# stack_sequencer

stack_sequencer, placement view:
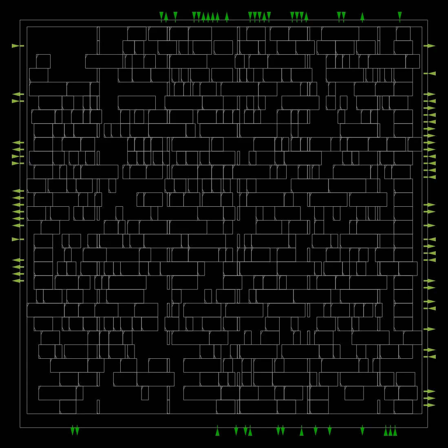
stack_sequencer, placed cells, one colour a class:
Drawn at 4 px/µm.
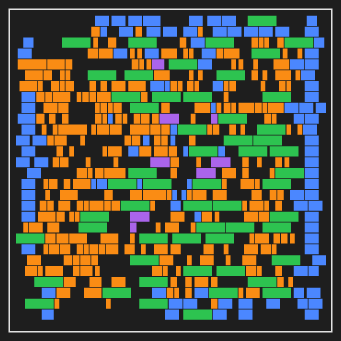
$ cat src/rtl/stack_sequencer.sv
// rtl/stack_sequencer.sv - push/pop sequencer driving the stack-pointer counter and stack RAM
// SP points to the next free byte: push writes then decrements, pop increments then reads.
module stack_sequencer #(
    parameter int DEPTH = 256
) (
    input  logic        clk,
    input  logic        rst,
    input  logic        clk_en,
    input  logic        req_valid,
    output logic        req_ready,
    input  logic        req_op,
    input  logic        req_word,
    input  logic [15:0] req_data,
    input  logic [7:0]  sp_addr,
    output logic        sp_en,
    output logic        sp_dir,
    output logic [7:0]  mem_addr,
    output logic        mem_we,
    output logic        mem_re,
    output logic [7:0]  mem_wdata,
    input  logic [7:0]  mem_rdata,
    output logic        rsp_done,
    output logic        rsp_err,
    output logic [15:0] rsp_data,
    output logic [8:0]  depth_count,
    output logic        empty,
    output logic        full
);

    localparam logic [2:0] S_IDLE    = 3'd0;
    localparam logic [2:0] S_PUSH_HI = 3'd1;
    localparam logic [2:0] S_PUSH_LO = 3'd2;
    localparam logic [2:0] S_POP_INC = 3'd3;
    localparam logic [2:0] S_POP_RD  = 3'd4;
    localparam logic [2:0] S_POP_CAP = 3'd5;
    localparam logic [2:0] S_DONE    = 3'd6;

    localparam logic [9:0] DEPTH_W = 10'(DEPTH);

    logic [2:0]  state;
    logic [2:0]  state_nxt;
    logic        word_q;
    logic        second_q;
    logic        err_q;
    logic [15:0] data_q;
    logic [7:0]  lo_byte_q;

    logic        accept;
    logic [9:0]  need;
    logic        push_ovf;
    logic        pop_unf;
    logic        req_bad;
    logic        push_st;

    assign accept   = req_valid & req_ready & clk_en;
    assign need     = req_word ? 10'd2 : 10'd1;
    assign push_ovf = ({1'b0, depth_count} + need) > DEPTH_W;
    assign pop_unf  = {1'b0, depth_count} < need;
    // A word op is checked whole so it is never half-done.
    assign req_bad  = req_op ? pop_unf : push_ovf;

    always_comb begin
        state_nxt = state;
        case (state)
            S_IDLE: begin
                if (req_valid) begin
                    if (req_bad)
                        state_nxt = S_DONE;
                    else if (req_op)
                        state_nxt = S_POP_INC;
                    else if (req_word)
                        state_nxt = S_PUSH_HI;
                    else
                        state_nxt = S_PUSH_LO;
                end
            end
            S_PUSH_HI: state_nxt = S_PUSH_LO;
            S_PUSH_LO: state_nxt = S_DONE;
            S_POP_INC: state_nxt = S_POP_RD;
            S_POP_RD:  state_nxt = S_POP_CAP;
            S_POP_CAP: state_nxt = (word_q && !second_q) ? S_POP_INC : S_DONE;
            S_DONE:    state_nxt = S_IDLE;
            default:   state_nxt = S_IDLE;
        endcase
    end

    always_ff @(posedge clk) begin
        if (rst) begin
            state       <= S_IDLE;
            depth_count <= 9'd0;
            rsp_data    <= 16'h0000;
            word_q      <= 1'b0;
            second_q    <= 1'b0;
            err_q       <= 1'b0;
            data_q      <= 16'h0000;
            lo_byte_q   <= 8'h00;
        end else if (clk_en) begin
            state <= state_nxt;
            if (accept) begin
                word_q   <= req_word;
                data_q   <= req_data;
                err_q    <= req_bad;
                second_q <= 1'b0;
            end
            if (state == S_PUSH_HI || state == S_PUSH_LO)
                depth_count <= depth_count + 9'd1;
            else if (state == S_POP_INC)
                depth_count <= depth_count - 9'd1;
            // rsp_data only moves when a pop finishes, so it holds across pushes and errors.
            if (state == S_POP_CAP) begin
                if (word_q && !second_q) begin
                    lo_byte_q <= mem_rdata;
                    second_q  <= 1'b1;
                end else if (word_q) begin
                    rsp_data <= {mem_rdata, lo_byte_q};
                end else begin
                    rsp_data <= {8'h00, mem_rdata};
                end
            end
        end
    end

    assign push_st   = (state == S_PUSH_HI) || (state == S_PUSH_LO);
    assign req_ready = (state == S_IDLE);
    assign sp_en     = clk_en & (push_st | (state == S_POP_INC));
    assign sp_dir    = push_st;
    assign mem_addr  = sp_addr;
    assign mem_we    = clk_en & push_st;
    assign mem_re    = clk_en & (state == S_POP_RD);
    assign mem_wdata = (state == S_PUSH_HI) ? data_q[15:8] : data_q[7:0];
    assign rsp_done  = clk_en & (state == S_DONE);
    assign rsp_err   = rsp_done & err_q;
    assign empty     = (depth_count == 9'd0);
    assign full      = (depth_count == DEPTH_W[8:0]);

endmodule

$ cat config.mk
export PLATFORM = sky130hd
export DESIGN_NAME = stack_sequencer
export DESIGN_NICKNAME = d
export VERILOG_FILES = /design/src/rtl/stack_sequencer.sv
export SDC_FILE = /design/constraint.sdc
export NUM_CORES = 1
export LEC_CHECK = 0
export ABC_AREA = 0
export CORE_UTILIZATION = 47
export DETAILED_ROUTE_END_ITERATION = 10
export GPL_TIMING_DRIVEN = 0
export HOLD_SLACK_MARGIN = 0.03
export PLACE_DENSITY_LB_ADDON = 0.12
export SLEW_MARGIN = 20
export SYNTH_ARGS = -nofsm -noshare
export SYNTH_HDL_FRONTEND = slang
export SYNTH_SLANG_ARGS = --single-unit
$ cat constraint.sdc
create_clock -name clk -period 3 [get_ports clk]
set_input_delay 0.6 -clock clk [delete_from_list [all_inputs] [get_ports clk]]
set_output_delay 0.6 -clock clk [all_outputs]
set_load 0.02 [all_outputs]
==> impl_metrics.yaml <==
# implementation run metrics
outcome:
  status: "completed"
cells_and_area:
  largestClassByArea: "multi-input combinational cells"
  buffer_area_frac: 0.245
  clkCellAreaFrac: 0.0226
  top_regs: "data_q: 16 flops, rsp_data: 16 flops, depth_count: 9 flops"
critical_path:
  slowest_delay_ps: 540
  crit_fanout: 8
  endpoint_kind: "output port"
  r2r_slack_ps: 290
  cp-startpoint: "state[1]$_SDFFE_PP0P_"
pwr:
  powerDensity_nw_per_um2: 576
  power_switching_uw: 818
  p_leak_nw: 1.41
synth:
  ys_sh_mux: 0.110
  syn_area_per_cell_um2: 8.41
  syn_area_um2: 2880
  synth-edff-count: 0
  synth_cells: 342
  synthArstFlopShare: 0
  ys_warn_count: 0
  area_leaders: "dfxtp_1 38%, mux2i_1 7.3%, a21oi_1 6.1%"
  ys_chip_area_um2: 2880
detailed_routing:
  via_per_inst: 5.28
  dr.max_layer_used: "met4"
  vias: 2663
clocking:
  cts_root_buffer: "clkbuf_8"
  cts_hold_buf: 0
  cts_resized: 5
  clkTransAtPathRegs_ps: 100
timing:
  fin_crit_ps: 2780
  relSlewSlack: 0.666
  grt_setup_unrepaired: "false"
grt:
  grt_use_met3: 0.0318
  grt_use_met2: 0.393
  grt_max_degree: 18
  grt_util_all_layers: 0.221
hold_path:
  min_delay_path_depth: 2
placed_design:
  placed_area_um2: 3760
floorplan:
  die_w_um: 80.2
## Picture notes: 'placement view' of stack_sequencer
core area: 5920 µm²
Rows: 28
Final Util: 0.654
FILL cells: 531
Final Instance Count excl. Fillers: 504

## Picture notes: 'placed cells, one colour a class' of stack_sequencer
legend:
  clock drivers and dummy loads:
    colour: purple
    cells: 8
    share_of_their_area: 2.3%
  combinational and other logic:
    colour: orange
    cells: 260
    share_of_their_area: 43%
  flops:
    colour: green
    cells: 55
    share_of_their_area: 29%
  other buffers and delay cells:
    colour: blue
    cells: 106
    share_of_their_area: 25%


# registro_serial_ctrl

==> src/rtl/registro_serial_ctrl.sv <==
// Sequencer for the N-bit universal shift register: loads a word, shifts it out serially,
// reassembles the returned bitstream and flags any mismatch against the word sent.
module registro_serial_ctrl #(
   parameter int unsigned N          = 4,
   parameter logic [1:0]  MODO_LOAD  = 2'b10,
   parameter logic [1:0]  MODO_SHIFT = 2'b00
) (
   input  logic         CLK,
   input  logic         RESET,
   input  logic         IN_VALID,
   output logic         IN_READY,
   input  logic [N-1:0] IN_DATA,
   input  logic         IN_DIR,
   input  logic         IN_FILL,
   input  logic         S_OUT,
   output logic [1:0]   MODO,
   output logic         DIR,
   output logic [N-1:0] D,
   output logic         S_IN,
   output logic         ENB,
   output logic         BUSY,
   output logic         OUT_VALID,
   output logic [N-1:0] OUT_DATA,
   output logic         ERR
);

   localparam int unsigned     CntW    = $clog2(N) + 1;
   localparam logic [CntW-1:0] CntLast = CntW'(N - 1);

   typedef enum logic [2:0] {StIdle, StLoad, StShift, StDrain, StDone} state_e;

   state_e          state_q, state_d;
   logic [CntW-1:0] cnt_q, cnt_d;
   logic [N-1:0]    word_q, word_d;
   logic [N-1:0]    asm_q, asm_d;
   logic [N-1:0]    out_q, out_d;
   logic            dir_q, dir_d;
   logic            fill_q, fill_d;
   logic [N-1:0]    asm_shifted;

   // Bits come back in the same order they left: MSB first when shifting left, LSB first otherwise.
   always_comb begin
      if (dir_q) begin
         asm_shifted = (asm_q << 1) | N'(S_OUT);
      end else begin
         asm_shifted = (asm_q >> 1) | (N'(S_OUT) << (N - 1));
      end
   end

   always_comb begin
      state_d = state_q;
      cnt_d   = cnt_q;
      word_d  = word_q;
      dir_d   = dir_q;
      fill_d  = fill_q;
      asm_d   = asm_q;
      out_d   = out_q;
      case (state_q)
         StIdle: begin
            if (IN_VALID) begin
               word_d  = IN_DATA;
               dir_d   = IN_DIR;
               fill_d  = IN_FILL;
               asm_d   = '0;
               state_d = StLoad;
            end
         end
         StLoad: begin
            cnt_d   = '0;
            state_d = StShift;
         end
         StShift: begin
            // S_OUT is registered in the shift register, so it lags the first shift by one edge.
            if (cnt_q != '0) begin
               asm_d = asm_shifted;
            end
            cnt_d = cnt_q + 1'b1;
            if (cnt_q == CntLast) begin
               state_d = StDrain;
            end
         end
         StDrain: begin
            asm_d   = asm_shifted;
            out_d   = asm_shifted;
            state_d = StDone;
         end
         StDone: begin
            state_d = StIdle;
         end
         default: begin
            state_d = StIdle;
         end
      endcase
   end

   always_ff @(posedge CLK) begin
      if (RESET) begin
         state_q <= StIdle;
         cnt_q   <= '0;
         word_q  <= '0;
         dir_q   <= 1'b0;
         fill_q  <= 1'b0;
         asm_q   <= '0;
         out_q   <= '0;
      end else begin
         state_q <= state_d;
         cnt_q   <= cnt_d;
         word_q  <= word_d;
         dir_q   <= dir_d;
         fill_q  <= fill_d;
         asm_q   <= asm_d;
         out_q   <= out_d;
      end
   end

   // Outputs decode registered state only, so register controls never see IN_* combinationally.
   always_comb begin
      IN_READY  = 1'b0;
      BUSY      = 1'b1;
      ENB       = 1'b0;
      MODO      = '0;
      D         = '0;
      DIR       = 1'b0;
      S_IN      = 1'b0;
      OUT_VALID = 1'b0;
      ERR       = 1'b0;
      case (state_q)
         StIdle: begin
            IN_READY = 1'b1;
            BUSY     = 1'b0;
         end
         StLoad: begin
            ENB  = 1'b1;
            MODO = MODO_LOAD;
            D    = word_q;
            DIR  = dir_q;
         end
         StShift: begin
            ENB  = 1'b1;
            MODO = MODO_SHIFT;
            D    = word_q;
            DIR  = dir_q;
            S_IN = fill_q;
         end
         StDone: begin
            OUT_VALID = 1'b1;
            ERR       = (out_q != word_q);
         end
         default: begin
         end
      endcase
   end

   assign OUT_DATA = out_q;

endmodule

==> config.mk <==
export PLATFORM = sky130hd
export DESIGN_NAME = registro_serial_ctrl
export DESIGN_NICKNAME = d
export VERILOG_FILES = /design/src/rtl/registro_serial_ctrl.sv
export SDC_FILE = /design/constraint.sdc
export NUM_CORES = 1
export LEC_CHECK = 0
export ABC_CLOCK_PERIOD_IN_PS = 2000
export CORE_UTILIZATION = 50
export DETAILED_ROUTE_END_ITERATION = 6
export GPL_TIMING_DRIVEN = 0
export PLACE_DENSITY_LB_ADDON = 0.1
export RECOVER_POWER = 100
export SYNTH_ARGS = -nofsm -noshare
export SYNTH_HDL_FRONTEND = slang
export SYNTH_SLANG_ARGS = --single-unit
==> constraint.sdc <==
create_clock -name CLK -period 2 [get_ports CLK]
set_input_delay 0.4 -clock CLK [delete_from_list [all_inputs] [get_ports CLK]]
set_output_delay 0.4 -clock CLK [all_outputs]
set_load 0.005 [all_outputs]
==> impl_metrics.yaml <==
# implementation run metrics
outcome:
  status: "completed"
cells_and_area:
  design_area_um2: 1450
  lay_top_cells: "18 x dfxtp_1, 14 x nor2_1, 10 x mux2i_1"
  drive_gt1_frac: 0.149
  nNonClkBuffers: 40
  comb_area_um2: 594
  comb.multi_input.count: 78
  comb-cell-share: 0.411
  final_util: 0.795
  diodes: 0
  buffer_area_frac: 0.248
  finalNonFillerCells: 173
  seq_share: 0.279
critical_path:
  arrival_ps: 1520
  r2r_slack_ps: 160
  path_buffers: 3
  r2r_end: "asm_q[0]$_SDFFE_PP0P_"
  slowest_delay_ps: 370
  r2r-start: "state_q[0]$_SDFFE_PP0P_"
  crit_family: "buffers and inverters"
  cp-startpoint: "state_q[2]$_SDFFE_PP0P_"
  slowest_stage: "dfxtp_2"
  critical_path_class: "flip-flop to output port"
synth:
  ys_chip_area_um2: 1020
  synth-main-ff-cell: "dfxtp_1"
  ys_sh_mux: 0.109
  common_cells: "20 x dfxtp_1, 15 x nor2_1, 10 x mux2i_1"
  top_cell_area_share: 0.393
  ys_types: 36
  ys_cells: 113
  synth_cells: 113
  ys_seq_frac: 0.393
  syn_area_per_cell_um2: 9.02
detailed_routing:
  drt_iter0_markers: 14
  routed-wl-met3_um: 141
  vias: 963
clocking:
  cts_sinks: 20
  cts_resized: 32
  numCtsBuffers: 3
grt:
  grt_use_met3: 0.0577
  grt_overflow_total: 0
  grt_pass1_vias: 879
  grt_max_degree: 12
  grt_util_all_layers: 0.258
  grt_pass1_wl_um: 3910
pwr:
  p_sw_frac: 0.286
  irDropWorstVdd_v: 0.000523
  power_frac_comb: 0.251
  power_switching_uw: 258
  power.total_uw: 904
floorplan:
  rows: 15
  initial_core_util: 0.560
  die_h_um: 47.2
timing:
  hold_viol_final: 0
  skew_ps: 4.14
  final-setup-viol-count: 0
  fin_crit_ps: 1920
  hold-worst-slack_ps: 499
run:
  warnings: 27
  cap_violations: 0
placed_design:
  gp_congestion: 0.912
  io_buffers: 25
  placed_area_um2: 1300
registro_serial_ctrl, the metal 1 layer:
Drawn at 10 px/µm. Supply wires on this layer in grey. Cells faint in the background.
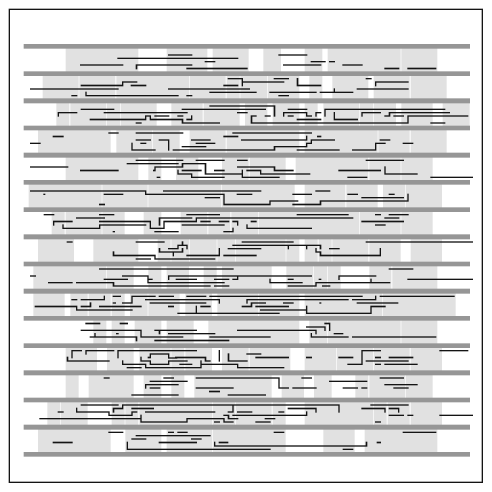
wire length on this layer: 1120 µm
nets with wire on the layer: 134
share of all routed wire: 42%
drt total wl: 2650 µm
met1 Use GR: 0.272


# seven_seg_scan

seven_seg_scan, I/O nets highlighted:
Drawn at 2 px/µm.
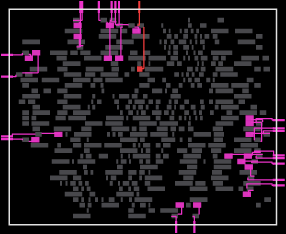
seven_seg_scan, placed cells, one colour a class:
Drawn at 3 px/µm.
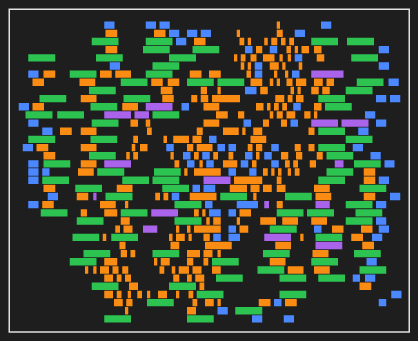
seven_seg_scan, the metal 1 layer:
Drawn at 4 px/µm. Supply wires on this layer in grey. Cells faint in the background.
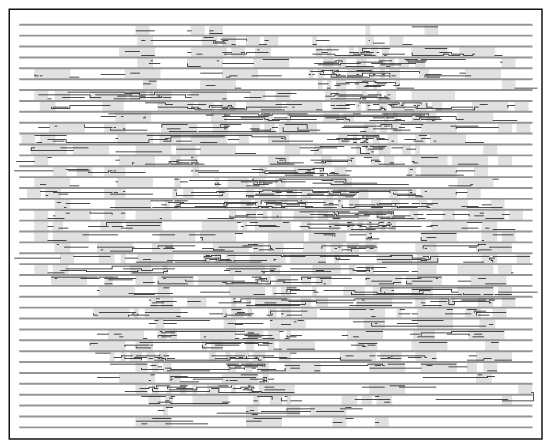
### config.mk
export PLATFORM = sky130hd
export DESIGN_NAME = seven_seg_scan
export DESIGN_NICKNAME = d
export VERILOG_FILES = /design/src/rtl/seven_seg_pkg.sv /design/src/rtl/seg_decoder.sv /design/src/rtl/seven_seg_scan.sv
export SDC_FILE = /design/constraint.sdc
export NUM_CORES = 1
export LEC_CHECK = 0
export CAP_MARGIN = 20
export CELL_PAD_IN_SITES_DETAIL_PLACEMENT = 1
export CELL_PAD_IN_SITES_GLOBAL_PLACEMENT = 1
export CORE_ASPECT_RATIO = 0.8
export CORE_MARGIN = 2
export CORE_UTILIZATION = 30
export DETAILED_ROUTE_END_ITERATION = 7
export PLACE_DENSITY_LB_ADDON = 0.1
export SYNTH_ARGS = -nofsm -noshare
export SYNTH_HDL_FRONTEND = slang
export SYNTH_HIERARCHICAL = 1
export SYNTH_SLANG_ARGS = --single-unit
### constraint.sdc
create_clock -name clk -period 2.4 [get_ports clk]
set_input_delay 0.24 -clock clk [delete_from_list [all_inputs] [get_ports clk]]
set_output_delay 0.24 -clock clk [all_outputs]
set_load 0.02 [all_outputs]
### src/rtl/seven_seg_pkg.sv
// Shared constants for the multiplexed seven-segment scanner:
// segment codes (g..a, active-high), the blank pattern and the dp bit position.
package seven_seg_pkg;

  localparam int DP_BIT = 7;

  localparam logic [7:0] SEG_BLANK = 8'h00;
  localparam logic [6:0] SEG_OFF   = SEG_BLANK[6:0];

  localparam logic [6:0] SEG_0 = 7'h3F;
  localparam logic [6:0] SEG_1 = 7'h06;
  localparam logic [6:0] SEG_2 = 7'h5B;
  localparam logic [6:0] SEG_3 = 7'h4F;
  localparam logic [6:0] SEG_4 = 7'h66;
  localparam logic [6:0] SEG_5 = 7'h6D;
  localparam logic [6:0] SEG_6 = 7'h7D;
  localparam logic [6:0] SEG_7 = 7'h07;
  localparam logic [6:0] SEG_8 = 7'h7F;
  localparam logic [6:0] SEG_9 = 7'h6F;
  localparam logic [6:0] SEG_A = 7'h77;
  localparam logic [6:0] SEG_B = 7'h7C;
  localparam logic [6:0] SEG_C = 7'h39;
  localparam logic [6:0] SEG_D = 7'h5E;
  localparam logic [6:0] SEG_E = 7'h79;
  localparam logic [6:0] SEG_F = 7'h71;

endpackage

### src/rtl/seg_decoder.sv
// Combinational nibble-to-segment decoder; letters A-F only when hex_en is set.
module seg_decoder
  import seven_seg_pkg::*;
(
  input  logic [3:0] nibble,
  input  logic       hex_en,
  output logic [6:0] seg
);

  always_comb begin
    // NOTE: seg gets a default before the case so no path can leave it unassigned (no latch).
    seg = SEG_OFF;
    case (nibble)
      4'h0: seg = SEG_0;
      4'h1: seg = SEG_1;
      4'h2: seg = SEG_2;
      4'h3: seg = SEG_3;
      4'h4: seg = SEG_4;
      4'h5: seg = SEG_5;
      4'h6: seg = SEG_6;
      4'h7: seg = SEG_7;
      4'h8: seg = SEG_8;
      4'h9: seg = SEG_9;
      4'hA: if (hex_en) seg = SEG_A;
      4'hB: if (hex_en) seg = SEG_B;
      4'hC: if (hex_en) seg = SEG_C;
      4'hD: if (hex_en) seg = SEG_D;
      4'hE: if (hex_en) seg = SEG_E;
      4'hF: if (hex_en) seg = SEG_F;
      default: seg = SEG_OFF;
    endcase
  end

endmodule

### src/rtl/seven_seg_scan.sv
// Multiplexed seven-segment scanner with staged/shadowed display data so a
// frame never mixes old and new digits, plus optional leading-zero blanking.
module seven_seg_scan
  import seven_seg_pkg::*;
#(
  parameter int NUM_DIGITS = 5,
  parameter int SCAN_DIV   = 50000,
  parameter int HEX_EN     = 1
) (
  input  logic                    clk,
  input  logic                    rst_n,
  input  logic [4*NUM_DIGITS-1:0] digits,
  input  logic [NUM_DIGITS-1:0]   dp,
  input  logic                    upd,
  input  logic                    en,
  input  logic                    lz_blank,
  output logic [NUM_DIGITS-1:0]   SEG_SEL,
  output logic [7:0]              SEG_DATA,
  output logic                    frame_done
);

  localparam int PRE_W = $clog2(SCAN_DIV);
  localparam int IDX_W = $clog2(NUM_DIGITS);
  localparam logic [PRE_W-1:0] PRE_LAST = PRE_W'(SCAN_DIV - 1);
  localparam logic [IDX_W-1:0] IDX_LAST = IDX_W'(NUM_DIGITS - 1);
  localparam logic             HEX_ON   = (HEX_EN != 0);

  logic [PRE_W-1:0]        presc_q, presc_d;
  logic [IDX_W-1:0]        idx_q, idx_d;
  logic [4*NUM_DIGITS-1:0] stage_dig_q, stage_dig_d;
  logic [NUM_DIGITS-1:0]   stage_dp_q, stage_dp_d;
  logic [4*NUM_DIGITS-1:0] shadow_dig_q, shadow_dig_d;
  logic [NUM_DIGITS-1:0]   shadow_dp_q, shadow_dp_d;
  logic                    pending_q, pending_d;
  logic [NUM_DIGITS-1:0]   seg_sel_q, seg_sel_d;
  logic [7:0]              seg_data_q, seg_data_d;
  logic                    frame_done_q, frame_done_d;

  logic       tick, wrap;
  logic [3:0] cur_nib;
  logic       cur_dp;
  logic       cur_lz;
  logic [6:0] dec_seg;

  // Timing and double-buffered display data.
  always_comb begin
    tick = (presc_q == PRE_LAST);
    wrap = tick && (idx_q == IDX_LAST);

    presc_d = tick ? '0 : presc_q + PRE_W'(1);
    idx_d   = idx_q;
    if (tick) idx_d = wrap ? '0 : idx_q + IDX_W'(1);
    frame_done_d = wrap;

    stage_dig_d  = stage_dig_q;
    stage_dp_d   = stage_dp_q;
    shadow_dig_d = shadow_dig_q;
    shadow_dp_d  = shadow_dp_q;
    pending_d    = pending_q;

    if (wrap && pending_q) begin
      shadow_dig_d = stage_dig_q;
      shadow_dp_d  = stage_dp_q;
      pending_d    = 1'b0;
    end
    // A new capture always wins, so an update landing on a wrap waits for the next one.
    if (upd) begin
      stage_dig_d = digits;
      stage_dp_d  = dp;
      pending_d   = 1'b1;
    end
  end

  // Select the active digit and whether it is a leading zero.
  always_comb begin
    cur_nib = '0;
    cur_dp  = 1'b0;
    cur_lz  = 1'b0;
    for (int k = 0; k < NUM_DIGITS; k++) begin
      if (idx_q == IDX_W'(k)) begin
        cur_nib = shadow_dig_q[4*k +: 4];
        cur_dp  = shadow_dp_q[k];
        cur_lz  = (k != 0);
        for (int j = k; j < NUM_DIGITS; j++) begin
          if (shadow_dig_q[4*j +: 4] != 4'h0) cur_lz = 1'b0;
        end
      end
    end
  end

  seg_decoder u_dec (
    .nibble (cur_nib),
    .hex_en (HEX_ON),
    .seg    (dec_seg)
  );

  always_comb begin
    seg_sel_d  = '0;
    seg_data_d = SEG_BLANK;
    if (en) begin
      seg_sel_d              = NUM_DIGITS'(1) << idx_q;
      seg_data_d[DP_BIT]     = cur_dp;
      seg_data_d[DP_BIT-1:0] = (lz_blank && cur_lz) ? SEG_OFF : dec_seg;
    end
  end

  always_ff @(posedge clk or negedge rst_n) begin
    if (!rst_n) begin
      presc_q      <= '0;
      idx_q        <= '0;
      stage_dig_q  <= '0;
      stage_dp_q   <= '0;
      shadow_dig_q <= '0;
      shadow_dp_q  <= '0;
      pending_q    <= 1'b0;
      seg_sel_q    <= '0;
      seg_data_q   <= SEG_BLANK;
      frame_done_q <= 1'b0;
    end else begin
      // NOTE: non-blocking updates so every flop samples pre-edge values.
      presc_q      <= presc_d;
      idx_q        <= idx_d;
      stage_dig_q  <= stage_dig_d;
      stage_dp_q   <= stage_dp_d;
      shadow_dig_q <= shadow_dig_d;
      shadow_dp_q  <= shadow_dp_d;
      pending_q    <= pending_d;
      seg_sel_q    <= seg_sel_d;
      seg_data_q   <= seg_data_d;
      frame_done_q <= frame_done_d;
    end
  end

  assign SEG_SEL    = seg_sel_q;
  assign SEG_DATA   = seg_data_q;
  assign frame_done = frame_done_q;

endmodule
==> impl_metrics.yaml <==
# implementation run metrics
detailed_routing:
  avgRoutedWirePerCell_um: 16.0
  drtAntennaViolNets: 0
  drt_iter0_markers: 87
cells_and_area:
  area_growth_pct: 34.5
  nFlopsAndLatches: 84
  lay_top_cells: "84 x dfrtp_1, 42 x clkdlybuf4s50_1, 36 x buf_4"
  comb-cell-share: 0.355
timing:
  max_freq_ghz: 0.425
  skew_ps: 7.26
  slew_violations: 0
  final-setup-viol-count: 0
  setup_slack_ps: 47.0
pwr:
  powerDensity_nw_per_um2: 577
  pg_clk_mw: 1.42
  irDropWorstVdd_v: 0.000328
clocking:
  cts_setup_buffers: 3
  cts_max_level: 3
  cts_root_buffer: "clkbuf_16"
critical_path:
  cpMostUsedCell: "a21oi_1"
synth:
  yosysMostFrequentCell: "dfrtp_1"
  top_cell_area_share: 0.528
  ys_types: 50
run:
  cap_violations: 0
outcome:
  status: "completed"
grt:
  grt_use_met3: 0.0430
## Picture notes: 'I/O nets highlighted' of seven_seg_scan
legend:
  `digits`:
    colour: magenta
    bits: 20
    direction: input
    edge: 8 east, 6 north, 4 west, 2 south
    end_cells: 20
    buffers: 20
    wire: 370 µm
  `lz_blank`:
    colour: red
    bits: 1
    direction: input
    edge: north
    end_cells: 1
    buffers: 1
    wire: 30.4 µm
IO Count: 44
Port Buffers: 43

## Picture notes: 'placed cells, one colour a class' of seven_seg_scan
legend:
  flops:
    colour: green
    cells: 84
    share_of_their_area: 41%
  combinational and other logic:
    colour: orange
    cells: 239
    share_of_their_area: 38%
  clock drivers and dummy loads:
    colour: purple
    cells: 16
    share_of_their_area: 6.1%
  other buffers and delay cells:
    colour: blue
    cells: 84
    share_of_their_area: 15%
Rows: 37
design area: 5360 µm²
Seq/total area: 0.392
Final Util: 0.415
core area: 12900 µm²

## Picture notes: 'the metal 1 layer' of seven_seg_scan
share of all routed wire: 50%
main direction: horizontal
vias post-DR: 2788
drt total wl: 9560 µm
met1 Use GR: 0.199


# mac_result_uart_tx

### src/rtl/mac_result_uart_tx.sv
// mac_result_uart_tx: FIFO-buffered LSB-first 8N1 serial transmitter for accumulator results.
// Defining MAC_TX_PARITY_EN inserts an even-parity bit before STOP.
module mac_result_uart_tx #(
  parameter int CLKS_PER_BIT = 16,
  parameter int FIFO_DEPTH = 4
) (
  input  logic       clk,
  input  logic       rst,
  input  logic       ena,
  input  logic [7:0] in_data,
  input  logic       in_valid,
  output logic       in_ready,
  output logic       tx,
  output logic       busy,
  output logic [3:0] fifo_count,
  output logic       overflow
);
  localparam int AW = $clog2(FIFO_DEPTH);
`ifdef MAC_TX_PARITY_EN
  typedef enum logic [2:0] {IDLE, START, DATA, PARITY, STOP} state_t;
`else
  typedef enum logic [2:0] {IDLE, START, DATA, STOP} state_t;
`endif
  state_t state, state_n;
  logic [7:0] mem [FIFO_DEPTH];
  logic [AW-1:0] wptr, rptr;
  logic [7:0] baud, baud_n, shift, shift_n;
  logic [2:0] idx, idx_n;
  logic full, push, pop, last, tx_n;
  assign full = fifo_count == 4'(FIFO_DEPTH);
  assign in_ready = ena & !full;
  assign push = in_valid & in_ready;
  assign last = baud == 8'(CLKS_PER_BIT - 1);
`ifdef MAC_TX_PARITY_EN
  logic par;
  always_ff @(posedge clk)
    if (rst) par <= 1'b0;
    else if (ena & pop) par <= ^mem[rptr];
`endif
  always_comb begin
    state_n = state;
    baud_n = baud + 8'd1;
    idx_n = idx;
    shift_n = shift;
    pop = 1'b0;
    case (state)
      IDLE: begin
        baud_n = 8'd0;
        if (fifo_count != 4'd0) begin
          pop = 1'b1;
          shift_n = mem[rptr];
          state_n = START;
        end
      end
      START: if (last) begin
        baud_n = 8'd0;
        idx_n = 3'd0;
        state_n = DATA;
      end
      DATA: if (last) begin
        baud_n = 8'd0;
        shift_n = shift >> 1;
        idx_n = idx + 3'd1;
`ifdef MAC_TX_PARITY_EN
        if (idx == 3'd7) state_n = PARITY;
`else
        if (idx == 3'd7) state_n = STOP;
`endif
      end
`ifdef MAC_TX_PARITY_EN
      PARITY: if (last) begin
        baud_n = 8'd0;
        state_n = STOP;
      end
`endif
      STOP: if (last) begin
        baud_n = 8'd0;
        state_n = IDLE;
      end
      default: state_n = IDLE;
    endcase
`ifdef MAC_TX_PARITY_EN
    tx_n = state_n == START ? 1'b0 : state_n == DATA ? shift_n[0] : state_n == PARITY ? par : 1'b1;
`else
    tx_n = state_n == START ? 1'b0 : state_n == DATA ? shift_n[0] : 1'b1;
`endif
  end
  always_ff @(posedge clk)
    if (push) mem[wptr] <= in_data;
  always_ff @(posedge clk)
    if (rst) begin
      state <= IDLE;
      baud <= 8'd0;
      idx <= 3'd0;
      shift <= 8'd0;
      wptr <= '0;
      rptr <= '0;
      fifo_count <= 4'd0;
      overflow <= 1'b0;
      tx <= 1'b1;
      busy <= 1'b0;
    end else if (ena) begin
      state <= state_n;
      baud <= baud_n;
      idx <= idx_n;
      shift <= shift_n;
      tx <= tx_n;
      busy <= state_n != IDLE;
      if (push) wptr <= wptr + 1'b1;
      if (pop) rptr <= rptr + 1'b1;
      fifo_count <= fifo_count + 4'(push) - 4'(pop);
      if (in_valid & full) overflow <= 1'b1;
    end
endmodule

### config.mk
export PLATFORM = sky130hd
export DESIGN_NAME = mac_result_uart_tx
export DESIGN_NICKNAME = d
export VERILOG_FILES = /design/src/rtl/mac_result_uart_tx.sv
export SDC_FILE = /design/constraint.sdc
export NUM_CORES = 1
export LEC_CHECK = 0
export ABC_CLOCK_PERIOD_IN_PS = 6600
export CAP_MARGIN = 0
export CORE_MARGIN = 3
export CORE_UTILIZATION = 50
export CTS_BUF_LIST = sky130_fd_sc_hd__clkbuf_4
export CTS_CLUSTER_SIZE = 8
export DETAILED_ROUTE_END_ITERATION = 10
export PLACE_DENSITY_LB_ADDON = 0.2
export SYNTH_ARGS = -nofsm -noshare
export SYNTH_HDL_FRONTEND = slang
export SYNTH_SLANG_ARGS = --single-unit
### constraint.sdc
create_clock -name clk -period 6.6 [get_ports clk]
set_clock_uncertainty 0.05 [all_clocks]
set_input_delay 0.66 -clock clk [delete_from_list [all_inputs] [get_ports clk]]
set_output_delay 0.66 -clock clk [all_outputs]
set_load 0.02 [all_outputs]
mac_result_uart_tx, placement view:
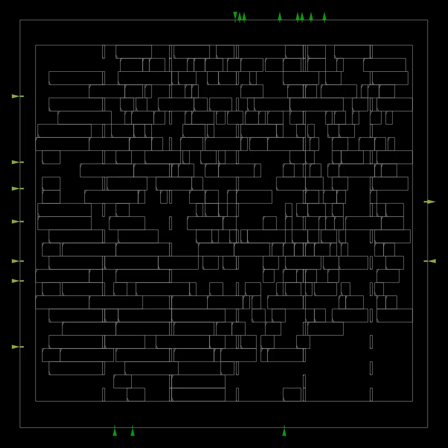
Rows: 27
Final Instance Count excl. Fillers: 342
Final Util: 0.597

==> impl_metrics.yaml <==
# implementation run metrics
outcome:
  status: "completed"
cells_and_area:
  comb.multi_input.count: 155
  comb-cell-share: 0.366
  comb_area_um2: 1250
clocking:
  clkTransAtPathRegs_ps: 110
  cts_setup_buffers: 0
synth:
  topCombFamilyByArea: "simple AND/OR/NAND/NOR gates"
  simple_gate_share: 0.140
  ys_seq_elements: 67
  ys_types: 52
pwr:
  p_leak_nw: 1.23
critical_path:
  cp-startpoint: "ena"
  arrival_ps: 3210
  critical_path_class: "primary input to flip-flop"
hold_path:
  min-delay-start: "overflow$_SDFFE_PP0P_"
  holdPathEnd: "overflow$_SDFFE_PP0P_"
placed_design:
  post-place-cells: 326
detailed_routing:
  drtAntennaViolNets: 0
  vias: 1855
  avgRoutedWirePerCell_um: 14.9
timing:
  max_freq_ghz: 0.338
mac_result_uart_tx, placed cells, one colour a class:
Drawn at 4 px/µm.
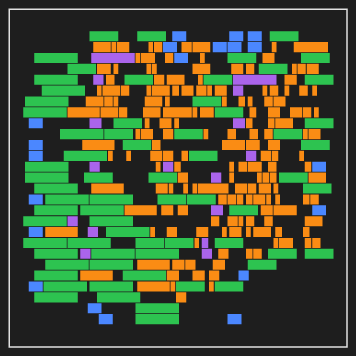
legend:
  other buffers and delay cells:
    colour: blue
    cells: 20
    share_of_their_area: 6.0%
  combinational and other logic:
    colour: orange
    cells: 167
    share_of_their_area: 39%
  clock drivers and dummy loads:
    colour: purple
    cells: 16
    share_of_their_area: 5.0%
  flops:
    colour: green
    cells: 67
    share_of_their_area: 50%


# alu_seq

### src/rtl/alu_seq_pkg.sv
// alu_seq_pkg: mode codes and control state encoding shared by the alu_seq slice
package alu_seq_pkg;
  localparam logic [2:0] MODE_INC   = 3'd0;
  localparam logic [2:0] MODE_ADD   = 3'd1;
  localparam logic [2:0] MODE_ACC   = 3'd2;
  localparam logic [2:0] MODE_LOGIC = 3'd3;
  localparam logic [2:0] MODE_RED   = 3'd4;
  localparam logic [2:0] MODE_SHL   = 3'd5;
  localparam logic [2:0] MODE_SHR   = 3'd6;
  localparam logic [2:0] MODE_MUL   = 3'd7;
  typedef enum logic {IDLE, MUL} state_t;
endpackage

### src/rtl/alu_seq_mul.sv
// alu_seq_mul: iterative shift-add multiplier datapath, one multiplier bit per cycle
module alu_seq_mul #(
  parameter int WIDTH = 4
) (
  input  logic               clock,
  input  logic               reset,
  input  logic               load,
  input  logic               run,
  input  logic [WIDTH-1:0]   a,
  input  logic [WIDTH-1:0]   b,
  output logic [2*WIDTH-1:0] product,
  output logic               last
);
  localparam int W2 = 2 * WIDTH;
  localparam int CW = $clog2(WIDTH + 1);
  logic [W2-1:0]    mcand;
  logic [W2-1:0]    acc;
  logic [WIDTH-1:0] mplier;
  logic [CW-1:0]    cnt;
  // product is the accumulator after the current step, so the top can capture it on the final edge
  assign product = acc + (mplier[0] ? mcand : '0);
  assign last    = cnt == CW'(WIDTH - 1);
  always_ff @(posedge clock) begin
    if (reset) begin
      mcand  <= '0;
      acc    <= '0;
      mplier <= '0;
      cnt    <= '0;
    end else if (load) begin
      mcand  <= W2'(a);
      acc    <= '0;
      mplier <= b;
      cnt    <= '0;
    end else if (run) begin
      acc    <= product;
      mcand  <= mcand << 1;
      mplier <= mplier >> 1;
      cnt    <= cnt + 1'b1;
    end
  end
endmodule

### src/rtl/alu_seq.sv
// alu_seq: handshaked ALU on operand a and result register (B = low half), iterative multiply
module alu_seq
  import alu_seq_pkg::*;
#(
  parameter int WIDTH = 4
) (
  input  logic               clock,
  input  logic               reset,
  input  logic [WIDTH-1:0]   a,
  input  logic [2:0]         mode,
  input  logic               start,
  output logic               busy,
  output logic               done,
  output logic [2*WIDTH-1:0] result,
  output logic               zero
);
  localparam int W2 = 2 * WIDTH;
  state_t state, state_next;
  logic [WIDTH-1:0] b;
  logic [W2-1:0]    op_val;
  logic [W2-1:0]    product;
  logic             last;
  logic             accept;
  logic             big_shift;
  assign b         = result[WIDTH-1:0];
  assign busy      = state == MUL;
  assign zero      = result == '0;
  assign accept    = start && state == IDLE;
  assign big_shift = W2'(a) >= W2'(W2);
  always_comb begin
    op_val = '0;
    case (mode)
      MODE_INC:   op_val = W2'(a) + 1'b1;
      MODE_ADD:   op_val = W2'(a) + W2'(b);
      MODE_ACC:   op_val = result + W2'(a);
      MODE_LOGIC: op_val = {a | b, a ^ b};
      MODE_RED:   op_val = W2'(|{a, b});
      MODE_SHL:   op_val = big_shift ? '0 : W2'(b) << a;
      MODE_SHR:   op_val = big_shift ? '0 : W2'(b) >> a;
      default:    op_val = '0;
    endcase
  end
  always_comb begin
    state_next = state;
    state_next = (state == IDLE) ? ((accept && mode == MODE_MUL) ? MUL : IDLE)
                                 : (last ? IDLE : MUL);
  end
  always_ff @(posedge clock) begin
    if (reset) begin
      state  <= IDLE;
      result <= '0;
      done   <= 1'b0;
    end else begin
      state  <= state_next;
      done   <= (accept && mode != MODE_MUL) || (state == MUL && last);
      if (accept && mode != MODE_MUL)
        result <= op_val;
      else if (state == MUL && last)
        result <= product;
    end
  end
  alu_seq_mul #(.WIDTH(WIDTH)) u_mul (
    .clock   (clock),
    .reset   (reset),
    .load    (accept && mode == MODE_MUL),
    .run     (state == MUL),
    .a       (a),
    .b       (b),
    .product (product),
    .last    (last)
  );
endmodule

### config.mk
export PLATFORM = sky130hd
export DESIGN_NAME = alu_seq
export DESIGN_NICKNAME = d
export VERILOG_FILES = /design/src/rtl/alu_seq_pkg.sv /design/src/rtl/alu_seq_mul.sv /design/src/rtl/alu_seq.sv
export SDC_FILE = /design/constraint.sdc
export NUM_CORES = 1
export LEC_CHECK = 0
export ABC_CLOCK_PERIOD_IN_PS = 2500
export CAP_MARGIN = 20
export CORE_MARGIN = 4
export CORE_UTILIZATION = 40
export DETAILED_ROUTE_END_ITERATION = 16
export GPL_TIMING_DRIVEN = 1
export MAX_ROUTING_LAYER = met4
export PLACE_DENSITY_LB_ADDON = 0.25
export SLEW_MARGIN = 20
export SYNTH_ARGS = -nofsm -noshare
export SYNTH_HDL_FRONTEND = slang
export SYNTH_SLANG_ARGS = --single-unit
### constraint.sdc
create_clock -name clock -period 2.5 [get_ports clock]
set_input_delay 0.375 -clock clock [delete_from_list [all_inputs] [get_ports clock]]
set_output_delay 0.375 -clock clock [all_outputs]
set_load 0.1 [all_outputs]
alu_seq, cell density map:
Drawn at 4 px/µm. The die is cut into 9 by 9 equal tiles; dark blue is low, red is high, 0 to 100% covered.
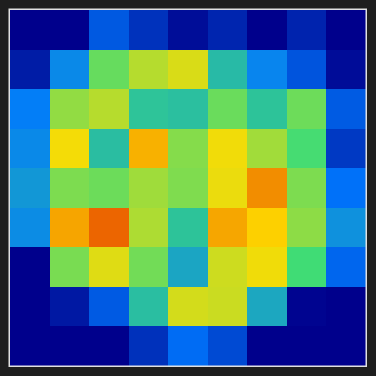
densest ninth of the die: centre
fullest tile: 89%
nearly empty tiles: 17%
tiles over 75% full: 7.4%
emptiest ninth of the die: south-west
mean over tiles: 38%
Core Util at FP: 0.412
core area: 6350 µm²
Final Util: 0.484

==> impl_metrics.yaml <==
# implementation run metrics
outcome:
  status: "completed"
critical_path:
  r2r-start: "u_mul.mplier[0]$_SDFFE_PP0P_"
  critPathLaunchType: "primary input"
  arrival_ps: 2590
  r2r_end: "result[4]$_SDFFE_PP0P_"
  crit_fanout: 2
  slowest_stage: "clkdlybuf4s50_1"
  slowest_delay_ps: 420
  cp-startpoint: "mode[1]"
  crit_cells: 11
grt:
  grt_max_degree: 22
  grtUsageMet1: 0.247
  grt_util_all_layers: 0.194
  grt_pass1_wl_um: 11700
pwr:
  p_leak_nw: 1.28
  p_sw_frac: 0.366
  clkPwrFrac: 0.293
  powerSeq_uw: 568
run:
  cap_violations: 0
detailed_routing:
  wl_met1_um: 3110
  drtAntennaViolNets: 0
  avgRoutedWirePerCell_um: 16.0
  drt_iter0_markers: 167
  via_per_inst: 5.69
cells_and_area:
  top_regs: "result: 8 flops, u_mul.acc: 8 flops, u_mul.mcand: 8 flops"
  comb-cell-share: 0.597
  clock_buffers: 5
  clkCellAreaFrac: 0.0281
  buffer_area_frac: 0.106
synth:
  syn_area_um2: 2620
  aoi_share: 0.219
  xor_share: 0.0435
  top_cell_area_share: 0.253
clocking:
  clk_latency_ps: 290
  clk_path_buf_depth: 2
  cts_root_buffer: "clkbuf_8"
  cts_setup_buffers: 0
  numCtsBuffers: 5
timing:
  skew_ps: 7.01
placed_design:
  post-place-cells: 425
hold_path:
  hold_class: "flip-flop to flip-flop"
floorplan:
  die_area_um2: 7900
alu_seq, I/O nets highlighted:
Drawn at 3 px/µm.
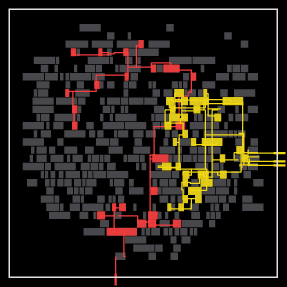
legend:
  `mode`:
    colour: yellow
    bits: 3
    direction: input
    edge: east
    end_cells: 37
    buffers: 7
    wire: 401 µm
  `reset`:
    colour: red
    bits: 1
    direction: input
    edge: south
    end_cells: 25
    buffers: 2
    wire: 235 µm


# nn_cls_operand_streamer

===== src/rtl/nn_cls_operand_streamer.sv =====
// ---------------------------------------------------------------------------
// nn_cls_operand_streamer
//
// Initiator-side sequencer for the forward NN classification datapath.
// A host loads three feature vectors (x1, x2, x3), one weight vector and a
// bias through a word-write port. A go pulse streams one feature column plus
// its weight per clock into the classifier while holding nn_start and the
// bias. The block then waits for nn_done and captures the activations and the
// unhealthy decision. A watchdog turns a classifier that never completes into
// a fail-safe "unhealthy" result and a sticky error.
//
// Ports
//   clk, rst                 system clock, synchronous active-high reset
//   wr_en/wr_sel/wr_idx/wr_data
//                            host buffer write (sel 0..2 = x1..x3,
//                            sel 3 = weights, sel 3 with idx 15 = bias)
//   go                       start one classification (pulse, IDLE only)
//   busy                     run in progress
//   nn_start, nn_b1          classifier enable and bias, held for the run
//   nn_x1j/nn_x2j/nn_x3j/nn_wj
//                            feature column j and weight j
//   nn_done/nn_unhealthy/nn_a1..nn_a3
//                            classifier completion and results
//   res_valid                one-cycle result strobe
//   res_unhealthy/res_a1..res_a3
//                            captured results, held until the next capture
//   err                      sticky: watchdog timeout or nn_done while
//                            streaming; cleared only by rst
// All operand and result words pass bit-exact (signed Q6.10, no arithmetic).
// ---------------------------------------------------------------------------
module nn_cls_operand_streamer #(
  parameter int DATA_WIDTH = 16,
  parameter int N_FEAT     = 9,
  parameter int TIMEOUT    = 32
) (
  input  logic                  clk,
  input  logic                  rst,
  input  logic                  wr_en,
  input  logic [1:0]            wr_sel,
  input  logic [3:0]            wr_idx,
  input  logic [DATA_WIDTH-1:0] wr_data,
  input  logic                  go,
  output logic                  busy,
  output logic                  nn_start,
  output logic [DATA_WIDTH-1:0] nn_x1j,
  output logic [DATA_WIDTH-1:0] nn_x2j,
  output logic [DATA_WIDTH-1:0] nn_x3j,
  output logic [DATA_WIDTH-1:0] nn_wj,
  output logic [DATA_WIDTH-1:0] nn_b1,
  input  logic                  nn_done,
  input  logic                  nn_unhealthy,
  input  logic [DATA_WIDTH-1:0] nn_a1,
  input  logic [DATA_WIDTH-1:0] nn_a2,
  input  logic [DATA_WIDTH-1:0] nn_a3,
  output logic                  res_valid,
  output logic                  res_unhealthy,
  output logic [DATA_WIDTH-1:0] res_a1,
  output logic [DATA_WIDTH-1:0] res_a2,
  output logic [DATA_WIDTH-1:0] res_a3,
  output logic                  err
);

  localparam int               CNT_W     = (TIMEOUT > 1) ? $clog2(TIMEOUT) : 1;
  localparam logic [3:0]       LAST_COL  = 4'(N_FEAT - 1);
  localparam logic [CNT_W-1:0] WDOG_LAST = CNT_W'(TIMEOUT - 1);
  localparam logic [CNT_W-1:0] WDOG_ONE  = CNT_W'(1);
  localparam logic [1:0]       SEL_WB    = 2'd3;
  localparam logic [3:0]       BIAS_IDX  = 4'd15;
  localparam logic [DATA_WIDTH-1:0] ZERO_W = {DATA_WIDTH{1'b0}};

  typedef enum logic [1:0] {
    ST_IDLE   = 2'd0,
    ST_STREAM = 2'd1,
    ST_WAIT   = 2'd2,
    ST_RESP   = 2'd3
  } state_t;

  // Operand storage: row 0..2 = x1..x3, row 3 = weights.
  logic [DATA_WIDTH-1:0] r_buf [4][N_FEAT];
  logic [DATA_WIDTH-1:0] r_bias;

  state_t                r_state;
  logic [3:0]            r_col;
  logic [CNT_W-1:0]      r_wdog;
  logic                  r_busy;
  logic                  r_start;
  logic [DATA_WIDTH-1:0] r_x1j, r_x2j, r_x3j, r_wj, r_b1;
  logic                  r_res_valid;
  logic                  r_res_unh;
  logic [DATA_WIDTH-1:0] r_res_a1, r_res_a2, r_res_a3;
  logic                  r_err;

  state_t                w_state_nxt;
  logic [3:0]            w_col_nxt;
  logic [CNT_W-1:0]      w_wdog_nxt;
  logic                  w_busy_nxt;
  logic                  w_start_nxt;
  logic [DATA_WIDTH-1:0] w_x1_nxt, w_x2_nxt, w_x3_nxt, w_w_nxt, w_b1_nxt;
  logic                  w_res_valid_nxt;
  logic                  w_res_unh_nxt;
  logic [DATA_WIDTH-1:0] w_res_a1_nxt, w_res_a2_nxt, w_res_a3_nxt;
  logic                  w_err_nxt;

  logic                  w_wr_idle;
  logic                  w_wr_feat;
  logic                  w_wr_bias;
  logic [3:0]            w_rd_idx;
  logic [DATA_WIDTH-1:0] w_col [4];
  logic [DATA_WIDTH-1:0] w_bias_fwd;

  // Host writes land only while idle; out-of-range indices are dropped.
  assign w_wr_idle = wr_en && (r_state == ST_IDLE);
  assign w_wr_feat = w_wr_idle && (wr_idx <= LAST_COL);
  assign w_wr_bias = w_wr_idle && (wr_sel == SEL_WB) && (wr_idx == BIAS_IDX);

  // Operand and bias buffer storage.
  always_ff @(posedge clk) begin
    if (rst) begin
      for (int s = 0; s < 4; s++) begin
        for (int i = 0; i < N_FEAT; i++) begin
          r_buf[s][i] <= ZERO_W;
        end
      end
      r_bias <= ZERO_W;
    end else begin
      if (w_wr_feat) begin
        r_buf[wr_sel][wr_idx] <= wr_data;
      end
      if (w_wr_bias) begin
        r_bias <= wr_data;
      end
    end
  end

  // Column to load at the next edge: column 0 when starting, else the next one.
  always_comb begin
    w_rd_idx = 4'd0;
    if ((r_state == ST_STREAM) && (r_col != LAST_COL)) begin
      w_rd_idx = r_col + 4'd1;
    end else begin
      w_rd_idx = 4'd0;
    end
  end

  // Column read with write forwarding, so a write issued together with go
  // is already visible in column 0 and in the bias of that same run.
  always_comb begin
    for (int s = 0; s < 4; s++) begin
      w_col[s] = r_buf[s][w_rd_idx];
      if (w_wr_feat && (wr_sel == 2'(s)) && (wr_idx == w_rd_idx)) begin
        w_col[s] = wr_data;
      end else begin
        w_col[s] = r_buf[s][w_rd_idx];
      end
    end
    if (w_wr_bias) begin
      w_bias_fwd = wr_data;
    end else begin
      w_bias_fwd = r_bias;
    end
  end

  // Next-state and next-output logic of the run sequencer.
  always_comb begin
    w_state_nxt     = r_state;
    w_col_nxt       = r_col;
    w_wdog_nxt      = r_wdog;
    w_busy_nxt      = r_busy;
    w_start_nxt     = r_start;
    w_x1_nxt        = r_x1j;
    w_x2_nxt        = r_x2j;
    w_x3_nxt        = r_x3j;
    w_w_nxt         = r_wj;
    w_b1_nxt        = r_b1;
    w_res_valid_nxt = 1'b0;
    w_res_unh_nxt   = r_res_unh;
    w_res_a1_nxt    = r_res_a1;
    w_res_a2_nxt    = r_res_a2;
    w_res_a3_nxt    = r_res_a3;
    w_err_nxt       = r_err;

    case (r_state)
      ST_IDLE: begin
        if (go) begin
          w_state_nxt = ST_STREAM;
          w_col_nxt   = 4'd0;
          w_busy_nxt  = 1'b1;
          w_start_nxt = 1'b1;
          w_x1_nxt    = w_col[0];
          w_x2_nxt    = w_col[1];
          w_x3_nxt    = w_col[2];
          w_w_nxt     = w_col[3];
          w_b1_nxt    = w_bias_fwd;
        end else begin
          w_state_nxt = ST_IDLE;
        end
      end

      ST_STREAM: begin
        // Completion before all operands were delivered cannot be trusted:
        // flag it and keep streaming.
        if (nn_done) begin
          w_err_nxt = 1'b1;
        end else begin
          w_err_nxt = r_err;
        end
        if (r_col == LAST_COL) begin
          w_state_nxt = ST_WAIT;
          w_wdog_nxt  = {CNT_W{1'b0}};
          w_x1_nxt    = ZERO_W;
          w_x2_nxt    = ZERO_W;
          w_x3_nxt    = ZERO_W;
          w_w_nxt     = ZERO_W;
        end else begin
          w_col_nxt = r_col + 4'd1;
          w_x1_nxt  = w_col[0];
          w_x2_nxt  = w_col[1];
          w_x3_nxt  = w_col[2];
          w_w_nxt   = w_col[3];
        end
      end

      ST_WAIT: begin
        // r_wdog holds (WAIT edges seen - 1); a genuine nn_done wins over
        // the watchdog on the final allowed edge.
        if (nn_done) begin
          w_state_nxt     = ST_RESP;
          w_res_valid_nxt = 1'b1;
          w_res_unh_nxt   = nn_unhealthy;
          w_res_a1_nxt    = nn_a1;
          w_res_a2_nxt    = nn_a2;
          w_res_a3_nxt    = nn_a3;
          w_busy_nxt      = 1'b0;
          w_start_nxt     = 1'b0;
          w_b1_nxt        = ZERO_W;
          w_col_nxt       = 4'd0;
        end else if (r_wdog == WDOG_LAST) begin
          // Fail-safe: a silent classifier is reported as unhealthy.
          w_state_nxt     = ST_RESP;
          w_err_nxt       = 1'b1;
          w_res_valid_nxt = 1'b1;
          w_res_unh_nxt   = 1'b1;
          w_res_a1_nxt    = ZERO_W;
          w_res_a2_nxt    = ZERO_W;
          w_res_a3_nxt    = ZERO_W;
          w_busy_nxt      = 1'b0;
          w_start_nxt     = 1'b0;
          w_b1_nxt        = ZERO_W;
          w_col_nxt       = 4'd0;
        end else begin
          w_wdog_nxt = r_wdog + WDOG_ONE;
        end
      end

      ST_RESP: begin
        w_state_nxt = ST_IDLE;
        w_wdog_nxt  = {CNT_W{1'b0}};
      end

      default: begin
        w_state_nxt = ST_IDLE;
      end
    endcase
  end

  // State, counters and registered outputs.
  always_ff @(posedge clk) begin
    if (rst) begin
      r_state     <= ST_IDLE;
      r_col       <= 4'd0;
      r_wdog      <= {CNT_W{1'b0}};
      r_busy      <= 1'b0;
      r_start     <= 1'b0;
      r_x1j       <= ZERO_W;
      r_x2j       <= ZERO_W;
      r_x3j       <= ZERO_W;
      r_wj        <= ZERO_W;
      r_b1        <= ZERO_W;
      r_res_valid <= 1'b0;
      r_res_unh   <= 1'b0;
      r_res_a1    <= ZERO_W;
      r_res_a2    <= ZERO_W;
      r_res_a3    <= ZERO_W;
      r_err       <= 1'b0;
    end else begin
      r_state     <= w_state_nxt;
      r_col       <= w_col_nxt;
      r_wdog      <= w_wdog_nxt;
      r_busy      <= w_busy_nxt;
      r_start     <= w_start_nxt;
      r_x1j       <= w_x1_nxt;
      r_x2j       <= w_x2_nxt;
      r_x3j       <= w_x3_nxt;
      r_wj        <= w_w_nxt;
      r_b1        <= w_b1_nxt;
      r_res_valid <= w_res_valid_nxt;
      r_res_unh   <= w_res_unh_nxt;
      r_res_a1    <= w_res_a1_nxt;
      r_res_a2    <= w_res_a2_nxt;
      r_res_a3    <= w_res_a3_nxt;
      r_err       <= w_err_nxt;
    end
  end

  assign busy          = r_busy;
  assign nn_start      = r_start;
  assign nn_x1j        = r_x1j;
  assign nn_x2j        = r_x2j;
  assign nn_x3j        = r_x3j;
  assign nn_wj         = r_wj;
  assign nn_b1         = r_b1;
  assign res_valid     = r_res_valid;
  assign res_unhealthy = r_res_unh;
  assign res_a1        = r_res_a1;
  assign res_a2        = r_res_a2;
  assign res_a3        = r_res_a3;
  assign err           = r_err;

endmodule


===== config.mk =====
export PLATFORM = sky130hd
export DESIGN_NAME = nn_cls_operand_streamer
export DESIGN_NICKNAME = d
export VERILOG_FILES = /design/src/rtl/nn_cls_operand_streamer.sv
export SDC_FILE = /design/constraint.sdc
export NUM_CORES = 1
export LEC_CHECK = 0
export CAP_MARGIN = 20
export CELL_PAD_IN_SITES_DETAIL_PLACEMENT = 1
export CELL_PAD_IN_SITES_GLOBAL_PLACEMENT = 1
export CORE_MARGIN = 10
export CORE_UTILIZATION = 40
export DETAILED_ROUTE_END_ITERATION = 12
export GPL_TIMING_DRIVEN = 0
export PLACE_DENSITY = 0.66
export SYNTH_ARGS = -nofsm -noshare
export SYNTH_HDL_FRONTEND = slang
export SYNTH_SLANG_ARGS = --single-unit

===== constraint.sdc =====
create_clock -name clk -period 3.3 [get_ports clk]
set_input_delay 0.99 -clock clk [delete_from_list [all_inputs] [get_ports clk]]
set_output_delay 0.99 -clock clk [all_outputs]
set_load 0.005 [all_outputs]

nn_cls_operand_streamer, placement view:
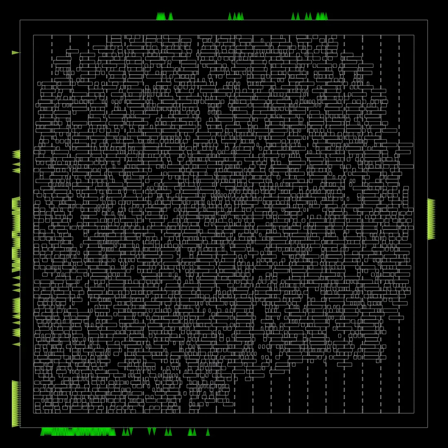
Final Util: 0.489
Final Instance Count excl. Fillers: 4237
registers: 735

==> impl_metrics.yaml <==
# implementation run metrics
synth:
  ys_chip_area_um2: 33200
  synth_nets: 2863
  ys_cells: 2777
  common_cells: "583 x and2_1, 576 x edfxtp_1, 222 x clkbuf_1"
  syn_area_um2: 33200
  topCombFamilyByArea: "simple AND/OR/NAND/NOR gates"
  yosysMostFrequentCell: "and2_1"
critical_path:
  crit_family: "simple AND/OR/NAND/NOR gates"
  crit_fanout: 16
  r2r_slack_ps: 60
  critPathLaunchType: "primary input"
  r2r_end: "nn_x2j[2]$_SDFFE_PP0P_"
  r2r-start: "r_col[0]$_SDFFE_PP0P_"
detailed_routing:
  avgRoutedWirePerCell_um: 33.8
  drc: 0
  wl_met2_um: 66300
  first_pass_iters: 6
clocking:
  cts_sinks: 735
outcome:
  status: "finished with violations"
  violations: "negative setup slack"
pwr:
  clkPwrFrac: 0.348
  power.group.top: "registers"
  power_switching_mw: 8.36
  pg_clk_mw: 9.10
  p_leak_nw: 14.7
timing:
  setup_slack_ps: -95.9
  relSlewSlack: 0.155
  max_freq_ghz: 0.294
  hold_viol_final: 0
  final-setup-viol-count: 90
  fin_crit_ps: 3400
  fin_tns_setup_ps: -5420
  slew_violations: 0
floorplan:
  initial_core_util: 0.404
  rows: 105
cells_and_area:
  lay_top_cells: "583 x and2_1, 576 x edfxtp_1, 205 x clkdlybuf4s50_1"
  finalNetCount: 3181
  nNonClkBuffers: 514
hold_path:
  min-delay-start: "nn_wj[9]$_SDFFE_PP0P_"
run:
  cap_violations: 0
grt:
  grt_pass1_vias: 26574
  grt_use_met2: 0.472
  grt_util_all_layers: 0.296
placed_design:
  post-place-cells: 4060

# fd_spi_master

fd_spi_master, placement view:
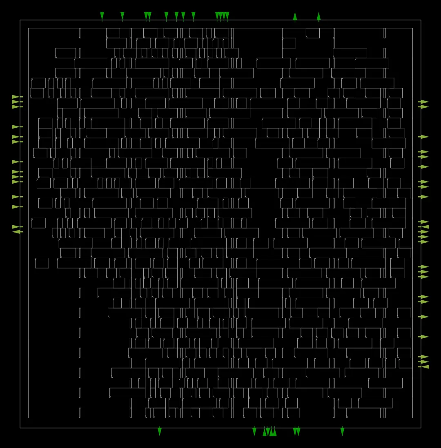
fd_spi_master, cell density map:
Drawn at 3 px/µm. The die is cut into 11 by 11 equal tiles; dark blue is low, red is high, 0 to 100% covered.
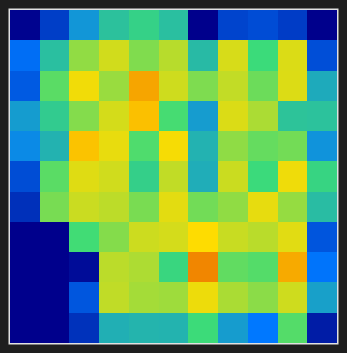
==> config.mk <==
export PLATFORM = sky130hd
export DESIGN_NAME = fd_spi_master
export DESIGN_NICKNAME = d
export VERILOG_FILES = /design/src/rtl/fd_spi_pkg.sv /design/src/rtl/fd_spi_master.sv
export SDC_FILE = /design/constraint.sdc
export NUM_CORES = 1
export LEC_CHECK = 0
export ABC_CLOCK_PERIOD_IN_PS = 1850
export CAP_MARGIN = 10
export CELL_PAD_IN_SITES_DETAIL_PLACEMENT = 1
export CELL_PAD_IN_SITES_GLOBAL_PLACEMENT = 1
export CORE_AREA = 2 2 107 109
export DETAILED_ROUTE_END_ITERATION = 8
export DIE_AREA = 0 0 109 111
export PLACE_DENSITY = 0.75
export SLEW_MARGIN = 20
export SYNTH_ARGS = -nofsm -noshare
export SYNTH_HDL_FRONTEND = slang
export SYNTH_SLANG_ARGS = --single-unit
==> constraint.sdc <==
create_clock -name clk_sys_i -period 1.85 [get_ports clk_sys_i]
set_input_delay 0.37 -clock clk_sys_i [delete_from_list [all_inputs] [get_ports clk_sys_i]]
set_output_delay 0.37 -clock clk_sys_i [all_outputs]
set_load 0.03 [all_outputs]
==> src/rtl/fd_spi_pkg.sv <==
// Shared definitions for the Fine Delay mezzanine SPI master: target
// select codes, FSM state type and the chip-select decode helper.
package fd_spi_pkg;

  localparam logic [1:0] c_SPI_SEL_DAC  = 2'd0;
  localparam logic [1:0] c_SPI_SEL_PLL  = 2'd1;
  localparam logic [1:0] c_SPI_SEL_GPIO = 2'd2;
  localparam logic [1:0] c_SPI_SEL_RSVD = 2'd3;

  typedef enum logic [2:0] {
    IDLE     = 3'd0,
    CS_SETUP = 3'd1,
    SHIFT    = 3'd2,
    CS_HOLD  = 3'd3,
    GAP      = 3'd4
  } t_spi_state;

  // Active-low chip-select vector {gpio, pll, dac}; the reserved code selects nothing.
  function automatic logic [2:0] f_cs_n(input logic [1:0] sel);
    logic [2:0] cs_n;
    cs_n = 3'b111;
    case (sel)
      c_SPI_SEL_DAC:  cs_n = 3'b110;
      c_SPI_SEL_PLL:  cs_n = 3'b101;
      c_SPI_SEL_GPIO: cs_n = 3'b011;
      default:        cs_n = 3'b111;
    endcase
    return cs_n;
  endfunction

endpackage

==> src/rtl/fd_spi_master.sv <==
// Mode-0, MSB-first SPI master with three chip selects. A one-cycle start
// request in IDLE launches one fixed-length frame; MISO is gathered on SCLK
// rising edges and presented on rdata_o together with the done_o pulse.
//
// Handshake: start_i is taken only on a cycle where busy_o reads 0 and
// sel_i is not the reserved code; any other start_i is silently dropped.
// busy_o stays high from the accepting edge until the frame's trailing gap
// has elapsed, and done_o marks the single cycle in which rdata_o is new.
module fd_spi_master
  import fd_spi_pkg::*;
#(
  parameter int g_div  = 4,
  parameter int g_bits = 24
) (
  input  logic              clk_sys_i,
  input  logic              rst_n_i,
  input  logic              start_i,
  input  logic [1:0]        sel_i,
  input  logic [g_bits-1:0] data_i,
  output logic              busy_o,
  output logic              done_o,
  output logic [g_bits-1:0] rdata_o,
  output logic              spi_sclk_o,
  output logic              spi_mosi_o,
  input  logic              spi_miso_i,
  output logic              spi_cs_dac_n_o,
  output logic              spi_cs_pll_n_o,
  output logic              spi_cs_gpio_n_o
);

  localparam int c_CW = $clog2(g_div + 1);
  localparam int c_BW = $clog2(2 * g_bits + 1);
  localparam logic [c_CW-1:0] c_DIV_LOAD  = c_CW'(g_div - 1);
  localparam logic [c_BW-1:0] c_HALF_LAST = c_BW'(2 * g_bits);
  localparam logic [c_BW-1:0] c_HALF_FALL = c_BW'(2 * g_bits - 1);

  t_spi_state        state_q;
  logic [c_CW-1:0]   div_q;
  logic [c_BW-1:0]   half_q;
  logic [g_bits-1:0] tx_q;
  logic [g_bits-1:0] rx_q;
  logic [g_bits-1:0] rdata_q;
  logic [2:0]        cs_n_q;
  logic              sclk_q;
  logic              mosi_q;
  logic              busy_q;
  logic              done_q;
  logic              tick_d;

  // A phase ends when the half-period down-counter has run out.
  always_comb begin
    tick_d = (div_q == '0);
  end

  // Frame sequencer: divider, half-period count, shift registers and all pins.
  always_ff @(posedge clk_sys_i or negedge rst_n_i) begin
    if (!rst_n_i) begin
      state_q <= IDLE;
      div_q   <= '0;
      half_q  <= '0;
      tx_q    <= '0;
      rx_q    <= '0;
      rdata_q <= '0;
      cs_n_q  <= 3'b111;
      sclk_q  <= 1'b0;
      mosi_q  <= 1'b0;
      busy_q  <= 1'b0;
      done_q  <= 1'b0;
    end else begin
      done_q <= 1'b0;
      if (state_q != IDLE) begin
        div_q <= tick_d ? c_DIV_LOAD : div_q - 1'b1;
      end
      case (state_q)
        IDLE: begin
          if (start_i && (sel_i != c_SPI_SEL_RSVD)) begin
            state_q <= CS_SETUP;
            div_q   <= c_DIV_LOAD;
            half_q  <= '0;
            tx_q    <= data_i;
            rx_q    <= '0;
            cs_n_q  <= f_cs_n(sel_i);
            mosi_q  <= data_i[g_bits-1];
            busy_q  <= 1'b1;
          end
        end
        CS_SETUP: begin
          // Leaving setup is the first rising SCLK edge, so MISO is taken here too.
          if (tick_d) begin
            state_q <= SHIFT;
            sclk_q  <= 1'b1;
            rx_q    <= {rx_q[g_bits-2:0], spi_miso_i};
            half_q  <= c_BW'(1);
          end
        end
        SHIFT: begin
          if (tick_d) begin
            if (half_q == c_HALF_LAST) begin
              state_q <= CS_HOLD;
            end else if (sclk_q) begin
              sclk_q <= 1'b0;
              half_q <= half_q + 1'b1;
              // The final falling edge leaves MOSI on bit 0 rather than shifting in a zero.
              if (half_q != c_HALF_FALL) begin
                tx_q   <= {tx_q[g_bits-2:0], 1'b0};
                mosi_q <= tx_q[g_bits-2];
              end
            end else begin
              sclk_q <= 1'b1;
              half_q <= half_q + 1'b1;
              rx_q   <= {rx_q[g_bits-2:0], spi_miso_i};
            end
          end
        end
        CS_HOLD: begin
          if (tick_d) begin
            state_q <= GAP;
            cs_n_q  <= 3'b111;
            mosi_q  <= 1'b0;
            done_q  <= 1'b1;
            rdata_q <= rx_q;
          end
        end
        GAP: begin
          if (tick_d) begin
            state_q <= IDLE;
            busy_q  <= 1'b0;
          end
        end
        default: begin
          state_q <= IDLE;
        end
      endcase
    end
  end

  assign busy_o          = busy_q;
  assign done_o          = done_q;
  assign rdata_o         = rdata_q;
  assign spi_sclk_o      = sclk_q;
  assign spi_mosi_o      = mosi_q;
  assign spi_cs_dac_n_o  = cs_n_q[0];
  assign spi_cs_pll_n_o  = cs_n_q[1];
  assign spi_cs_gpio_n_o = cs_n_q[2];

endmodule

==> impl_metrics.yaml <==
# implementation run metrics
outcome:
  status: "finished with violations"
  violations: "negative setup slack"
critical_path:
  reg2regPathDepth: 8
  critPathLaunchType: "flip-flop"
  crit_cells: 8
  r2r_slack_ps: -160
  arrival_ps: 2220
  worstSetupEndpoint: "rx_q[22]$_DFFE_PN0P_"
  crit_chain: "inv_2, ha_4, and4bb_4, a2111oi_4, buf_4, o21ai_4, buf_2, a22o_1"
  cp-startpoint: "half_q[0]$_DFFE_PN0P_"
  path_buffers: 3
grt:
  grt_use_met2: 0.315
  busiest_layer: "met2"
  grtUsageMet1: 0.227
  grt_overflow_total: 0
  grt_util_all_layers: 0.181
synth:
  ys_types: 57
  simple_gate_share: 0.124
  top_cell_area_share: 0.519
  yosys.area_share.adder: 0.0119
  xor_share: 0.00209
  ys_warn_count: 0
  synth_cells: 350
  ys_chip_area_um2: 4190
  syn_area_um2: 4190
  area_leaders: "dfrtp_1 52%, mux2_4 6.8%, mux2_2 6.7%"
  synth_nets: 384
  aoi_share: 0.132
  ys_seq_elements: 90
  synth-edff-count: 0
placed_design:
  io_buffers: 60
  dpl_worst_slack_ps: -359
  gp_congestion: 0.799
  dpl.hpwl_um: 6670
clocking:
  cts_setup_buffers: 10
  clk_path_buf_depth: 2
  cts_max_level: 3
  numCtsBuffers: 9
  cts_root_buffer: "clkbuf_16"
cells_and_area:
  final_common_cell: "dfrtp_1"
  register_area_um2: 2260
  comb_area_um2: 1900
  comb.multi_input.count: 232
  diodes: 0
  comb-cell-share: 0.325
  design_area_um2: 5860
  clkCellAreaFrac: 0.0515
timing:
  setup_slack_ps: -157
  tightestPinTransition_ps: 475
  final-setup-viol-count: 50
  hold-worst-slack_ps: 455
  grt_setup_unrepaired: "true"
  fin_crit_ps: 2010
detailed_routing:
  dr.max_layer_used: "met4"
  first_pass_iters: 4
  via_per_inst: 5.31
  vias: 3231
  wl_met1_um: 4800
  routed-wl-met3_um: 390
floorplan:
  rows: 39
  die_h_um: 111
  die_area_um2: 12100
pwr:
  p_int_mw: 5.36
  power_switching_mw: 2.95
  clkPwrFrac: 0.225
  irDropWorstVdd_v: 0.000566
  p_sw_frac: 0.355
run:
  cap_violations: 0
hold_path:
  hold_class: "primary input to async pin"
Notes on 'placement view' of fd_spi_master above:
Seq/total area: 0.386
core area: 11100 µm²
Tapcell Cnt: 143
FILL cells: 1177
Final Util: 0.529

Notes on 'cell density map' of fd_spi_master above:
mean over tiles: 47%
fullest tile: 85%
nearly empty tiles: 9.1%
emptiest ninth of the die: south-west
tiles over 75% full: 4.1%


# multi_dataflow_engine

--- config.mk ---
export PLATFORM = sky130hd
export DESIGN_NAME = multi_dataflow_engine
export DESIGN_NICKNAME = d
export VERILOG_FILES = /design/src/rtl/multi_dataflow_engine.sv
export SDC_FILE = /design/constraint.sdc
export NUM_CORES = 1
export LEC_CHECK = 0
export ABC_AREA = 1
export ABC_CLOCK_PERIOD_IN_PS = 4200
export CAP_MARGIN = 20
export CORE_MARGIN = 8
export CORE_UTILIZATION = 62
export DETAILED_ROUTE_END_ITERATION = 7
export HOLD_SLACK_MARGIN = 0.12
export PLACE_DENSITY = 0.83
export SLEW_MARGIN = 0
export SYNTH_ARGS = -nofsm -noshare
export SYNTH_HDL_FRONTEND = slang
export SYNTH_SLANG_ARGS = --single-unit
--- constraint.sdc ---
create_clock -name clk_i -period 4.2 [get_ports clk_i]
set_clock_uncertainty 0.1 [all_clocks]
set_input_delay 1.26 -clock clk_i [delete_from_list [all_inputs] [get_ports clk_i]]
set_output_delay 1.26 -clock clk_i [all_outputs]
set_load 0.01 [all_outputs]
--- src/rtl/multi_dataflow_engine.sv ---
// Streaming 3-tap horizontal running-sum engine over a width x height frame,
// with a 2-entry first-word-fall-through output buffer absorbing sink backpressure.
module multi_dataflow_engine #(
   parameter int DATA_WIDTH = 32,
   parameter int CNT_WIDTH  = 16,
   parameter int DIM_WIDTH  = 16
) (
   input  logic                  clk_i,
   input  logic                  rst_ni,
   input  logic                  test_mode_i,
   input  logic                  clear_i,
   input  logic                  ctrl_clear_i,
   input  logic                  ctrl_enable_i,
   input  logic                  ctrl_start_i,
   input  logic [CNT_WIDTH-1:0]  ctrl_cnt_limit_i,
   input  logic [DIM_WIDTH-1:0]  ctrl_width_i,
   input  logic [DIM_WIDTH-1:0]  ctrl_height_i,
   input  logic [DATA_WIDTH-1:0] in_data_i,
   input  logic                  in_valid_i,
   output logic                  in_ready_o,
   output logic [DATA_WIDTH-1:0] out_data_o,
   output logic                  out_valid_o,
   input  logic                  out_ready_i,
   output logic [CNT_WIDTH-1:0]  flags_cnt_o,
   output logic                  flags_ready_o,
   output logic                  flags_done_o
);

   typedef enum logic [1:0] {IDLE, RUN, FLUSH, DONE} state_t;

   state_t                state;
   logic [DIM_WIDTH-1:0]  width_q, height_q, col, row;
   logic [CNT_WIDTH-1:0]  cnt_limit_q;
   logic [DATA_WIDTH-1:0] tap1, tap2, sum;
   logic [DATA_WIDTH-1:0] mem [2];
   logic                  wr_ptr, rd_ptr;
   logic [1:0]            fifo_count;
   logic                  clr, in_fire, out_fire, last_col, last_in;
   logic                  unused_bits;

   assign clr         = clear_i | ctrl_clear_i;
   // Clear outranks every handshake, so ready is withheld in the clearing cycle.
   assign in_ready_o  = (state == RUN) & ctrl_enable_i & (fifo_count != 2'd2) & ~clr;
   assign in_fire     = in_valid_i & in_ready_o;
   assign out_valid_o = (fifo_count != 2'd0);
   assign out_fire    = out_valid_o & out_ready_i;
   assign out_data_o  = mem[rd_ptr];
   assign sum         = in_data_i + tap1 + tap2;
   assign last_col    = (col == width_q - DIM_WIDTH'(1));
   assign last_in     = last_col && (row == height_q - DIM_WIDTH'(1));
   // The limit is held for the controller's benefit only; test mode has no effect.
   assign unused_bits = ^{test_mode_i, cnt_limit_q};

   // NOTE: sequential state uses non-blocking assignments so every register
   // samples pre-edge values regardless of statement order.
   always_ff @(posedge clk_i or negedge rst_ni) begin
      if (!rst_ni) begin
         state         <= IDLE;
         width_q       <= '0;
         height_q      <= '0;
         cnt_limit_q   <= '0;
         col           <= '0;
         row           <= '0;
         tap1          <= '0;
         tap2          <= '0;
         flags_ready_o <= 1'b1;
         flags_done_o  <= 1'b0;
      end else if (clr) begin
         state         <= IDLE;
         width_q       <= '0;
         height_q      <= '0;
         cnt_limit_q   <= '0;
         col           <= '0;
         row           <= '0;
         tap1          <= '0;
         tap2          <= '0;
         flags_ready_o <= 1'b1;
         flags_done_o  <= 1'b0;
      end else begin
         flags_done_o <= 1'b0;
         case (state)
            IDLE: if (ctrl_start_i) begin
               width_q       <= ctrl_width_i;
               height_q      <= ctrl_height_i;
               cnt_limit_q   <= ctrl_cnt_limit_i;
               col           <= '0;
               row           <= '0;
               tap1          <= '0;
               tap2          <= '0;
               flags_ready_o <= 1'b0;
               state         <= (ctrl_width_i == '0 || ctrl_height_i == '0) ? DONE : RUN;
            end
            RUN: if (in_fire) begin
               if (last_col) begin
                  col  <= '0;
                  row  <= row + DIM_WIDTH'(1);
                  tap1 <= '0;
                  tap2 <= '0;
               end else begin
                  col  <= col + DIM_WIDTH'(1);
                  tap1 <= in_data_i;
                  tap2 <= tap1;
               end
               if (last_in) state <= FLUSH;
            end
            FLUSH: if (fifo_count == 2'd0) state <= DONE;
            DONE: begin
               flags_done_o  <= 1'b1;
               flags_ready_o <= 1'b1;
               state         <= IDLE;
            end
            default: state <= IDLE;
         endcase
      end
   end

   // NOTE: the two buffer entries are reset so out_data_o reads 0 after
   // reset or clear; larger buffers would normally be left unreset.
   always_ff @(posedge clk_i or negedge rst_ni) begin
      if (!rst_ni) begin
         mem[0]     <= '0;
         mem[1]     <= '0;
         wr_ptr     <= 1'b0;
         rd_ptr     <= 1'b0;
         fifo_count <= 2'd0;
      end else if (clr) begin
         mem[0]     <= '0;
         mem[1]     <= '0;
         wr_ptr     <= 1'b0;
         rd_ptr     <= 1'b0;
         fifo_count <= 2'd0;
      end else begin
         if (in_fire) begin
            mem[wr_ptr] <= sum;
            wr_ptr      <= ~wr_ptr;
         end
         if (out_fire) rd_ptr <= ~rd_ptr;
         case ({in_fire, out_fire})
            2'b10:   fifo_count <= fifo_count + 2'd1;
            2'b01:   fifo_count <= fifo_count - 2'd1;
            default: fifo_count <= fifo_count;
         endcase
      end
   end

   always_ff @(posedge clk_i or negedge rst_ni) begin
      if (!rst_ni) begin
         flags_cnt_o <= '0;
      end else if (clr) begin
         flags_cnt_o <= '0;
      end else if (out_fire && flags_cnt_o != '1) begin
         flags_cnt_o <= flags_cnt_o + CNT_WIDTH'(1);
      end
   end

endmodule

multi_dataflow_engine, the metal 1 layer:
Drawn at 3 px/µm. Supply wires on this layer in grey. Cells faint in the background.
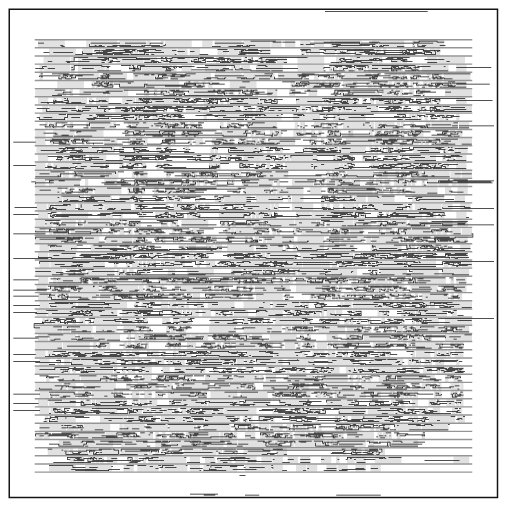
main direction: horizontal
share of all routed wire: 42%
nets with wire on the layer: 1916
wire length on this layer: 15000 µm
met1 Use GR: 0.332
drt total wl: 35200 µm
vias post-DR: 12199

==> impl_metrics.yaml <==
# implementation run metrics
outcome:
  status: "completed"
detailed_routing:
  drt_iter0_markers: 802
  routed-wl-met3_um: 1480
  via_per_inst: 5.58
  dr.max_layer_used: "met4"
  wl_met2_um: 17400
cells_and_area:
  diodes: 0
  comb-cell-share: 0.437
  comb_area_um2: 6980
  nNonClkBuffers: 186
  area_growth_pct: 20.5
  finalNetCount: 2057
  seq_share: 0.339
  top_register: "mem"
  buffer_area_frac: 0.110
clocking:
  cts_root_buffer: "clkbuf_16"
  clk_latency_ps: 520
  clkTransAtPathRegs_ps: 60
  cts_resized: 0
grt:
  grt_util_all_layers: 0.268
  grt_use_met3: 0.0334
placed_design:
  io_buffers: 123
  dpl.hpwl_um: 25700
synth:
  synth-main-ff-cell: "dfrtp_1"
  ys_seq_frac: 0.408
  synth-edff-count: 0
  simple_gate_share: 0.300
  ys_chip_area_um2: 13300
run:
  warnings: 46
critical_path:
  critPathLaunchType: "primary input"
  crit_family: "buffers and inverters"
  crit_chain: "clkdlybuf4s50_1, nor2_4, nand2_1, nor2_2, clkdlybuf4s50_1"
  r2r-start: "tap1[6]$_DFFE_PN0P_"
  r2r_end: "mem[55]$_DFFE_PN0P_"
floorplan:
  initial_core_util: 0.630
pwr:
  power.total_mw: 5.30
  power_frac_comb: 0.162
timing:
  fin_crit_ps: 4100
  max_freq_ghz: 0.244
  final-setup-viol-count: 0
  finalCritPeriodShare: 0.977
  tightestPinTransition_ps: 929

# uart_link_flat

uart_link_flat, placed cells, one colour a class:
Drawn at 4 px/µm.
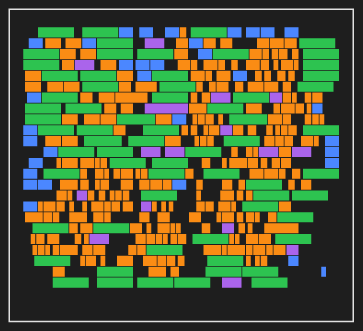
uart_link_flat, I/O nets highlighted:
Drawn at 3 px/µm.
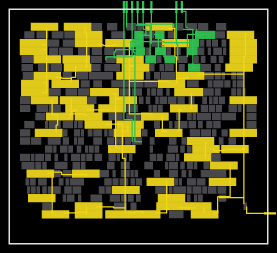
$ cat config.mk
export PLATFORM = sky130hd
export DESIGN_NAME = uart_link_flat
export DESIGN_NICKNAME = d
export VERILOG_FILES = /design/src/rtl/uart_link_if.sv /design/src/rtl/uart_link.sv /design/src/flat_wrapper.sv
export SDC_FILE = /design/constraint.sdc
export NUM_CORES = 1
export LEC_CHECK = 0
export CORE_ASPECT_RATIO = 0.9
export CORE_MARGIN = 3
export CORE_UTILIZATION = 60
export DETAILED_ROUTE_END_ITERATION = 10
export PLACE_DENSITY = 0.85
export RECOVER_POWER = 100
export SLEW_MARGIN = 5
export SYNTH_ARGS = -nofsm -noshare
export SYNTH_HDL_FRONTEND = slang
export SYNTH_SLANG_ARGS = --single-unit
$ cat constraint.sdc
create_clock -name clk -period 4.4 [get_ports clk]
set_clock_uncertainty 0.15 [all_clocks]
set_input_delay 0.88 -clock clk [delete_from_list [all_inputs] [get_ports clk]]
set_output_delay 0.88 -clock clk [all_outputs]
set_load 0.005 [all_outputs]
$ cat src/rtl/uart_link_if.sv
// Bundle of the uart_link data, control and status signals.
// tx_state_dbg/rx_state_dbg expose the FSM encodings: 0 is IDLE for both.
`timescale 1ns/1ps
interface uart_link_if #(
  parameter int D_WIDTH = 8
);
  // transmit/busy: transmit is a level request; a word is accepted on any rising
  // edge with transmit=1 and busy=0, and busy stays high until the last stop bit
  // ends. valid_rx is a one-cycle strobe with no back-pressure.
  logic [D_WIDTH-1:0] TX_data;
  logic               transmit;
  logic               loopback;
  logic               RxD;
  logic               TxD;
  logic               busy;
  logic [D_WIDTH-1:0] Rx_Data;
  logic               valid_rx;
  logic               parity_error;
  logic               stop_error;
  logic [2:0]         tx_state_dbg;
  logic [2:0]         rx_state_dbg;

  modport master (
    output TX_data, transmit, loopback, RxD,
    input  TxD, busy, Rx_Data, valid_rx, parity_error, stop_error,
    input  tx_state_dbg, rx_state_dbg
  );

  modport slave (
    input  TX_data, transmit, loopback, RxD,
    output TxD, busy, Rx_Data, valid_rx, parity_error, stop_error,
    output tx_state_dbg, rx_state_dbg
  );
endinterface

$ cat src/rtl/uart_link.sv
// Single-clock UART: shared oversample tick generator, TX and RX FSMs.
// Ticks are clock enables; RxD is synchronised, the loopback path is not.
`timescale 1ns/1ps
module uart_link #(
  parameter int CLK_FREQ   = 50_000_000,
  parameter int BAUD_RATE  = 9600,
  parameter int OVERSAMPLE = 16,
  parameter int D_WIDTH    = 8,
  parameter int PARITY_EN  = 1,
  parameter int PARITY_ODD = 0,
  parameter int STOP_BITS  = 1
) (
  input logic        clk,
  input logic        rst,
  uart_link_if.slave bus
);
  localparam int RAW_DIV = CLK_FREQ / (BAUD_RATE * OVERSAMPLE);
  localparam int DIV     = (RAW_DIV < 1) ? 1 : RAW_DIV;
  localparam int DCW     = (DIV > 1) ? $clog2(DIV) : 1;
  localparam int TCW     = $clog2(STOP_BITS * OVERSAMPLE + 1);
  localparam int BW      = $clog2(D_WIDTH + 1);

  localparam logic [DCW-1:0] DIV_END  = DCW'(DIV - 1);
  localparam logic [TCW-1:0] BIT_END  = TCW'(OVERSAMPLE - 1);
  localparam logic [TCW-1:0] HALF_END = TCW'(OVERSAMPLE / 2 - 1);
  localparam logic [TCW-1:0] STOP_END = TCW'(STOP_BITS * OVERSAMPLE - 1);
  localparam logic [BW-1:0]  LAST_BIT = BW'(D_WIDTH - 1);
  localparam logic           PODD     = (PARITY_ODD != 0);
  localparam logic           PEN      = (PARITY_EN != 0);

  // ---------------- tick generator ----------------
  logic [DCW-1:0] div_cnt;
  logic           tick;

  always_ff @(posedge clk or negedge rst) begin
    if (!rst)                   div_cnt <= '0;
    else if (div_cnt == DIV_END) div_cnt <= '0;
    else                        div_cnt <= div_cnt + 1'b1;
  end

  assign tick = (div_cnt == DIV_END);

  // ---------------- transmitter ----------------
  typedef enum logic [2:0] {
    TX_IDLE   = 3'd0,
    TX_START  = 3'd1,
    TX_DATA   = 3'd2,
    TX_PARITY = 3'd3,
    TX_STOP   = 3'd4
  } tx_state_t;

  tx_state_t          tx_state, tx_state_d;
  logic [TCW-1:0]     tx_cnt, tx_cnt_d;
  logic [BW-1:0]      tx_bit, tx_bit_d;
  logic [D_WIDTH-1:0] tx_shift, tx_shift_d;
  logic               tx_par, tx_par_d;
  logic               txd_q, txd_d;

  always_ff @(posedge clk or negedge rst) begin
    if (!rst) begin
      tx_state <= TX_IDLE;
      tx_cnt   <= '0;
      tx_bit   <= '0;
      tx_shift <= '0;
      tx_par   <= 1'b0;
      txd_q    <= 1'b1;
    end else begin
      tx_state <= tx_state_d;
      tx_cnt   <= tx_cnt_d;
      tx_bit   <= tx_bit_d;
      tx_shift <= tx_shift_d;
      tx_par   <= tx_par_d;
      txd_q    <= txd_d;
    end
  end

  // TxD is registered alongside the state so the line never glitches.
  always_comb begin
    tx_state_d = tx_state;
    tx_cnt_d   = tx_cnt;
    tx_bit_d   = tx_bit;
    tx_shift_d = tx_shift;
    tx_par_d   = tx_par;
    txd_d      = txd_q;
    case (tx_state)
      TX_IDLE: begin
        txd_d = 1'b1;
        if (bus.transmit) begin
          tx_state_d = TX_START;
          tx_shift_d = bus.TX_data;
          tx_par_d   = (^bus.TX_data) ^ PODD;
          tx_cnt_d   = '0;
          tx_bit_d   = '0;
          txd_d      = 1'b0;
        end
      end
      TX_START: begin
        if (tick) begin
          if (tx_cnt == BIT_END) begin
            tx_state_d = TX_DATA;
            tx_cnt_d   = '0;
            txd_d      = tx_shift[0];
          end else begin
            tx_cnt_d = tx_cnt + 1'b1;
          end
        end
      end
      TX_DATA: begin
        if (tick) begin
          if (tx_cnt == BIT_END) begin
            tx_cnt_d   = '0;
            tx_shift_d = tx_shift >> 1;
            if (tx_bit == LAST_BIT) begin
              tx_bit_d = '0;
              if (PEN) begin
                tx_state_d = TX_PARITY;
                txd_d      = tx_par;
              end else begin
                tx_state_d = TX_STOP;
                txd_d      = 1'b1;
              end
            end else begin
              tx_bit_d = tx_bit + 1'b1;
              txd_d    = tx_shift[1];
            end
          end else begin
            tx_cnt_d = tx_cnt + 1'b1;
          end
        end
      end
      TX_PARITY: begin
        if (tick) begin
          if (tx_cnt == BIT_END) begin
            tx_state_d = TX_STOP;
            tx_cnt_d   = '0;
            txd_d      = 1'b1;
          end else begin
            tx_cnt_d = tx_cnt + 1'b1;
          end
        end
      end
      TX_STOP: begin
        if (tick) begin
          if (tx_cnt == STOP_END) begin
            tx_state_d = TX_IDLE;
            tx_cnt_d   = '0;
            txd_d      = 1'b1;
          end else begin
            tx_cnt_d = tx_cnt + 1'b1;
          end
        end
      end
      default: begin
        tx_state_d = TX_IDLE;
        txd_d      = 1'b1;
      end
    endcase
  end

  // ---------------- receiver ----------------
  typedef enum logic [2:0] {
    RX_IDLE   = 3'd0,
    RX_START  = 3'd1,
    RX_DATA   = 3'd2,
    RX_PARITY = 3'd3,
    RX_STOP   = 3'd4,
    RX_BREAK  = 3'd5
  } rx_state_t;

  logic               rxd_s1, rxd_s2, rx_line;
  rx_state_t          rx_state, rx_state_d;
  logic [TCW-1:0]     rx_cnt, rx_cnt_d;
  logic [BW-1:0]      rx_bit, rx_bit_d;
  logic [D_WIDTH-1:0] rx_shift, rx_shift_d;
  logic               rx_par, rx_par_d;
  logic [D_WIDTH-1:0] rx_data_q, rx_data_d;
  logic               perr_q, perr_d;
  logic               serr_q, serr_d;
  logic               valid_q, valid_d;

  always_ff @(posedge clk or negedge rst) begin
    if (!rst) begin
      rxd_s1 <= 1'b1;
      rxd_s2 <= 1'b1;
    end else begin
      rxd_s1 <= bus.RxD;
      rxd_s2 <= rxd_s1;
    end
  end

  assign rx_line = bus.loopback ? txd_q : rxd_s2;

  always_ff @(posedge clk or negedge rst) begin
    if (!rst) begin
      rx_state  <= RX_IDLE;
      rx_cnt    <= '0;
      rx_bit    <= '0;
      rx_shift  <= '0;
      rx_par    <= 1'b0;
      rx_data_q <= '0;
      perr_q    <= 1'b0;
      serr_q    <= 1'b0;
      valid_q   <= 1'b0;
    end else begin
      rx_state  <= rx_state_d;
      rx_cnt    <= rx_cnt_d;
      rx_bit    <= rx_bit_d;
      rx_shift  <= rx_shift_d;
      rx_par    <= rx_par_d;
      rx_data_q <= rx_data_d;
      perr_q    <= perr_d;
      serr_q    <= serr_d;
      valid_q   <= valid_d;
    end
  end

  // Samples fall at bit centres: half a bit after the first low tick, then every bit.
  always_comb begin
    rx_state_d = rx_state;
    rx_cnt_d   = rx_cnt;
    rx_bit_d   = rx_bit;
    rx_shift_d = rx_shift;
    rx_par_d   = rx_par;
    rx_data_d  = rx_data_q;
    perr_d     = perr_q;
    serr_d     = serr_q;
    valid_d    = 1'b0;
    case (rx_state)
      RX_IDLE: begin
        if (tick && !rx_line) begin
          rx_state_d = RX_START;
          rx_cnt_d   = '0;
        end
      end
      RX_START: begin
        if (tick) begin
          if (rx_cnt == HALF_END) begin
            rx_cnt_d   = '0;
            rx_bit_d   = '0;
            rx_state_d = rx_line ? RX_IDLE : RX_DATA;
          end else begin
            rx_cnt_d = rx_cnt + 1'b1;
          end
        end
      end
      RX_DATA: begin
        if (tick) begin
          if (rx_cnt == BIT_END) begin
            rx_cnt_d   = '0;
            rx_shift_d = {rx_line, rx_shift[D_WIDTH-1:1]};
            if (rx_bit == LAST_BIT) begin
              rx_bit_d   = '0;
              rx_state_d = PEN ? RX_PARITY : RX_STOP;
            end else begin
              rx_bit_d = rx_bit + 1'b1;
            end
          end else begin
            rx_cnt_d = rx_cnt + 1'b1;
          end
        end
      end
      RX_PARITY: begin
        if (tick) begin
          if (rx_cnt == BIT_END) begin
            rx_cnt_d   = '0;
            rx_par_d   = rx_line;
            rx_state_d = RX_STOP;
          end else begin
            rx_cnt_d = rx_cnt + 1'b1;
          end
        end
      end
      RX_STOP: begin
        if (tick) begin
          if (rx_cnt == BIT_END) begin
            rx_cnt_d   = '0;
            rx_data_d  = rx_shift;
            perr_d     = PEN ? (rx_par ^ (^rx_shift) ^ PODD) : 1'b0;
            serr_d     = ~rx_line;
            valid_d    = 1'b1;
            rx_state_d = rx_line ? RX_IDLE : RX_BREAK;
          end else begin
            rx_cnt_d = rx_cnt + 1'b1;
          end
        end
      end
      RX_BREAK: begin
        if (tick && rx_line) rx_state_d = RX_IDLE;
      end
      default: rx_state_d = RX_IDLE;
    endcase
  end

  assign bus.TxD          = txd_q;
  assign bus.busy         = (tx_state != TX_IDLE);
  assign bus.Rx_Data      = rx_data_q;
  assign bus.valid_rx     = valid_q;
  assign bus.parity_error = perr_q;
  assign bus.stop_error   = serr_q;
  assign bus.tx_state_dbg = tx_state;
  assign bus.rx_state_dbg = rx_state;
endmodule

$ cat src/flat_wrapper.sv
// flat-port wrapper written by rule: the top's interface ports become plain ports
module uart_link_flat 
#(
  parameter int CLK_FREQ   = 50_000_000,
  parameter int BAUD_RATE  = 9600,
  parameter int OVERSAMPLE = 16,
  parameter int D_WIDTH    = 8,
  parameter int PARITY_EN  = 1,
  parameter int PARITY_ODD = 0,
  parameter int STOP_BITS  = 1
)
  (clk, rst, bus_TX_data, bus_transmit, bus_loopback, bus_RxD, bus_TxD, bus_busy, bus_Rx_Data, bus_valid_rx, bus_parity_error, bus_stop_error, bus_tx_state_dbg, bus_rx_state_dbg);
  uart_link_if #(.D_WIDTH(D_WIDTH)) bus_i ();
  input logic clk;
  input logic rst;
  input wire logic [$bits(bus_i.TX_data)-1:0] bus_TX_data;
  input wire logic [$bits(bus_i.transmit)-1:0] bus_transmit;
  input wire logic [$bits(bus_i.loopback)-1:0] bus_loopback;
  input wire logic [$bits(bus_i.RxD)-1:0] bus_RxD;
  output wire logic [$bits(bus_i.TxD)-1:0] bus_TxD;
  output wire logic [$bits(bus_i.busy)-1:0] bus_busy;
  output wire logic [$bits(bus_i.Rx_Data)-1:0] bus_Rx_Data;
  output wire logic [$bits(bus_i.valid_rx)-1:0] bus_valid_rx;
  output wire logic [$bits(bus_i.parity_error)-1:0] bus_parity_error;
  output wire logic [$bits(bus_i.stop_error)-1:0] bus_stop_error;
  output wire logic [$bits(bus_i.tx_state_dbg)-1:0] bus_tx_state_dbg;
  output wire logic [$bits(bus_i.rx_state_dbg)-1:0] bus_rx_state_dbg;
  assign bus_i.TX_data = bus_TX_data;
  assign bus_i.transmit = bus_transmit;
  assign bus_i.loopback = bus_loopback;
  assign bus_i.RxD = bus_RxD;
  assign bus_TxD = bus_i.TxD;
  assign bus_busy = bus_i.busy;
  assign bus_Rx_Data = bus_i.Rx_Data;
  assign bus_valid_rx = bus_i.valid_rx;
  assign bus_parity_error = bus_i.parity_error;
  assign bus_stop_error = bus_i.stop_error;
  assign bus_tx_state_dbg = bus_i.tx_state_dbg;
  assign bus_rx_state_dbg = bus_i.rx_state_dbg;
  uart_link #(.CLK_FREQ(CLK_FREQ), .BAUD_RATE(BAUD_RATE), .OVERSAMPLE(OVERSAMPLE), .D_WIDTH(D_WIDTH), .PARITY_EN(PARITY_EN), .PARITY_ODD(PARITY_ODD), .STOP_BITS(STOP_BITS)) u_core (.clk(clk), .rst(rst), .bus(bus_i));
endmodule
==> impl_metrics.yaml <==
# implementation run metrics
cells_and_area:
  seq_share: 0.414
  top_register: "u_core.div_cnt"
  comb.multi_input.count: 225
  nFlopsAndLatches: 65
  register_area_um2: 1630
  finalNonFillerCells: 423
  clkCellAreaFrac: 0.0518
  comb-cell-share: 0.416
  drive_gt1_frac: 0.135
clocking:
  cts_root_buffer: "clkbuf_8"
  clk_path_buf_depth: 2
  cts_resized: 0
  clkTransAtPathRegs_ps: 80
synth:
  ys_warn_count: 0
  ys_types: 60
  synth_cells: 322
  synth-edff-count: 0
  largest_area_cell: "dfrtp_1"
  ys_cells: 322
  topCombFamilyByArea: "simple AND/OR/NAND/NOR gates"
  ys_chip_area_um2: 3420
  yosysMostFrequentCell: "dfrtp_1"
outcome:
  status: "finished with violations"
  violations: "max-capacitance violations, max-slew violations"
floorplan:
  die_area_um2: 6650
  num_tap_cells: 67
pwr:
  powerSeq_uw: 604
  pg_comb_uw: 44.4
  p_sw_frac: 0.240
grt:
  grt_pass1_wl_um: 11700
  grtUsageMet1: 0.294
  grt_util_all_layers: 0.224
detailed_routing:
  first_pass_iters: 4
  drt-total-wl_um: 6830
  wl_met2_um: 3240
  drc: 0
  via_per_inst: 5.97
hold_path:
  hold_class: "flip-flop to flip-flop"
  min-delay-start: "u_core.rxd_s1$_DFF_PN1_"
run:
  cap_violations: 1
  warnings: 28
critical_path:
  arrival_ps: 1900
  critPathLaunchType: "flip-flop"
  crit_required_ps: 3370
  slowest_stage: "dlygate4sd3_1"
  worstSetupEndpoint: "bus_busy"
  crit_family: "buffers and inverters"
  reg2regPathDepth: 4
placed_design:
  dpl_worst_slack_ps: 1490
timing:
  max_freq_ghz: 0.341
  slew_violations: 48
  fin_tns_setup_ps: 0
About 'placed cells, one colour a class' of uart_link_flat:
legend:
  other buffers and delay cells:
    colour: blue
    cells: 33
    share_of_their_area: 8.3%
  flops:
    colour: green
    cells: 65
    share_of_their_area: 42%
  combinational and other logic:
    colour: orange
    cells: 242
    share_of_their_area: 44%
  clock drivers and dummy loads:
    colour: purple
    cells: 16
    share_of_their_area: 5.3%

About 'I/O nets highlighted' of uart_link_flat:
legend:
  `bus_TX_data`:
    colour: green
    bits: 8
    direction: input
    edge: north
    end_cells: 12
    buffers: 8
    wire: 288 µm
  `rst`:
    colour: yellow
    bits: 1
    direction: input
    edge: east
    end_cells: 65
    buffers: 2
    wire: 459 µm
IO Count: 32
Port Buffers: 31


# uart_count_receiver

uart_count_receiver, cell density map:
Drawn at 6 px/µm. The die is cut into 7 by 7 equal tiles; dark blue is low, red is high, 0 to 100% covered.
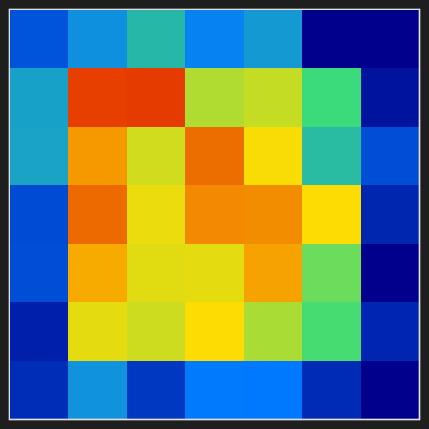
uart_count_receiver, I/O nets highlighted:
Drawn at 4 px/µm.
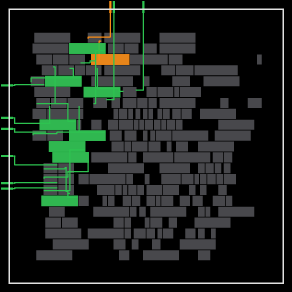
uart_count_receiver, placed cells, one colour a class:
Drawn at 6 px/µm.
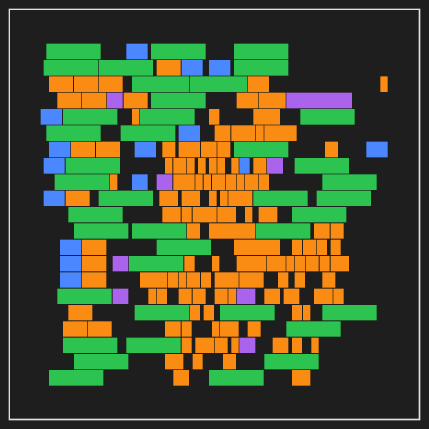
`config.mk`:
```
export PLATFORM = sky130hd
export DESIGN_NAME = uart_count_receiver
export DESIGN_NICKNAME = d
export VERILOG_FILES = /design/src/rtl/uart_pkg.sv /design/src/rtl/rx_sync.sv /design/src/rtl/uart_count_receiver.sv
export SDC_FILE = /design/constraint.sdc
export NUM_CORES = 1
export LEC_CHECK = 0
export CAP_MARGIN = 25
export CORE_MARGIN = 5
export CORE_UTILIZATION = 57
export DETAILED_ROUTE_END_ITERATION = 6
export PLACE_DENSITY = 0.77
export SLEW_MARGIN = 20
export SYNTH_ARGS = -nofsm -noshare
export SYNTH_HDL_FRONTEND = slang
export SYNTH_SLANG_ARGS = --single-unit
```
`constraint.sdc`:
```
create_clock -name CLK -period 3.1 [get_ports CLK]
set_input_delay 0.93 -clock CLK [delete_from_list [all_inputs] [get_ports CLK]]
set_output_delay 0.93 -clock CLK [all_outputs]
set_load 0.05 [all_outputs]
```
`src/rtl/uart_pkg.sv`:
```
// Shared UART definitions: receiver state encoding, frame width and the default
// bit period agreed with the encoder-count transmitter.
package uart_pkg;

  localparam int DATA_BITS            = 8;
  localparam int DEFAULT_CLKS_PER_BIT = 5208;

  typedef enum logic [2:0] {
    IDLE,
    START,
    DATA,
    PARITY,
    STOP,
    WAIT_IDLE
  } state_e;

endpackage

```
`src/rtl/rx_sync.sv`:
```
// Two-flop synchronizer for an asynchronous single-bit input.
// Resets to RESET_VAL so an idle-high line never looks like a falling edge.
module rx_sync #(
  parameter logic RESET_VAL = 1'b1
) (
  input  logic clk,
  input  logic rst,
  input  logic d,
  output logic q
);

  logic meta_q;
  logic sync_q;

  always_ff @(posedge clk or posedge rst) begin
    if (rst) begin
      meta_q <= RESET_VAL;
      sync_q <= RESET_VAL;
    end else begin
      meta_q <= d;
      sync_q <= meta_q;
    end
  end

  assign q = sync_q;

endmodule

```
`src/rtl/uart_count_receiver.sv`:
```
// UART receiver rebuilding the 8-bit Count sample; mid-bit sampling, 8N1 by default.
// Define UART_RX_PARITY_EN for 8E1 frames with an even-parity check and Parity_Err strobe.
module uart_count_receiver
  import uart_pkg::*;
#(
  parameter int CLKS_PER_BIT = DEFAULT_CLKS_PER_BIT
) (
  input  logic                 CLK,
  input  logic                 RST,
  input  logic                 RX,
  output logic [DATA_BITS-1:0] Data,
  output logic                 Valid,
  output logic                 Frame_Err,
  output logic                 Parity_Err,
  output logic                 Busy
);

  localparam int HALF_BIT = CLKS_PER_BIT / 2;
  localparam int CNT_W    = $clog2(CLKS_PER_BIT);
  localparam int IDX_W    = $clog2(DATA_BITS);

  localparam logic [CNT_W-1:0] HALF_TC  = CNT_W'(HALF_BIT - 1);
  localparam logic [CNT_W-1:0] BIT_TC   = CNT_W'(CLKS_PER_BIT - 1);
  localparam logic [IDX_W-1:0] LAST_IDX = IDX_W'(DATA_BITS - 1);

  logic rx_s;

  rx_sync #(
    .RESET_VAL(1'b1)
  ) u_rx_sync (
    .clk(CLK),
    .rst(RST),
    .d  (RX),
    .q  (rx_s)
  );

  state_e               state_q, state_d;
  logic [CNT_W-1:0]     cnt_q, cnt_d;
  logic [IDX_W-1:0]     idx_q, idx_d;
  logic [DATA_BITS-1:0] shift_q, shift_d;
  logic [DATA_BITS-1:0] data_q, data_d;
  logic                 valid_q, valid_d;
  logic                 frame_err_q, frame_err_d;
  logic                 parity_err_q, parity_err_d;
  logic                 busy_q, busy_d;
  logic                 bit_done;
  logic                 par_bad;

`ifdef UART_RX_PARITY_EN
  logic par_bad_q, par_bad_d;
  assign par_bad = par_bad_q;
`else
  assign par_bad = 1'b0;
`endif

  assign bit_done = (cnt_q == BIT_TC);

  // Start is re-checked at half a bit; every later sample lands a whole bit on, i.e. mid-bit.
  always_comb begin
    state_d      = state_q;
    cnt_d        = cnt_q;
    idx_d        = idx_q;
    shift_d      = shift_q;
    data_d       = data_q;
    valid_d      = 1'b0;
    frame_err_d  = 1'b0;
    parity_err_d = 1'b0;
`ifdef UART_RX_PARITY_EN
    par_bad_d    = par_bad_q;
`endif

    case (state_q)
      IDLE: begin
        if (!rx_s) begin
          state_d = START;
          cnt_d   = '0;
        end
      end

      START: begin
        if (cnt_q == HALF_TC) begin
          cnt_d   = '0;
          idx_d   = '0;
          state_d = rx_s ? IDLE : DATA;
`ifdef UART_RX_PARITY_EN
          par_bad_d = 1'b0;
`endif
        end else begin
          cnt_d = cnt_q + 1'b1;
        end
      end

      DATA: begin
        if (bit_done) begin
          cnt_d   = '0;
          shift_d = {rx_s, shift_q[DATA_BITS-1:1]};
          if (idx_q == LAST_IDX) begin
`ifdef UART_RX_PARITY_EN
            state_d = PARITY;
`else
            state_d = STOP;
`endif
          end else begin
            idx_d = idx_q + 1'b1;
          end
        end else begin
          cnt_d = cnt_q + 1'b1;
        end
      end

`ifdef UART_RX_PARITY_EN
      PARITY: begin
        if (bit_done) begin
          cnt_d     = '0;
          par_bad_d = (^shift_q) ^ rx_s;
          state_d   = STOP;
        end else begin
          cnt_d = cnt_q + 1'b1;
        end
      end
`endif

      // Leaving at mid-stop gives half a bit of slack to catch a back-to-back start edge.
      STOP: begin
        if (bit_done) begin
          cnt_d = '0;
          if (rx_s) begin
            state_d = IDLE;
            if (par_bad) begin
              parity_err_d = 1'b1;
            end else begin
              data_d  = shift_q;
              valid_d = 1'b1;
            end
          end else begin
            state_d      = WAIT_IDLE;
            frame_err_d  = 1'b1;
            parity_err_d = par_bad;
          end
        end else begin
          cnt_d = cnt_q + 1'b1;
        end
      end

      WAIT_IDLE: begin
        if (rx_s) begin
          state_d = IDLE;
        end
      end

      default: begin
        state_d = IDLE;
      end
    endcase

    busy_d = (state_d != IDLE);
  end

  always_ff @(posedge CLK or posedge RST) begin
    if (RST) begin
      state_q      <= IDLE;
      cnt_q        <= '0;
      idx_q        <= '0;
      shift_q      <= '0;
      data_q       <= '0;
      valid_q      <= 1'b0;
      frame_err_q  <= 1'b0;
      parity_err_q <= 1'b0;
      busy_q       <= 1'b0;
`ifdef UART_RX_PARITY_EN
      par_bad_q    <= 1'b0;
`endif
    end else begin
      state_q      <= state_d;
      cnt_q        <= cnt_d;
      idx_q        <= idx_d;
      shift_q      <= shift_d;
      data_q       <= data_d;
      valid_q      <= valid_d;
      frame_err_q  <= frame_err_d;
      parity_err_q <= parity_err_d;
      busy_q       <= busy_d;
`ifdef UART_RX_PARITY_EN
      par_bad_q    <= par_bad_d;
`endif
    end
  end

  assign Data       = data_q;
  assign Valid      = valid_q;
  assign Frame_Err  = frame_err_q;
  assign Parity_Err = parity_err_q;
  assign Busy       = busy_q;

endmodule

```
==> impl_metrics.yaml <==
# implementation run metrics
pwr:
  powerSeq_uw: 525
  power.group.top: "registers"
outcome:
  status: "completed"
floorplan:
  die_area_um2: 4640
  die_h_um: 68.1
cells_and_area:
  comb.multi_input.count: 113
  clkCellAreaFrac: 0.0387
synth:
  aoi_share: 0.112
  area_leaders: "dfrtp_1 49%, mux2_2 9.9%, dfstp_2 2.7%"
  synthArstFlopShare: 1.00
  ys_cells: 167
critical_path:
  critPathLaunchType: "flip-flop"
detailed_routing:
  drtAntennaViolNets: 0
  dr.max_layer_used: "met4"
grt:
  grt_max_degree: 41
  busiest_layer: "met2"
  grt_pass1_vias: 1392
placed_design:
  io_buffers: 13
Notes on 'cell density map' of uart_count_receiver above:
fullest tile: 94%
densest ninth of the die: centre
tiles over 75% full: 18%
Core Util at FP: 0.582
Final Util: 0.654
core area: 3310 µm²

Notes on 'I/O nets highlighted' of uart_count_receiver above:
legend:
  `RX`:
    colour: orange
    bits: 1
    direction: input
    edge: north
    end_cells: 1
    buffers: 1
    wire: 17.4 µm
  `Data`:
    colour: green
    bits: 8
    direction: output
    edge: 6 west, 2 north
    end_cells: 8
    buffers: 8
    wire: 264 µm

Notes on 'placed cells, one colour a class' of uart_count_receiver above:
legend:
  flops:
    colour: green
    cells: 40
    share_of_their_area: 48%
  other buffers and delay cells:
    colour: blue
    cells: 15
    share_of_their_area: 6.8%
  clock drivers and dummy loads:
    colour: purple
    cells: 8
    share_of_their_area: 4.0%
  combinational and other logic:
    colour: orange
    cells: 119
    share_of_their_area: 42%
design area: 2170 µm²
Rows: 21


# vga_timing_gen

vga_timing_gen, placement view:
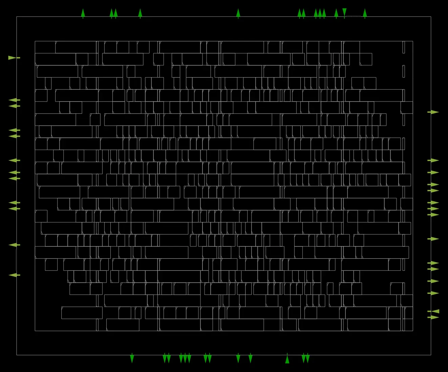
vga_timing_gen, I/O nets highlighted:
Drawn at 3 px/µm.
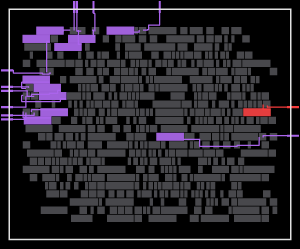
vga_timing_gen, the metal 1 layer:
Drawn at 4 px/µm. Supply wires on this layer in grey. Cells faint in the background.
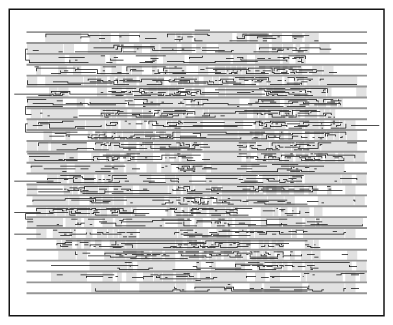
===== src/rtl/vga_timing_gen.sv =====
// Parametrised VGA raster timing generator: counts, sync, active-area coordinates and strobes.
// Optional 16-bit frame counter port enabled by defining VGA_TIMING_FRAME_CNT_EN.
`timescale 1ns/1ps

module vga_timing_gen #(
    parameter int H_ACTIVE = 640,
    parameter int H_FP     = 16,
    parameter int H_SYNC   = 96,
    parameter int H_BP     = 48,
    parameter int V_ACTIVE = 480,
    parameter int V_FP     = 10,
    parameter int V_SYNC   = 2,
    parameter int V_BP     = 33,
    parameter bit HS_POL   = 1'b0,
    parameter bit VS_POL   = 1'b0,
    parameter int CW       = 11
) (
    input  logic          plk,
    input  logic          rst_n,
    input  logic          ce,
    input  logic          restart,
    output logic [CW-1:0] h_count,
    output logic [CW-1:0] v_count,
    output logic          hsync,
    output logic          vsync,
    output logic          active,
    output logic [CW-1:0] x,
    output logic [CW-1:0] y,
    output logic          line_start,
`ifdef VGA_TIMING_FRAME_CNT_EN
    output logic          frame_start,
    output logic [15:0]   frame_cnt
`else
    output logic          frame_start
`endif
);

    localparam int H_BLANK = H_FP + H_SYNC + H_BP;
    localparam int H_TOTAL = H_BLANK + H_ACTIVE;
    localparam int V_BLANK = V_FP + V_SYNC + V_BP;
    localparam int V_TOTAL = V_BLANK + V_ACTIVE;

    localparam logic [CW-1:0] H_LAST    = CW'(H_TOTAL - 1);
    localparam logic [CW-1:0] H_SYNC_LO = CW'(H_FP);
    localparam logic [CW-1:0] H_SYNC_HI = CW'(H_FP + H_SYNC - 1);
    localparam logic [CW-1:0] H_VIS_LO  = CW'(H_BLANK);
    localparam logic [CW-1:0] V_LAST    = CW'(V_TOTAL - 1);
    localparam logic [CW-1:0] V_SYNC_LO = CW'(V_FP);
    localparam logic [CW-1:0] V_SYNC_HI = CW'(V_FP + V_SYNC - 1);
    localparam logic [CW-1:0] V_VIS_LO  = CW'(V_BLANK);

    logic          h_wrap;
    logic          v_wrap;
    logic [CW-1:0] h_nxt;
    logic [CW-1:0] v_nxt;
    logic          h_vis_nxt;
    logic          v_vis_nxt;
    logic          active_nxt;
    logic          hsync_nxt;
    logic          vsync_nxt;
    logic [CW-1:0] x_nxt;
    logic [CW-1:0] y_nxt;
    logic          line_start_nxt;
    logic          frame_start_nxt;

    // Everything visible is decoded from the next-state counts so that the
    // registered decodes line up with the registered counts.
    always_comb begin
        // NOTE: every always_comb output gets a default first, so no path can infer a latch.
        h_nxt = h_count;
        v_nxt = v_count;

        h_wrap = ce && (h_count == H_LAST);
        v_wrap = h_wrap && (v_count == V_LAST);

        if (restart) begin
            h_nxt = '0;
            v_nxt = '0;
        end else if (ce) begin
            h_nxt = h_wrap ? '0 : h_count + CW'(1);
            if (h_wrap) begin
                v_nxt = v_wrap ? '0 : v_count + CW'(1);
            end
        end

        h_vis_nxt  = (h_nxt >= H_VIS_LO);
        v_vis_nxt  = (v_nxt >= V_VIS_LO);
        active_nxt = h_vis_nxt && v_vis_nxt;

        hsync_nxt = ((h_nxt >= H_SYNC_LO) && (h_nxt <= H_SYNC_HI)) ? HS_POL : ~HS_POL;
        vsync_nxt = ((v_nxt >= V_SYNC_LO) && (v_nxt <= V_SYNC_HI)) ? VS_POL : ~VS_POL;

        x_nxt = active_nxt ? h_nxt - H_VIS_LO : '0;
        y_nxt = active_nxt ? v_nxt - V_VIS_LO : '0;

        // A restart coinciding with a natural wrap still yields a single strobe.
        line_start_nxt  = restart || h_wrap;
        frame_start_nxt = restart || v_wrap;
    end

    // NOTE: sequential state uses non-blocking assignments so every register samples pre-edge values.
    always_ff @(posedge plk or negedge rst_n) begin
        if (!rst_n) begin
            h_count     <= '0;
            v_count     <= '0;
            hsync       <= ~HS_POL;
            vsync       <= ~VS_POL;
            active      <= 1'b0;
            x           <= '0;
            y           <= '0;
            line_start  <= 1'b0;
            frame_start <= 1'b0;
`ifdef VGA_TIMING_FRAME_CNT_EN
            frame_cnt   <= '0;
`endif
        end else begin
            h_count     <= h_nxt;
            v_count     <= v_nxt;
            hsync       <= hsync_nxt;
            vsync       <= vsync_nxt;
            active      <= active_nxt;
            x           <= x_nxt;
            y           <= y_nxt;
            line_start  <= line_start_nxt;
            frame_start <= frame_start_nxt;
`ifdef VGA_TIMING_FRAME_CNT_EN
            if (frame_start_nxt) begin
                frame_cnt <= frame_cnt + 16'd1;
            end
`endif
        end
    end

endmodule


===== config.mk =====
export PLATFORM = sky130hd
export DESIGN_NAME = vga_timing_gen
export DESIGN_NICKNAME = d
export VERILOG_FILES = /design/src/rtl/vga_timing_gen.sv
export SDC_FILE = /design/constraint.sdc
export NUM_CORES = 1
export LEC_CHECK = 0
export ABC_AREA = 1
export CAP_MARGIN = 25
export CORE_ASPECT_RATIO = 0.8
export CORE_MARGIN = 4
export CORE_UTILIZATION = 50
export CTS_CLUSTER_DIAMETER = 150
export DETAILED_ROUTE_END_ITERATION = 16
export PLACE_DENSITY_LB_ADDON = 0.15
export SYNTH_ARGS = -nofsm -noshare
export SYNTH_HDL_FRONTEND = slang
export SYNTH_SLANG_ARGS = --single-unit

===== constraint.sdc =====
create_clock -name plk -period 2.4 [get_ports plk]
set_input_delay 0.48 -clock plk [delete_from_list [all_inputs] [get_ports plk]]
set_output_delay 0.48 -clock plk [all_outputs]
set_load 0.1 [all_outputs]

==> impl_metrics.yaml <==
# implementation run metrics
outcome:
  status: "completed"
cells_and_area:
  clkCellAreaFrac: 0.0199
  comb_area_um2: 1580
  area_growth_pct: 42.4
  buffer_area_frac: 0.216
  inverters_excl_clock: 59
  nNonClkBuffers: 113
  largestClassByArea: "multi-input combinational cells"
  finalNetCount: 498
  register_area_um2: 1260
detailed_routing:
  drtAntennaViolNets: 0
  via_per_inst: 4.91
  wl_met1_um: 3720
  avgRoutedWirePerCell_um: 13.6
  first_pass_iters: 5
synth:
  ys_seq_elements: 49
  area_leaders: "dfrtp_1 40%, nand2_1 11%, inv_1 6.8%"
  synth-main-ff-cell: "dfrtp_1"
  simple_gate_share: 0.369
  synthArstFlopShare: 1.00
  ys_seq_frac: 0.422
  xor_share: 0.0331
  ys_chip_area_um2: 2910
  common_cells: "87 x nand2_1, 53 x inv_1, 47 x dfrtp_1"
critical_path:
  cp-startpoint: "v_count[0]$_DFF_PN0_"
  slowest_stage: "dfrtp_4"
  path_buffers: 4
  critPathLaunchType: "flip-flop"
  worstSetupEndpoint: "x[6]$_DFF_PN0_"
floorplan:
  num_tap_cells: 78
  rows: 24
  die_w_um: 93.3
grt:
  grt_max_degree: 28
  grt_overflow_total: 0
  grt_pass1_wl_um: 12200
  grtUsageMet1: 0.331
  grt_util_all_layers: 0.212
  busiest_layer: "met1"
clocking:
  cts_sinks: 49
  cts_tree: "yes"
  cts_root_buffer: "clkbuf_8"
  cts_setup_buffers: 0
  numCtsBuffers: 5
pwr:
  p_leak_nw: 2.27
  pg_clk_uw: 470
  powerDensity_nw_per_um2: 348
  power_frac_comb: 0.093
  power.group.top: "registers"
  irDropWorstVdd_v: 0.000378
  p_int_mw: 1.08
timing:
  hold_viol_final: 0
  setup_slack_ps: 90.5
  max_freq_ghz: 0.433
placed_design:
  post-place-cells: 548
## Picture notes: 'placement view' of vga_timing_gen
Final Util: 0.746
registers: 49
Final Instance Count excl. Fillers: 563

## Picture notes: 'I/O nets highlighted' of vga_timing_gen
legend:
  `frame_start`:
    colour: red
    bits: 1
    direction: output
    edge: east
    end_cells: 1
    buffers: 1
    wire: 11.6 µm
  `y`:
    colour: purple
    bits: 11
    direction: output
    edge: 6 west, 4 north, 1 east
    end_cells: 11
    buffers: 11
    wire: 218 µm
Port Buffers: 52
IO Count: 53

## Picture notes: 'the metal 1 layer' of vga_timing_gen
nets with wire on the layer: 443
main direction: horizontal
wire length on this layer: 3720 µm
longest straight run: 32.7 µm
share of all routed wire: 49%


# div_seq_flat

<file path="src/rtl/div_seq_if.sv">
`timescale 1ns/1ps
`default_nettype none
// ============================================================================
//  Module   : div_seq_if
//  Purpose  : start/done handshake and operand/result bundle for div_seq.
//             The requester owns start/sgn/x/y; the divider owns the rest.
//  Revision : 1.0  initial release
// ============================================================================
interface div_seq_if #(
   parameter int DSZ = 32
);
   logic           start;
   logic           sgn;
   logic [DSZ-1:0] x;
   logic [DSZ-1:0] y;
   logic           busy;
   logic           done;
   logic           dz;
   logic           ovf;
   logic [DSZ-1:0] q;
   logic [DSZ-1:0] r;

   modport master (
      output start, sgn, x, y,
      input  busy, done, dz, ovf, q, r
   );

   modport slave (
      input  start, sgn, x, y,
      output busy, done, dz, ovf, q, r
   );
endinterface
`default_nettype wire

</file>
<file path="src/rtl/div_seq.sv">
`timescale 1ns/1ps
`default_nettype none
// ============================================================================
//  Module   : div_seq
//  Purpose  : Sequential restoring divider, one quotient bit per clock.
//             Signed (truncating) or unsigned mode, divide-by-zero and
//             MIN/-1 overflow flags, results held until the next operation.
//  Revision : 1.0  initial release
// ============================================================================
module div_seq #(
   parameter int DSZ = 32
) (
   input  wire logic  clk,
   input  wire logic  rst_n,
   div_seq_if.slave   bus
);

   localparam int             CW          = $clog2(DSZ);
   localparam logic [CW-1:0]  c_CNT_INIT  = CW'(DSZ - 1);
   localparam logic [DSZ-1:0] c_MIN       = {1'b1, {(DSZ-1){1'b0}}};
   localparam logic [DSZ-1:0] c_ONES      = {DSZ{1'b1}};

   typedef enum logic [1:0] {
      S_IDLE = 2'd0,
      S_CALC = 2'd1,
      S_FIX  = 2'd2
   } state_t;

   state_t         r_state;
   state_t         w_state_nxt;
   logic           w_load;
   logic           w_step;
   logic           w_fix;

   // operation context captured at start
   logic           r_xs;
   logic           r_ys;
   logic           r_dzp;
   logic           r_ovfp;
   logic [DSZ-1:0] r_ymag;
   logic [CW-1:0]  r_cnt;

   // iteration registers: quo shifts out dividend bits, shifts in quotient bits
   logic [DSZ-1:0] r_rem;
   logic [DSZ-1:0] r_quo;

   // registered outputs
   logic           r_busy;
   logic           r_done;
   logic           r_dz;
   logic           r_ovf;
   logic [DSZ-1:0] r_q;
   logic [DSZ-1:0] r_r;

   // operand sign/magnitude decode
   logic           w_xs;
   logic           w_ys;
   logic [DSZ-1:0] w_xmag;
   logic [DSZ-1:0] w_ymag;

   // one restoring step
   logic [DSZ:0]   w_sh;
   logic           w_ge;
   logic [DSZ-1:0] w_rem_nxt;

   assign w_xs   = bus.sgn & bus.x[DSZ-1];
   assign w_ys   = bus.sgn & bus.y[DSZ-1];
   // |MIN| = 2^(DSZ-1) is representable as an unsigned DSZ-bit value
   assign w_xmag = w_xs ? -bus.x : bus.x;
   assign w_ymag = w_ys ? -bus.y : bus.y;

   // The shifted partial remainder needs DSZ+1 bits; after a conditional
   // subtract it is always below |y|, so DSZ bits suffice to store it and
   // the DSZ-bit modular difference is exact.
   assign w_sh      = {r_rem, r_quo[DSZ-1]};
   assign w_ge      = (w_sh >= {1'b0, r_ymag});
   assign w_rem_nxt = w_ge ? (w_sh[DSZ-1:0] - r_ymag) : w_sh[DSZ-1:0];

   // state register
   always_ff @(posedge clk or negedge rst_n) begin
      if (!rst_n) begin
         r_state <= S_IDLE;
      end else begin
         r_state <= w_state_nxt;
      end
   end

   // next-state decode and per-state datapath strobes
   always_comb begin
      w_state_nxt = r_state;
      w_load      = 1'b0;
      w_step      = 1'b0;
      w_fix       = 1'b0;
      case (r_state)
         S_IDLE: begin
            if (bus.start) begin
               w_load      = 1'b1;
               w_state_nxt = (bus.y == '0) ? S_FIX : S_CALC;
            end
         end
         S_CALC: begin
            w_step = 1'b1;
            if (r_cnt == '0) begin
               w_state_nxt = S_FIX;
            end
         end
         S_FIX: begin
            w_fix       = 1'b1;
            w_state_nxt = S_IDLE;
         end
         default: begin
            w_state_nxt = S_IDLE;
         end
      endcase
   end

   // operand capture and shift-subtract iteration
   always_ff @(posedge clk or negedge rst_n) begin
      if (!rst_n) begin
         r_xs   <= 1'b0;
         r_ys   <= 1'b0;
         r_dzp  <= 1'b0;
         r_ovfp <= 1'b0;
         r_ymag <= '0;
         r_cnt  <= '0;
         r_rem  <= '0;
         r_quo  <= '0;
      end else if (w_load) begin
         r_xs   <= w_xs;
         r_ys   <= w_ys;
         r_dzp  <= (bus.y == '0);
         r_ovfp <= bus.sgn & (bus.x == c_MIN) & (bus.y == c_ONES);
         r_ymag <= w_ymag;
         r_cnt  <= c_CNT_INIT;
         r_rem  <= '0;
         // a zero divisor skips CALC, so quo can carry the raw dividend
         // through to FIX where it becomes the remainder
         r_quo  <= (bus.y == '0) ? bus.x : w_xmag;
      end else if (w_step) begin
         r_cnt  <= r_cnt - CW'(1);
         r_rem  <= w_rem_nxt;
         r_quo  <= {r_quo[DSZ-2:0], w_ge};
      end
   end

   // result registration, sign fix-up and handshake flags
   always_ff @(posedge clk or negedge rst_n) begin
      if (!rst_n) begin
         r_busy <= 1'b0;
         r_done <= 1'b0;
         r_dz   <= 1'b0;
         r_ovf  <= 1'b0;
         r_q    <= '0;
         r_r    <= '0;
      end else begin
         r_done <= w_fix;
         if (w_load) begin
            r_busy <= 1'b1;
         end else if (w_fix) begin
            r_busy <= 1'b0;
         end
         if (w_fix) begin
            if (r_dzp) begin
               r_q   <= c_ONES;
               r_r   <= r_quo;
               r_dz  <= 1'b1;
               r_ovf <= 1'b0;
            end else begin
               // truncating division: remainder follows the dividend sign;
               // MIN/-1 wraps naturally to q=MIN, r=0
               r_q   <= (r_xs ^ r_ys) ? -r_quo : r_quo;
               r_r   <= r_xs ? -r_rem : r_rem;
               r_dz  <= 1'b0;
               r_ovf <= r_ovfp;
            end
         end
      end
   end

   assign bus.busy = r_busy;
   assign bus.done = r_done;
   assign bus.dz   = r_dz;
   assign bus.ovf  = r_ovf;
   assign bus.q    = r_q;
   assign bus.r    = r_r;

endmodule
`default_nettype wire

</file>
<file path="src/flat_wrapper.sv">
// flat-port wrapper written by rule: the top's interface ports become plain ports
module div_seq_flat 
#(
   parameter int DSZ = 32
)
  (clk, rst_n, bus_start, bus_sgn, bus_x, bus_y, bus_busy, bus_done, bus_dz, bus_ovf, bus_q, bus_r);
  div_seq_if #(.DSZ(DSZ)) bus_i ();
  input  wire logic clk;
  input  wire logic rst_n;
  input wire logic [$bits(bus_i.start)-1:0] bus_start;
  input wire logic [$bits(bus_i.sgn)-1:0] bus_sgn;
  input wire logic [$bits(bus_i.x)-1:0] bus_x;
  input wire logic [$bits(bus_i.y)-1:0] bus_y;
  output wire logic [$bits(bus_i.busy)-1:0] bus_busy;
  output wire logic [$bits(bus_i.done)-1:0] bus_done;
  output wire logic [$bits(bus_i.dz)-1:0] bus_dz;
  output wire logic [$bits(bus_i.ovf)-1:0] bus_ovf;
  output wire logic [$bits(bus_i.q)-1:0] bus_q;
  output wire logic [$bits(bus_i.r)-1:0] bus_r;
  assign bus_i.start = bus_start;
  assign bus_i.sgn = bus_sgn;
  assign bus_i.x = bus_x;
  assign bus_i.y = bus_y;
  assign bus_busy = bus_i.busy;
  assign bus_done = bus_i.done;
  assign bus_dz = bus_i.dz;
  assign bus_ovf = bus_i.ovf;
  assign bus_q = bus_i.q;
  assign bus_r = bus_i.r;
  div_seq #(.DSZ(DSZ)) u_core (.clk(clk), .rst_n(rst_n), .bus(bus_i));
endmodule
</file>
<file path="config.mk">
export PLATFORM = sky130hd
export DESIGN_NAME = div_seq_flat
export DESIGN_NICKNAME = d
export VERILOG_FILES = /design/src/rtl/div_seq_if.sv /design/src/rtl/div_seq.sv /design/src/flat_wrapper.sv
export SDC_FILE = /design/constraint.sdc
export NUM_CORES = 1
export LEC_CHECK = 0
export CAP_MARGIN = 5
export CELL_PAD_IN_SITES_DETAIL_PLACEMENT = 0
export CELL_PAD_IN_SITES_GLOBAL_PLACEMENT = 1
export CORE_ASPECT_RATIO = 0.5
export CORE_MARGIN = 1.5
export CORE_UTILIZATION = 43
export DETAILED_ROUTE_END_ITERATION = 10
export PLACE_DENSITY = 0.86
export RECOVER_POWER = 50
export SLEW_MARGIN = 10
export SYNTH_ARGS = -nofsm -noshare
export SYNTH_HDL_FRONTEND = slang
export SYNTH_SLANG_ARGS = --single-unit
export TNS_END_PERCENT = 50
</file>
<file path="constraint.sdc">
create_clock -name clk -period 4.29 [get_ports clk]
set_input_delay 0.858 -clock clk [delete_from_list [all_inputs] [get_ports clk]]
set_output_delay 0.858 -clock clk [all_outputs]
set_load 0.02 [all_outputs]
</file>
div_seq_flat, placed cells, one colour a class:
Drawn at 2 px/µm.
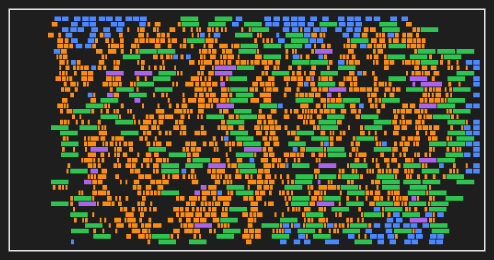
legend:
  clock drivers and dummy loads:
    colour: purple
    cells: 31
    share_of_their_area: 4.3%
  combinational and other logic:
    colour: orange
    cells: 1155
    share_of_their_area: 52%
  flops:
    colour: green
    cells: 175
    share_of_their_area: 32%
  other buffers and delay cells:
    colour: blue
    cells: 157
    share_of_their_area: 11%

div_seq_flat, I/O nets highlighted:
Drawn at 1.5 px/µm.
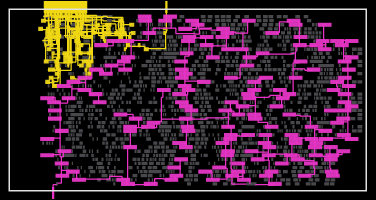
legend:
  `rst_n`:
    colour: magenta
    bits: 1
    direction: input
    edge: south
    end_cells: 175
    buffers: 3
    wire: 1450 µm
  `bus_y`:
    colour: yellow
    bits: 32
    direction: input
    edge: north
    end_cells: 81
    buffers: 32
    wire: 1700 µm

==> impl_metrics.yaml <==
# implementation run metrics
cells_and_area:
  fill_cells: 2470
  inverters_excl_clock: 54
  buffer_area_frac: 0.109
  design_area_um2: 14000
  comb.multi_input.count: 1101
  comb_area_um2: 6850
  register_area_um2: 4380
  nFlopsAndLatches: 175
placed_design:
  dpl_worst_slack_ps: 323
  placed_area_um2: 13400
  post-place-cells: 1839
  dpl.hpwl_um: 28700
detailed_routing:
  vias: 10988
  routed-wl-met3_um: 2060
  first_pass_iters: 6
  wl_met2_um: 17000
  wl_met1_um: 17400
synth:
  ys_chip_area_um2: 11800
  ys_warn_count: 0
  synth-edff-count: 0
  syn_area_per_cell_um2: 8.28
  top_cell_area_share: 0.372
outcome:
  violations: "max-capacitance violations, max-slew violations"
  status: "finished with violations"
grt:
  grt_pass1_wl_um: 58500
  grt_util_all_layers: 0.267
  grt_overflow_total: 0
  grt_use_met2: 0.423
  grt_pass1_vias: 10459
  grt_use_met3: 0.0375
clocking:
  cts_hold_buf: 0
  cts_tree: "yes"
critical_path:
  crit_chain: "ha_1, and2_1, nand3_1, or2_1, or3_1, o211a_1, nor2_2, buf_4, nand2_1, o21ai_0"
  critPathLaunchType: "flip-flop"
  r2r_end: "u_core.r_rem[28]$_DFFE_PN0P_"
  arrival_ps: 4050
pwr:
  p_int_mw: 6.16
  irDropWorstVdd_v: 0.000475
  power_switching_mw: 5.99
  power_frac_comb: 0.600
  power.group.top: "combinational logic"
timing:
  final-setup-viol-count: 0
  max_freq_ghz: 0.271
  slew_violations: 148
  setup_slack_ps: 601
  finalCritPeriodShare: 0.860
floorplan:
  core_region_area_um2: 26600
  rows: 42
run:
  cap_violations: 2
  warnings: 28
hold_path:
  min_delay_path_depth: 2

# id_ex_stage_flat

id_ex_stage_flat, the metal 1 layer:
Drawn at 3 px/µm. Supply wires on this layer in grey. Cells faint in the background.
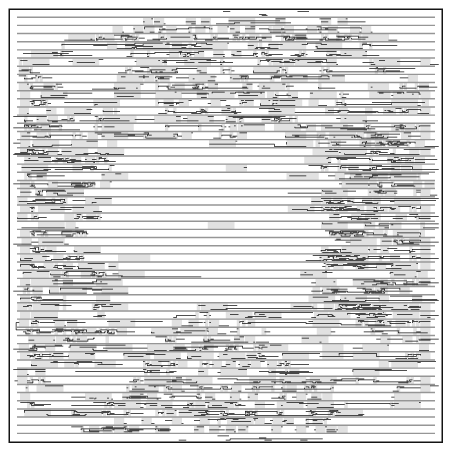
id_ex_stage_flat, placement view:
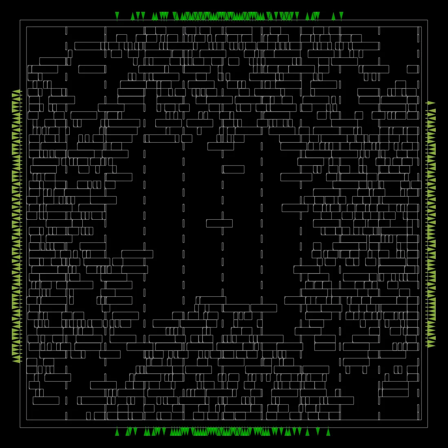
id_ex_stage_flat, cell density map:
Drawn at 2 px/µm. The die is cut into 14 by 14 equal tiles; dark blue is low, red is high, 0 to 100% covered.
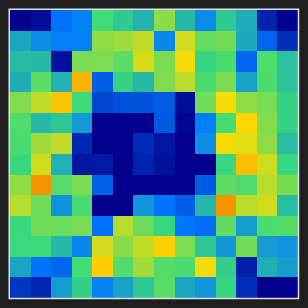
$ cat src/rtl/pipe_pkg.sv
// Shared definitions for the five-stage MIPS pipeline: control-word bit
// positions, ID/EX hazard FSM states and register-file constants.
package pipe_pkg;

   localparam int CTRL_W = 9;

   // Control word layout {regwrite, memread, memwrite, memtoreg, alusrc, regdst, branch, aluop[1:0]}
   localparam int CTRL_REGWRITE = 8;
   localparam int CTRL_MEMREAD  = 7;
   localparam int CTRL_MEMWRITE = 6;
   localparam int CTRL_MEMTOREG = 5;
   localparam int CTRL_ALUSRC   = 4;
   localparam int CTRL_REGDST   = 3;
   localparam int CTRL_BRANCH   = 2;
   localparam int CTRL_ALUOP    = 0;

   localparam int REG_W = 5;
   localparam logic [REG_W-1:0] REG_ZERO = '0;

   typedef enum logic {ST_RUN, ST_STALL} state_t;

endpackage

$ cat src/rtl/id_ex_stage_if.sv
// Decode-to-execute bus: ID-side fields in, registered EX-side copies out.
interface id_ex_stage_if
   import pipe_pkg::*;
#(
   parameter int CTRL_W = 9
);
   logic              id_valid;
   logic [REG_W-1:0]  id_rs;
   logic [REG_W-1:0]  id_rt;
   logic [REG_W-1:0]  id_rd;
   logic [31:0]       id_readda1;
   logic [31:0]       id_readda2;
   logic [31:0]       id_imm;
   logic [CTRL_W-1:0] id_ctrl;

   logic              ex_valid;
   logic [REG_W-1:0]  ex_rs;
   logic [REG_W-1:0]  ex_rt;
   logic [REG_W-1:0]  ex_rd;
   logic [31:0]       ex_readda1;
   logic [31:0]       ex_readda2;
   logic [31:0]       ex_imm;
   logic [CTRL_W-1:0] ex_ctrl;

   modport master (
      output id_valid, id_rs, id_rt, id_rd, id_readda1, id_readda2, id_imm, id_ctrl,
      input  ex_valid, ex_rs, ex_rt, ex_rd, ex_readda1, ex_readda2, ex_imm, ex_ctrl
   );

   modport slave (
      input  id_valid, id_rs, id_rt, id_rd, id_readda1, id_readda2, id_imm, id_ctrl,
      output ex_valid, ex_rs, ex_rt, ex_rd, ex_readda1, ex_readda2, ex_imm, ex_ctrl
   );

endinterface

$ cat src/rtl/hazard_detect.sv
// Combinational load-use detector: a load in EX whose destination feeds a
// source operand of the instruction in ID. Register zero never stalls.
module hazard_detect
   import pipe_pkg::*;
(
   input  logic             ex_valid,
   input  logic             ex_memread,
   input  logic             id_valid,
   input  logic [REG_W-1:0] ex_rt,
   input  logic [REG_W-1:0] id_rs,
   input  logic [REG_W-1:0] id_rt,
   output logic             lu
);

   assign lu = ex_valid & ex_memread & id_valid & (ex_rt != REG_ZERO) &
               ((ex_rt == id_rs) | (ex_rt == id_rt));

endmodule

$ cat src/rtl/id_ex_stage.sv
// ID/EX pipeline register with load-use bubble insertion, flush and global hold.
// Optional stall counter enabled by defining ID_EX_STALL_CNT_EN.
module id_ex_stage #(
   parameter int CTRL_W = pipe_pkg::CTRL_W,
   parameter int CNT_W  = 16
) (
   input  logic clk,
   input  logic rst_n,
   input  logic flush,
   input  logic hold,
   id_ex_stage_if.slave bus,
   output logic pc_write,
   output logic ifid_write
`ifdef ID_EX_STALL_CNT_EN
   ,
   output logic [CNT_W-1:0] stall_cnt
`endif
);
   import pipe_pkg::*;

   if (CNT_W < 1) begin : g_bad_cnt_w
      $error("CNT_W must be at least 1");
   end

   state_t            state_p1;
   logic              vld_p1;
   logic [REG_W-1:0]  rs_p1;
   logic [REG_W-1:0]  rt_p1;
   logic [REG_W-1:0]  rd_p1;
   logic [31:0]       rda1_p1;
   logic [31:0]       rda2_p1;
   logic [31:0]       imm_p1;
   logic [CTRL_W-1:0] ctrl_p1;

   logic lu;
   logic stall_now;

   hazard_detect u_hazard (
      .ex_valid   (vld_p1),
      .ex_memread (ctrl_p1[CTRL_MEMREAD]),
      .id_valid   (bus.id_valid),
      .ex_rt      (rt_p1),
      .id_rs      (bus.id_rs),
      .id_rt      (bus.id_rt),
      .lu         (lu)
   );

   // In STALL the EX slot already holds the bubble, so a hazard can only bite in RUN.
   assign stall_now  = lu & (state_p1 == ST_RUN);
   assign pc_write   = ~stall_now & ~hold;
   assign ifid_write = ~stall_now & ~hold;

   // ID -> EX stage boundary
   always_ff @(posedge clk or negedge rst_n) begin
      if (!rst_n) begin
         state_p1 <= ST_RUN;
         vld_p1   <= 1'b0;
         ctrl_p1  <= '0;
         rs_p1    <= '0;
         rt_p1    <= '0;
         rd_p1    <= '0;
         rda1_p1  <= '0;
         rda2_p1  <= '0;
         imm_p1   <= '0;
      end else if (flush || !hold) begin
         rs_p1   <= bus.id_rs;
         rt_p1   <= bus.id_rt;
         rd_p1   <= bus.id_rd;
         rda1_p1 <= bus.id_readda1;
         rda2_p1 <= bus.id_readda2;
         imm_p1  <= bus.id_imm;
         if (flush) begin
            state_p1 <= ST_RUN;
            vld_p1   <= 1'b0;
            ctrl_p1  <= '0;
         end else if (stall_now) begin
            state_p1 <= ST_STALL;
            vld_p1   <= 1'b0;
            ctrl_p1  <= '0;
         end else begin
            state_p1 <= ST_RUN;
            vld_p1   <= bus.id_valid;
            ctrl_p1  <= bus.id_ctrl;
         end
      end
   end

   assign bus.ex_valid   = vld_p1;
   assign bus.ex_rs      = rs_p1;
   assign bus.ex_rt      = rt_p1;
   assign bus.ex_rd      = rd_p1;
   assign bus.ex_readda1 = rda1_p1;
   assign bus.ex_readda2 = rda2_p1;
   assign bus.ex_imm     = imm_p1;
   assign bus.ex_ctrl    = ctrl_p1;

`ifdef ID_EX_STALL_CNT_EN
   function automatic logic [CNT_W-1:0] sat_inc(input logic [CNT_W-1:0] v);
      return (&v) ? v : v + CNT_W'(1);
   endfunction

   logic [CNT_W-1:0] cnt_p1;

   // Counts only real load-use bubbles; flush and hold edges never count.
   always_ff @(posedge clk or negedge rst_n) begin
      if (!rst_n) begin
         cnt_p1 <= '0;
      end else if (!flush && !hold && stall_now) begin
         cnt_p1 <= sat_inc(cnt_p1);
      end
   end

   assign stall_cnt = cnt_p1;
`endif

endmodule

$ cat src/flat_wrapper.sv
// flat-port wrapper written by rule: the top's interface ports become plain ports
module id_ex_stage_flat import pipe_pkg::*;
#(
   parameter int CTRL_W = pipe_pkg::CTRL_W,
   parameter int CNT_W  = 16
)
  (clk, rst_n, flush, hold, pc_write, ifid_write, bus_id_valid, bus_id_rs, bus_id_rt, bus_id_rd, bus_id_readda1, bus_id_readda2, bus_id_imm, bus_id_ctrl, bus_ex_valid, bus_ex_rs, bus_ex_rt, bus_ex_rd, bus_ex_readda1, bus_ex_readda2, bus_ex_imm, bus_ex_ctrl);
  id_ex_stage_if #(.CTRL_W(CTRL_W)) bus_i ();
  input  logic clk;
  input  logic rst_n;
  input  logic flush;
  input  logic hold;
  output logic pc_write;
  output logic ifid_write;
  input wire logic [$bits(bus_i.id_valid)-1:0] bus_id_valid;
  input wire logic [$bits(bus_i.id_rs)-1:0] bus_id_rs;
  input wire logic [$bits(bus_i.id_rt)-1:0] bus_id_rt;
  input wire logic [$bits(bus_i.id_rd)-1:0] bus_id_rd;
  input wire logic [$bits(bus_i.id_readda1)-1:0] bus_id_readda1;
  input wire logic [$bits(bus_i.id_readda2)-1:0] bus_id_readda2;
  input wire logic [$bits(bus_i.id_imm)-1:0] bus_id_imm;
  input wire logic [$bits(bus_i.id_ctrl)-1:0] bus_id_ctrl;
  output wire logic [$bits(bus_i.ex_valid)-1:0] bus_ex_valid;
  output wire logic [$bits(bus_i.ex_rs)-1:0] bus_ex_rs;
  output wire logic [$bits(bus_i.ex_rt)-1:0] bus_ex_rt;
  output wire logic [$bits(bus_i.ex_rd)-1:0] bus_ex_rd;
  output wire logic [$bits(bus_i.ex_readda1)-1:0] bus_ex_readda1;
  output wire logic [$bits(bus_i.ex_readda2)-1:0] bus_ex_readda2;
  output wire logic [$bits(bus_i.ex_imm)-1:0] bus_ex_imm;
  output wire logic [$bits(bus_i.ex_ctrl)-1:0] bus_ex_ctrl;
  assign bus_i.id_valid = bus_id_valid;
  assign bus_i.id_rs = bus_id_rs;
  assign bus_i.id_rt = bus_id_rt;
  assign bus_i.id_rd = bus_id_rd;
  assign bus_i.id_readda1 = bus_id_readda1;
  assign bus_i.id_readda2 = bus_id_readda2;
  assign bus_i.id_imm = bus_id_imm;
  assign bus_i.id_ctrl = bus_id_ctrl;
  assign bus_ex_valid = bus_i.ex_valid;
  assign bus_ex_rs = bus_i.ex_rs;
  assign bus_ex_rt = bus_i.ex_rt;
  assign bus_ex_rd = bus_i.ex_rd;
  assign bus_ex_readda1 = bus_i.ex_readda1;
  assign bus_ex_readda2 = bus_i.ex_readda2;
  assign bus_ex_imm = bus_i.ex_imm;
  assign bus_ex_ctrl = bus_i.ex_ctrl;
  id_ex_stage #(.CTRL_W(CTRL_W), .CNT_W(CNT_W)) u_core (.clk(clk), .rst_n(rst_n), .flush(flush), .hold(hold), .bus(bus_i), .pc_write(pc_write), .ifid_write(ifid_write));
endmodule
$ cat config.mk
export PLATFORM = sky130hd
export DESIGN_NAME = id_ex_stage_flat
export DESIGN_NICKNAME = d
export VERILOG_FILES = /design/src/rtl/pipe_pkg.sv /design/src/rtl/id_ex_stage_if.sv /design/src/rtl/hazard_detect.sv /design/src/rtl/id_ex_stage.sv /design/src/flat_wrapper.sv
export SDC_FILE = /design/constraint.sdc
export NUM_CORES = 1
export LEC_CHECK = 0
export CAP_MARGIN = 15
export CORE_MARGIN = 2
export CORE_UTILIZATION = 25
export CTS_CLUSTER_DIAMETER = 80
export DETAILED_ROUTE_END_ITERATION = 16
export PLACE_DENSITY = 0.59
export REMOVE_ABC_BUFFERS = 1
export SYNTH_ARGS = -nofsm -noshare
export SYNTH_HDL_FRONTEND = slang
export SYNTH_SLANG_ARGS = --single-unit
$ cat constraint.sdc
create_clock -name clk -period 2 [get_ports clk]
set_input_delay 0.5 -clock clk [delete_from_list [all_inputs] [get_ports clk]]
set_output_delay 0.5 -clock clk [all_outputs]
set_load 0.01 [all_outputs]
==> impl_metrics.yaml <==
# implementation run metrics
clocking:
  cts_setup_buffers: 6
  cts_tree: "yes"
  clk_latency_ps: 400
  cts_hold_buf: 0
  cts_max_level: 4
  clk_path_buf_depth: 2
  numCtsBuffers: 17
placed_design:
  gp_congestion: 0.740
  dpl.hpwl_um: 10300
  post-place-cells: 1060
floorplan:
  die_h_um: 144
  die_area_um2: 20700
cells_and_area:
  buffer_area_frac: 0.338
  clkCellAreaFrac: 0.0697
  lay_top_cells: "337 x nand2_1, 243 x clkdlybuf4s50_1, 122 x dfrtp_1"
  largestClassByArea: "registers"
  drive_gt1_frac: 0.0924
critical_path:
  crit_fanout: 2
  crit_family: "simple AND/OR/NAND/NOR gates"
  arrival_ps: 1810
  crit_cells: 5
  crit_chain: "or4_4, o21ai_2, inv_2, a21oi_2, buf_2"
detailed_routing:
  first_pass_iters: 4
  via_per_inst: 4.11
  drtAntennaViolNets: 0
pwr:
  power_switching_mw: 1.75
  powerSeq_mw: 2.79
  pg_comb_mw: 1.32
timing:
  hold-worst-slack_ps: 95.8
  setup_slack_ps: -308
  fin_tns_setup_ps: -905
  fin_crit_ps: 2310
  final-setup-viol-count: 3
run:
  warnings: 27
  cap_violations: 0
synth:
  ys_chip_area_um2: 4890
  syn_area_um2: 4890
  xor_share: 0.0179
  synth_cells: 551
grt:
  grt_util_all_layers: 0.144
  busiest_layer: "met2"
  grt_max_degree: 70
outcome:
  status: "finished with violations"
  violations: "negative setup slack"
## Picture notes: 'the metal 1 layer' of id_ex_stage_flat
longest straight run: 39.1 µm
wire length on this layer: 6260 µm
main direction: horizontal
nets with wire on the layer: 805
share of all routed wire: 42%
vias post-DR: 4515
drt total wl: 14700 µm
met1 Use GR: 0.173

## Picture notes: 'placement view' of id_ex_stage_flat
Tapcell Cnt: 265
FILL cells: 1921
Final Instance Count excl. Fillers: 1098
Rows: 51
Seq/total area: 0.356

## Picture notes: 'cell density map' of id_ex_stage_flat
fullest tile: 83%
densest ninth of the die: east
nearly empty tiles: 10%
core area: 19300 µm²
Core Util at FP: 0.253


# led_chain_ctrl_flat

==> src/rtl/led_chain_ctrl_pkg.sv <==
// led_chain_ctrl_pkg: shared FSM encoding and width helper for the LED chain sequencer
package led_chain_ctrl_pkg;
    typedef enum logic [2:0] {IDLE, LOAD, SHIFT_LO, SHIFT_HI, LATCH, DONE} state_t;
    function automatic int width_of(input int n);
        return n > 1 ? $clog2(n) : 1;
    endfunction
endpackage

==> src/rtl/led_chain_ctrl_if.sv <==
// led_chain_ctrl_if: host write port, status flags and driver pins of the LED chain sequencer
interface led_chain_ctrl_if import led_chain_ctrl_pkg::*; #(
    parameter int c_channels = 24,
    parameter int c_bits     = 12
) ();
    logic                             i_wr_en;
    logic [width_of(c_channels)-1:0]  i_wr_addr;
    logic [c_bits-1:0]                i_wr_data;
    logic                             i_swap;
    logic                             o_busy;
    logic                             o_frame_done;
    logic                             o_overrun;
    logic                             o_clk;
    logic                             o_dai;
    logic                             o_lat;
    modport master (
        output i_wr_en, i_wr_addr, i_wr_data, i_swap,
        input  o_busy, o_frame_done, o_overrun, o_clk, o_dai, o_lat
    );
    modport slave (
        input  i_wr_en, i_wr_addr, i_wr_data, i_swap,
        output o_busy, o_frame_done, o_overrun, o_clk, o_dai, o_lat
    );
endinterface

==> src/rtl/led_chain_ctrl_tick_gen.sv <==
// led_tick_gen: refresh prescaler, one-cycle tick every c_freq/c_refresh cycles
module led_tick_gen import led_chain_ctrl_pkg::*; #(
    parameter int c_freq    = 20000000,
    parameter int c_refresh = 100
) (
    input  logic i_clk,
    input  logic i_rst_n,
    output logic o_tick
);
    localparam int period = c_freq / c_refresh;
    localparam int cw     = width_of(period);
    logic [cw-1:0] cnt;
    always_ff @(posedge i_clk) begin
        if (!i_rst_n) begin
            cnt    <= '0;
            o_tick <= 1'b0;
        end else begin
            o_tick <= cnt == cw'(period - 1);
            cnt    <= cnt == cw'(period - 1) ? '0 : cnt + cw'(1);
        end
    end
endmodule

==> src/rtl/led_chain_ctrl.sv <==
// led_chain_ctrl: LED driver-chain frame sequencer; LED_DBUF_EN selects double-buffered word memory
module led_chain_ctrl import led_chain_ctrl_pkg::*; #(
    parameter int c_freq     = 20000000,
    parameter int c_refresh  = 100,
    parameter int c_channels = 24,
    parameter int c_bits     = 12,
    parameter int c_sclk_div = 4
) (
    input  logic             i_clk,
    input  logic             i_rst_n,
    led_chain_ctrl_if.slave  bus
);
    localparam int aw = width_of(c_channels);
    localparam int bw = width_of(c_bits);
    localparam int dw = width_of(c_sclk_div);
    state_t            state, state_n;
    logic              tick, phase_end, last, wr_ok, overrun;
    logic [aw-1:0]     ch, rd_addr;
    logic [bw-1:0]     bit_idx;
    logic [dw-1:0]     div_cnt;
    logic [c_bits-1:0] shreg, rd_word;

    led_tick_gen #(.c_freq(c_freq), .c_refresh(c_refresh)) u_tick (
        .i_clk(i_clk), .i_rst_n(i_rst_n), .o_tick(tick)
    );

    assign phase_end = div_cnt == dw'(c_sclk_div - 1);
    assign last      = ch == '0 && bit_idx == '0;
    assign wr_ok     = bus.i_wr_en && bus.i_wr_addr <= aw'(c_channels - 1);
    assign rd_addr   = state == LOAD ? aw'(c_channels - 1) : ch - aw'(1);

`ifdef LED_DBUF_EN
    logic [c_bits-1:0] mem [2][c_channels];
    logic front, pending, swap_now;
    // banks only trade places between frames, right before LOAD
    assign swap_now = tick && state == IDLE && pending;
    assign rd_word  = mem[front][rd_addr];
    always_ff @(posedge i_clk) begin
        if (!i_rst_n) begin
            front   <= 1'b0;
            pending <= 1'b0;
            for (int i = 0; i < c_channels; i++) begin
                mem[0][i] <= '0;
                mem[1][i] <= '0;
            end
        end else begin
            if (wr_ok) mem[~front][bus.i_wr_addr] <= bus.i_wr_data;
            if (swap_now) front <= ~front;
            pending <= bus.i_swap | (pending & ~swap_now);
        end
    end
`else
    logic [c_bits-1:0] mem [c_channels];
    logic unused_swap;
    assign unused_swap = bus.i_swap;
    assign rd_word     = mem[rd_addr];
    always_ff @(posedge i_clk) begin
        if (!i_rst_n) begin
            for (int i = 0; i < c_channels; i++) mem[i] <= '0;
        end else if (wr_ok) begin
            mem[bus.i_wr_addr] <= bus.i_wr_data;
        end
    end
`endif

    always_ff @(posedge i_clk) begin
        if (!i_rst_n) state <= IDLE;
        else          state <= state_n;
    end

    always_comb begin
        state_n = state;
        case (state)
            IDLE:     state_n = tick ? LOAD : IDLE;
            LOAD:     state_n = SHIFT_LO;
            SHIFT_LO: state_n = phase_end ? SHIFT_HI : SHIFT_LO;
            SHIFT_HI: state_n = phase_end ? (last ? LATCH : SHIFT_LO) : SHIFT_HI;
            LATCH:    state_n = phase_end ? DONE : LATCH;
            default:  state_n = IDLE;
        endcase
        bus.o_busy       = state inside {LOAD, SHIFT_LO, SHIFT_HI, LATCH};
        bus.o_frame_done = state == DONE;
        bus.o_overrun    = overrun;
        bus.o_clk        = state == SHIFT_HI;
        bus.o_dai        = (state == SHIFT_LO || state == SHIFT_HI) && shreg[c_bits-1];
        bus.o_lat        = state == LATCH;
    end

    always_ff @(posedge i_clk) begin
        if (!i_rst_n) begin
            div_cnt <= '0;
            ch      <= '0;
            bit_idx <= '0;
            shreg   <= '0;
            overrun <= 1'b0;
        end else begin
            div_cnt <= state_n != state ? '0 : div_cnt + dw'(1);
            if (tick && state != IDLE) overrun <= 1'b1;
            if (state == LOAD) begin
                ch      <= aw'(c_channels - 1);
                bit_idx <= bw'(c_bits - 1);
                shreg   <= rd_word;
            end else if (state == SHIFT_HI && phase_end) begin
                // data moves on the falling serial clock edge only
                if (bit_idx != '0) begin
                    bit_idx <= bit_idx - bw'(1);
                    shreg   <= shreg << 1;
                end else if (!last) begin
                    ch      <= ch - aw'(1);
                    bit_idx <= bw'(c_bits - 1);
                    shreg   <= rd_word;
                end
            end
        end
    end
endmodule

==> src/flat_wrapper.sv <==
// flat-port wrapper written by rule: the top's interface ports become plain ports
module led_chain_ctrl_flat import led_chain_ctrl_pkg::*;
#(
    parameter int c_freq     = 20000000,
    parameter int c_refresh  = 100,
    parameter int c_channels = 24,
    parameter int c_bits     = 12,
    parameter int c_sclk_div = 4
)
  (i_clk, i_rst_n, bus_i_wr_en, bus_i_wr_addr, bus_i_wr_data, bus_i_swap, bus_o_busy, bus_o_frame_done, bus_o_overrun, bus_o_clk, bus_o_dai, bus_o_lat);
  led_chain_ctrl_if #(.c_channels(c_channels), .c_bits(c_bits)) bus_i ();
  input  logic i_clk;
  input  logic i_rst_n;
  input wire logic [$bits(bus_i.i_wr_en)-1:0] bus_i_wr_en;
  input wire logic [$bits(bus_i.i_wr_addr)-1:0] bus_i_wr_addr;
  input wire logic [$bits(bus_i.i_wr_data)-1:0] bus_i_wr_data;
  input wire logic [$bits(bus_i.i_swap)-1:0] bus_i_swap;
  output wire logic [$bits(bus_i.o_busy)-1:0] bus_o_busy;
  output wire logic [$bits(bus_i.o_frame_done)-1:0] bus_o_frame_done;
  output wire logic [$bits(bus_i.o_overrun)-1:0] bus_o_overrun;
  output wire logic [$bits(bus_i.o_clk)-1:0] bus_o_clk;
  output wire logic [$bits(bus_i.o_dai)-1:0] bus_o_dai;
  output wire logic [$bits(bus_i.o_lat)-1:0] bus_o_lat;
  assign bus_i.i_wr_en = bus_i_wr_en;
  assign bus_i.i_wr_addr = bus_i_wr_addr;
  assign bus_i.i_wr_data = bus_i_wr_data;
  assign bus_i.i_swap = bus_i_swap;
  assign bus_o_busy = bus_i.o_busy;
  assign bus_o_frame_done = bus_i.o_frame_done;
  assign bus_o_overrun = bus_i.o_overrun;
  assign bus_o_clk = bus_i.o_clk;
  assign bus_o_dai = bus_i.o_dai;
  assign bus_o_lat = bus_i.o_lat;
  led_chain_ctrl #(.c_freq(c_freq), .c_refresh(c_refresh), .c_channels(c_channels), .c_bits(c_bits), .c_sclk_div(c_sclk_div)) u_core (.i_clk(i_clk), .i_rst_n(i_rst_n), .bus(bus_i));
endmodule
==> config.mk <==
export PLATFORM = sky130hd
export DESIGN_NAME = led_chain_ctrl_flat
export DESIGN_NICKNAME = d
export VERILOG_FILES = /design/src/rtl/led_chain_ctrl_pkg.sv /design/src/rtl/led_chain_ctrl_if.sv /design/src/rtl/led_chain_ctrl_tick_gen.sv /design/src/rtl/led_chain_ctrl.sv /design/src/flat_wrapper.sv
export SDC_FILE = /design/constraint.sdc
export NUM_CORES = 1
export LEC_CHECK = 0
export CAP_MARGIN = 10
export CORE_ASPECT_RATIO = 0.75
export CORE_UTILIZATION = 30
export CTS_CLUSTER_DIAMETER = 200
export DETAILED_ROUTE_END_ITERATION = 7
export MAX_ROUTING_LAYER = met4
export PLACE_DENSITY = 0.45
export SETUP_SLACK_MARGIN = 0.3
export SLEW_MARGIN = 20
export SYNTH_ARGS = -nofsm -noshare
export SYNTH_HDL_FRONTEND = slang
export SYNTH_HIERARCHICAL = 1
export SYNTH_SLANG_ARGS = --single-unit
==> constraint.sdc <==
create_clock -name i_clk -period 3.5 [get_ports i_clk]
set_input_delay 0.35 -clock i_clk [delete_from_list [all_inputs] [get_ports i_clk]]
set_output_delay 0.35 -clock i_clk [all_outputs]
set_load 0.01 [all_outputs]
led_chain_ctrl_flat, placed cells, one colour a class:
Drawn at 1 px/µm.
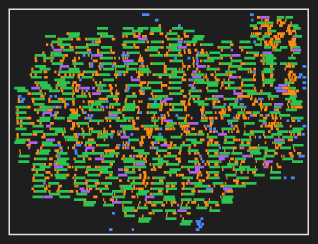
legend:
  combinational and other logic:
    colour: orange
    cells: 1139
    share_of_their_area: 32%
  flops:
    colour: green
    cells: 430
    share_of_their_area: 57%
  other buffers and delay cells:
    colour: blue
    cells: 129
    share_of_their_area: 4.7%
  clock drivers and dummy loads:
    colour: purple
    cells: 89
    share_of_their_area: 6.8%

==> impl_metrics.yaml <==
# implementation run metrics
run:
  cap_violations: 0
critical_path:
  reg2regPathDepth: 9
  cp-startpoint: "u_core/ch[1]$_SDFFE_PN0P_"
  path_buffers: 3
cells_and_area:
  finalNetCount: 1773
  final_common_cell: "edfxtp_1"
  comb.multi_input.count: 1125
  comb-cell-share: 0.302
  design_area_um2: 23100
  final_util: 0.360
  register_area_um2: 12500
  nFlopsAndLatches: 430
grt:
  grt_pass1_vias: 12821
  grt_use_met2: 0.264
  grt_util_all_layers: 0.184
  grt_max_degree: 60
detailed_routing:
  vias: 13078
  dr.max_layer_used: "met4"
  drtAntennaViolNets: 0
  avgRoutedWirePerCell_um: 22.3
synth:
  area_leaders: "edfxtp_1 59%, and2_1 9.2%, dfxtp_1 4.7%"
  ys_chip_area_um2: 19600
  ys_seq_frac: 0.634
  synth-main-ff-cell: "edfxtp_1"
  synth_cells: 1609
  simple_gate_share: 0.157
placed_design:
  dpl_worst_slack_ps: 547
  io_buffers: 25
floorplan:
  core_region_area_um2: 64200
  die_h_um: 224
  die_w_um: 298
  rows: 80
timing:
  relSlewSlack: 0.280
  fin_tns_setup_ps: 0
  hold-worst-slack_ps: 419
  finalCritPeriodShare: 0.861
  setup_slack_ps: 488
  tightestPinTransition_ps: 1080
  max_freq_ghz: 0.332
pwr:
  pg_clk_mw: 4.87
  powerDensity_nw_per_um2: 488
clocking:
  cts_hold_buf: 0
  clkTransAtPathRegs_ps: 60
  cts_setup_buffers: 0
  cts_resized: 0
hold_path:
  min_delay_path_depth: 1
outcome:
  status: "completed"

# ram_file_responder

ram_file_responder, the metal 1 layer:
Drawn at 1 px/µm. Supply wires on this layer in grey. Cells faint in the background.
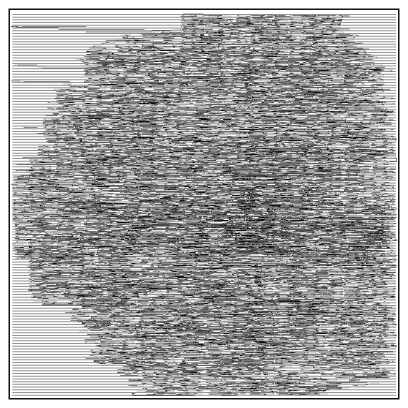
ram_file_responder, placement view:
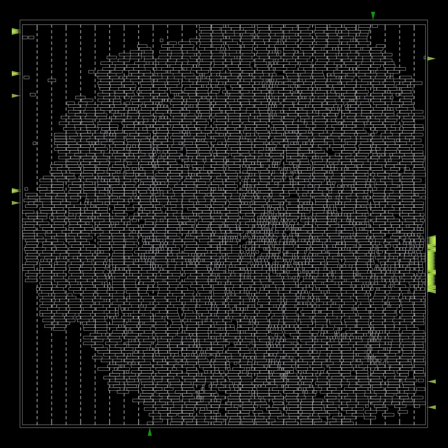
$ cat config.mk
export PLATFORM = sky130hd
export DESIGN_NAME = ram_file_responder
export DESIGN_NICKNAME = d
export VERILOG_FILES = /design/src/rtl/ram_file_responder.sv
export SDC_FILE = /design/constraint.sdc
export NUM_CORES = 2
export LEC_CHECK = 0
export ABC_AREA = 0
export ABC_CLOCK_PERIOD_IN_PS = 2940
export CORE_MARGIN = 2
export CORE_UTILIZATION = 55
export CTS_CLUSTER_DIAMETER = 150
export CTS_CLUSTER_SIZE = 10
export DETAILED_ROUTE_END_ITERATION = 16
export PLACE_DENSITY = 0.71
export SYNTH_ARGS = -nofsm -noshare
export SYNTH_HDL_FRONTEND = slang
export SYNTH_SLANG_ARGS = --single-unit
$ cat constraint.sdc
create_clock -name clk -period 2.94 [get_ports clk]
set_input_delay 0.588 -clock clk [delete_from_list [all_inputs] [get_ports clk]]
set_output_delay 0.588 -clock clk [all_outputs]
set_load 0.02 [all_outputs]
$ cat src/rtl/ram_file_responder.sv
// rtl/ram_file_responder.sv - PIC16F data-memory responder: banked GPR, shared RAM, STATUS and FSR
module ram_file_responder #(
    parameter int          GPR_BANKS    = 3,
    parameter logic [7:0]  STATUS_RESET = 8'h18
) (
    input  logic       clk,
    input  logic       rst_n,
    input  logic [8:0] file_addr,
    input  logic       wr_en,
    input  logic [7:0] wr_data,
    input  logic       rd_en,
    output logic [7:0] rd_data,
    output logic       rd_valid,
    input  logic       alu_flag_we,
    input  logic       alu_z,
    input  logic       alu_dc,
    input  logic       alu_c,
    output logic [7:0] status,
    output logic [1:0] status_rp,
    output logic       status_irp,
    output logic [7:0] fsr
);

    localparam int GPR_BYTES = GPR_BANKS * 80;

    logic [1:0] bank;
    logic [6:0] off;
    logic [8:0] gpr_idx;
    logic       gpr_hit;
    logic       shared_hit;
    logic       status_hit;
    logic       fsr_hit;

    logic [7:0] gpr_q    [0:GPR_BYTES-1];
    logic [7:0] shared_q [0:15];

    logic [7:0] status_q, status_d;
    logic [7:0] fsr_q, fsr_d;
    logic [7:0] rd_mux;
    logic       pend_valid_q;
    logic [7:0] pend_data_q;
    logic       rd_valid_q;
    logic [7:0] rd_data_q;

    assign bank       = file_addr[8:7];
    assign off        = file_addr[6:0];
    assign status_hit = (off == 7'h03);
    assign fsr_hit    = (off == 7'h04);
    assign shared_hit = (off[6:4] == 3'b111);
    assign gpr_hit    = (off >= 7'h20) && (off < 7'h70) && ({30'd0, bank} < GPR_BANKS);
    // Banks are packed back to back, 80 bytes each, starting at offset 0x20.
    assign gpr_idx    = {7'd0, bank} * 9'd80 + {2'd0, off} - 9'd32;

    always_comb begin
        rd_mux = 8'h00;
        if (status_hit)
            rd_mux = status_q;
        else if (fsr_hit)
            rd_mux = fsr_q;
        else if (shared_hit)
            rd_mux = shared_q[off[3:0]];
        else if (gpr_hit)
            rd_mux = gpr_q[gpr_idx];
    end

    // TO/PD are read-only; ALU flags override written Z/DC/C in the same cycle.
    always_comb begin
        status_d = status_q;
        fsr_d    = fsr_q;
        if (wr_en && status_hit)
            status_d = {wr_data[7:5], status_q[4:3], wr_data[2:0]};
        if (alu_flag_we)
            status_d[2:0] = {alu_z, alu_dc, alu_c};
        if (wr_en && fsr_hit)
            fsr_d = wr_data;
    end

    always_ff @(posedge clk) begin
        if (wr_en && gpr_hit)
            gpr_q[gpr_idx] <= wr_data;
        if (wr_en && shared_hit)
            shared_q[off[3:0]] <= wr_data;
    end

    // Read data is captured at the request edge so a same-cycle write is not seen.
    always_ff @(posedge clk or negedge rst_n) begin
        if (!rst_n) begin
            status_q     <= STATUS_RESET;
            fsr_q        <= 8'h00;
            pend_valid_q <= 1'b0;
            pend_data_q  <= 8'h00;
            rd_valid_q   <= 1'b0;
            rd_data_q    <= 8'h00;
        end else begin
            status_q     <= status_d;
            fsr_q        <= fsr_d;
            pend_valid_q <= rd_en;
            if (rd_en)
                pend_data_q <= rd_mux;
            rd_valid_q   <= pend_valid_q;
            if (pend_valid_q)
                rd_data_q <= pend_data_q;
        end
    end

    assign rd_data    = rd_data_q;
    assign rd_valid   = rd_valid_q;
    assign status     = status_q;
    assign status_rp  = status_q[6:5];
    assign status_irp = status_q[7];
    assign fsr        = fsr_q;

endmodule

==> impl_metrics.yaml <==
# implementation run metrics
cells_and_area:
  comb.multi_input.count: 1499
  lay_top_cells: "2048 x edfxtp_1, 544 x buf_4, 456 x mux4_2"
  drive_gt1_frac: 0.376
  largestClassByArea: "registers"
  clock_buffers: 251
  largest_reg_flops: 1920
  inverters_excl_clock: 10
  design_area_um2: 97600
  diodes: 0
clocking:
  cts_sinks: 2080
  cts_hold_buf: 0
  cts_max_level: 4
  cts_root_buffer: "clkbuf_16"
  cts_setup_buffers: 1
synth:
  largest_area_cell: "edfxtp_1"
  area_leaders: "edfxtp_1 76%, mux4_2 13%, mux2i_1 1.5%"
  topCombFamilyByArea: "multiplexers"
  aoi_share: 0.0307
  synthArstFlopShare: 0.0154
  yosysMostFrequentCell: "edfxtp_1"
  yosys.area_share.adder: 0.000864
  syn_area_per_cell_um2: 21.2
  synth_cells: 3828
  ys_seq_elements: 2080
  common_cells: "2048 x edfxtp_1, 456 x mux4_2, 302 x nor2_1"
  ys_seq_frac: 0.768
detailed_routing:
  drtAntennaViolNets: 0
  wl_met2_um: 103000
  dr.max_layer_used: "met4"
  vias: 43195
  wl_met1_um: 82000
  via_per_inst: 6.61
  routed-wl-met3_um: 25300
  avgRoutedWirePerCell_um: 33.4
pwr:
  irDropWorstVdd_v: 0.000520
  p_int_mw: 48.3
  powerDensity_nw_per_um2: 634
  p_seq_frac: 0.530
  pg_comb_mw: 4.79
  pg_clk_mw: 24.3
  power_switching_mw: 13.7
critical_path:
  critical_path_class: "primary input to flip-flop"
  arrival_ps: 3710
  crit_family: "buffers and inverters"
  reg2regPathDepth: 7
  r2r_slack_ps: 190
  worstSetupEndpoint: "pend_data_q[1]$_DFFE_PN0P_"
  slowest_delay_ps: 410
  critPathLaunchType: "primary input"
  crit_required_ps: 3680
hold_path:
  hold_class: "primary input to async pin"
run:
  cap_violations: 0
grt:
  grt_pass1_vias: 43641
  grt_use_met2: 0.451
  grt_pass1_wl_um: 314000
  busiest_layer: "met2"
outcome:
  violations: "negative setup slack"
  status: "finished with violations"
timing:
  max_freq_ghz: 0.337
  skew_ps: 57.8
  slew_violations: 0
  final-setup-viol-count: 2
  setup_slack_ps: -26.3
placed_design:
  gp_congestion: 0.939
  dpl.hpwl_um: 143000
floorplan:
  core_region_area_um2: 146000
  die_area_um2: 151000
  num_tap_cells: 1917
## Picture notes: 'the metal 1 layer' of ram_file_responder
wire length on this layer: 82.0 mm
share of all routed wire: 38%

## Picture notes: 'placement view' of ram_file_responder
Final Instance Count excl. Fillers: 6538
registers: 2080


# mem_arbiter_flat

mem_arbiter_flat, the metal 1 layer:
Drawn at 1.5 px/µm. Supply wires on this layer in grey. Cells faint in the background.
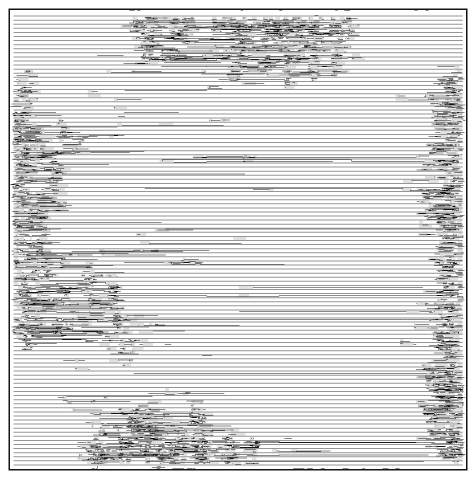
mem_arbiter_flat, cell density map:
Drawn at 1 px/µm. The die is cut into 30 by 31 equal tiles; dark blue is low, red is high, 0 to 100% covered.
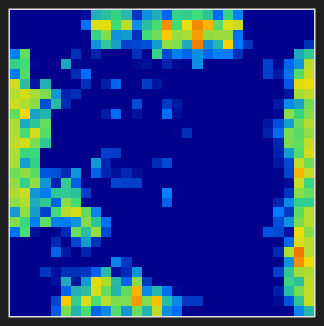
==> config.mk <==
export PLATFORM = sky130hd
export DESIGN_NAME = mem_arbiter_flat
export DESIGN_NICKNAME = d
export VERILOG_FILES = /design/src/rtl/mem_arb_pkg.sv /design/src/rtl/mem_arbiter_if.sv /design/src/rtl/mem_arb_grant.sv /design/src/rtl/mem_arbiter.sv /design/src/flat_wrapper.sv
export SDC_FILE = /design/constraint.sdc
export NUM_CORES = 1
export LEC_CHECK = 0
export ABC_AREA = 1
export CAP_MARGIN = 20
export CORE_AREA = 2 2 302 304
export DETAILED_ROUTE_END_ITERATION = 16
export DIE_AREA = 0 0 304 306
export DONT_BUFFER_PORTS = 1
export PLACE_DENSITY = 0.3
export SLEW_MARGIN = 20
export SYNTH_ARGS = -nofsm -noshare
export SYNTH_HDL_FRONTEND = slang
export SYNTH_SLANG_ARGS = --single-unit
==> constraint.sdc <==
create_clock -name clk -period 1.27 [get_ports clk]
set_input_delay 0.254 -clock clk [delete_from_list [all_inputs] [get_ports clk]]
set_output_delay 0.254 -clock clk [all_outputs]
set_load 0.01 [all_outputs]
==> src/rtl/mem_arb_pkg.sv <==
// Shared types and default sizes for the two-client memory arbiter.
// Build with ARB_RR_EN defined for round-robin grant; default is fixed dcache priority.
package mem_arb_pkg;

    localparam int DEF_ADDR_W     = 28;
    localparam int DEF_DATA_W     = 128;
    localparam int DEF_RESP_BEATS = 4;

    typedef enum logic [1:0] {
        IDLE,
        ISSUE,
        RESP
    } state_t;

    typedef enum logic [1:0] {
        OWN_NONE,
        OWN_IC,
        OWN_DC
    } owner_t;

endpackage

==> src/rtl/mem_arbiter_if.sv <==
// Cache-side and memory-side request/response bundle of the arbiter.
// slave is the arbiter's view; master is the caches/memory view.
interface mem_arbiter_if #(
    parameter int ADDR_W = mem_arb_pkg::DEF_ADDR_W,
    parameter int DATA_W = mem_arb_pkg::DEF_DATA_W
);
    localparam int MASK_W = DATA_W / 8;

    logic              ic_req_valid;
    logic              ic_req_ready;
    logic [ADDR_W-1:0] ic_req_addr;
    logic              ic_resp_valid;
    logic [DATA_W-1:0] ic_resp_data;

    logic              dc_req_valid;
    logic              dc_req_ready;
    logic [ADDR_W-1:0] dc_req_addr;
    logic              dc_req_rw;
    logic              dc_req_data_valid;
    logic              dc_req_data_ready;
    logic [DATA_W-1:0] dc_req_data_bits;
    logic [MASK_W-1:0] dc_req_data_mask;
    logic              dc_resp_valid;
    logic [DATA_W-1:0] dc_resp_data;

    logic              mem_req_valid;
    logic              mem_req_ready;
    logic [ADDR_W-1:0] mem_req_addr;
    logic              mem_req_rw;
    logic              mem_req_data_valid;
    logic              mem_req_data_ready;
    logic [DATA_W-1:0] mem_req_data_bits;
    logic [MASK_W-1:0] mem_req_data_mask;
    logic              mem_resp_valid;
    logic [DATA_W-1:0] mem_resp_data;

    modport slave (
        input  ic_req_valid, ic_req_addr,
        output ic_req_ready, ic_resp_valid, ic_resp_data,
        input  dc_req_valid, dc_req_addr, dc_req_rw,
        input  dc_req_data_valid, dc_req_data_bits,
        input  dc_req_data_mask,
        output dc_req_ready, dc_req_data_ready,
        output dc_resp_valid, dc_resp_data,
        output mem_req_valid, mem_req_addr, mem_req_rw,
        output mem_req_data_valid, mem_req_data_bits,
        output mem_req_data_mask,
        input  mem_req_ready, mem_req_data_ready,
        input  mem_resp_valid, mem_resp_data
    );

    modport master (
        output ic_req_valid, ic_req_addr,
        input  ic_req_ready, ic_resp_valid, ic_resp_data,
        output dc_req_valid, dc_req_addr, dc_req_rw,
        output dc_req_data_valid, dc_req_data_bits,
        output dc_req_data_mask,
        input  dc_req_ready, dc_req_data_ready,
        input  dc_resp_valid, dc_resp_data,
        input  mem_req_valid, mem_req_addr, mem_req_rw,
        input  mem_req_data_valid, mem_req_data_bits,
        input  mem_req_data_mask,
        output mem_req_ready, mem_req_data_ready,
        output mem_resp_valid, mem_resp_data
    );

endinterface

==> src/rtl/mem_arb_grant.sv <==
// Grant select between the two qualified client requests.
// ARB_RR_EN: tie goes to the client not granted last; otherwise dcache wins.
module mem_arb_grant (
`ifdef ARB_RR_EN
    input  logic clk,
    input  logic reset,
    input  logic accept,
`endif
    input  logic ic_req,
    input  logic dc_req,
    output logic gnt_ic,
    output logic gnt_dc
);

`ifdef ARB_RR_EN
    // 0 = icache granted last, so dcache wins the first tie
    logic last_dc;

    always_ff @(posedge clk) begin
        if (!reset) begin
            last_dc <= 1'b0;
        end else if (accept) begin
            last_dc <= gnt_dc;
        end
    end

    always_comb begin
        gnt_dc = dc_req && (!ic_req || !last_dc);
        gnt_ic = ic_req && !gnt_dc;
    end
`else
    always_comb begin
        gnt_dc = dc_req;
        gnt_ic = ic_req && !dc_req;
    end
`endif

endmodule

==> src/rtl/mem_arbiter.sv <==
// Icache/dcache to main-memory arbiter: one beat transaction at a time,
// read ownership held until all response beats return. Option: ARB_RR_EN.
module mem_arbiter
    import mem_arb_pkg::*;
#(
    parameter int ADDR_W     = DEF_ADDR_W,
    parameter int DATA_W     = DEF_DATA_W,
    parameter int RESP_BEATS = DEF_RESP_BEATS
) (
    input logic         clk,
    input logic         reset,
    mem_arbiter_if.slave bus
);

    localparam int MASK_W = DATA_W / 8;
    localparam int CNT_W  = (RESP_BEATS > 1) ? $clog2(RESP_BEATS) : 1;

    state_t            state;
    state_t            state_nx;
    owner_t            owner;
    logic [ADDR_W-1:0] cmd_addr;
    logic              cmd_rw;
    logic [DATA_W-1:0] wr_data;
    logic [MASK_W-1:0] wr_mask;
    logic              cmd_pend;
    logic              data_pend;
    logic [CNT_W-1:0]  beat_cnt;

    logic idle;
    logic ic_q;
    logic dc_q;
    logic gnt_ic;
    logic gnt_dc;
    logic accept;
    logic cmd_done;
    logic data_done;
    logic beat;
    logic last_beat;
    logic dc_wr;

    assign idle   = (state == IDLE);
    assign dc_wr  = bus.dc_req_rw;
    assign ic_q   = idle && bus.ic_req_valid;
    // a write only competes once its data beat is also presented
    assign dc_q   = idle && bus.dc_req_valid
                  && (!dc_wr || bus.dc_req_data_valid);
    assign accept = gnt_ic || gnt_dc;

    mem_arb_grant u_grant (
`ifdef ARB_RR_EN
        .clk    (clk),
        .reset  (reset),
        .accept (accept),
`endif
        .ic_req (ic_q),
        .dc_req (dc_q),
        .gnt_ic (gnt_ic),
        .gnt_dc (gnt_dc)
    );

    assign cmd_done  = !cmd_pend || bus.mem_req_ready;
    assign data_done = !data_pend || bus.mem_req_data_ready;
    assign beat      = (state == RESP) && bus.mem_resp_valid;
    assign last_beat = beat
                     && (beat_cnt == CNT_W'(RESP_BEATS - 1));

    always_ff @(posedge clk) begin
        if (!reset) begin
            state <= IDLE;
        end else begin
            state <= state_nx;
        end
    end

    always_comb begin
        state_nx              = state;
        bus.ic_req_ready      = 1'b0;
        bus.dc_req_ready      = 1'b0;
        bus.dc_req_data_ready = 1'b0;
        bus.ic_resp_valid     = 1'b0;
        bus.dc_resp_valid     = 1'b0;
        unique case (state)
            IDLE: begin
                bus.ic_req_ready      = gnt_ic;
                bus.dc_req_ready      = gnt_dc;
                bus.dc_req_data_ready = gnt_dc && dc_wr;
                if (accept) state_nx = ISSUE;
            end
            ISSUE: begin
                if (cmd_done && data_done) begin
                    state_nx = cmd_rw ? IDLE : RESP;
                end
            end
            RESP: begin
                bus.ic_resp_valid = bus.mem_resp_valid
                                  && (owner == OWN_IC);
                bus.dc_resp_valid = bus.mem_resp_valid
                                  && (owner == OWN_DC);
                if (last_beat) state_nx = IDLE;
            end
            default: state_nx = IDLE;
        endcase
    end

    always_ff @(posedge clk) begin
        if (!reset) begin
            owner     <= OWN_NONE;
            cmd_addr  <= '0;
            cmd_rw    <= 1'b0;
            wr_data   <= '0;
            wr_mask   <= '0;
            cmd_pend  <= 1'b0;
            data_pend <= 1'b0;
            beat_cnt  <= '0;
        end else begin
            if (accept) begin
                owner     <= gnt_dc ? OWN_DC : OWN_IC;
                cmd_addr  <= gnt_dc ? bus.dc_req_addr
                                    : bus.ic_req_addr;
                cmd_rw    <= gnt_dc && dc_wr;
                wr_data   <= (gnt_dc && dc_wr)
                           ? bus.dc_req_data_bits : '0;
                wr_mask   <= (gnt_dc && dc_wr)
                           ? bus.dc_req_data_mask : '0;
                cmd_pend  <= 1'b1;
                data_pend <= gnt_dc && dc_wr;
            end else begin
                if (cmd_pend && bus.mem_req_ready) begin
                    cmd_pend <= 1'b0;
                end
                if (data_pend && bus.mem_req_data_ready) begin
                    data_pend <= 1'b0;
                end
            end
            if (beat) begin
                beat_cnt <= last_beat ? '0
                                      : beat_cnt + CNT_W'(1);
            end
            if (last_beat
                || (state == ISSUE && state_nx == IDLE)) begin
                owner <= OWN_NONE;
            end
        end
    end

    assign bus.mem_req_valid      = cmd_pend;
    assign bus.mem_req_addr       = cmd_addr;
    assign bus.mem_req_rw         = cmd_rw;
    assign bus.mem_req_data_valid = data_pend;
    assign bus.mem_req_data_bits  = wr_data;
    assign bus.mem_req_data_mask  = wr_mask;
    assign bus.ic_resp_data       = bus.mem_resp_data;
    assign bus.dc_resp_data       = bus.mem_resp_data;

endmodule

==> src/flat_wrapper.sv <==
// flat-port wrapper written by rule: the top's interface ports become plain ports
module mem_arbiter_flat import mem_arb_pkg::*;
#(
    parameter int ADDR_W     = DEF_ADDR_W,
    parameter int DATA_W     = DEF_DATA_W,
    parameter int RESP_BEATS = DEF_RESP_BEATS
)
  (clk, reset, bus_ic_req_valid, bus_ic_req_addr, bus_ic_req_ready, bus_ic_resp_valid, bus_ic_resp_data, bus_dc_req_valid, bus_dc_req_addr, bus_dc_req_rw, bus_dc_req_data_valid, bus_dc_req_data_bits, bus_dc_req_data_mask, bus_dc_req_ready, bus_dc_req_data_ready, bus_dc_resp_valid, bus_dc_resp_data, bus_mem_req_valid, bus_mem_req_addr, bus_mem_req_rw, bus_mem_req_data_valid, bus_mem_req_data_bits, bus_mem_req_data_mask, bus_mem_req_ready, bus_mem_req_data_ready, bus_mem_resp_valid, bus_mem_resp_data);
  mem_arbiter_if #(.ADDR_W(ADDR_W), .DATA_W(DATA_W)) bus_i ();
  input logic clk;
  input logic reset;
  input wire logic [$bits(bus_i.ic_req_valid)-1:0] bus_ic_req_valid;
  input wire logic [$bits(bus_i.ic_req_addr)-1:0] bus_ic_req_addr;
  output wire logic [$bits(bus_i.ic_req_ready)-1:0] bus_ic_req_ready;
  output wire logic [$bits(bus_i.ic_resp_valid)-1:0] bus_ic_resp_valid;
  output wire logic [$bits(bus_i.ic_resp_data)-1:0] bus_ic_resp_data;
  input wire logic [$bits(bus_i.dc_req_valid)-1:0] bus_dc_req_valid;
  input wire logic [$bits(bus_i.dc_req_addr)-1:0] bus_dc_req_addr;
  input wire logic [$bits(bus_i.dc_req_rw)-1:0] bus_dc_req_rw;
  input wire logic [$bits(bus_i.dc_req_data_valid)-1:0] bus_dc_req_data_valid;
  input wire logic [$bits(bus_i.dc_req_data_bits)-1:0] bus_dc_req_data_bits;
  input wire logic [$bits(bus_i.dc_req_data_mask)-1:0] bus_dc_req_data_mask;
  output wire logic [$bits(bus_i.dc_req_ready)-1:0] bus_dc_req_ready;
  output wire logic [$bits(bus_i.dc_req_data_ready)-1:0] bus_dc_req_data_ready;
  output wire logic [$bits(bus_i.dc_resp_valid)-1:0] bus_dc_resp_valid;
  output wire logic [$bits(bus_i.dc_resp_data)-1:0] bus_dc_resp_data;
  output wire logic [$bits(bus_i.mem_req_valid)-1:0] bus_mem_req_valid;
  output wire logic [$bits(bus_i.mem_req_addr)-1:0] bus_mem_req_addr;
  output wire logic [$bits(bus_i.mem_req_rw)-1:0] bus_mem_req_rw;
  output wire logic [$bits(bus_i.mem_req_data_valid)-1:0] bus_mem_req_data_valid;
  output wire logic [$bits(bus_i.mem_req_data_bits)-1:0] bus_mem_req_data_bits;
  output wire logic [$bits(bus_i.mem_req_data_mask)-1:0] bus_mem_req_data_mask;
  input wire logic [$bits(bus_i.mem_req_ready)-1:0] bus_mem_req_ready;
  input wire logic [$bits(bus_i.mem_req_data_ready)-1:0] bus_mem_req_data_ready;
  input wire logic [$bits(bus_i.mem_resp_valid)-1:0] bus_mem_resp_valid;
  input wire logic [$bits(bus_i.mem_resp_data)-1:0] bus_mem_resp_data;
  assign bus_i.ic_req_valid = bus_ic_req_valid;
  assign bus_i.ic_req_addr = bus_ic_req_addr;
  assign bus_ic_req_ready = bus_i.ic_req_ready;
  assign bus_ic_resp_valid = bus_i.ic_resp_valid;
  assign bus_ic_resp_data = bus_i.ic_resp_data;
  assign bus_i.dc_req_valid = bus_dc_req_valid;
  assign bus_i.dc_req_addr = bus_dc_req_addr;
  assign bus_i.dc_req_rw = bus_dc_req_rw;
  assign bus_i.dc_req_data_valid = bus_dc_req_data_valid;
  assign bus_i.dc_req_data_bits = bus_dc_req_data_bits;
  assign bus_i.dc_req_data_mask = bus_dc_req_data_mask;
  assign bus_dc_req_ready = bus_i.dc_req_ready;
  assign bus_dc_req_data_ready = bus_i.dc_req_data_ready;
  assign bus_dc_resp_valid = bus_i.dc_resp_valid;
  assign bus_dc_resp_data = bus_i.dc_resp_data;
  assign bus_mem_req_valid = bus_i.mem_req_valid;
  assign bus_mem_req_addr = bus_i.mem_req_addr;
  assign bus_mem_req_rw = bus_i.mem_req_rw;
  assign bus_mem_req_data_valid = bus_i.mem_req_data_valid;
  assign bus_mem_req_data_bits = bus_i.mem_req_data_bits;
  assign bus_mem_req_data_mask = bus_i.mem_req_data_mask;
  assign bus_i.mem_req_ready = bus_mem_req_ready;
  assign bus_i.mem_req_data_ready = bus_mem_req_data_ready;
  assign bus_i.mem_resp_valid = bus_mem_resp_valid;
  assign bus_i.mem_resp_data = bus_mem_resp_data;
  mem_arbiter #(.ADDR_W(ADDR_W), .DATA_W(DATA_W), .RESP_BEATS(RESP_BEATS)) u_core (.clk(clk), .reset(reset), .bus(bus_i));
endmodule
==> impl_metrics.yaml <==
# implementation run metrics
pwr:
  p_seq_frac: 0.365
  pg_clk_mw: 5.92
  power_switching_mw: 6.05
  irDropWorstVdd_v: 0.00110
synth:
  topCombFamilyByArea: "buffers and inverters"
  common_cells: "373 x nand3_1, 272 x buf_4, 181 x dfxtp_1"
  top_cell_area_share: 0.390
  simple_gate_share: 0.246
  synth_cells: 1205
  synth-edff-count: 0
  ys_sh_mux: 0
critical_path:
  slowest_delay_ps: 380
  worstSetupEndpoint: "bus_dc_resp_valid"
  critPathLaunchType: "flip-flop"
  slowest_stage: "dfxtp_4"
  r2r_slack_ps: -430
  r2r-start: "u_core.state[1]$_SDFF_PN0_"
  crit_fanout: 3
  crit_family: "flip-flops"
outcome:
  violations: "negative setup slack"
  status: "finished with violations"
timing:
  final-setup-viol-count: 185
  setup_slack_ps: -489
detailed_routing:
  drtAntennaViolNets: 0
  avgRoutedWirePerCell_um: 20.4
placed_design:
  gp_congestion: 0.726
  dpl.hpwl_um: 29000
clocking:
  clk_latency_ps: 510
  clkTransAtPathRegs_ps: 90
  clk_path_buf_depth: 2
  cts_sinks: 181
floorplan:
  rows: 110
  num_tap_cells: 1176
grt:
  grt_max_degree: 147
cells_and_area:
  clock_buffers: 19
  inverters_excl_clock: 46
  design_area_um2: 16200
## Picture notes: 'the metal 1 layer' of mem_arbiter_flat
nets with wire on the layer: 1271
longest straight run: 210 µm
wire length on this layer: 16600 µm
main direction: horizontal

## Picture notes: 'cell density map' of mem_arbiter_flat
fullest tile: 86%
densest ninth of the die: west
tiles over 75% full: 1.6%
emptiest ninth of the die: centre
mean over tiles: 16%
Final Util: 0.181
Core Util at FP: 0.104
core area: 89600 µm²


# micro_seq_flat

micro_seq_flat, the metal 1 layer:
Drawn at 6 px/µm. Supply wires on this layer in grey. Cells faint in the background.
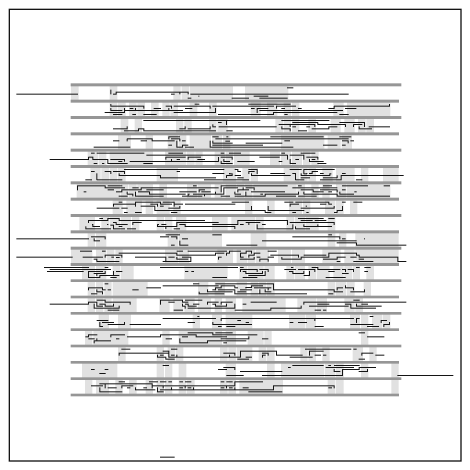
micro_seq_flat, cell density map:
Drawn at 4 px/µm. The die is cut into 8 by 8 equal tiles; dark blue is low, red is high, 0 to 100% covered.
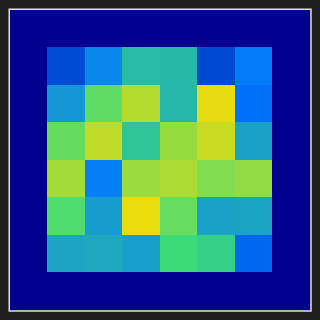
[src/rtl/micro_seq_if.sv]
// Sequencer bus: decoder/control-store side (master) drives ops and addresses,
// the sequencer (slave) returns the current micro-address and stack status.
interface micro_seq_if #(
  parameter int AW    = 16,
  parameter int DEPTH = 4
) ();
  localparam int SPW = $clog2(DEPTH + 1);

  logic           en;
  logic [2:0]     seq_op;
  logic [AW-1:0]  map_addr;
  logic [AW-1:0]  next_addr;
  logic           cond;
  logic [AW-1:0]  upc_out;
  logic [SPW-1:0] sp_out;
  logic           stack_ovf;
  logic           stack_unf;

  modport master (
    output en, seq_op, map_addr, next_addr, cond,
    input  upc_out, sp_out, stack_ovf, stack_unf
  );

  modport slave (
    input  en, seq_op, map_addr, next_addr, cond,
    output upc_out, sp_out, stack_ovf, stack_unf
  );
endinterface

[src/rtl/micro_seq.sv]
// Micro-program sequencer: next-address selection plus an optional bounded
// return-address stack, built only when MICRO_SEQ_STACK_EN is defined.
module micro_seq #(
  parameter int AW    = 16,
  parameter int DEPTH = 4
) (
  input  logic       clk,
  input  logic       rst,
  micro_seq_if.slave sif
);
  localparam int SPW = $clog2(DEPTH + 1);

  typedef enum logic [2:0] {
    OP_HOLD    = 3'b000,
    OP_INC     = 3'b001,
    OP_JMP     = 3'b010,
    OP_MAP     = 3'b011,
    OP_CJMP    = 3'b100,
    OP_CALL    = 3'b101,
    OP_RET     = 3'b110,
    OP_RESTART = 3'b111
  } seq_op_e;

  function automatic logic [AW-1:0] addr_inc(input logic [AW-1:0] a);
    return a + AW'(1);
  endfunction

  seq_op_e       op;
  logic [AW-1:0] upc_q, upc_d;

  assign op = seq_op_e'(sif.seq_op);

`ifdef MICRO_SEQ_STACK_EN
  // Stack index width; one bit minimum so DEPTH=1 still has a legal index.
  localparam int SIW = (DEPTH > 1) ? $clog2(DEPTH) : 1;

  logic [SPW-1:0] sp_q, sp_d, sp_m1;
  logic           ovf_q, ovf_d;
  logic           unf_q, unf_d;
  logic [AW-1:0]  stack_q [0:(2**SIW)-1];
  logic           push;
  logic [SIW-1:0] push_idx, top_idx;
  logic           full, empty;

  assign full     = (sp_q == SPW'(DEPTH));
  assign empty    = (sp_q == '0);
  assign sp_m1    = sp_q - SPW'(1);
  assign push_idx = sp_q[SIW-1:0];
  assign top_idx  = sp_m1[SIW-1:0];

  always_comb begin
    upc_d = upc_q;
    sp_d  = sp_q;
    ovf_d = ovf_q;
    unf_d = unf_q;
    push  = 1'b0;
    if (sif.en) begin
      case (op)
        OP_HOLD: upc_d = upc_q;
        OP_INC:  upc_d = addr_inc(upc_q);
        OP_JMP:  upc_d = sif.next_addr;
        OP_MAP:  upc_d = sif.map_addr;
        OP_CJMP: upc_d = sif.cond ? sif.next_addr : addr_inc(upc_q);
        OP_CALL: begin
          if (!full) begin
            push  = 1'b1;
            sp_d  = sp_q + SPW'(1);
            upc_d = sif.next_addr;
          end else begin
            ovf_d = 1'b1;
          end
        end
        OP_RET: begin
          if (!empty) begin
            upc_d = stack_q[top_idx];
            sp_d  = sp_m1;
          end else begin
            upc_d = '0;
            unf_d = 1'b1;
          end
        end
        OP_RESTART: begin
          upc_d = '0;
          sp_d  = '0;
          ovf_d = 1'b0;
          unf_d = 1'b0;
        end
        default: upc_d = upc_q;
      endcase
    end
  end

  // Register stage: control state is reset, stack storage is not.
  always_ff @(posedge clk) begin
    if (rst) begin
      upc_q <= '0;
      sp_q  <= '0;
      ovf_q <= 1'b0;
      unf_q <= 1'b0;
    end else begin
      upc_q <= upc_d;
      sp_q  <= sp_d;
      ovf_q <= ovf_d;
      unf_q <= unf_d;
    end
  end

  always_ff @(posedge clk) begin
    if (push) begin
      stack_q[push_idx] <= addr_inc(upc_q);
    end
  end

  assign sif.sp_out    = sp_q;
  assign sif.stack_ovf = ovf_q;
  assign sif.stack_unf = unf_q;
`else
  // Without a stack, CALL degenerates to JMP and RET to RESTART.
  always_comb begin
    upc_d = upc_q;
    if (sif.en) begin
      case (op)
        OP_HOLD:    upc_d = upc_q;
        OP_INC:     upc_d = addr_inc(upc_q);
        OP_JMP:     upc_d = sif.next_addr;
        OP_MAP:     upc_d = sif.map_addr;
        OP_CJMP:    upc_d = sif.cond ? sif.next_addr : addr_inc(upc_q);
        OP_CALL:    upc_d = sif.next_addr;
        OP_RET:     upc_d = '0;
        OP_RESTART: upc_d = '0;
        default:    upc_d = upc_q;
      endcase
    end
  end

  // Register stage
  always_ff @(posedge clk) begin
    if (rst) begin
      upc_q <= '0;
    end else begin
      upc_q <= upc_d;
    end
  end

  assign sif.sp_out    = '0;
  assign sif.stack_ovf = 1'b0;
  assign sif.stack_unf = 1'b0;
`endif

  assign sif.upc_out = upc_q;

endmodule

[src/flat_wrapper.sv]
// flat-port wrapper written by rule: the top's interface ports become plain ports
module micro_seq_flat 
#(
  parameter int AW    = 16,
  parameter int DEPTH = 4
)
  (clk, rst, sif_en, sif_seq_op, sif_map_addr, sif_next_addr, sif_cond, sif_upc_out, sif_sp_out, sif_stack_ovf, sif_stack_unf);
  micro_seq_if #(.AW(AW), .DEPTH(DEPTH)) sif_i ();
  input  logic clk;
  input  logic rst;
  input wire logic [$bits(sif_i.en)-1:0] sif_en;
  input wire logic [$bits(sif_i.seq_op)-1:0] sif_seq_op;
  input wire logic [$bits(sif_i.map_addr)-1:0] sif_map_addr;
  input wire logic [$bits(sif_i.next_addr)-1:0] sif_next_addr;
  input wire logic [$bits(sif_i.cond)-1:0] sif_cond;
  output wire logic [$bits(sif_i.upc_out)-1:0] sif_upc_out;
  output wire logic [$bits(sif_i.sp_out)-1:0] sif_sp_out;
  output wire logic [$bits(sif_i.stack_ovf)-1:0] sif_stack_ovf;
  output wire logic [$bits(sif_i.stack_unf)-1:0] sif_stack_unf;
  assign sif_i.en = sif_en;
  assign sif_i.seq_op = sif_seq_op;
  assign sif_i.map_addr = sif_map_addr;
  assign sif_i.next_addr = sif_next_addr;
  assign sif_i.cond = sif_cond;
  assign sif_upc_out = sif_i.upc_out;
  assign sif_sp_out = sif_i.sp_out;
  assign sif_stack_ovf = sif_i.stack_ovf;
  assign sif_stack_unf = sif_i.stack_unf;
  micro_seq #(.AW(AW), .DEPTH(DEPTH)) u_core (.clk(clk), .rst(rst), .sif(sif_i));
endmodule
[config.mk]
export PLATFORM = sky130hd
export DESIGN_NAME = micro_seq_flat
export DESIGN_NICKNAME = d
export VERILOG_FILES = /design/src/rtl/micro_seq_if.sv /design/src/rtl/micro_seq.sv /design/src/flat_wrapper.sv
export SDC_FILE = /design/constraint.sdc
export NUM_CORES = 1
export LEC_CHECK = 0
export ABC_AREA = 1
export CAP_MARGIN = 20
export CORE_MARGIN = 10
export CORE_UTILIZATION = 47
export CTS_CLUSTER_DIAMETER = 120
export DETAILED_ROUTE_END_ITERATION = 7
export DONT_BUFFER_PORTS = 1
export PLACE_DENSITY_LB_ADDON = 0.05
export SYNTH_ARGS = -nofsm -noshare
export SYNTH_HDL_FRONTEND = slang
export SYNTH_SLANG_ARGS = --single-unit
[constraint.sdc]
create_clock -name clk -period 2.1 [get_ports clk]
set_clock_uncertainty 0.15 [all_clocks]
set_input_delay 0.21 -clock clk [delete_from_list [all_inputs] [get_ports clk]]
set_output_delay 0.21 -clock clk [all_outputs]
set_load 0.02 [all_outputs]
==> impl_metrics.yaml <==
# implementation run metrics
outcome:
  status: "completed"
timing:
  final-setup-viol-count: 0
  finalCritPeriodShare: 0.789
  hold-worst-slack_ps: 2.67
  hold_viol_final: 0
detailed_routing:
  vias: 1537
  via_per_inst: 5.57
  routed-wl-met3_um: 365
hold_path:
  holdPathEnd: "u_core.sif.upc_out[1]$_SDFFE_PP0P_"
  min-delay-start: "sif_next_addr[1]"
pwr:
  power.group.top: "registers"
  powerSeq_uw: 378
  p_seq_frac: 0.503
  irDropWorstVdd_v: 0.000244
  p_sw_frac: 0.382
  power_switching_uw: 288
  clkPwrFrac: 0.226
critical_path:
  path_buffers: 0
  crit_cells: 6
  critPathLaunchType: "flip-flop"
  slowest_delay_ps: 550
  crit_fanout: 6
  crit_family: "simple AND/OR/NAND/NOR gates"
  slowest_stage: "dfxtp_1"
  arrival_ps: 1740
  reg2regPathDepth: 6
cells_and_area:
  final_util: 0.523
  diodes: 0
  fill_cells: 310
  final_common_cell: "nand2_1"
  nNonClkBuffers: 8
  drive_gt1_frac: 0.114
  inverters_excl_clock: 18
  register_area_um2: 320
  lay_top_cells: "85 x nand2_1, 25 x nor2_1, 17 x a21oi_1, 17 x nand3_1, 16 x dfxtp_1"
synth:
  syn_area_um2: 1420
  ys_sh_mux: 0
  ys_seq_elements: 16
  xor_share: 0.0123
  largest_area_cell: "dfxtp_1"
  topCombFamilyByArea: "simple AND/OR/NAND/NOR gates"
  yosysMostFrequentCell: "nand2_1"
  common_cells: "85 x nand2_1, 25 x nor2_1, 17 x a21oi_1, 17 x nand3_1, 16 x dfxtp_1"
  area_leaders: "dfxtp_1 22%, nand2_1 22%, nor2_1 6.6%"
  ys_types: 30
clocking:
  cts_tree: "yes"
  clkTransAtPathRegs_ps: 100
  cts_max_level: 1
  clk_path_buf_depth: 2
  cts_root_buffer: "clkbuf_4"
grt:
  busiest_layer: "met2"
  grt_max_degree: 25
  grt_pass1_vias: 1446
  grt_pass1_wl_um: 6780
floorplan:
  die_area_um2: 5630
  die_h_um: 75.0
  initial_core_util: 0.503
placed_design:
  dpl_worst_slack_ps: 480
  io_buffers: 0
About 'the metal 1 layer' of micro_seq_flat:
nets with wire on the layer: 249
longest straight run: 26.2 µm
main direction: horizontal
share of all routed wire: 42%
wire length on this layer: 1790 µm

About 'cell density map' of micro_seq_flat:
nearly empty tiles: 44%
mean over tiles: 26%
densest ninth of the die: centre
fullest tile: 72%


# if_stage

if_stage, cell density map:
Drawn at 4 px/µm. The die is cut into 9 by 9 equal tiles; dark blue is low, red is high, 0 to 100% covered.
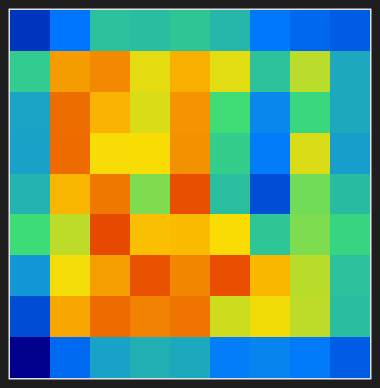
--- config.mk ---
export PLATFORM = sky130hd
export DESIGN_NAME = if_stage
export DESIGN_NICKNAME = d
export VERILOG_FILES = /design/src/rtl/mips_pkg.sv /design/src/rtl/if_stage.sv
export SDC_FILE = /design/constraint.sdc
export NUM_CORES = 1
export LEC_CHECK = 0
export CORE_AREA = 4 4 86 88
export DETAILED_ROUTE_END_ITERATION = 8
export DIE_AREA = 0 0 90 92
export PLACE_DENSITY = 0.79
export SYNTH_ARGS = -nofsm -noshare
export SYNTH_HDL_FRONTEND = slang
export SYNTH_SLANG_ARGS = --single-unit
export TNS_END_PERCENT = 10
--- constraint.sdc ---
create_clock -name clock -period 1.9 [get_ports clock]
set_clock_uncertainty 0.2 [all_clocks]
set_input_delay 0.285 -clock clock [delete_from_list [all_inputs] [get_ports clock]]
set_output_delay 0.285 -clock clock [all_outputs]
set_load 0.01 [all_outputs]
--- src/rtl/mips_pkg.sv ---
// Shared MIPS pipeline definitions: fetch geometry, reset PC, the NOP encoding
// and the fetch-state enum that the hazard unit also decodes.
package mips_pkg;

    localparam int unsigned ADDR_WIDTH  = 10;
    localparam int unsigned INSTR_WIDTH = 32;
    localparam int unsigned RESET_PC    = 0;

    localparam logic [31:0] NOP_INSTR = 32'h0000_0000;

    typedef enum logic {
        BOOT = 1'b0,
        RUN  = 1'b1
    } fetch_state_e;

endpackage : mips_pkg

--- src/rtl/if_stage.sv ---
// Instruction-fetch stage: owns the PC, drives the synchronous InstMem address
// and hands {pc, instruction, valid} to decode with stall/redirect handling.
module if_stage #(
    parameter int unsigned ADDR_WIDTH = mips_pkg::ADDR_WIDTH,
    parameter int unsigned DATA_WIDTH = mips_pkg::INSTR_WIDTH,
    parameter int unsigned RESET_PC   = mips_pkg::RESET_PC
) (
    input  logic                  clock,
    input  logic                  reset_n,
    output logic [ADDR_WIDTH-1:0] imem_address,
    input  logic [DATA_WIDTH-1:0] imem_q,
    input  logic                  stall,
    input  logic                  redirect_valid,
    input  logic [ADDR_WIDTH-1:0] redirect_target,
    output logic                  redirect_ack,
    output logic [DATA_WIDTH-1:0] if_instr,
    output logic [ADDR_WIDTH-1:0] if_pc,
    output logic [ADDR_WIDTH-1:0] if_pc_plus4,
    output logic                  if_valid,
    output logic                  misalign_err,
    output logic [31:0]           fetch_count
);

    localparam logic [ADDR_WIDTH-1:0] PC_RESET = ADDR_WIDTH'(RESET_PC);
    localparam logic [ADDR_WIDTH-1:0] PC_STEP  = ADDR_WIDTH'(4);
    localparam logic [DATA_WIDTH-1:0] NOP      = DATA_WIDTH'(mips_pkg::NOP_INSTR);

    mips_pkg::fetch_state_e r_state;
    mips_pkg::fetch_state_e w_state_next;

    logic [ADDR_WIDTH-1:0] r_pc;
    logic [ADDR_WIDTH-1:0] w_pc_next;
    logic [ADDR_WIDTH-1:0] w_pc_plus4;
    logic [ADDR_WIDTH-1:0] w_target_aligned;
    logic                  r_misalign_err;
    logic [31:0]           r_fetch_count;
    logic                  w_run;
    logic                  w_accept;

    assign w_run            = (r_state == mips_pkg::RUN);
    assign w_accept         = w_run && !stall && redirect_valid;
    assign w_pc_plus4       = r_pc + PC_STEP;
    assign w_target_aligned = {redirect_target[ADDR_WIDTH-1:2], 2'b00};

    // NOTE: every combinational output gets a default first so no path through
    // the case leaves it unassigned, which would otherwise infer a latch.
    always_comb begin
        w_state_next = r_state;
        w_pc_next    = r_pc;
        case (r_state)
            mips_pkg::BOOT: begin
                w_state_next = mips_pkg::RUN;
            end
            mips_pkg::RUN: begin
                if (!stall) begin
                    w_pc_next = redirect_valid ? w_target_aligned : w_pc_plus4;
                end
            end
        endcase
    end

    // The memory registers this address on the same edge that loads r_pc,
    // so imem_q always belongs to r_pc afterwards.
    assign imem_address = reset_n ? w_pc_next : PC_RESET;

    // NOTE: state is updated with non-blocking assignments so all registers
    // sample the pre-edge values regardless of statement order.
    always_ff @(posedge clock or negedge reset_n) begin
        if (!reset_n) begin
            r_state        <= mips_pkg::BOOT;
            r_pc           <= PC_RESET;
            r_misalign_err <= 1'b0;
            r_fetch_count  <= 32'd0;
        end else begin
            r_state <= w_state_next;
            r_pc    <= w_pc_next;
            if (w_accept && (redirect_target[1:0] != 2'b00)) begin
                r_misalign_err <= 1'b1;
            end
            if (w_run && !stall) begin
                r_fetch_count <= r_fetch_count + 32'd1;
            end
        end
    end

    assign redirect_ack = w_accept;
    assign if_valid     = w_run;
    assign if_instr     = w_run ? imem_q : NOP;
    assign if_pc        = r_pc;
    assign if_pc_plus4  = w_pc_plus4;
    assign misalign_err = r_misalign_err;
    assign fetch_count  = r_fetch_count;

endmodule : if_stage
==> impl_metrics.yaml <==
# implementation run metrics
critical_path:
  r2r_end: "fetch_count[31]$_DFFE_PN0P_"
  slowest_delay_ps: 450
  crit_cells: 7
  crit_fanout: 4
  r2r_slack_ps: 70
  critical_path_class: "flip-flop to output port"
  path_buffers: 5
floorplan:
  die_w_um: 90
  die_h_um: 92
  rows: 30
grt:
  grt_util_all_layers: 0.209
  grt_pass1_wl_um: 14000
  grt_use_met3: 0.0525
  grt_overflow_total: 0
  grt_use_met2: 0.368
synth:
  synth_cells: 245
  aoi_share: 0.0562
  synthArstFlopShare: 1.00
  ys_types: 42
  synth-main-ff-cell: "dfrtp_1"
  common_cells: "44 x and2_1, 44 x dfrtp_1, 30 x xnor2_1"
  largest_area_cell: "dfrtp_1"
  ys_warn_count: 0
  top_cell_area_share: 0.449
  ys_cells: 245
  ys_seq_frac: 0.449
detailed_routing:
  drt-total-wl_um: 8630
  drc: 0
  vias: 2618
  via_per_inst: 4.96
  wl_met1_um: 3600
  wl_met2_um: 4300
pwr:
  powerSeq_mw: 1.16
  power.group.top: "combinational logic"
  power_switching_uw: 961
  p_seq_frac: 0.379
  irDropWorstVdd_v: 0.000467
hold_path:
  hold_class: "primary input to async pin"
clocking:
  numCtsBuffers: 5
  clkTransAtPathRegs_ps: 90
  cts_max_level: 2
cells_and_area:
  finalNetCount: 495
  drive_gt1_frac: 0.288
  register_area_um2: 1110
  largestClassByArea: "buffers"
  clkCellAreaFrac: 0.0229
placed_design:
  post-place-cells: 508
  gp_congestion: 0.840
  io_buffers: 142
  dpl.hpwl_um: 6260
run:
  warnings: 29
  cap_violations: 0
timing:
  final-setup-viol-count: 44
  setup_slack_ps: -305
  hold-worst-slack_ps: 71.5
  slew_violations: 0
outcome:
  violations: "negative setup slack"
  status: "finished with violations"
About 'cell density map' of if_stage:
emptiest ninth of the die: north-east
nearly empty tiles: 1.2%
mean over tiles: 56%
core area: 6640 µm²
Final Util: 0.707
Core Util at FP: 0.369


# instr_loader_encoder

instr_loader_encoder, I/O nets highlighted:
Drawn at 4 px/µm.
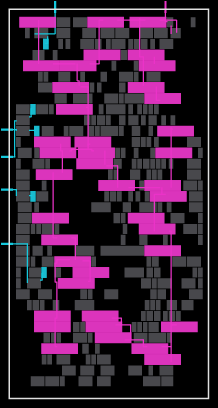
instr_loader_encoder, cell density map:
Drawn at 4 px/µm. The die is cut into 5 by 10 equal tiles; dark blue is low, red is high, 0 to 100% covered.
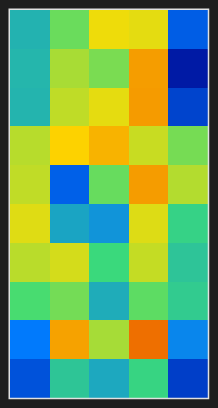
instr_loader_encoder, the metal 1 layer:
Drawn at 6 px/µm. Supply wires on this layer in grey. Cells faint in the background.
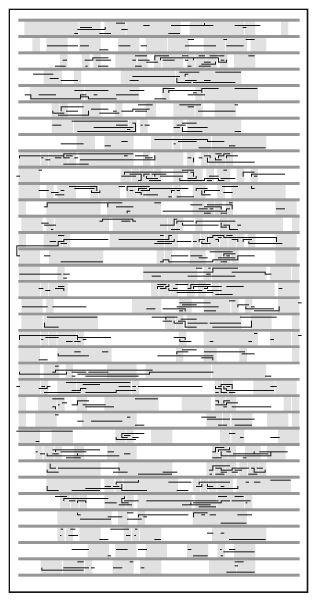
**src/rtl/cpu_pkg.sv**
```systemverilog
// Shared CPU definitions: R-type opcode/funct constants, the abstract ALU
// op encoding (same code as ALUOp) and the instruction loader state enum.
package cpu_pkg;

   localparam logic [5:0] OPCODE_RTYPE = 6'b000000;
   localparam logic [5:0] FUNCT_ADD    = 6'b100000;
   localparam logic [5:0] FUNCT_SUB    = 6'b100010;
   localparam logic [5:0] FUNCT_AND    = 6'b100100;
   localparam logic [5:0] FUNCT_SLL    = 6'b000000;

   typedef enum logic [1:0] {
      OP_NOP = 2'b00,
      OP_ADD = 2'b01,
      OP_SUB = 2'b10,
      OP_AND = 2'b11
   } op_kind_t;

   // WRITE/READ/CHECK are only reached when read-back verification is built in.
   typedef enum logic [2:0] {
      ST_IDLE  = 3'd0,
      ST_LOAD  = 3'd1,
      ST_DRAIN = 3'd2,
      ST_DONE  = 3'd3,
      ST_WRITE = 3'd4,
      ST_READ  = 3'd5,
      ST_CHECK = 3'd6
   } loader_state_t;

endpackage

```
**src/rtl/r_type_enc.sv**
```systemverilog
// Combinational encoder: abstract ALU op + register fields -> 32-bit MIPS
// R-type word. NOP encodes to all zeros regardless of the register fields.
module r_type_enc
   import cpu_pkg::*;
(
   input  logic [1:0]  i_kind,
   input  logic [4:0]  i_rs,
   input  logic [4:0]  i_rt,
   input  logic [4:0]  i_rd,
   output logic [31:0] o_word
);

   op_kind_t   w_kind;
   logic [5:0] w_funct;

   assign w_kind = op_kind_t'(i_kind);

   // Select the funct field for the requested ALU operation.
   always_comb begin
      w_funct = FUNCT_SLL;
      case (w_kind)
         OP_ADD:  w_funct = FUNCT_ADD;
         OP_SUB:  w_funct = FUNCT_SUB;
         OP_AND:  w_funct = FUNCT_AND;
         default: w_funct = FUNCT_SLL;
      endcase
   end

   assign o_word = (w_kind == OP_NOP) ? 32'h0000_0000
                                      : {OPCODE_RTYPE, i_rs, i_rt, i_rd, 5'b00000, w_funct};

endmodule

```
**src/rtl/instr_loader_encoder.sv**
```systemverilog
// Instruction memory loader: accepts abstract ALU ops over a valid/ready
// handshake, encodes each to an R-type word and writes it to imem at
// consecutive word addresses starting from 0.
// Optional build macro LOADER_READBACK_EN adds a write/read/compare pass
// per word (imem_re, imem_rdata, mismatch).
//
// Handshake: an op transfers on a rising edge where op_valid && op_ready.
// op_ready depends on FSM state only (never on op_valid); op_valid is a
// don't-care while op_ready is low. The write appears one cycle after accept.
module instr_loader_encoder
   import cpu_pkg::*;
#(
   parameter int ADDR_W = 8
)(
   input  logic              clk,
   input  logic              rst_n,
   input  logic              start,
   input  logic              op_valid,
   output logic              op_ready,
   input  logic [1:0]        op_kind,
   input  logic [4:0]        op_rs,
   input  logic [4:0]        op_rt,
   input  logic [4:0]        op_rd,
   input  logic              op_last,
   output logic              imem_we,
   output logic [ADDR_W-1:0] imem_addr,
   output logic [31:0]       imem_wdata,
   output logic              busy,
   output logic              done,
   output logic              full,
   output logic [ADDR_W:0]   word_count,
`ifdef LOADER_READBACK_EN
   output logic              imem_re,
   input  logic [31:0]       imem_rdata,
   output logic              mismatch,
`endif
   output logic [2:0]        dbg_state
);

   loader_state_t     r_state;
   logic              r_we;
   logic [ADDR_W-1:0] r_addr;
   logic [31:0]       r_wdata;
   logic [ADDR_W:0]   r_count;
   logic              r_full;
   logic              r_done;
   logic [31:0]       w_enc;
   logic              w_accept;
   logic              w_at_cap;
   logic              w_final;
`ifdef LOADER_READBACK_EN
   logic              r_re;
   logic              r_final;
   logic              r_mismatch;
`endif

   r_type_enc u_enc (
      .i_kind (op_kind),
      .i_rs   (op_rs),
      .i_rt   (op_rt),
      .i_rd   (op_rd),
      .o_word (w_enc)
   );

`ifdef LOADER_READBACK_EN
   // The CHECK cycle also offers the next op, so ready is low for exactly the
   // WRITE and READ cycles between accepts: one op every three cycles.
   assign op_ready = (r_state == ST_LOAD) || ((r_state == ST_CHECK) && !r_final);
`else
   assign op_ready = (r_state == ST_LOAD);
`endif

   assign w_accept = op_valid && op_ready;
   // The op being accepted lands on the top address of imem.
   assign w_at_cap = (r_count == {1'b0, {ADDR_W{1'b1}}});
   assign w_final  = op_last || w_at_cap;

   // Loader FSM with registered write port, address, count and status flags.
   always_ff @(posedge clk or negedge rst_n) begin
      if (!rst_n) begin
         r_state <= ST_IDLE;
         r_we    <= 1'b0;
         r_addr  <= '0;
         r_wdata <= '0;
         r_count <= '0;
         r_full  <= 1'b0;
         r_done  <= 1'b0;
`ifdef LOADER_READBACK_EN
         r_re       <= 1'b0;
         r_final    <= 1'b0;
         r_mismatch <= 1'b0;
`endif
      end else begin
         r_we <= 1'b0;
`ifdef LOADER_READBACK_EN
         r_re <= 1'b0;
         if ((r_state == ST_CHECK) && (imem_rdata != r_wdata))
            r_mismatch <= 1'b1;
`endif
         if (w_accept) begin
            r_we    <= 1'b1;
            r_addr  <= r_count[ADDR_W-1:0];
            r_wdata <= w_enc;
            r_count <= r_count + {{ADDR_W{1'b0}}, 1'b1};
            if (w_final)
               r_full <= !op_last;
`ifdef LOADER_READBACK_EN
            r_final <= w_final;
            r_state <= ST_WRITE;
`else
            r_state <= w_final ? ST_DRAIN : ST_LOAD;
`endif
         end else begin
            case (r_state)
               ST_IDLE, ST_DONE: begin
                  if (start) begin
                     r_state <= ST_LOAD;
                     r_addr  <= '0;
                     r_count <= '0;
                     r_full  <= 1'b0;
                     r_done  <= 1'b0;
`ifdef LOADER_READBACK_EN
                     r_final    <= 1'b0;
                     r_mismatch <= 1'b0;
`endif
                  end
               end
               ST_DRAIN: begin
                  r_state <= ST_DONE;
                  r_done  <= 1'b1;
               end
`ifdef LOADER_READBACK_EN
               ST_WRITE: begin
                  r_state <= ST_READ;
                  r_re    <= 1'b1;
               end
               ST_READ: r_state <= ST_CHECK;
               ST_CHECK: begin
                  if (r_final) begin
                     r_state <= ST_DONE;
                     r_done  <= 1'b1;
                  end else begin
                     r_state <= ST_LOAD;
                  end
               end
`endif
               default: ;
            endcase
         end
      end
   end

   assign imem_we    = r_we;
   assign imem_addr  = r_addr;
   assign imem_wdata = r_wdata;
   assign word_count = r_count;
   assign full       = r_full;
   assign done       = r_done;
   assign busy       = (r_state != ST_IDLE) && (r_state != ST_DONE);
   assign dbg_state  = r_state;
`ifdef LOADER_READBACK_EN
   assign imem_re    = r_re;
   assign mismatch   = r_mismatch;
`endif

endmodule

```
**config.mk**
```make
export PLATFORM = sky130hd
export DESIGN_NAME = instr_loader_encoder
export DESIGN_NICKNAME = d
export VERILOG_FILES = /design/src/rtl/cpu_pkg.sv /design/src/rtl/r_type_enc.sv /design/src/rtl/instr_loader_encoder.sv
export SDC_FILE = /design/constraint.sdc
export NUM_CORES = 1
export LEC_CHECK = 0
export ABC_AREA = 1
export ABC_CLOCK_PERIOD_IN_PS = 1850
export CAP_MARGIN = 40
export CORE_ASPECT_RATIO = 2
export CORE_UTILIZATION = 42
export DETAILED_ROUTE_END_ITERATION = 8
export GPL_TIMING_DRIVEN = 1
export PLACE_DENSITY = 0.79
export SLEW_MARGIN = 20
export SYNTH_ARGS = -nofsm -noshare
export SYNTH_HDL_FRONTEND = slang
export SYNTH_SLANG_ARGS = --single-unit
```
**constraint.sdc**
```tcl
create_clock -name clk -period 1.85 [get_ports clk]
set_input_delay 0.2775 -clock clk [delete_from_list [all_inputs] [get_ports clk]]
set_output_delay 0.2775 -clock clk [all_outputs]
set_load 0.02 [all_outputs]
```
==> impl_metrics.yaml <==
# implementation run metrics
cells_and_area:
  buffer_area_frac: 0.246
  inverters_excl_clock: 32
  lay_top_cells: "64 x nand2_1, 60 x clkdlybuf4s50_1, 40 x dfrtp_1"
  diodes: 0
outcome:
  status: "completed"
synth:
  ys_cells: 214
grt:
  grt_max_degree: 41
  grt_use_met2: 0.336
critical_path:
  cpMostUsedCell: "inv_1"
  critPathLaunchType: "flip-flop"
  crit_family: "buffers and inverters"
clocking:
  cts_resized: 2
hold_path:
  hold_class: "primary input to async pin"
detailed_routing:
  first_pass_iters: 4
placed_design:
  dpl_worst_slack_ps: 67.2
## Picture notes: 'I/O nets highlighted' of instr_loader_encoder
legend:
  `rst_n`:
    colour: magenta
    bits: 1
    direction: input
    edge: north
    end_cells: 40
    buffers: 2
    wire: 275 µm
  `op_rt`:
    colour: cyan
    bits: 5
    direction: input
    edge: 4 west, 1 north
    end_cells: 5
    buffers: 5
    wire: 48.0 µm

## Picture notes: 'cell density map' of instr_loader_encoder
mean over tiles: 53%
fullest tile: 87%
densest ninth of the die: north
tiles over 75% full: 14%
Core Util at FP: 0.436
core area: 4340 µm²
Final Util: 0.605

## Picture notes: 'the metal 1 layer' of instr_loader_encoder
share of all routed wire: 36%
main direction: horizontal
nets with wire on the layer: 247
longest straight run: 16.1 µm
wire length on this layer: 1400 µm


# serial_rx

serial_rx, I/O nets highlighted:
Drawn at 4 px/µm.
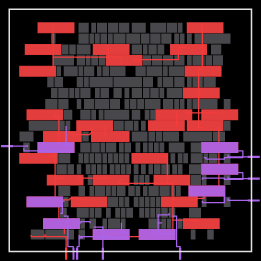
$ cat config.mk
export PLATFORM = sky130hd
export DESIGN_NAME = serial_rx
export DESIGN_NICKNAME = d
export VERILOG_FILES = /design/src/rtl/serial_rx_pkg.sv /design/src/rtl/rx_sync2.sv /design/src/rtl/serial_rx.sv
export SDC_FILE = /design/constraint.sdc
export NUM_CORES = 1
export LEC_CHECK = 0
export ABC_AREA = 1
export CAP_MARGIN = 20
export CORE_MARGIN = 2
export CORE_UTILIZATION = 53
export CTS_BUF_LIST = sky130_fd_sc_hd__clkbuf_4
export DETAILED_ROUTE_END_ITERATION = 10
export PLACE_DENSITY = 0.89
export SLEW_MARGIN = 40
export SYNTH_ARGS = -nofsm -noshare
export SYNTH_HDL_FRONTEND = slang
export SYNTH_SLANG_ARGS = --single-unit
$ cat constraint.sdc
create_clock -name Clk -period 1.3 [get_ports Clk]
set_input_delay 0.325 -clock Clk [delete_from_list [all_inputs] [get_ports Clk]]
set_output_delay 0.325 -clock Clk [all_outputs]
set_load 0.02 [all_outputs]
$ cat src/rtl/serial_rx_pkg.sv
// ============================================================================
// serial_rx_pkg : shared receiver state encoding and frame constants
// Revision      : 1.0
// ============================================================================
`default_nettype none

package serial_rx_pkg;

  localparam int DATA_BITS = 8;

  typedef enum logic [2:0] {
    IDLE      = 3'd0,
    START     = 3'd1,
    DATA      = 3'd2,
    PARITY    = 3'd3,
    STOP      = 3'd4,
    WAIT_HIGH = 3'd5
  } rx_state_t;

endpackage

`default_nettype wire

$ cat src/rtl/rx_sync2.sv
// ============================================================================
// rx_sync2 : two-flop synchronizer for the serial line, resets to idle-high
// Revision : 1.0
// ============================================================================
`default_nettype none

module rx_sync2 (
  input  logic clk_i,
  input  logic rst_ni,
  input  logic d_i,
  output logic q_o
);

  logic meta_q;
  logic sync_q;

  always_ff @(posedge clk_i or negedge rst_ni) begin
    if (!rst_ni) begin
      meta_q <= 1'b1;
      sync_q <= 1'b1;
    end else begin
      meta_q <= d_i;
      sync_q <= meta_q;
    end
  end

  assign q_o = sync_q;

endmodule

`default_nettype wire

$ cat src/rtl/serial_rx.sv
// ============================================================================
// serial_rx : oversampling UART-style receiver, optional even parity
// Revision  : 1.0
// ============================================================================
`default_nettype none

module serial_rx
  import serial_rx_pkg::*;
#(
  parameter int CLKS_PER_BIT = 16,
  parameter int PARITY_EN    = 1
) (
  input  logic                 Clk,
  input  logic                 reset,
  input  logic                 en,
  input  logic                 rx,
  output logic [DATA_BITS-1:0] data,
  output logic                 valid,
  output logic                 parity_err,
  output logic                 frame_err,
  output logic                 busy
);

  localparam int               CNT_W    = $clog2(CLKS_PER_BIT);
  localparam logic [CNT_W-1:0] CNT_LAST = CNT_W'(CLKS_PER_BIT - 1);
  localparam logic [CNT_W-1:0] CNT_HALF = CNT_W'(CLKS_PER_BIT / 2 - 1);
  localparam logic [2:0]       BIT_LAST = 3'(DATA_BITS - 1);

  logic                 rx_s;
  logic                 rx_prev_q;
  rx_state_t            state_q;
  logic [CNT_W-1:0]     cnt_q;
  logic [CNT_W-1:0]     cnt_d;
  logic                 tick_last;
  logic [2:0]           bit_idx_q;
  logic [DATA_BITS-1:0] shift_q;
  logic                 mismatch_q;
  logic [DATA_BITS-1:0] data_q;
  logic                 valid_q;
  logic                 parity_err_q;
  logic                 frame_err_q;

  rx_sync2 u_sync (
    .clk_i  (Clk),
    .rst_ni (reset),
    .d_i    (rx),
    .q_o    (rx_s)
  );

  assign tick_last = (cnt_q == CNT_LAST);
  assign cnt_d     = tick_last ? '0 : cnt_q + 1'b1;

  always_ff @(posedge Clk or negedge reset) begin
    if (!reset) begin
      rx_prev_q    <= 1'b1;
      state_q      <= IDLE;
      cnt_q        <= '0;
      bit_idx_q    <= '0;
      shift_q      <= '0;
      mismatch_q   <= 1'b0;
      data_q       <= '0;
      valid_q      <= 1'b0;
      parity_err_q <= 1'b0;
      frame_err_q  <= 1'b0;
    end else begin
      rx_prev_q    <= rx_s;
      valid_q      <= 1'b0;
      parity_err_q <= 1'b0;
      frame_err_q  <= 1'b0;
      if (!en) begin
        // Disarming abandons any frame in flight without reporting it.
        state_q   <= IDLE;
        cnt_q     <= '0;
        bit_idx_q <= '0;
      end else begin
        case (state_q)
          IDLE: begin
            cnt_q     <= '0;
            bit_idx_q <= '0;
            if (rx_prev_q && !rx_s) begin
              state_q    <= START;
              mismatch_q <= 1'b0;
            end
          end
          START: begin
            if (cnt_q == CNT_HALF) begin
              cnt_q   <= '0;
              state_q <= rx_s ? IDLE : DATA;
            end else begin
              cnt_q <= cnt_q + 1'b1;
            end
          end
          DATA: begin
            cnt_q <= cnt_d;
            if (tick_last) begin
              shift_q <= {rx_s, shift_q[DATA_BITS-1:1]};
              if (bit_idx_q == BIT_LAST) begin
                state_q <= (PARITY_EN != 0) ? PARITY : STOP;
              end else begin
                bit_idx_q <= bit_idx_q + 3'd1;
              end
            end
          end
          PARITY: begin
            cnt_q <= cnt_d;
            if (tick_last) begin
              mismatch_q <= (^shift_q) ^ rx_s;
              state_q    <= STOP;
            end
          end
          STOP: begin
            cnt_q <= cnt_d;
            if (tick_last) begin
              if (rx_s) begin
                if (mismatch_q) begin
                  parity_err_q <= 1'b1;
                end else begin
                  data_q  <= shift_q;
                  valid_q <= 1'b1;
                end
                state_q <= IDLE;
              end else begin
                frame_err_q <= 1'b1;
                state_q     <= WAIT_HIGH;
              end
            end
          end
          WAIT_HIGH: begin
            // A held-low line (break) is reported once, then ignored until it releases.
            cnt_q <= '0;
            if (rx_s) begin
              state_q <= IDLE;
            end
          end
          default: begin
            state_q <= IDLE;
            cnt_q   <= '0;
          end
        endcase
      end
    end
  end

  assign data       = data_q;
  assign valid      = valid_q;
  assign parity_err = parity_err_q;
  assign frame_err  = frame_err_q;
  assign busy       = (state_q != IDLE);

endmodule

`default_nettype wire

==> impl_metrics.yaml <==
# implementation run metrics
outcome:
  status: "finished with violations"
  violations: "negative setup slack"
cells_and_area:
  final_util: 0.761
  area_growth_pct: 37.7
  lay_top_cells: "73 x nand2_1, 30 x dfrtp_1, 29 x buf_4"
  design_area_um2: 2300
  final_common_cell: "nand2_1"
synth:
  synth_cells: 212
  synth-edff-count: 0
  ys_warn_count: 0
  largest_area_cell: "dfrtp_1"
detailed_routing:
  drt-total-wl_um: 4200
  drt_iter0_markers: 90
  vias: 1572
run:
  cap_violations: 0
pwr:
  p_leak_nw: 1.17
  powerSeq_mw: 1.16
  pg_clk_uw: 596
grt:
  grt_use_met2: 0.390
critical_path:
  r2r-start: "state_q[0]$_DFFE_PN0P_"
  arrival_ps: 1660
  r2r_slack_ps: -130
timing:
  setup_slack_ps: -126
  final-setup-viol-count: 23
clocking:
  numCtsBuffers: 5
floorplan:
  rows: 20
About 'I/O nets highlighted' of serial_rx:
legend:
  `reset`:
    colour: red
    bits: 1
    direction: input
    edge: south
    end_cells: 33
    buffers: 2
    wire: 236 µm
  `data`:
    colour: purple
    bits: 8
    direction: output
    edge: 4 south, 3 east, 1 west
    end_cells: 8
    buffers: 8
    wire: 147 µm
IO Count: 16
Port Buffers: 15


# pc_delay_line_flat

pc_delay_line_flat, the metal 1 layer:
Drawn at 6 px/µm. Supply wires on this layer in grey. Cells faint in the background.
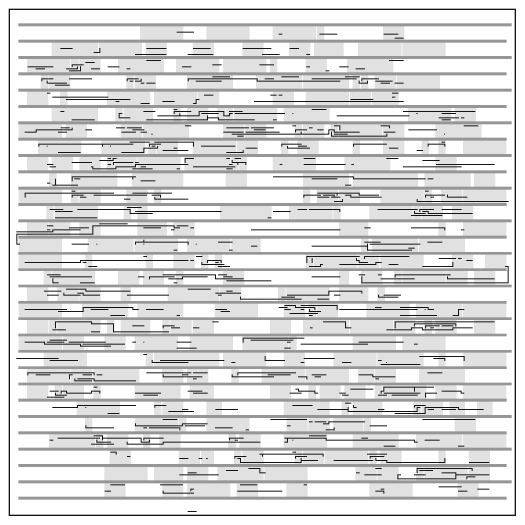
`src/rtl/pc_delay_line_if.sv`:
```
// Handshake bundle between the PC generator (master) and the PC delay line (slave).
interface pc_delay_line_if #(
    parameter int PC_WIDTH = 32,
    parameter int DEPTH    = 2
);
    localparam int CW = $clog2(DEPTH + 1);

    logic                stall_i;
    logic                flush_i;
    logic                valid_i;
    logic [PC_WIDTH-1:0] pc_i;
    logic                valid_o;
    logic [PC_WIDTH-1:0] pc_o;
    logic [CW-1:0]       inflight_o;

    modport master (
        output stall_i, flush_i, valid_i, pc_i,
        input  valid_o, pc_o, inflight_o
    );

    modport slave (
        input  stall_i, flush_i, valid_i, pc_i,
        output valid_o, pc_o, inflight_o
    );
endinterface

```
`src/rtl/pc_delay_line.sv`:
```
// Delays the fetch PC by DEPTH un-stalled cycles so it lines up with the BRAM instruction word.
// Per-stage valid bits, stall holds every stage, flush squashes in-flight and incoming entries.
module pc_delay_line #(
    parameter int                  PC_WIDTH = 32,
    parameter int                  DEPTH    = 2,
    parameter logic [PC_WIDTH-1:0] RESET_PC = '0
) (
    input logic              clk,
    input logic              rst_n,
    pc_delay_line_if.slave   bus
);
    localparam int CW = $clog2(DEPTH + 1);

    generate
        if (DEPTH < 1 || DEPTH > 16) begin : g_bad_depth
            $error("pc_delay_line: DEPTH must be in 1..16");
        end
    endgenerate

    logic [DEPTH-1:0]                vld_pipe;
    logic [DEPTH-1:0][PC_WIDTH-1:0]  pc_pipe;
    logic [CW-1:0]                   inflight_q;

    logic [DEPTH-1:0]                vld_next;
    logic [CW-1:0]                   cnt_next;

    // Valid bits after a shift, and their popcount, so the counter moves in the same edge.
    always_comb begin
        vld_next    = '0;
        vld_next[0] = bus.valid_i;
        for (int k = 1; k < DEPTH; k++) begin
            vld_next[k] = vld_pipe[k-1];
        end
        cnt_next = '0;
        for (int k = 0; k < DEPTH; k++) begin
            cnt_next = cnt_next + CW'(vld_next[k]);
        end
    end

    always_ff @(posedge clk) begin
        if (!rst_n || bus.flush_i) begin
            vld_pipe   <= '0;
            inflight_q <= '0;
            for (int k = 0; k < DEPTH; k++) begin
                pc_pipe[k] <= RESET_PC;
            end
        end else if (!bus.stall_i) begin
            vld_pipe   <= vld_next;
            inflight_q <= cnt_next;
            // pc is captured even when invalid; valid alone qualifies it.
            pc_pipe[0] <= bus.pc_i;
            for (int k = 1; k < DEPTH; k++) begin
                pc_pipe[k] <= pc_pipe[k-1];
            end
        end
    end

    assign bus.valid_o    = vld_pipe[DEPTH-1];
    assign bus.pc_o       = pc_pipe[DEPTH-1];
    assign bus.inflight_o = inflight_q;
endmodule

```
`src/flat_wrapper.sv`:
```
// flat-port wrapper written by rule: the top's interface ports become plain ports
module pc_delay_line_flat 
#(
    parameter int                  PC_WIDTH = 32,
    parameter int                  DEPTH    = 2,
    parameter logic [PC_WIDTH-1:0] RESET_PC = '0
)
  (clk, rst_n, bus_stall_i, bus_flush_i, bus_valid_i, bus_pc_i, bus_valid_o, bus_pc_o, bus_inflight_o);
  pc_delay_line_if #(.PC_WIDTH(PC_WIDTH), .DEPTH(DEPTH)) bus_i ();
  input logic clk;
  input logic rst_n;
  input wire logic [$bits(bus_i.stall_i)-1:0] bus_stall_i;
  input wire logic [$bits(bus_i.flush_i)-1:0] bus_flush_i;
  input wire logic [$bits(bus_i.valid_i)-1:0] bus_valid_i;
  input wire logic [$bits(bus_i.pc_i)-1:0] bus_pc_i;
  output wire logic [$bits(bus_i.valid_o)-1:0] bus_valid_o;
  output wire logic [$bits(bus_i.pc_o)-1:0] bus_pc_o;
  output wire logic [$bits(bus_i.inflight_o)-1:0] bus_inflight_o;
  assign bus_i.stall_i = bus_stall_i;
  assign bus_i.flush_i = bus_flush_i;
  assign bus_i.valid_i = bus_valid_i;
  assign bus_i.pc_i = bus_pc_i;
  assign bus_valid_o = bus_i.valid_o;
  assign bus_pc_o = bus_i.pc_o;
  assign bus_inflight_o = bus_i.inflight_o;
  pc_delay_line #(.PC_WIDTH(PC_WIDTH), .DEPTH(DEPTH), .RESET_PC(RESET_PC)) u_core (.clk(clk), .rst_n(rst_n), .bus(bus_i));
endmodule
```
`config.mk`:
```
export PLATFORM = sky130hd
export DESIGN_NAME = pc_delay_line_flat
export DESIGN_NICKNAME = d
export VERILOG_FILES = /design/src/rtl/pc_delay_line_if.sv /design/src/rtl/pc_delay_line.sv /design/src/flat_wrapper.sv
export SDC_FILE = /design/constraint.sdc
export NUM_CORES = 1
export LEC_CHECK = 0
export CORE_UTILIZATION = 40
export CTS_BUF_LIST = sky130_fd_sc_hd__clkbuf_8
export DETAILED_ROUTE_END_ITERATION = 12
export PLACE_DENSITY_LB_ADDON = 0.08
export RECOVER_POWER = 50
export REMOVE_ABC_BUFFERS = 1
export SLEW_MARGIN = 20
export SYNTH_ARGS = -nofsm -noshare
export SYNTH_HDL_FRONTEND = slang
export SYNTH_SLANG_ARGS = --single-unit
```
`constraint.sdc`:
```
create_clock -name clk -period 1.15 [get_ports clk]
set_clock_uncertainty 0.05 [all_clocks]
set_input_delay 0.2875 -clock clk [delete_from_list [all_inputs] [get_ports clk]]
set_output_delay 0.2875 -clock clk [all_outputs]
set_load 0.05 [all_outputs]
```
==> impl_metrics.yaml <==
# implementation run metrics
timing:
  grt_setup_unrepaired: "true"
  tightestPinTransition_ps: 265
  final-setup-viol-count: 35
  hold_viol_final: 0
  setup_slack_ps: -24.9
synth:
  largest_area_cell: "dfxtp_1"
  yosys.area_share.adder: 0.00464
  common_cells: "68 x dfxtp_1, 68 x mux2i_1, 68 x nor2_1"
  ys_cells: 254
outcome:
  violations: "design-rule violations, negative setup slack"
  status: "finished with violations"
cells_and_area:
  inverters_excl_clock: 0
  area_growth_pct: 41.6
  lay_top_cells: "68 x mux2i_1, 68 x nor2_1, 37 x buf_12"
  comb.multi_input.count: 138
  clkCellAreaFrac: 0.0567
  fill_cells: 548
critical_path:
  path_buffers: 1
  cp-startpoint: "u_core.bus.pc_o[25]$_SDFFE_PP0N_"
  crit_family: "flip-flops"
  reg2regPathDepth: 3
  critical_path_class: "flip-flop to output port"
  crit_chain: "buf_12"
grt:
  grt_use_met2: 0.200
  busiest_layer: "met2"
  grt_max_degree: 37
  grt_use_met3: 0.0415
floorplan:
  core_region_area_um2: 6420
  initial_core_util: 0.420
  die_h_um: 84.1
clocking:
  cts_resized: 37
  cts_sinks: 68
pwr:
  power.group.top: "registers"
  power_switching_mw: 1.07
hold_path:
  hold_class: "primary input to flip-flop"
  min-delay-start: "bus_stall_i"
  min_delay_path_depth: 3
detailed_routing:
  drc: 12
Notes on 'the metal 1 layer' of pc_delay_line_flat above:
main direction: horizontal
share of all routed wire: 45%
wire length on this layer: 1980 µm
longest straight run: 24.8 µm
nets with wire on the layer: 280
drt total wl: 4370 µm
vias post-DR: 1695
met1 Use GR: 0.179


# banked_register_file_sb

banked_register_file_sb, placement view:
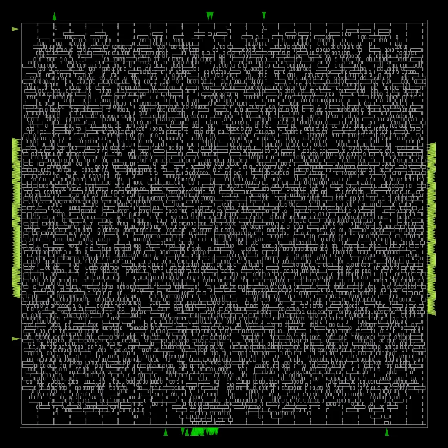
banked_register_file_sb, the metal 1 layer:
Drawn at 1.5 px/µm. Supply wires on this layer in grey. Cells faint in the background.
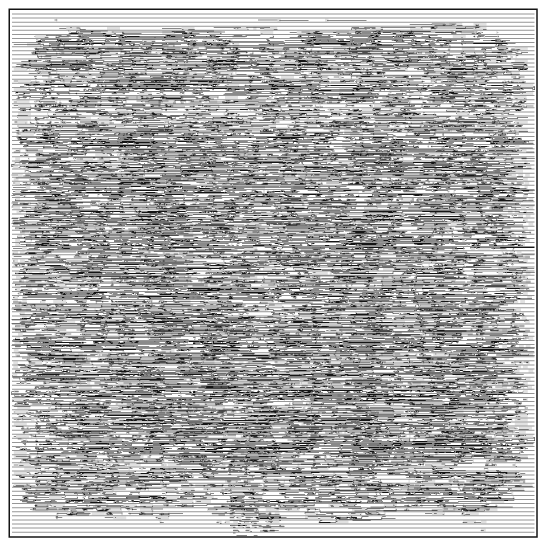
==> config.mk <==
export PLATFORM = sky130hd
export DESIGN_NAME = banked_register_file_sb
export DESIGN_NICKNAME = d
export VERILOG_FILES = /design/src/rtl/banked_register_file_sb.sv
export SDC_FILE = /design/constraint.sdc
export NUM_CORES = 2
export LEC_CHECK = 0
export ABC_AREA = 1
export CELL_PAD_IN_SITES_DETAIL_PLACEMENT = 1
export CELL_PAD_IN_SITES_GLOBAL_PLACEMENT = 2
export CORE_UTILIZATION = 32
export CTS_CLUSTER_DIAMETER = 120
export DETAILED_ROUTE_END_ITERATION = 6
export GPL_ROUTABILITY_DRIVEN = 0
export PLACE_DENSITY_LB_ADDON = 0.1
export SYNTH_ARGS = -nofsm -noshare
export SYNTH_HDL_FRONTEND = slang
export SYNTH_SLANG_ARGS = --single-unit
==> constraint.sdc <==
create_clock -name CLK -period 24.2 [get_ports CLK]
set_input_delay 2.42 -clock CLK [delete_from_list [all_inputs] [get_ports CLK]]
set_output_delay 2.42 -clock CLK [all_outputs]
set_load 0.02 [all_outputs]
==> src/rtl/banked_register_file_sb.sv <==
// banked_register_file_sb
// NREG general registers with three combinational read ports, one write port,
// a dedicated PC register (hazard hold, branch write, branch-and-link capture),
// write-first bypass on every read port and a pending-write scoreboard whose
// ready flags feed the hazard unit in the ID stage.
module banked_register_file_sb #(
  parameter  int DATA_W = 32,
  parameter  int ADDR_W = 4,
  parameter  int PC_IDX = 15,
  parameter  int LR_IDX = 14,
  localparam int NREG   = 2 ** ADDR_W
) (
  input  logic              CLK,
  input  logic              RST,
  input  logic [ADDR_W-1:0] SA,
  input  logic [ADDR_W-1:0] SB,
  input  logic [ADDR_W-1:0] SD,
  output logic [DATA_W-1:0] PA,
  output logic [DATA_W-1:0] PB,
  output logic [DATA_W-1:0] PD,
  output logic              PA_RDY,
  output logic              PB_RDY,
  output logic              PD_RDY,
  input  logic [ADDR_W-1:0] C,
  input  logic [DATA_W-1:0] PW,
  input  logic              RFLd,
  input  logic [DATA_W-1:0] PCin,
  input  logic              HZPCld,
  input  logic              BL,
  output logic [DATA_W-1:0] PCout,
  input  logic              ISS_EN,
  input  logic [ADDR_W-1:0] ISS_ADDR,
  output logic [NREG-1:0]   PEND
);

  localparam logic [ADDR_W-1:0] PC_A    = ADDR_W'(PC_IDX);
  localparam logic [ADDR_W-1:0] LR_A    = ADDR_W'(LR_IDX);
  localparam logic [NREG-1:0]   ONE_BIT = {{(NREG-1){1'b0}}, 1'b1};
  localparam int                NPORT   = 3;

  // Architectural state. The PC slot of regs_r is never written; the PC
  // lives in pc_r so that its hold/load rules stay separate from the file.
  logic [DATA_W-1:0] regs_r [NREG];
  logic [DATA_W-1:0] pc_r;
  logic [NREG-1:0]   pend_r;

  // Decoded control.
  logic              link_s;
  logic              wr_gen_s;
  logic              wr_pc_s;
  logic [NREG-1:0]   clr_mask_s;
  logic [NREG-1:0]   set_mask_s;
  logic [NREG-1:0]   pend_nxt_s;

  // Read port bundles: index 0 = A, 1 = B, 2 = D.
  logic [ADDR_W-1:0] sel_s [NPORT];
  logic [DATA_W-1:0] rd_s  [NPORT];
  logic              rdy_s [NPORT];

  // Link only happens when the pipeline is advancing; a stalled BL is dropped.
  assign link_s   = BL & HZPCld;
  assign wr_gen_s = RFLd & (C != PC_A);
  assign wr_pc_s  = RFLd & (C == PC_A);

  assign sel_s[0] = SA;
  assign sel_s[1] = SB;
  assign sel_s[2] = SD;

  assign PA     = rd_s[0];
  assign PB     = rd_s[1];
  assign PD     = rd_s[2];
  assign PA_RDY = rdy_s[0];
  assign PB_RDY = rdy_s[1];
  assign PD_RDY = rdy_s[2];

  assign PCout = pc_r;
  assign PEND  = pend_r;

  // General register file update; the link capture into LR beats a same-edge write.
  always_ff @(posedge CLK or posedge RST) begin
    if (RST) begin
      for (int i = 0; i < NREG; i++) begin
        regs_r[i] <= '0;
      end
    end else begin
      for (int i = 0; i < NREG; i++) begin
        if (link_s && (ADDR_W'(i) == LR_A)) begin
          regs_r[i] <= pc_r;
        end else if (wr_gen_s && (C == ADDR_W'(i))) begin
          regs_r[i] <= PW;
        end else begin
          regs_r[i] <= regs_r[i];
        end
      end
    end
  end

  // PC register: a branch write overrides a stall, otherwise load or hold.
  always_ff @(posedge CLK or posedge RST) begin
    if (RST) begin
      pc_r <= '0;
    end else if (wr_pc_s) begin
      pc_r <= PW;
    end else if (HZPCld) begin
      pc_r <= PCin;
    end else begin
      pc_r <= pc_r;
    end
  end

  // Scoreboard next state: clear on write-back, then a new reservation wins.
  always_comb begin
    clr_mask_s = '0;
    set_mask_s = '0;
    if (RFLd) begin
      clr_mask_s = ONE_BIT << C;
    end else begin
      clr_mask_s = '0;
    end
    if (ISS_EN && (ISS_ADDR != PC_A)) begin
      set_mask_s = ONE_BIT << ISS_ADDR;
    end else begin
      set_mask_s = '0;
    end
    pend_nxt_s = ((pend_r & ~clr_mask_s) | set_mask_s) & ~(ONE_BIT << PC_A);
  end

  // Scoreboard register.
  always_ff @(posedge CLK or posedge RST) begin
    if (RST) begin
      pend_r <= '0;
    end else begin
      pend_r <= pend_nxt_s;
    end
  end

  // Read muxes with write-first bypass; PC reads never see PW.
  always_comb begin
    for (int p = 0; p < NPORT; p++) begin
      rd_s[p]  = '0;
      rdy_s[p] = 1'b1;
      if (RFLd && (C == sel_s[p]) && (sel_s[p] != PC_A)) begin
        rd_s[p] = PW;
      end else if (link_s && (sel_s[p] == LR_A)) begin
        rd_s[p] = pc_r;
      end else if (sel_s[p] == PC_A) begin
        rd_s[p] = pc_r;
      end else begin
        rd_s[p] = regs_r[sel_s[p]];
      end
      rdy_s[p] = ~pend_r[sel_s[p]] | (RFLd & (C == sel_s[p]));
    end
  end

endmodule

==> impl_metrics.yaml <==
# implementation run metrics
detailed_routing:
  drt_iter0_markers: 4366
  avgRoutedWirePerCell_um: 27.0
  first_pass_iters: 5
  routed-wl-met3_um: 16500
  wl_met1_um: 95600
  via_per_inst: 5.55
critical_path:
  crit_fanout: 52
  r2r_slack_ps: 23160
  worstSetupEndpoint: "PA[26]"
  arrival_ps: 7540
  cp-startpoint: "SA[1]"
  endpoint_kind: "output port"
  reg2regPathDepth: 2
synth:
  topCombFamilyByArea: "simple AND/OR/NAND/NOR gates"
  top_cell_area_share: 0.359
  area_leaders: "dfrtp_1 36%, nand2_1 29%, nand3_1 8.5%"
  ys_seq_elements: 559
  syn_area_um2: 38900
  yosysMostFrequentCell: "nand2_1"
pwr:
  irDropWorstVdd_v: 0.0000577
  p_int_mw: 2.18
  pg_clk_mw: 1.20
  powerSeq_mw: 1.26
  powerDensity_nw_per_um2: 79.6
timing:
  grt_setup_unrepaired: "false"
  relSlewSlack: 0.0892
floorplan:
  io_pins: 237
  rows: 127
  die_w_um: 351
  core_region_area_um2: 120000
outcome:
  status: "completed"
clocking:
  cts_tree: "yes"
  cts_root_buffer: "clkbuf_16"
  cts_setup_buffers: 0
placed_design:
  placed_area_um2: 42100
  post-place-cells: 7984
grt:
  grt_use_met2: 0.563
  grt_overflow_total: 0
cells_and_area:
  finalNetCount: 6539
  buffer_area_frac: 0.0703
  comb-cell-share: 0.473
  comb.multi_input.count: 4993
  area_growth_pct: 14.7
  final_common_cell: "nand2_1"
hold_path:
  min-delay-start: "regs_r[22]$_DFFE_PP0P_"
  hold_class: "flip-flop to flip-flop"
Notes on 'placement view' of banked_register_file_sb above:
Final Instance Count excl. Fillers: 8118
Seq/total area: 0.313
Final Util: 0.371
Tapcell Cnt: 1612

Notes on 'the metal 1 layer' of banked_register_file_sb above:
wire length on this layer: 95.6 mm
longest straight run: 107 µm
main direction: horizontal
share of all routed wire: 44%
vias post-DR: 45064
drt total wl: 219000 µm


# vs_triangle_sequencer

vs_triangle_sequencer, placement view:
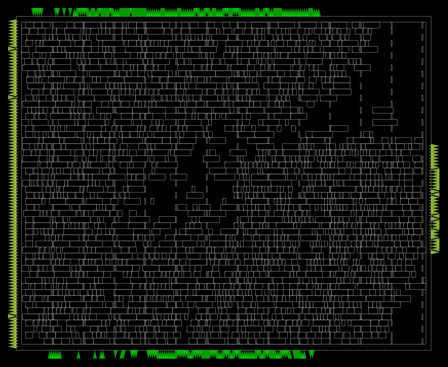
File: config.mk
export PLATFORM = sky130hd
export DESIGN_NAME = vs_triangle_sequencer
export DESIGN_NICKNAME = d
export VERILOG_FILES = /design/src/rtl/vs_triangle_sequencer.sv
export SDC_FILE = /design/constraint.sdc
export NUM_CORES = 1
export LEC_CHECK = 0
export ABC_AREA = 1
export CAP_MARGIN = 30
export CORE_ASPECT_RATIO = 0.8
export CORE_MARGIN = 2
export CORE_UTILIZATION = 42
export CTS_CLUSTER_SIZE = 14
export DETAILED_ROUTE_END_ITERATION = 16
export PLACE_DENSITY = 0.73
export SLEW_MARGIN = 30
export SYNTH_ARGS = -nofsm -noshare
export SYNTH_HDL_FRONTEND = slang
export SYNTH_SLANG_ARGS = --single-unit
File: constraint.sdc
create_clock -name clk -period 1.7 [get_ports clk]
set_input_delay 0.34 -clock clk [delete_from_list [all_inputs] [get_ports clk]]
set_output_delay 0.34 -clock clk [all_outputs]
set_load 0.02 [all_outputs]
File: src/rtl/vs_triangle_sequencer.sv
// Vertex-shading sequencer: issues three SRAM vertex reads per triangle, gathers the
// shaded results into three slots and presents each triangle over valid/ready.
module vs_triangle_sequencer #(
  parameter int ADDR_W   = 20,
  parameter int PIPE_LAT = 12,
  parameter int SRAM_LAT = 1
) (
  input  logic              clk,
  input  logic              srst_n,
  input  logic              start,
  input  logic [ADDR_W-1:0] base_addr,
  input  logic [ADDR_W-1:0] num_tri,
  output logic [ADDR_W-1:0] sram_addr,
  output logic              sram_rd_en,
  output logic              vs_in_valid,
  input  logic              vs_out_valid,
  input  logic [20:0]       vs_depth,
  input  logic [23:0]       vs_color,
  input  logic [11:0]       vs_sx,
  input  logic [11:0]       vs_sy,
  output logic              tri_valid,
  input  logic              tri_ready,
  output logic [20:0]       vertice1_depth_update,
  output logic [20:0]       vertice2_depth_update,
  output logic [20:0]       vertice3_depth_update,
  output logic [23:0]       vertice1_color_update,
  output logic [23:0]       vertice2_color_update,
  output logic [23:0]       vertice3_color_update,
  output logic [11:0]       screen_x1_update,
  output logic [11:0]       screen_y1_update,
  output logic [11:0]       screen_x2_update,
  output logic [11:0]       screen_y2_update,
  output logic [11:0]       screen_x3_update,
  output logic [11:0]       screen_y3_update,
  output logic [ADDR_W-1:0] tri_index,
  output logic              busy,
  output logic              done,
  output logic              err_unexpected
);

  if (PIPE_LAT < 1 || SRAM_LAT < 1) begin : g_param_check
    $error("vs_triangle_sequencer: PIPE_LAT and SRAM_LAT must be at least 1");
  end

  typedef enum logic [2:0] {
    S_IDLE,
    S_ISSUE,
    S_WAIT,
    S_PRESENT,
    S_FINISH
  } state_t;

  state_t              r_state;
  state_t              w_next;
  logic [ADDR_W-1:0]   r_addr;
  logic [ADDR_W-1:0]   r_num;
  logic [ADDR_W-1:0]   r_t;
  logic [1:0]          r_k;
  logic [1:0]          r_cnt;
  logic                r_err;
  logic                r_armed;
  logic [SRAM_LAT-1:0] r_rd_dly;
  logic [20:0]         r_depth [3];
  logic [23:0]         r_color [3];
  logic [11:0]         r_sx    [3];
  logic [11:0]         r_sy    [3];

  logic w_start_acc;
  logic w_res_acc;
  logic w_last_tri;
  logic w_spurious;

  assign w_start_acc = (r_state == S_IDLE) && start;
  assign w_res_acc   = (r_state == S_WAIT) && vs_out_valid;
  assign w_last_tri  = (r_t + ADDR_W'(1)) == r_num;
  // Results still draining from a frame aborted by reset are indistinguishable from
  // strays, so nothing is flagged until a frame has been started since reset.
  assign w_spurious  = vs_out_valid && r_armed && (r_state != S_WAIT);

  always_ff @(posedge clk) begin
    if (!srst_n) r_state <= S_IDLE;
    else         r_state <= w_next;
  end

  always_comb begin
    w_next = r_state;
    case (r_state)
      S_IDLE:    if (start) w_next = (num_tri == '0) ? S_FINISH : S_ISSUE;
      S_ISSUE:   if (r_k == 2'd2) w_next = S_WAIT;
      S_WAIT:    if (vs_out_valid && r_cnt == 2'd2) w_next = S_PRESENT;
      S_PRESENT: if (tri_ready) w_next = w_last_tri ? S_FINISH : S_ISSUE;
      S_FINISH:  w_next = S_IDLE;
      default:   w_next = S_IDLE;
    endcase
  end

  always_comb begin
    sram_rd_en = 1'b0;
    tri_valid  = 1'b0;
    busy       = 1'b0;
    done       = 1'b0;
    case (r_state)
      S_ISSUE:   begin sram_rd_en = 1'b1; busy = 1'b1; end
      S_WAIT:    busy = 1'b1;
      S_PRESENT: begin tri_valid = 1'b1; busy = 1'b1; end
      S_FINISH:  begin done = 1'b1; busy = 1'b1; end
      default:   ;
    endcase
  end

  always_ff @(posedge clk) begin
    if (!srst_n) begin
      r_addr   <= '0;
      r_num    <= '0;
      r_t      <= '0;
      r_k      <= '0;
      r_cnt    <= '0;
      r_err    <= 1'b0;
      r_armed  <= 1'b0;
      r_rd_dly <= '0;
      r_depth  <= '{default: '0};
      r_color  <= '{default: '0};
      r_sx     <= '{default: '0};
      r_sy     <= '{default: '0};
    end else begin
      r_rd_dly <= SRAM_LAT'({r_rd_dly, sram_rd_en});
      if (w_start_acc) begin
        r_addr  <= base_addr;
        r_num   <= num_tri;
        r_t     <= '0;
        r_k     <= '0;
        r_cnt   <= '0;
        r_err   <= 1'b0;
        r_armed <= 1'b1;
      end
      // Running address: after three issues it already points at the next triangle.
      if (r_state == S_ISSUE) begin
        r_addr <= r_addr + ADDR_W'(1);
        r_k    <= (r_k == 2'd2) ? 2'd0 : r_k + 2'd1;
      end
      if (w_res_acc) begin
        r_depth[r_cnt] <= vs_depth;
        r_color[r_cnt] <= vs_color;
        r_sx[r_cnt]    <= vs_sx;
        r_sy[r_cnt]    <= vs_sy;
        r_cnt          <= (r_cnt == 2'd2) ? 2'd0 : r_cnt + 2'd1;
      end
      if (r_state == S_PRESENT && tri_ready) r_t <= r_t + ADDR_W'(1);
      if (w_spurious) r_err <= 1'b1;
    end
  end

  assign sram_addr             = r_addr;
  assign vs_in_valid           = r_rd_dly[SRAM_LAT-1];
  assign tri_index             = r_t;
  assign err_unexpected        = r_err;
  assign vertice1_depth_update = r_depth[0];
  assign vertice2_depth_update = r_depth[1];
  assign vertice3_depth_update = r_depth[2];
  assign vertice1_color_update = r_color[0];
  assign vertice2_color_update = r_color[1];
  assign vertice3_color_update = r_color[2];
  assign screen_x1_update      = r_sx[0];
  assign screen_y1_update      = r_sy[0];
  assign screen_x2_update      = r_sx[1];
  assign screen_y2_update      = r_sy[1];
  assign screen_x3_update      = r_sx[2];
  assign screen_y3_update      = r_sy[2];

endmodule
==> impl_metrics.yaml <==
# implementation run metrics
detailed_routing:
  drt_iter0_markers: 737
  routed-wl-met3_um: 3600
  dr.max_layer_used: "met4"
  drc: 0
synth:
  synth-edff-count: 0
  syn_area_per_cell_um2: 7.71
  synth_cells: 1441
cells_and_area:
  lay_top_cells: "266 x a21oi_1, 257 x dfxtp_1, 224 x o21ai_0"
  clock_buffers: 40
  comb-cell-share: 0.267
  comb_area_um2: 4610
  area_growth_pct: 55.4
timing:
  skew_ps: 21.1
  final-setup-viol-count: 125
  setup_slack_ps: -274
  fin_tns_setup_ps: -7740
  hold-worst-slack_ps: 152
  finalCritPeriodShare: 1.16
grt:
  grtUsageMet1: 0.351
  antenna_found_initial: 7
  busiest_layer: "met2"
clocking:
  cts_tree: "yes"
  clk_latency_ps: 560
  cts_sinks: 277
  cts_setup_buffers: 6
floorplan:
  core_region_area_um2: 26100
  initial_core_util: 0.425
critical_path:
  crit_fanout: 3
  crit_family: "buffers and inverters"
  reg2regPathDepth: 15
  arrival_ps: 1630
pwr:
  pg_comb_mw: 4.90
  power_switching_mw: 6.12
  clkPwrFrac: 0.358
  powerDensity_nw_per_um2: 1140
outcome:
  status: "finished with violations"
  violations: "negative setup slack"
hold_path:
  hold_class: "primary input to flip-flop"
Notes on 'placement view' of vs_triangle_sequencer above:
FILL cells: 2254
Rows: 53
Seq/total area: 0.323


# pq_cmd_sched

**config.mk**
```make
export PLATFORM = sky130hd
export DESIGN_NAME = pq_cmd_sched
export DESIGN_NICKNAME = d
export VERILOG_FILES = /design/src/rtl/pq_cmd_sched.sv
export SDC_FILE = /design/constraint.sdc
export NUM_CORES = 1
export LEC_CHECK = 0
export ABC_AREA = 1
export CORE_UTILIZATION = 46
export DETAILED_ROUTE_END_ITERATION = 6
export PLACE_DENSITY = 0.9
export SETUP_SLACK_MARGIN = 0.05
export SYNTH_ARGS = -nofsm -noshare
export SYNTH_HDL_FRONTEND = slang
export SYNTH_SLANG_ARGS = --single-unit
```
**constraint.sdc**
```tcl
create_clock -name clk_i -period 3.2 [get_ports clk_i]
set_input_delay 0.64 -clock clk_i [delete_from_list [all_inputs] [get_ports clk_i]]
set_output_delay 0.64 -clock clk_i [all_outputs]
set_load 0.02 [all_outputs]
```
**src/rtl/pq_cmd_sched.sv**
```systemverilog
// pq_cmd_sched: round-robin push/pop/drop scheduler feeding the systolic priority-queue head cell.
// Defining PQ_SCHED_STATS_EN adds saturating per-class response counters with a synchronous clear.
module pq_cmd_sched #(
  parameter int NR  = 4,
  parameter int IW  = 4,
  parameter int PW  = 4,
  parameter int TMO = 16
) (
  input  logic                   clk_i,
  input  logic                   rst_i,
  input  logic [NR-1:0]          req_valid_i,
  input  logic [2*NR-1:0]        req_op_i,
  input  logic [IW*NR-1:0]       req_id_i,
  input  logic [PW*NR-1:0]       req_prio_i,
  output logic [NR-1:0]          req_ready_o,
  output logic                   rsp_valid_o,
  output logic [$clog2(NR)-1:0]  rsp_dst_o,
  output logic [IW-1:0]          rsp_id_o,
  output logic [PW-1:0]          rsp_prio_o,
  output logic                   rsp_err_o,
  output logic                   pq_push_o,
  output logic                   pq_pop_o,
  output logic                   pq_drop_o,
  output logic [IW-1:0]          pq_id_o,
  output logic [PW-1:0]          pq_prio_o,
  input  logic                   pq_push_vld_i,
  input  logic                   pq_pop_vld_i,
  input  logic                   pq_drop_vld_i,
  input  logic [IW-1:0]          pq_pop_id_i,
  input  logic [PW-1:0]          pq_pop_prio_i,
  input  logic                   pq_full_i,
  input  logic                   pq_peek_vld_i
`ifdef PQ_SCHED_STATS_EN
  ,
  input  logic                   stat_clr_i,
  output logic [15:0]            stat_push_o,
  output logic [15:0]            stat_pop_o,
  output logic [15:0]            stat_drop_o,
  output logic [15:0]            stat_err_o
`endif
);

  // state  | meaning
  // IDLE   | arbitrate, latch and validate the granted request
  // ISSUE  | one-cycle command strobe to the head cell
  // WAIT   | wait for the matching completion strobe or timeout
  // RESP   | one-cycle response to the granted requester
  localparam int DW = $clog2(NR);
  localparam int CW = $clog2(TMO);

  localparam logic [1:0] S_IDLE  = 2'd0;
  localparam logic [1:0] S_ISSUE = 2'd1;
  localparam logic [1:0] S_WAIT  = 2'd2;
  localparam logic [1:0] S_RESP  = 2'd3;

  localparam logic [1:0] OP_PUSH = 2'b00;
  localparam logic [1:0] OP_POP  = 2'b01;
  localparam logic [1:0] OP_DROP = 2'b10;

  logic [1:0]    state_q, state_d;
  logic [DW-1:0] rr_q, rr_d;
  logic [DW-1:0] dst_q, dst_d;
  logic [1:0]    op_q, op_d;
  logic [IW-1:0] id_q, id_d;
  logic [PW-1:0] prio_q, prio_d;
  logic          err_q, err_d;
  logic [IW-1:0] rid_q, rid_d;
  logic [PW-1:0] rprio_q, rprio_d;
  logic [CW-1:0] cnt_q, cnt_d;

  logic [1:0]    op_a   [NR];
  logic [IW-1:0] id_a   [NR];
  logic [PW-1:0] prio_a [NR];

  for (genvar i = 0; i < NR; i++) begin : g_unpack
    assign op_a[i]   = req_op_i[2*i +: 2];
    assign id_a[i]   = req_id_i[IW*i +: IW];
    assign prio_a[i] = req_prio_i[PW*i +: PW];
  end

  logic          found;
  logic [DW-1:0] gnt;
  logic [DW:0]   sum;

  // First asserted requester at or after the round-robin pointer, with wrap.
  always_comb begin
    found = 1'b0;
    gnt   = '0;
    sum   = '0;
    for (int i = 0; i < NR; i++) begin
      sum = {1'b0, rr_q} + (DW+1)'(i);
      if (sum >= (DW+1)'(NR)) sum = sum - (DW+1)'(NR);
      if (!found && req_valid_i[sum[DW-1:0]]) begin
        found = 1'b1;
        gnt   = sum[DW-1:0];
      end
    end
  end

  logic       bad;
  logic       match;
  logic [NR-1:0] ready_c;

  always_comb begin
    case (op_a[gnt])
      OP_PUSH: bad = pq_full_i || (id_a[gnt] == '0);
      OP_POP:  bad = !pq_peek_vld_i;
      OP_DROP: bad = (id_a[gnt] == '0);
      default: bad = 1'b1;
    endcase
  end

  assign match = ((op_q == OP_PUSH) && pq_push_vld_i) ||
                 ((op_q == OP_POP)  && pq_pop_vld_i)  ||
                 ((op_q == OP_DROP) && pq_drop_vld_i);

  always_comb begin
    state_d = state_q;
    rr_d    = rr_q;
    dst_d   = dst_q;
    op_d    = op_q;
    id_d    = id_q;
    prio_d  = prio_q;
    err_d   = err_q;
    rid_d   = rid_q;
    rprio_d = rprio_q;
    cnt_d   = cnt_q;
    ready_c = '0;
    case (state_q)
      S_IDLE: begin
        if (found && !rst_i) begin
          ready_c[gnt] = 1'b1;
          dst_d   = gnt;
          op_d    = op_a[gnt];
          id_d    = id_a[gnt];
          prio_d  = prio_a[gnt];
          err_d   = bad;
          rid_d   = '0;
          rprio_d = '0;
          rr_d    = (gnt == DW'(NR-1)) ? '0 : gnt + DW'(1);
          state_d = bad ? S_RESP : S_ISSUE;
        end
      end
      S_ISSUE: begin
        cnt_d   = '0;
        state_d = S_WAIT;
      end
      S_WAIT: begin
        // A strobe seen on the last counted cycle still beats the timeout.
        if (match) begin
          if (op_q == OP_POP) begin
            rid_d   = pq_pop_id_i;
            rprio_d = pq_pop_prio_i;
          end
          state_d = S_RESP;
        end else if (cnt_q == CW'(TMO-1)) begin
          err_d   = 1'b1;
          state_d = S_RESP;
        end else begin
          cnt_d = cnt_q + CW'(1);
        end
      end
      default: state_d = S_IDLE;
    endcase
  end

  always_ff @(posedge clk_i) begin
    if (rst_i) begin
      state_q <= S_IDLE;
      rr_q    <= '0;
      dst_q   <= '0;
      op_q    <= '0;
      id_q    <= '0;
      prio_q  <= '0;
      err_q   <= 1'b0;
      rid_q   <= '0;
      rprio_q <= '0;
      cnt_q   <= '0;
    end else begin
      state_q <= state_d;
      rr_q    <= rr_d;
      dst_q   <= dst_d;
      op_q    <= op_d;
      id_q    <= id_d;
      prio_q  <= prio_d;
      err_q   <= err_d;
      rid_q   <= rid_d;
      rprio_q <= rprio_d;
      cnt_q   <= cnt_d;
    end
  end

  assign req_ready_o = ready_c;
  assign pq_push_o   = (state_q == S_ISSUE) && (op_q == OP_PUSH);
  assign pq_pop_o    = (state_q == S_ISSUE) && (op_q == OP_POP);
  assign pq_drop_o   = (state_q == S_ISSUE) && (op_q == OP_DROP);
  assign pq_id_o     = id_q;
  assign pq_prio_o   = prio_q;
  assign rsp_valid_o = (state_q == S_RESP);
  assign rsp_dst_o   = rsp_valid_o ? dst_q : '0;
  assign rsp_err_o   = rsp_valid_o && err_q;
  assign rsp_id_o    = rsp_valid_o ? rid_q : '0;
  assign rsp_prio_o  = rsp_valid_o ? rprio_q : '0;

`ifdef PQ_SCHED_STATS_EN
  logic [15:0] st_push_q, st_pop_q, st_drop_q, st_err_q;

  always_ff @(posedge clk_i) begin
    if (rst_i || stat_clr_i) begin
      st_push_q <= '0;
      st_pop_q  <= '0;
      st_drop_q <= '0;
      st_err_q  <= '0;
    end else if (state_q == S_RESP) begin
      if (err_q) begin
        if (st_err_q != 16'hFFFF) st_err_q <= st_err_q + 16'd1;
      end else begin
        case (op_q)
          OP_PUSH: if (st_push_q != 16'hFFFF) st_push_q <= st_push_q + 16'd1;
          OP_POP:  if (st_pop_q  != 16'hFFFF) st_pop_q  <= st_pop_q  + 16'd1;
          OP_DROP: if (st_drop_q != 16'hFFFF) st_drop_q <= st_drop_q + 16'd1;
          default: ;
        endcase
      end
    end
  end

  assign stat_push_o = st_push_q;
  assign stat_pop_o  = st_pop_q;
  assign stat_drop_o = st_drop_q;
  assign stat_err_o  = st_err_q;
`endif

endmodule
```
pq_cmd_sched, the metal 1 layer:
Drawn at 6 px/µm. Supply wires on this layer in grey. Cells faint in the background.
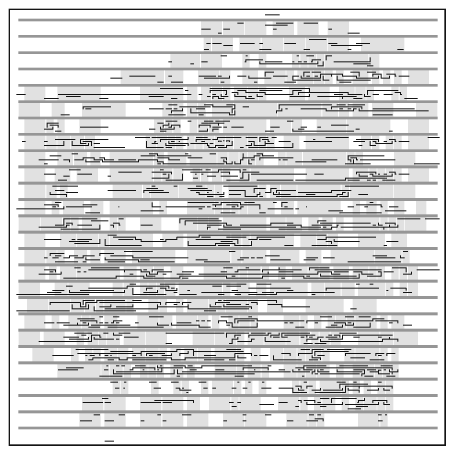
share of all routed wire: 41%
wire length on this layer: 2410 µm

==> impl_metrics.yaml <==
# implementation run metrics
critical_path:
  r2r-start: "rr_q[1]$_SDFFE_PP0P_"
clocking:
  cts_setup_buffers: 0
  cts_resized: 4
  cts_sinks: 29
detailed_routing:
  wl_met2_um: 3010
  dr.max_layer_used: "met4"
  avgRoutedWirePerCell_um: 11.5
floorplan:
  initial_core_util: 0.479
  io_pins: 86
cells_and_area:
  area_growth_pct: 44.3
  seq_share: 0.176
  comb.multi_input.count: 246
pwr:
  power_frac_comb: 0.702
  power.total_mw: 2.79
synth:
  ys_sh_mux: 0
  ys_types: 35
  ys_seq_elements: 29
  largest_area_cell: "dfxtp_1"
outcome:
  status: "completed"
hold_path:
  hold_class: "flip-flop to flip-flop"
grt:
  grt_pass1_wl_um: 9920
placed_design:
  dpl_worst_slack_ps: -210
timing:
  tightestPinTransition_ps: 461
  finalCritPeriodShare: 0.930
run:
  warnings: 33


==> screenshots <==
Cell density map.
panel A
Drawn at 1 px/µm. The die is cut into 30 by 22 equal tiles; dark blue is low, red is high, 0 to 100% covered.
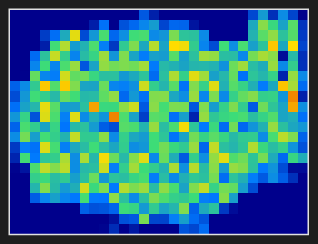
panel B
Drawn at 2 px/µm. The die is cut into 19 by 15 equal tiles; dark blue is low, red is high, 0 to 100% covered.
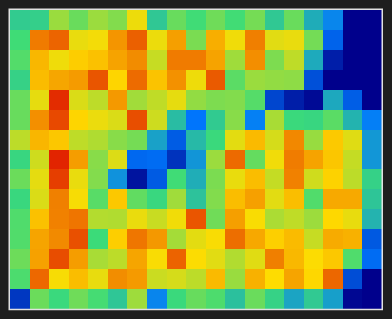
panel C
Drawn at 6 px/µm. The die is cut into 6 by 6 equal tiles; dark blue is low, red is high, 0 to 100% covered.
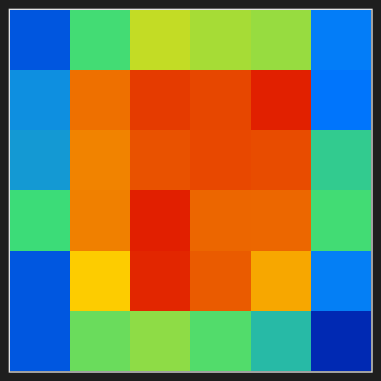
panel D
Drawn at 1 px/µm. The die is cut into 35 by 35 equal tiles; dark blue is low, red is high, 0 to 100% covered.
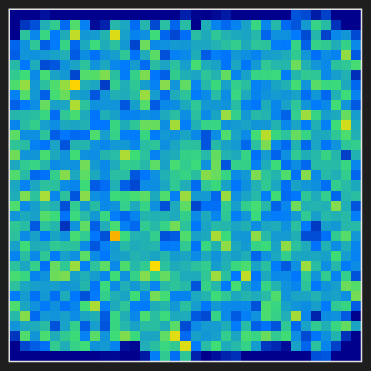
panel E
Drawn at 1 px/µm. The die is cut into 39 by 39 equal tiles; dark blue is low, red is high, 0 to 100% covered.
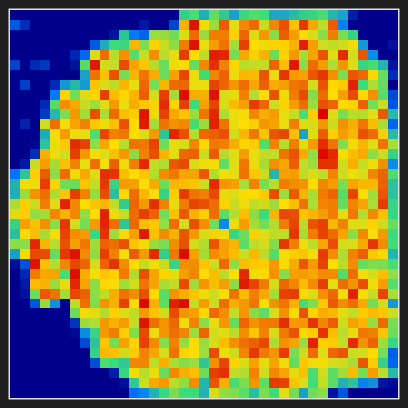
panel F
Drawn at 2 px/µm. The die is cut into 16 by 16 equal tiles; dark blue is low, red is high, 0 to 100% covered.
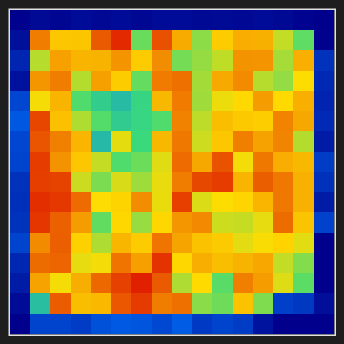
ram_file_responder -> panel E
serial_rx -> panel C
banked_register_file_sb -> panel D
vs_triangle_sequencer -> panel B
multi_dataflow_engine -> panel F
led_chain_ctrl_flat -> panel A
The one with the largest die is panel E.
The one with the smallest die is panel C.


## Gallery

Placement view.
picture 1
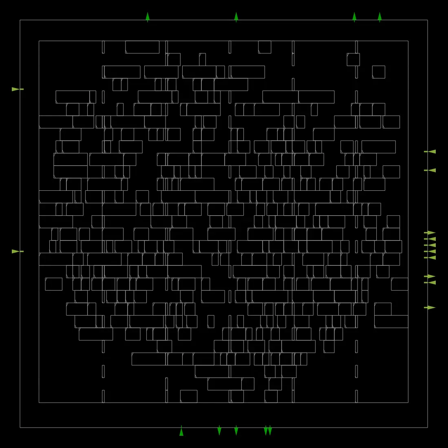
picture 2
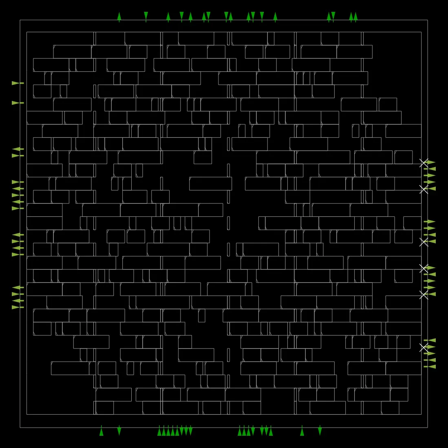
picture 3
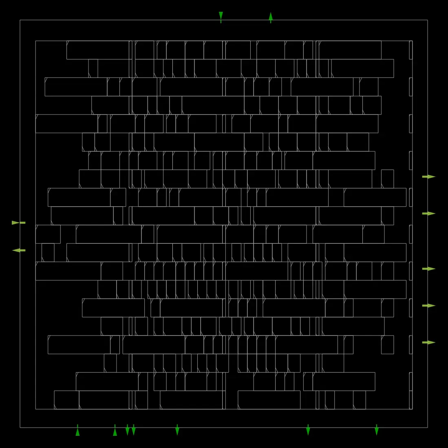
picture 4
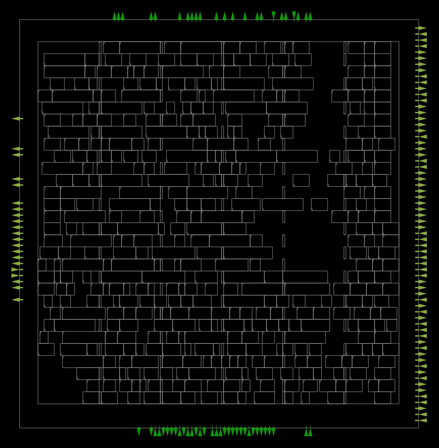
picture 5
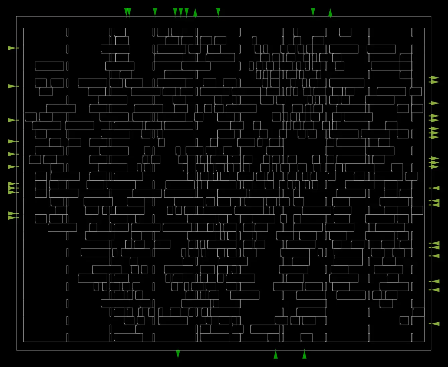
picture 6
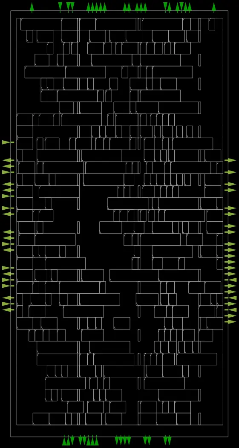
if_stage is picture 4.
serial_rx is picture 3.
pc_delay_line_flat is picture 2.
alu_seq is picture 1.
instr_loader_encoder is picture 6.
seven_seg_scan is picture 5.
The one with the lowest utilization is picture 5.

Power is estimated from default activity; no workload was simulated.
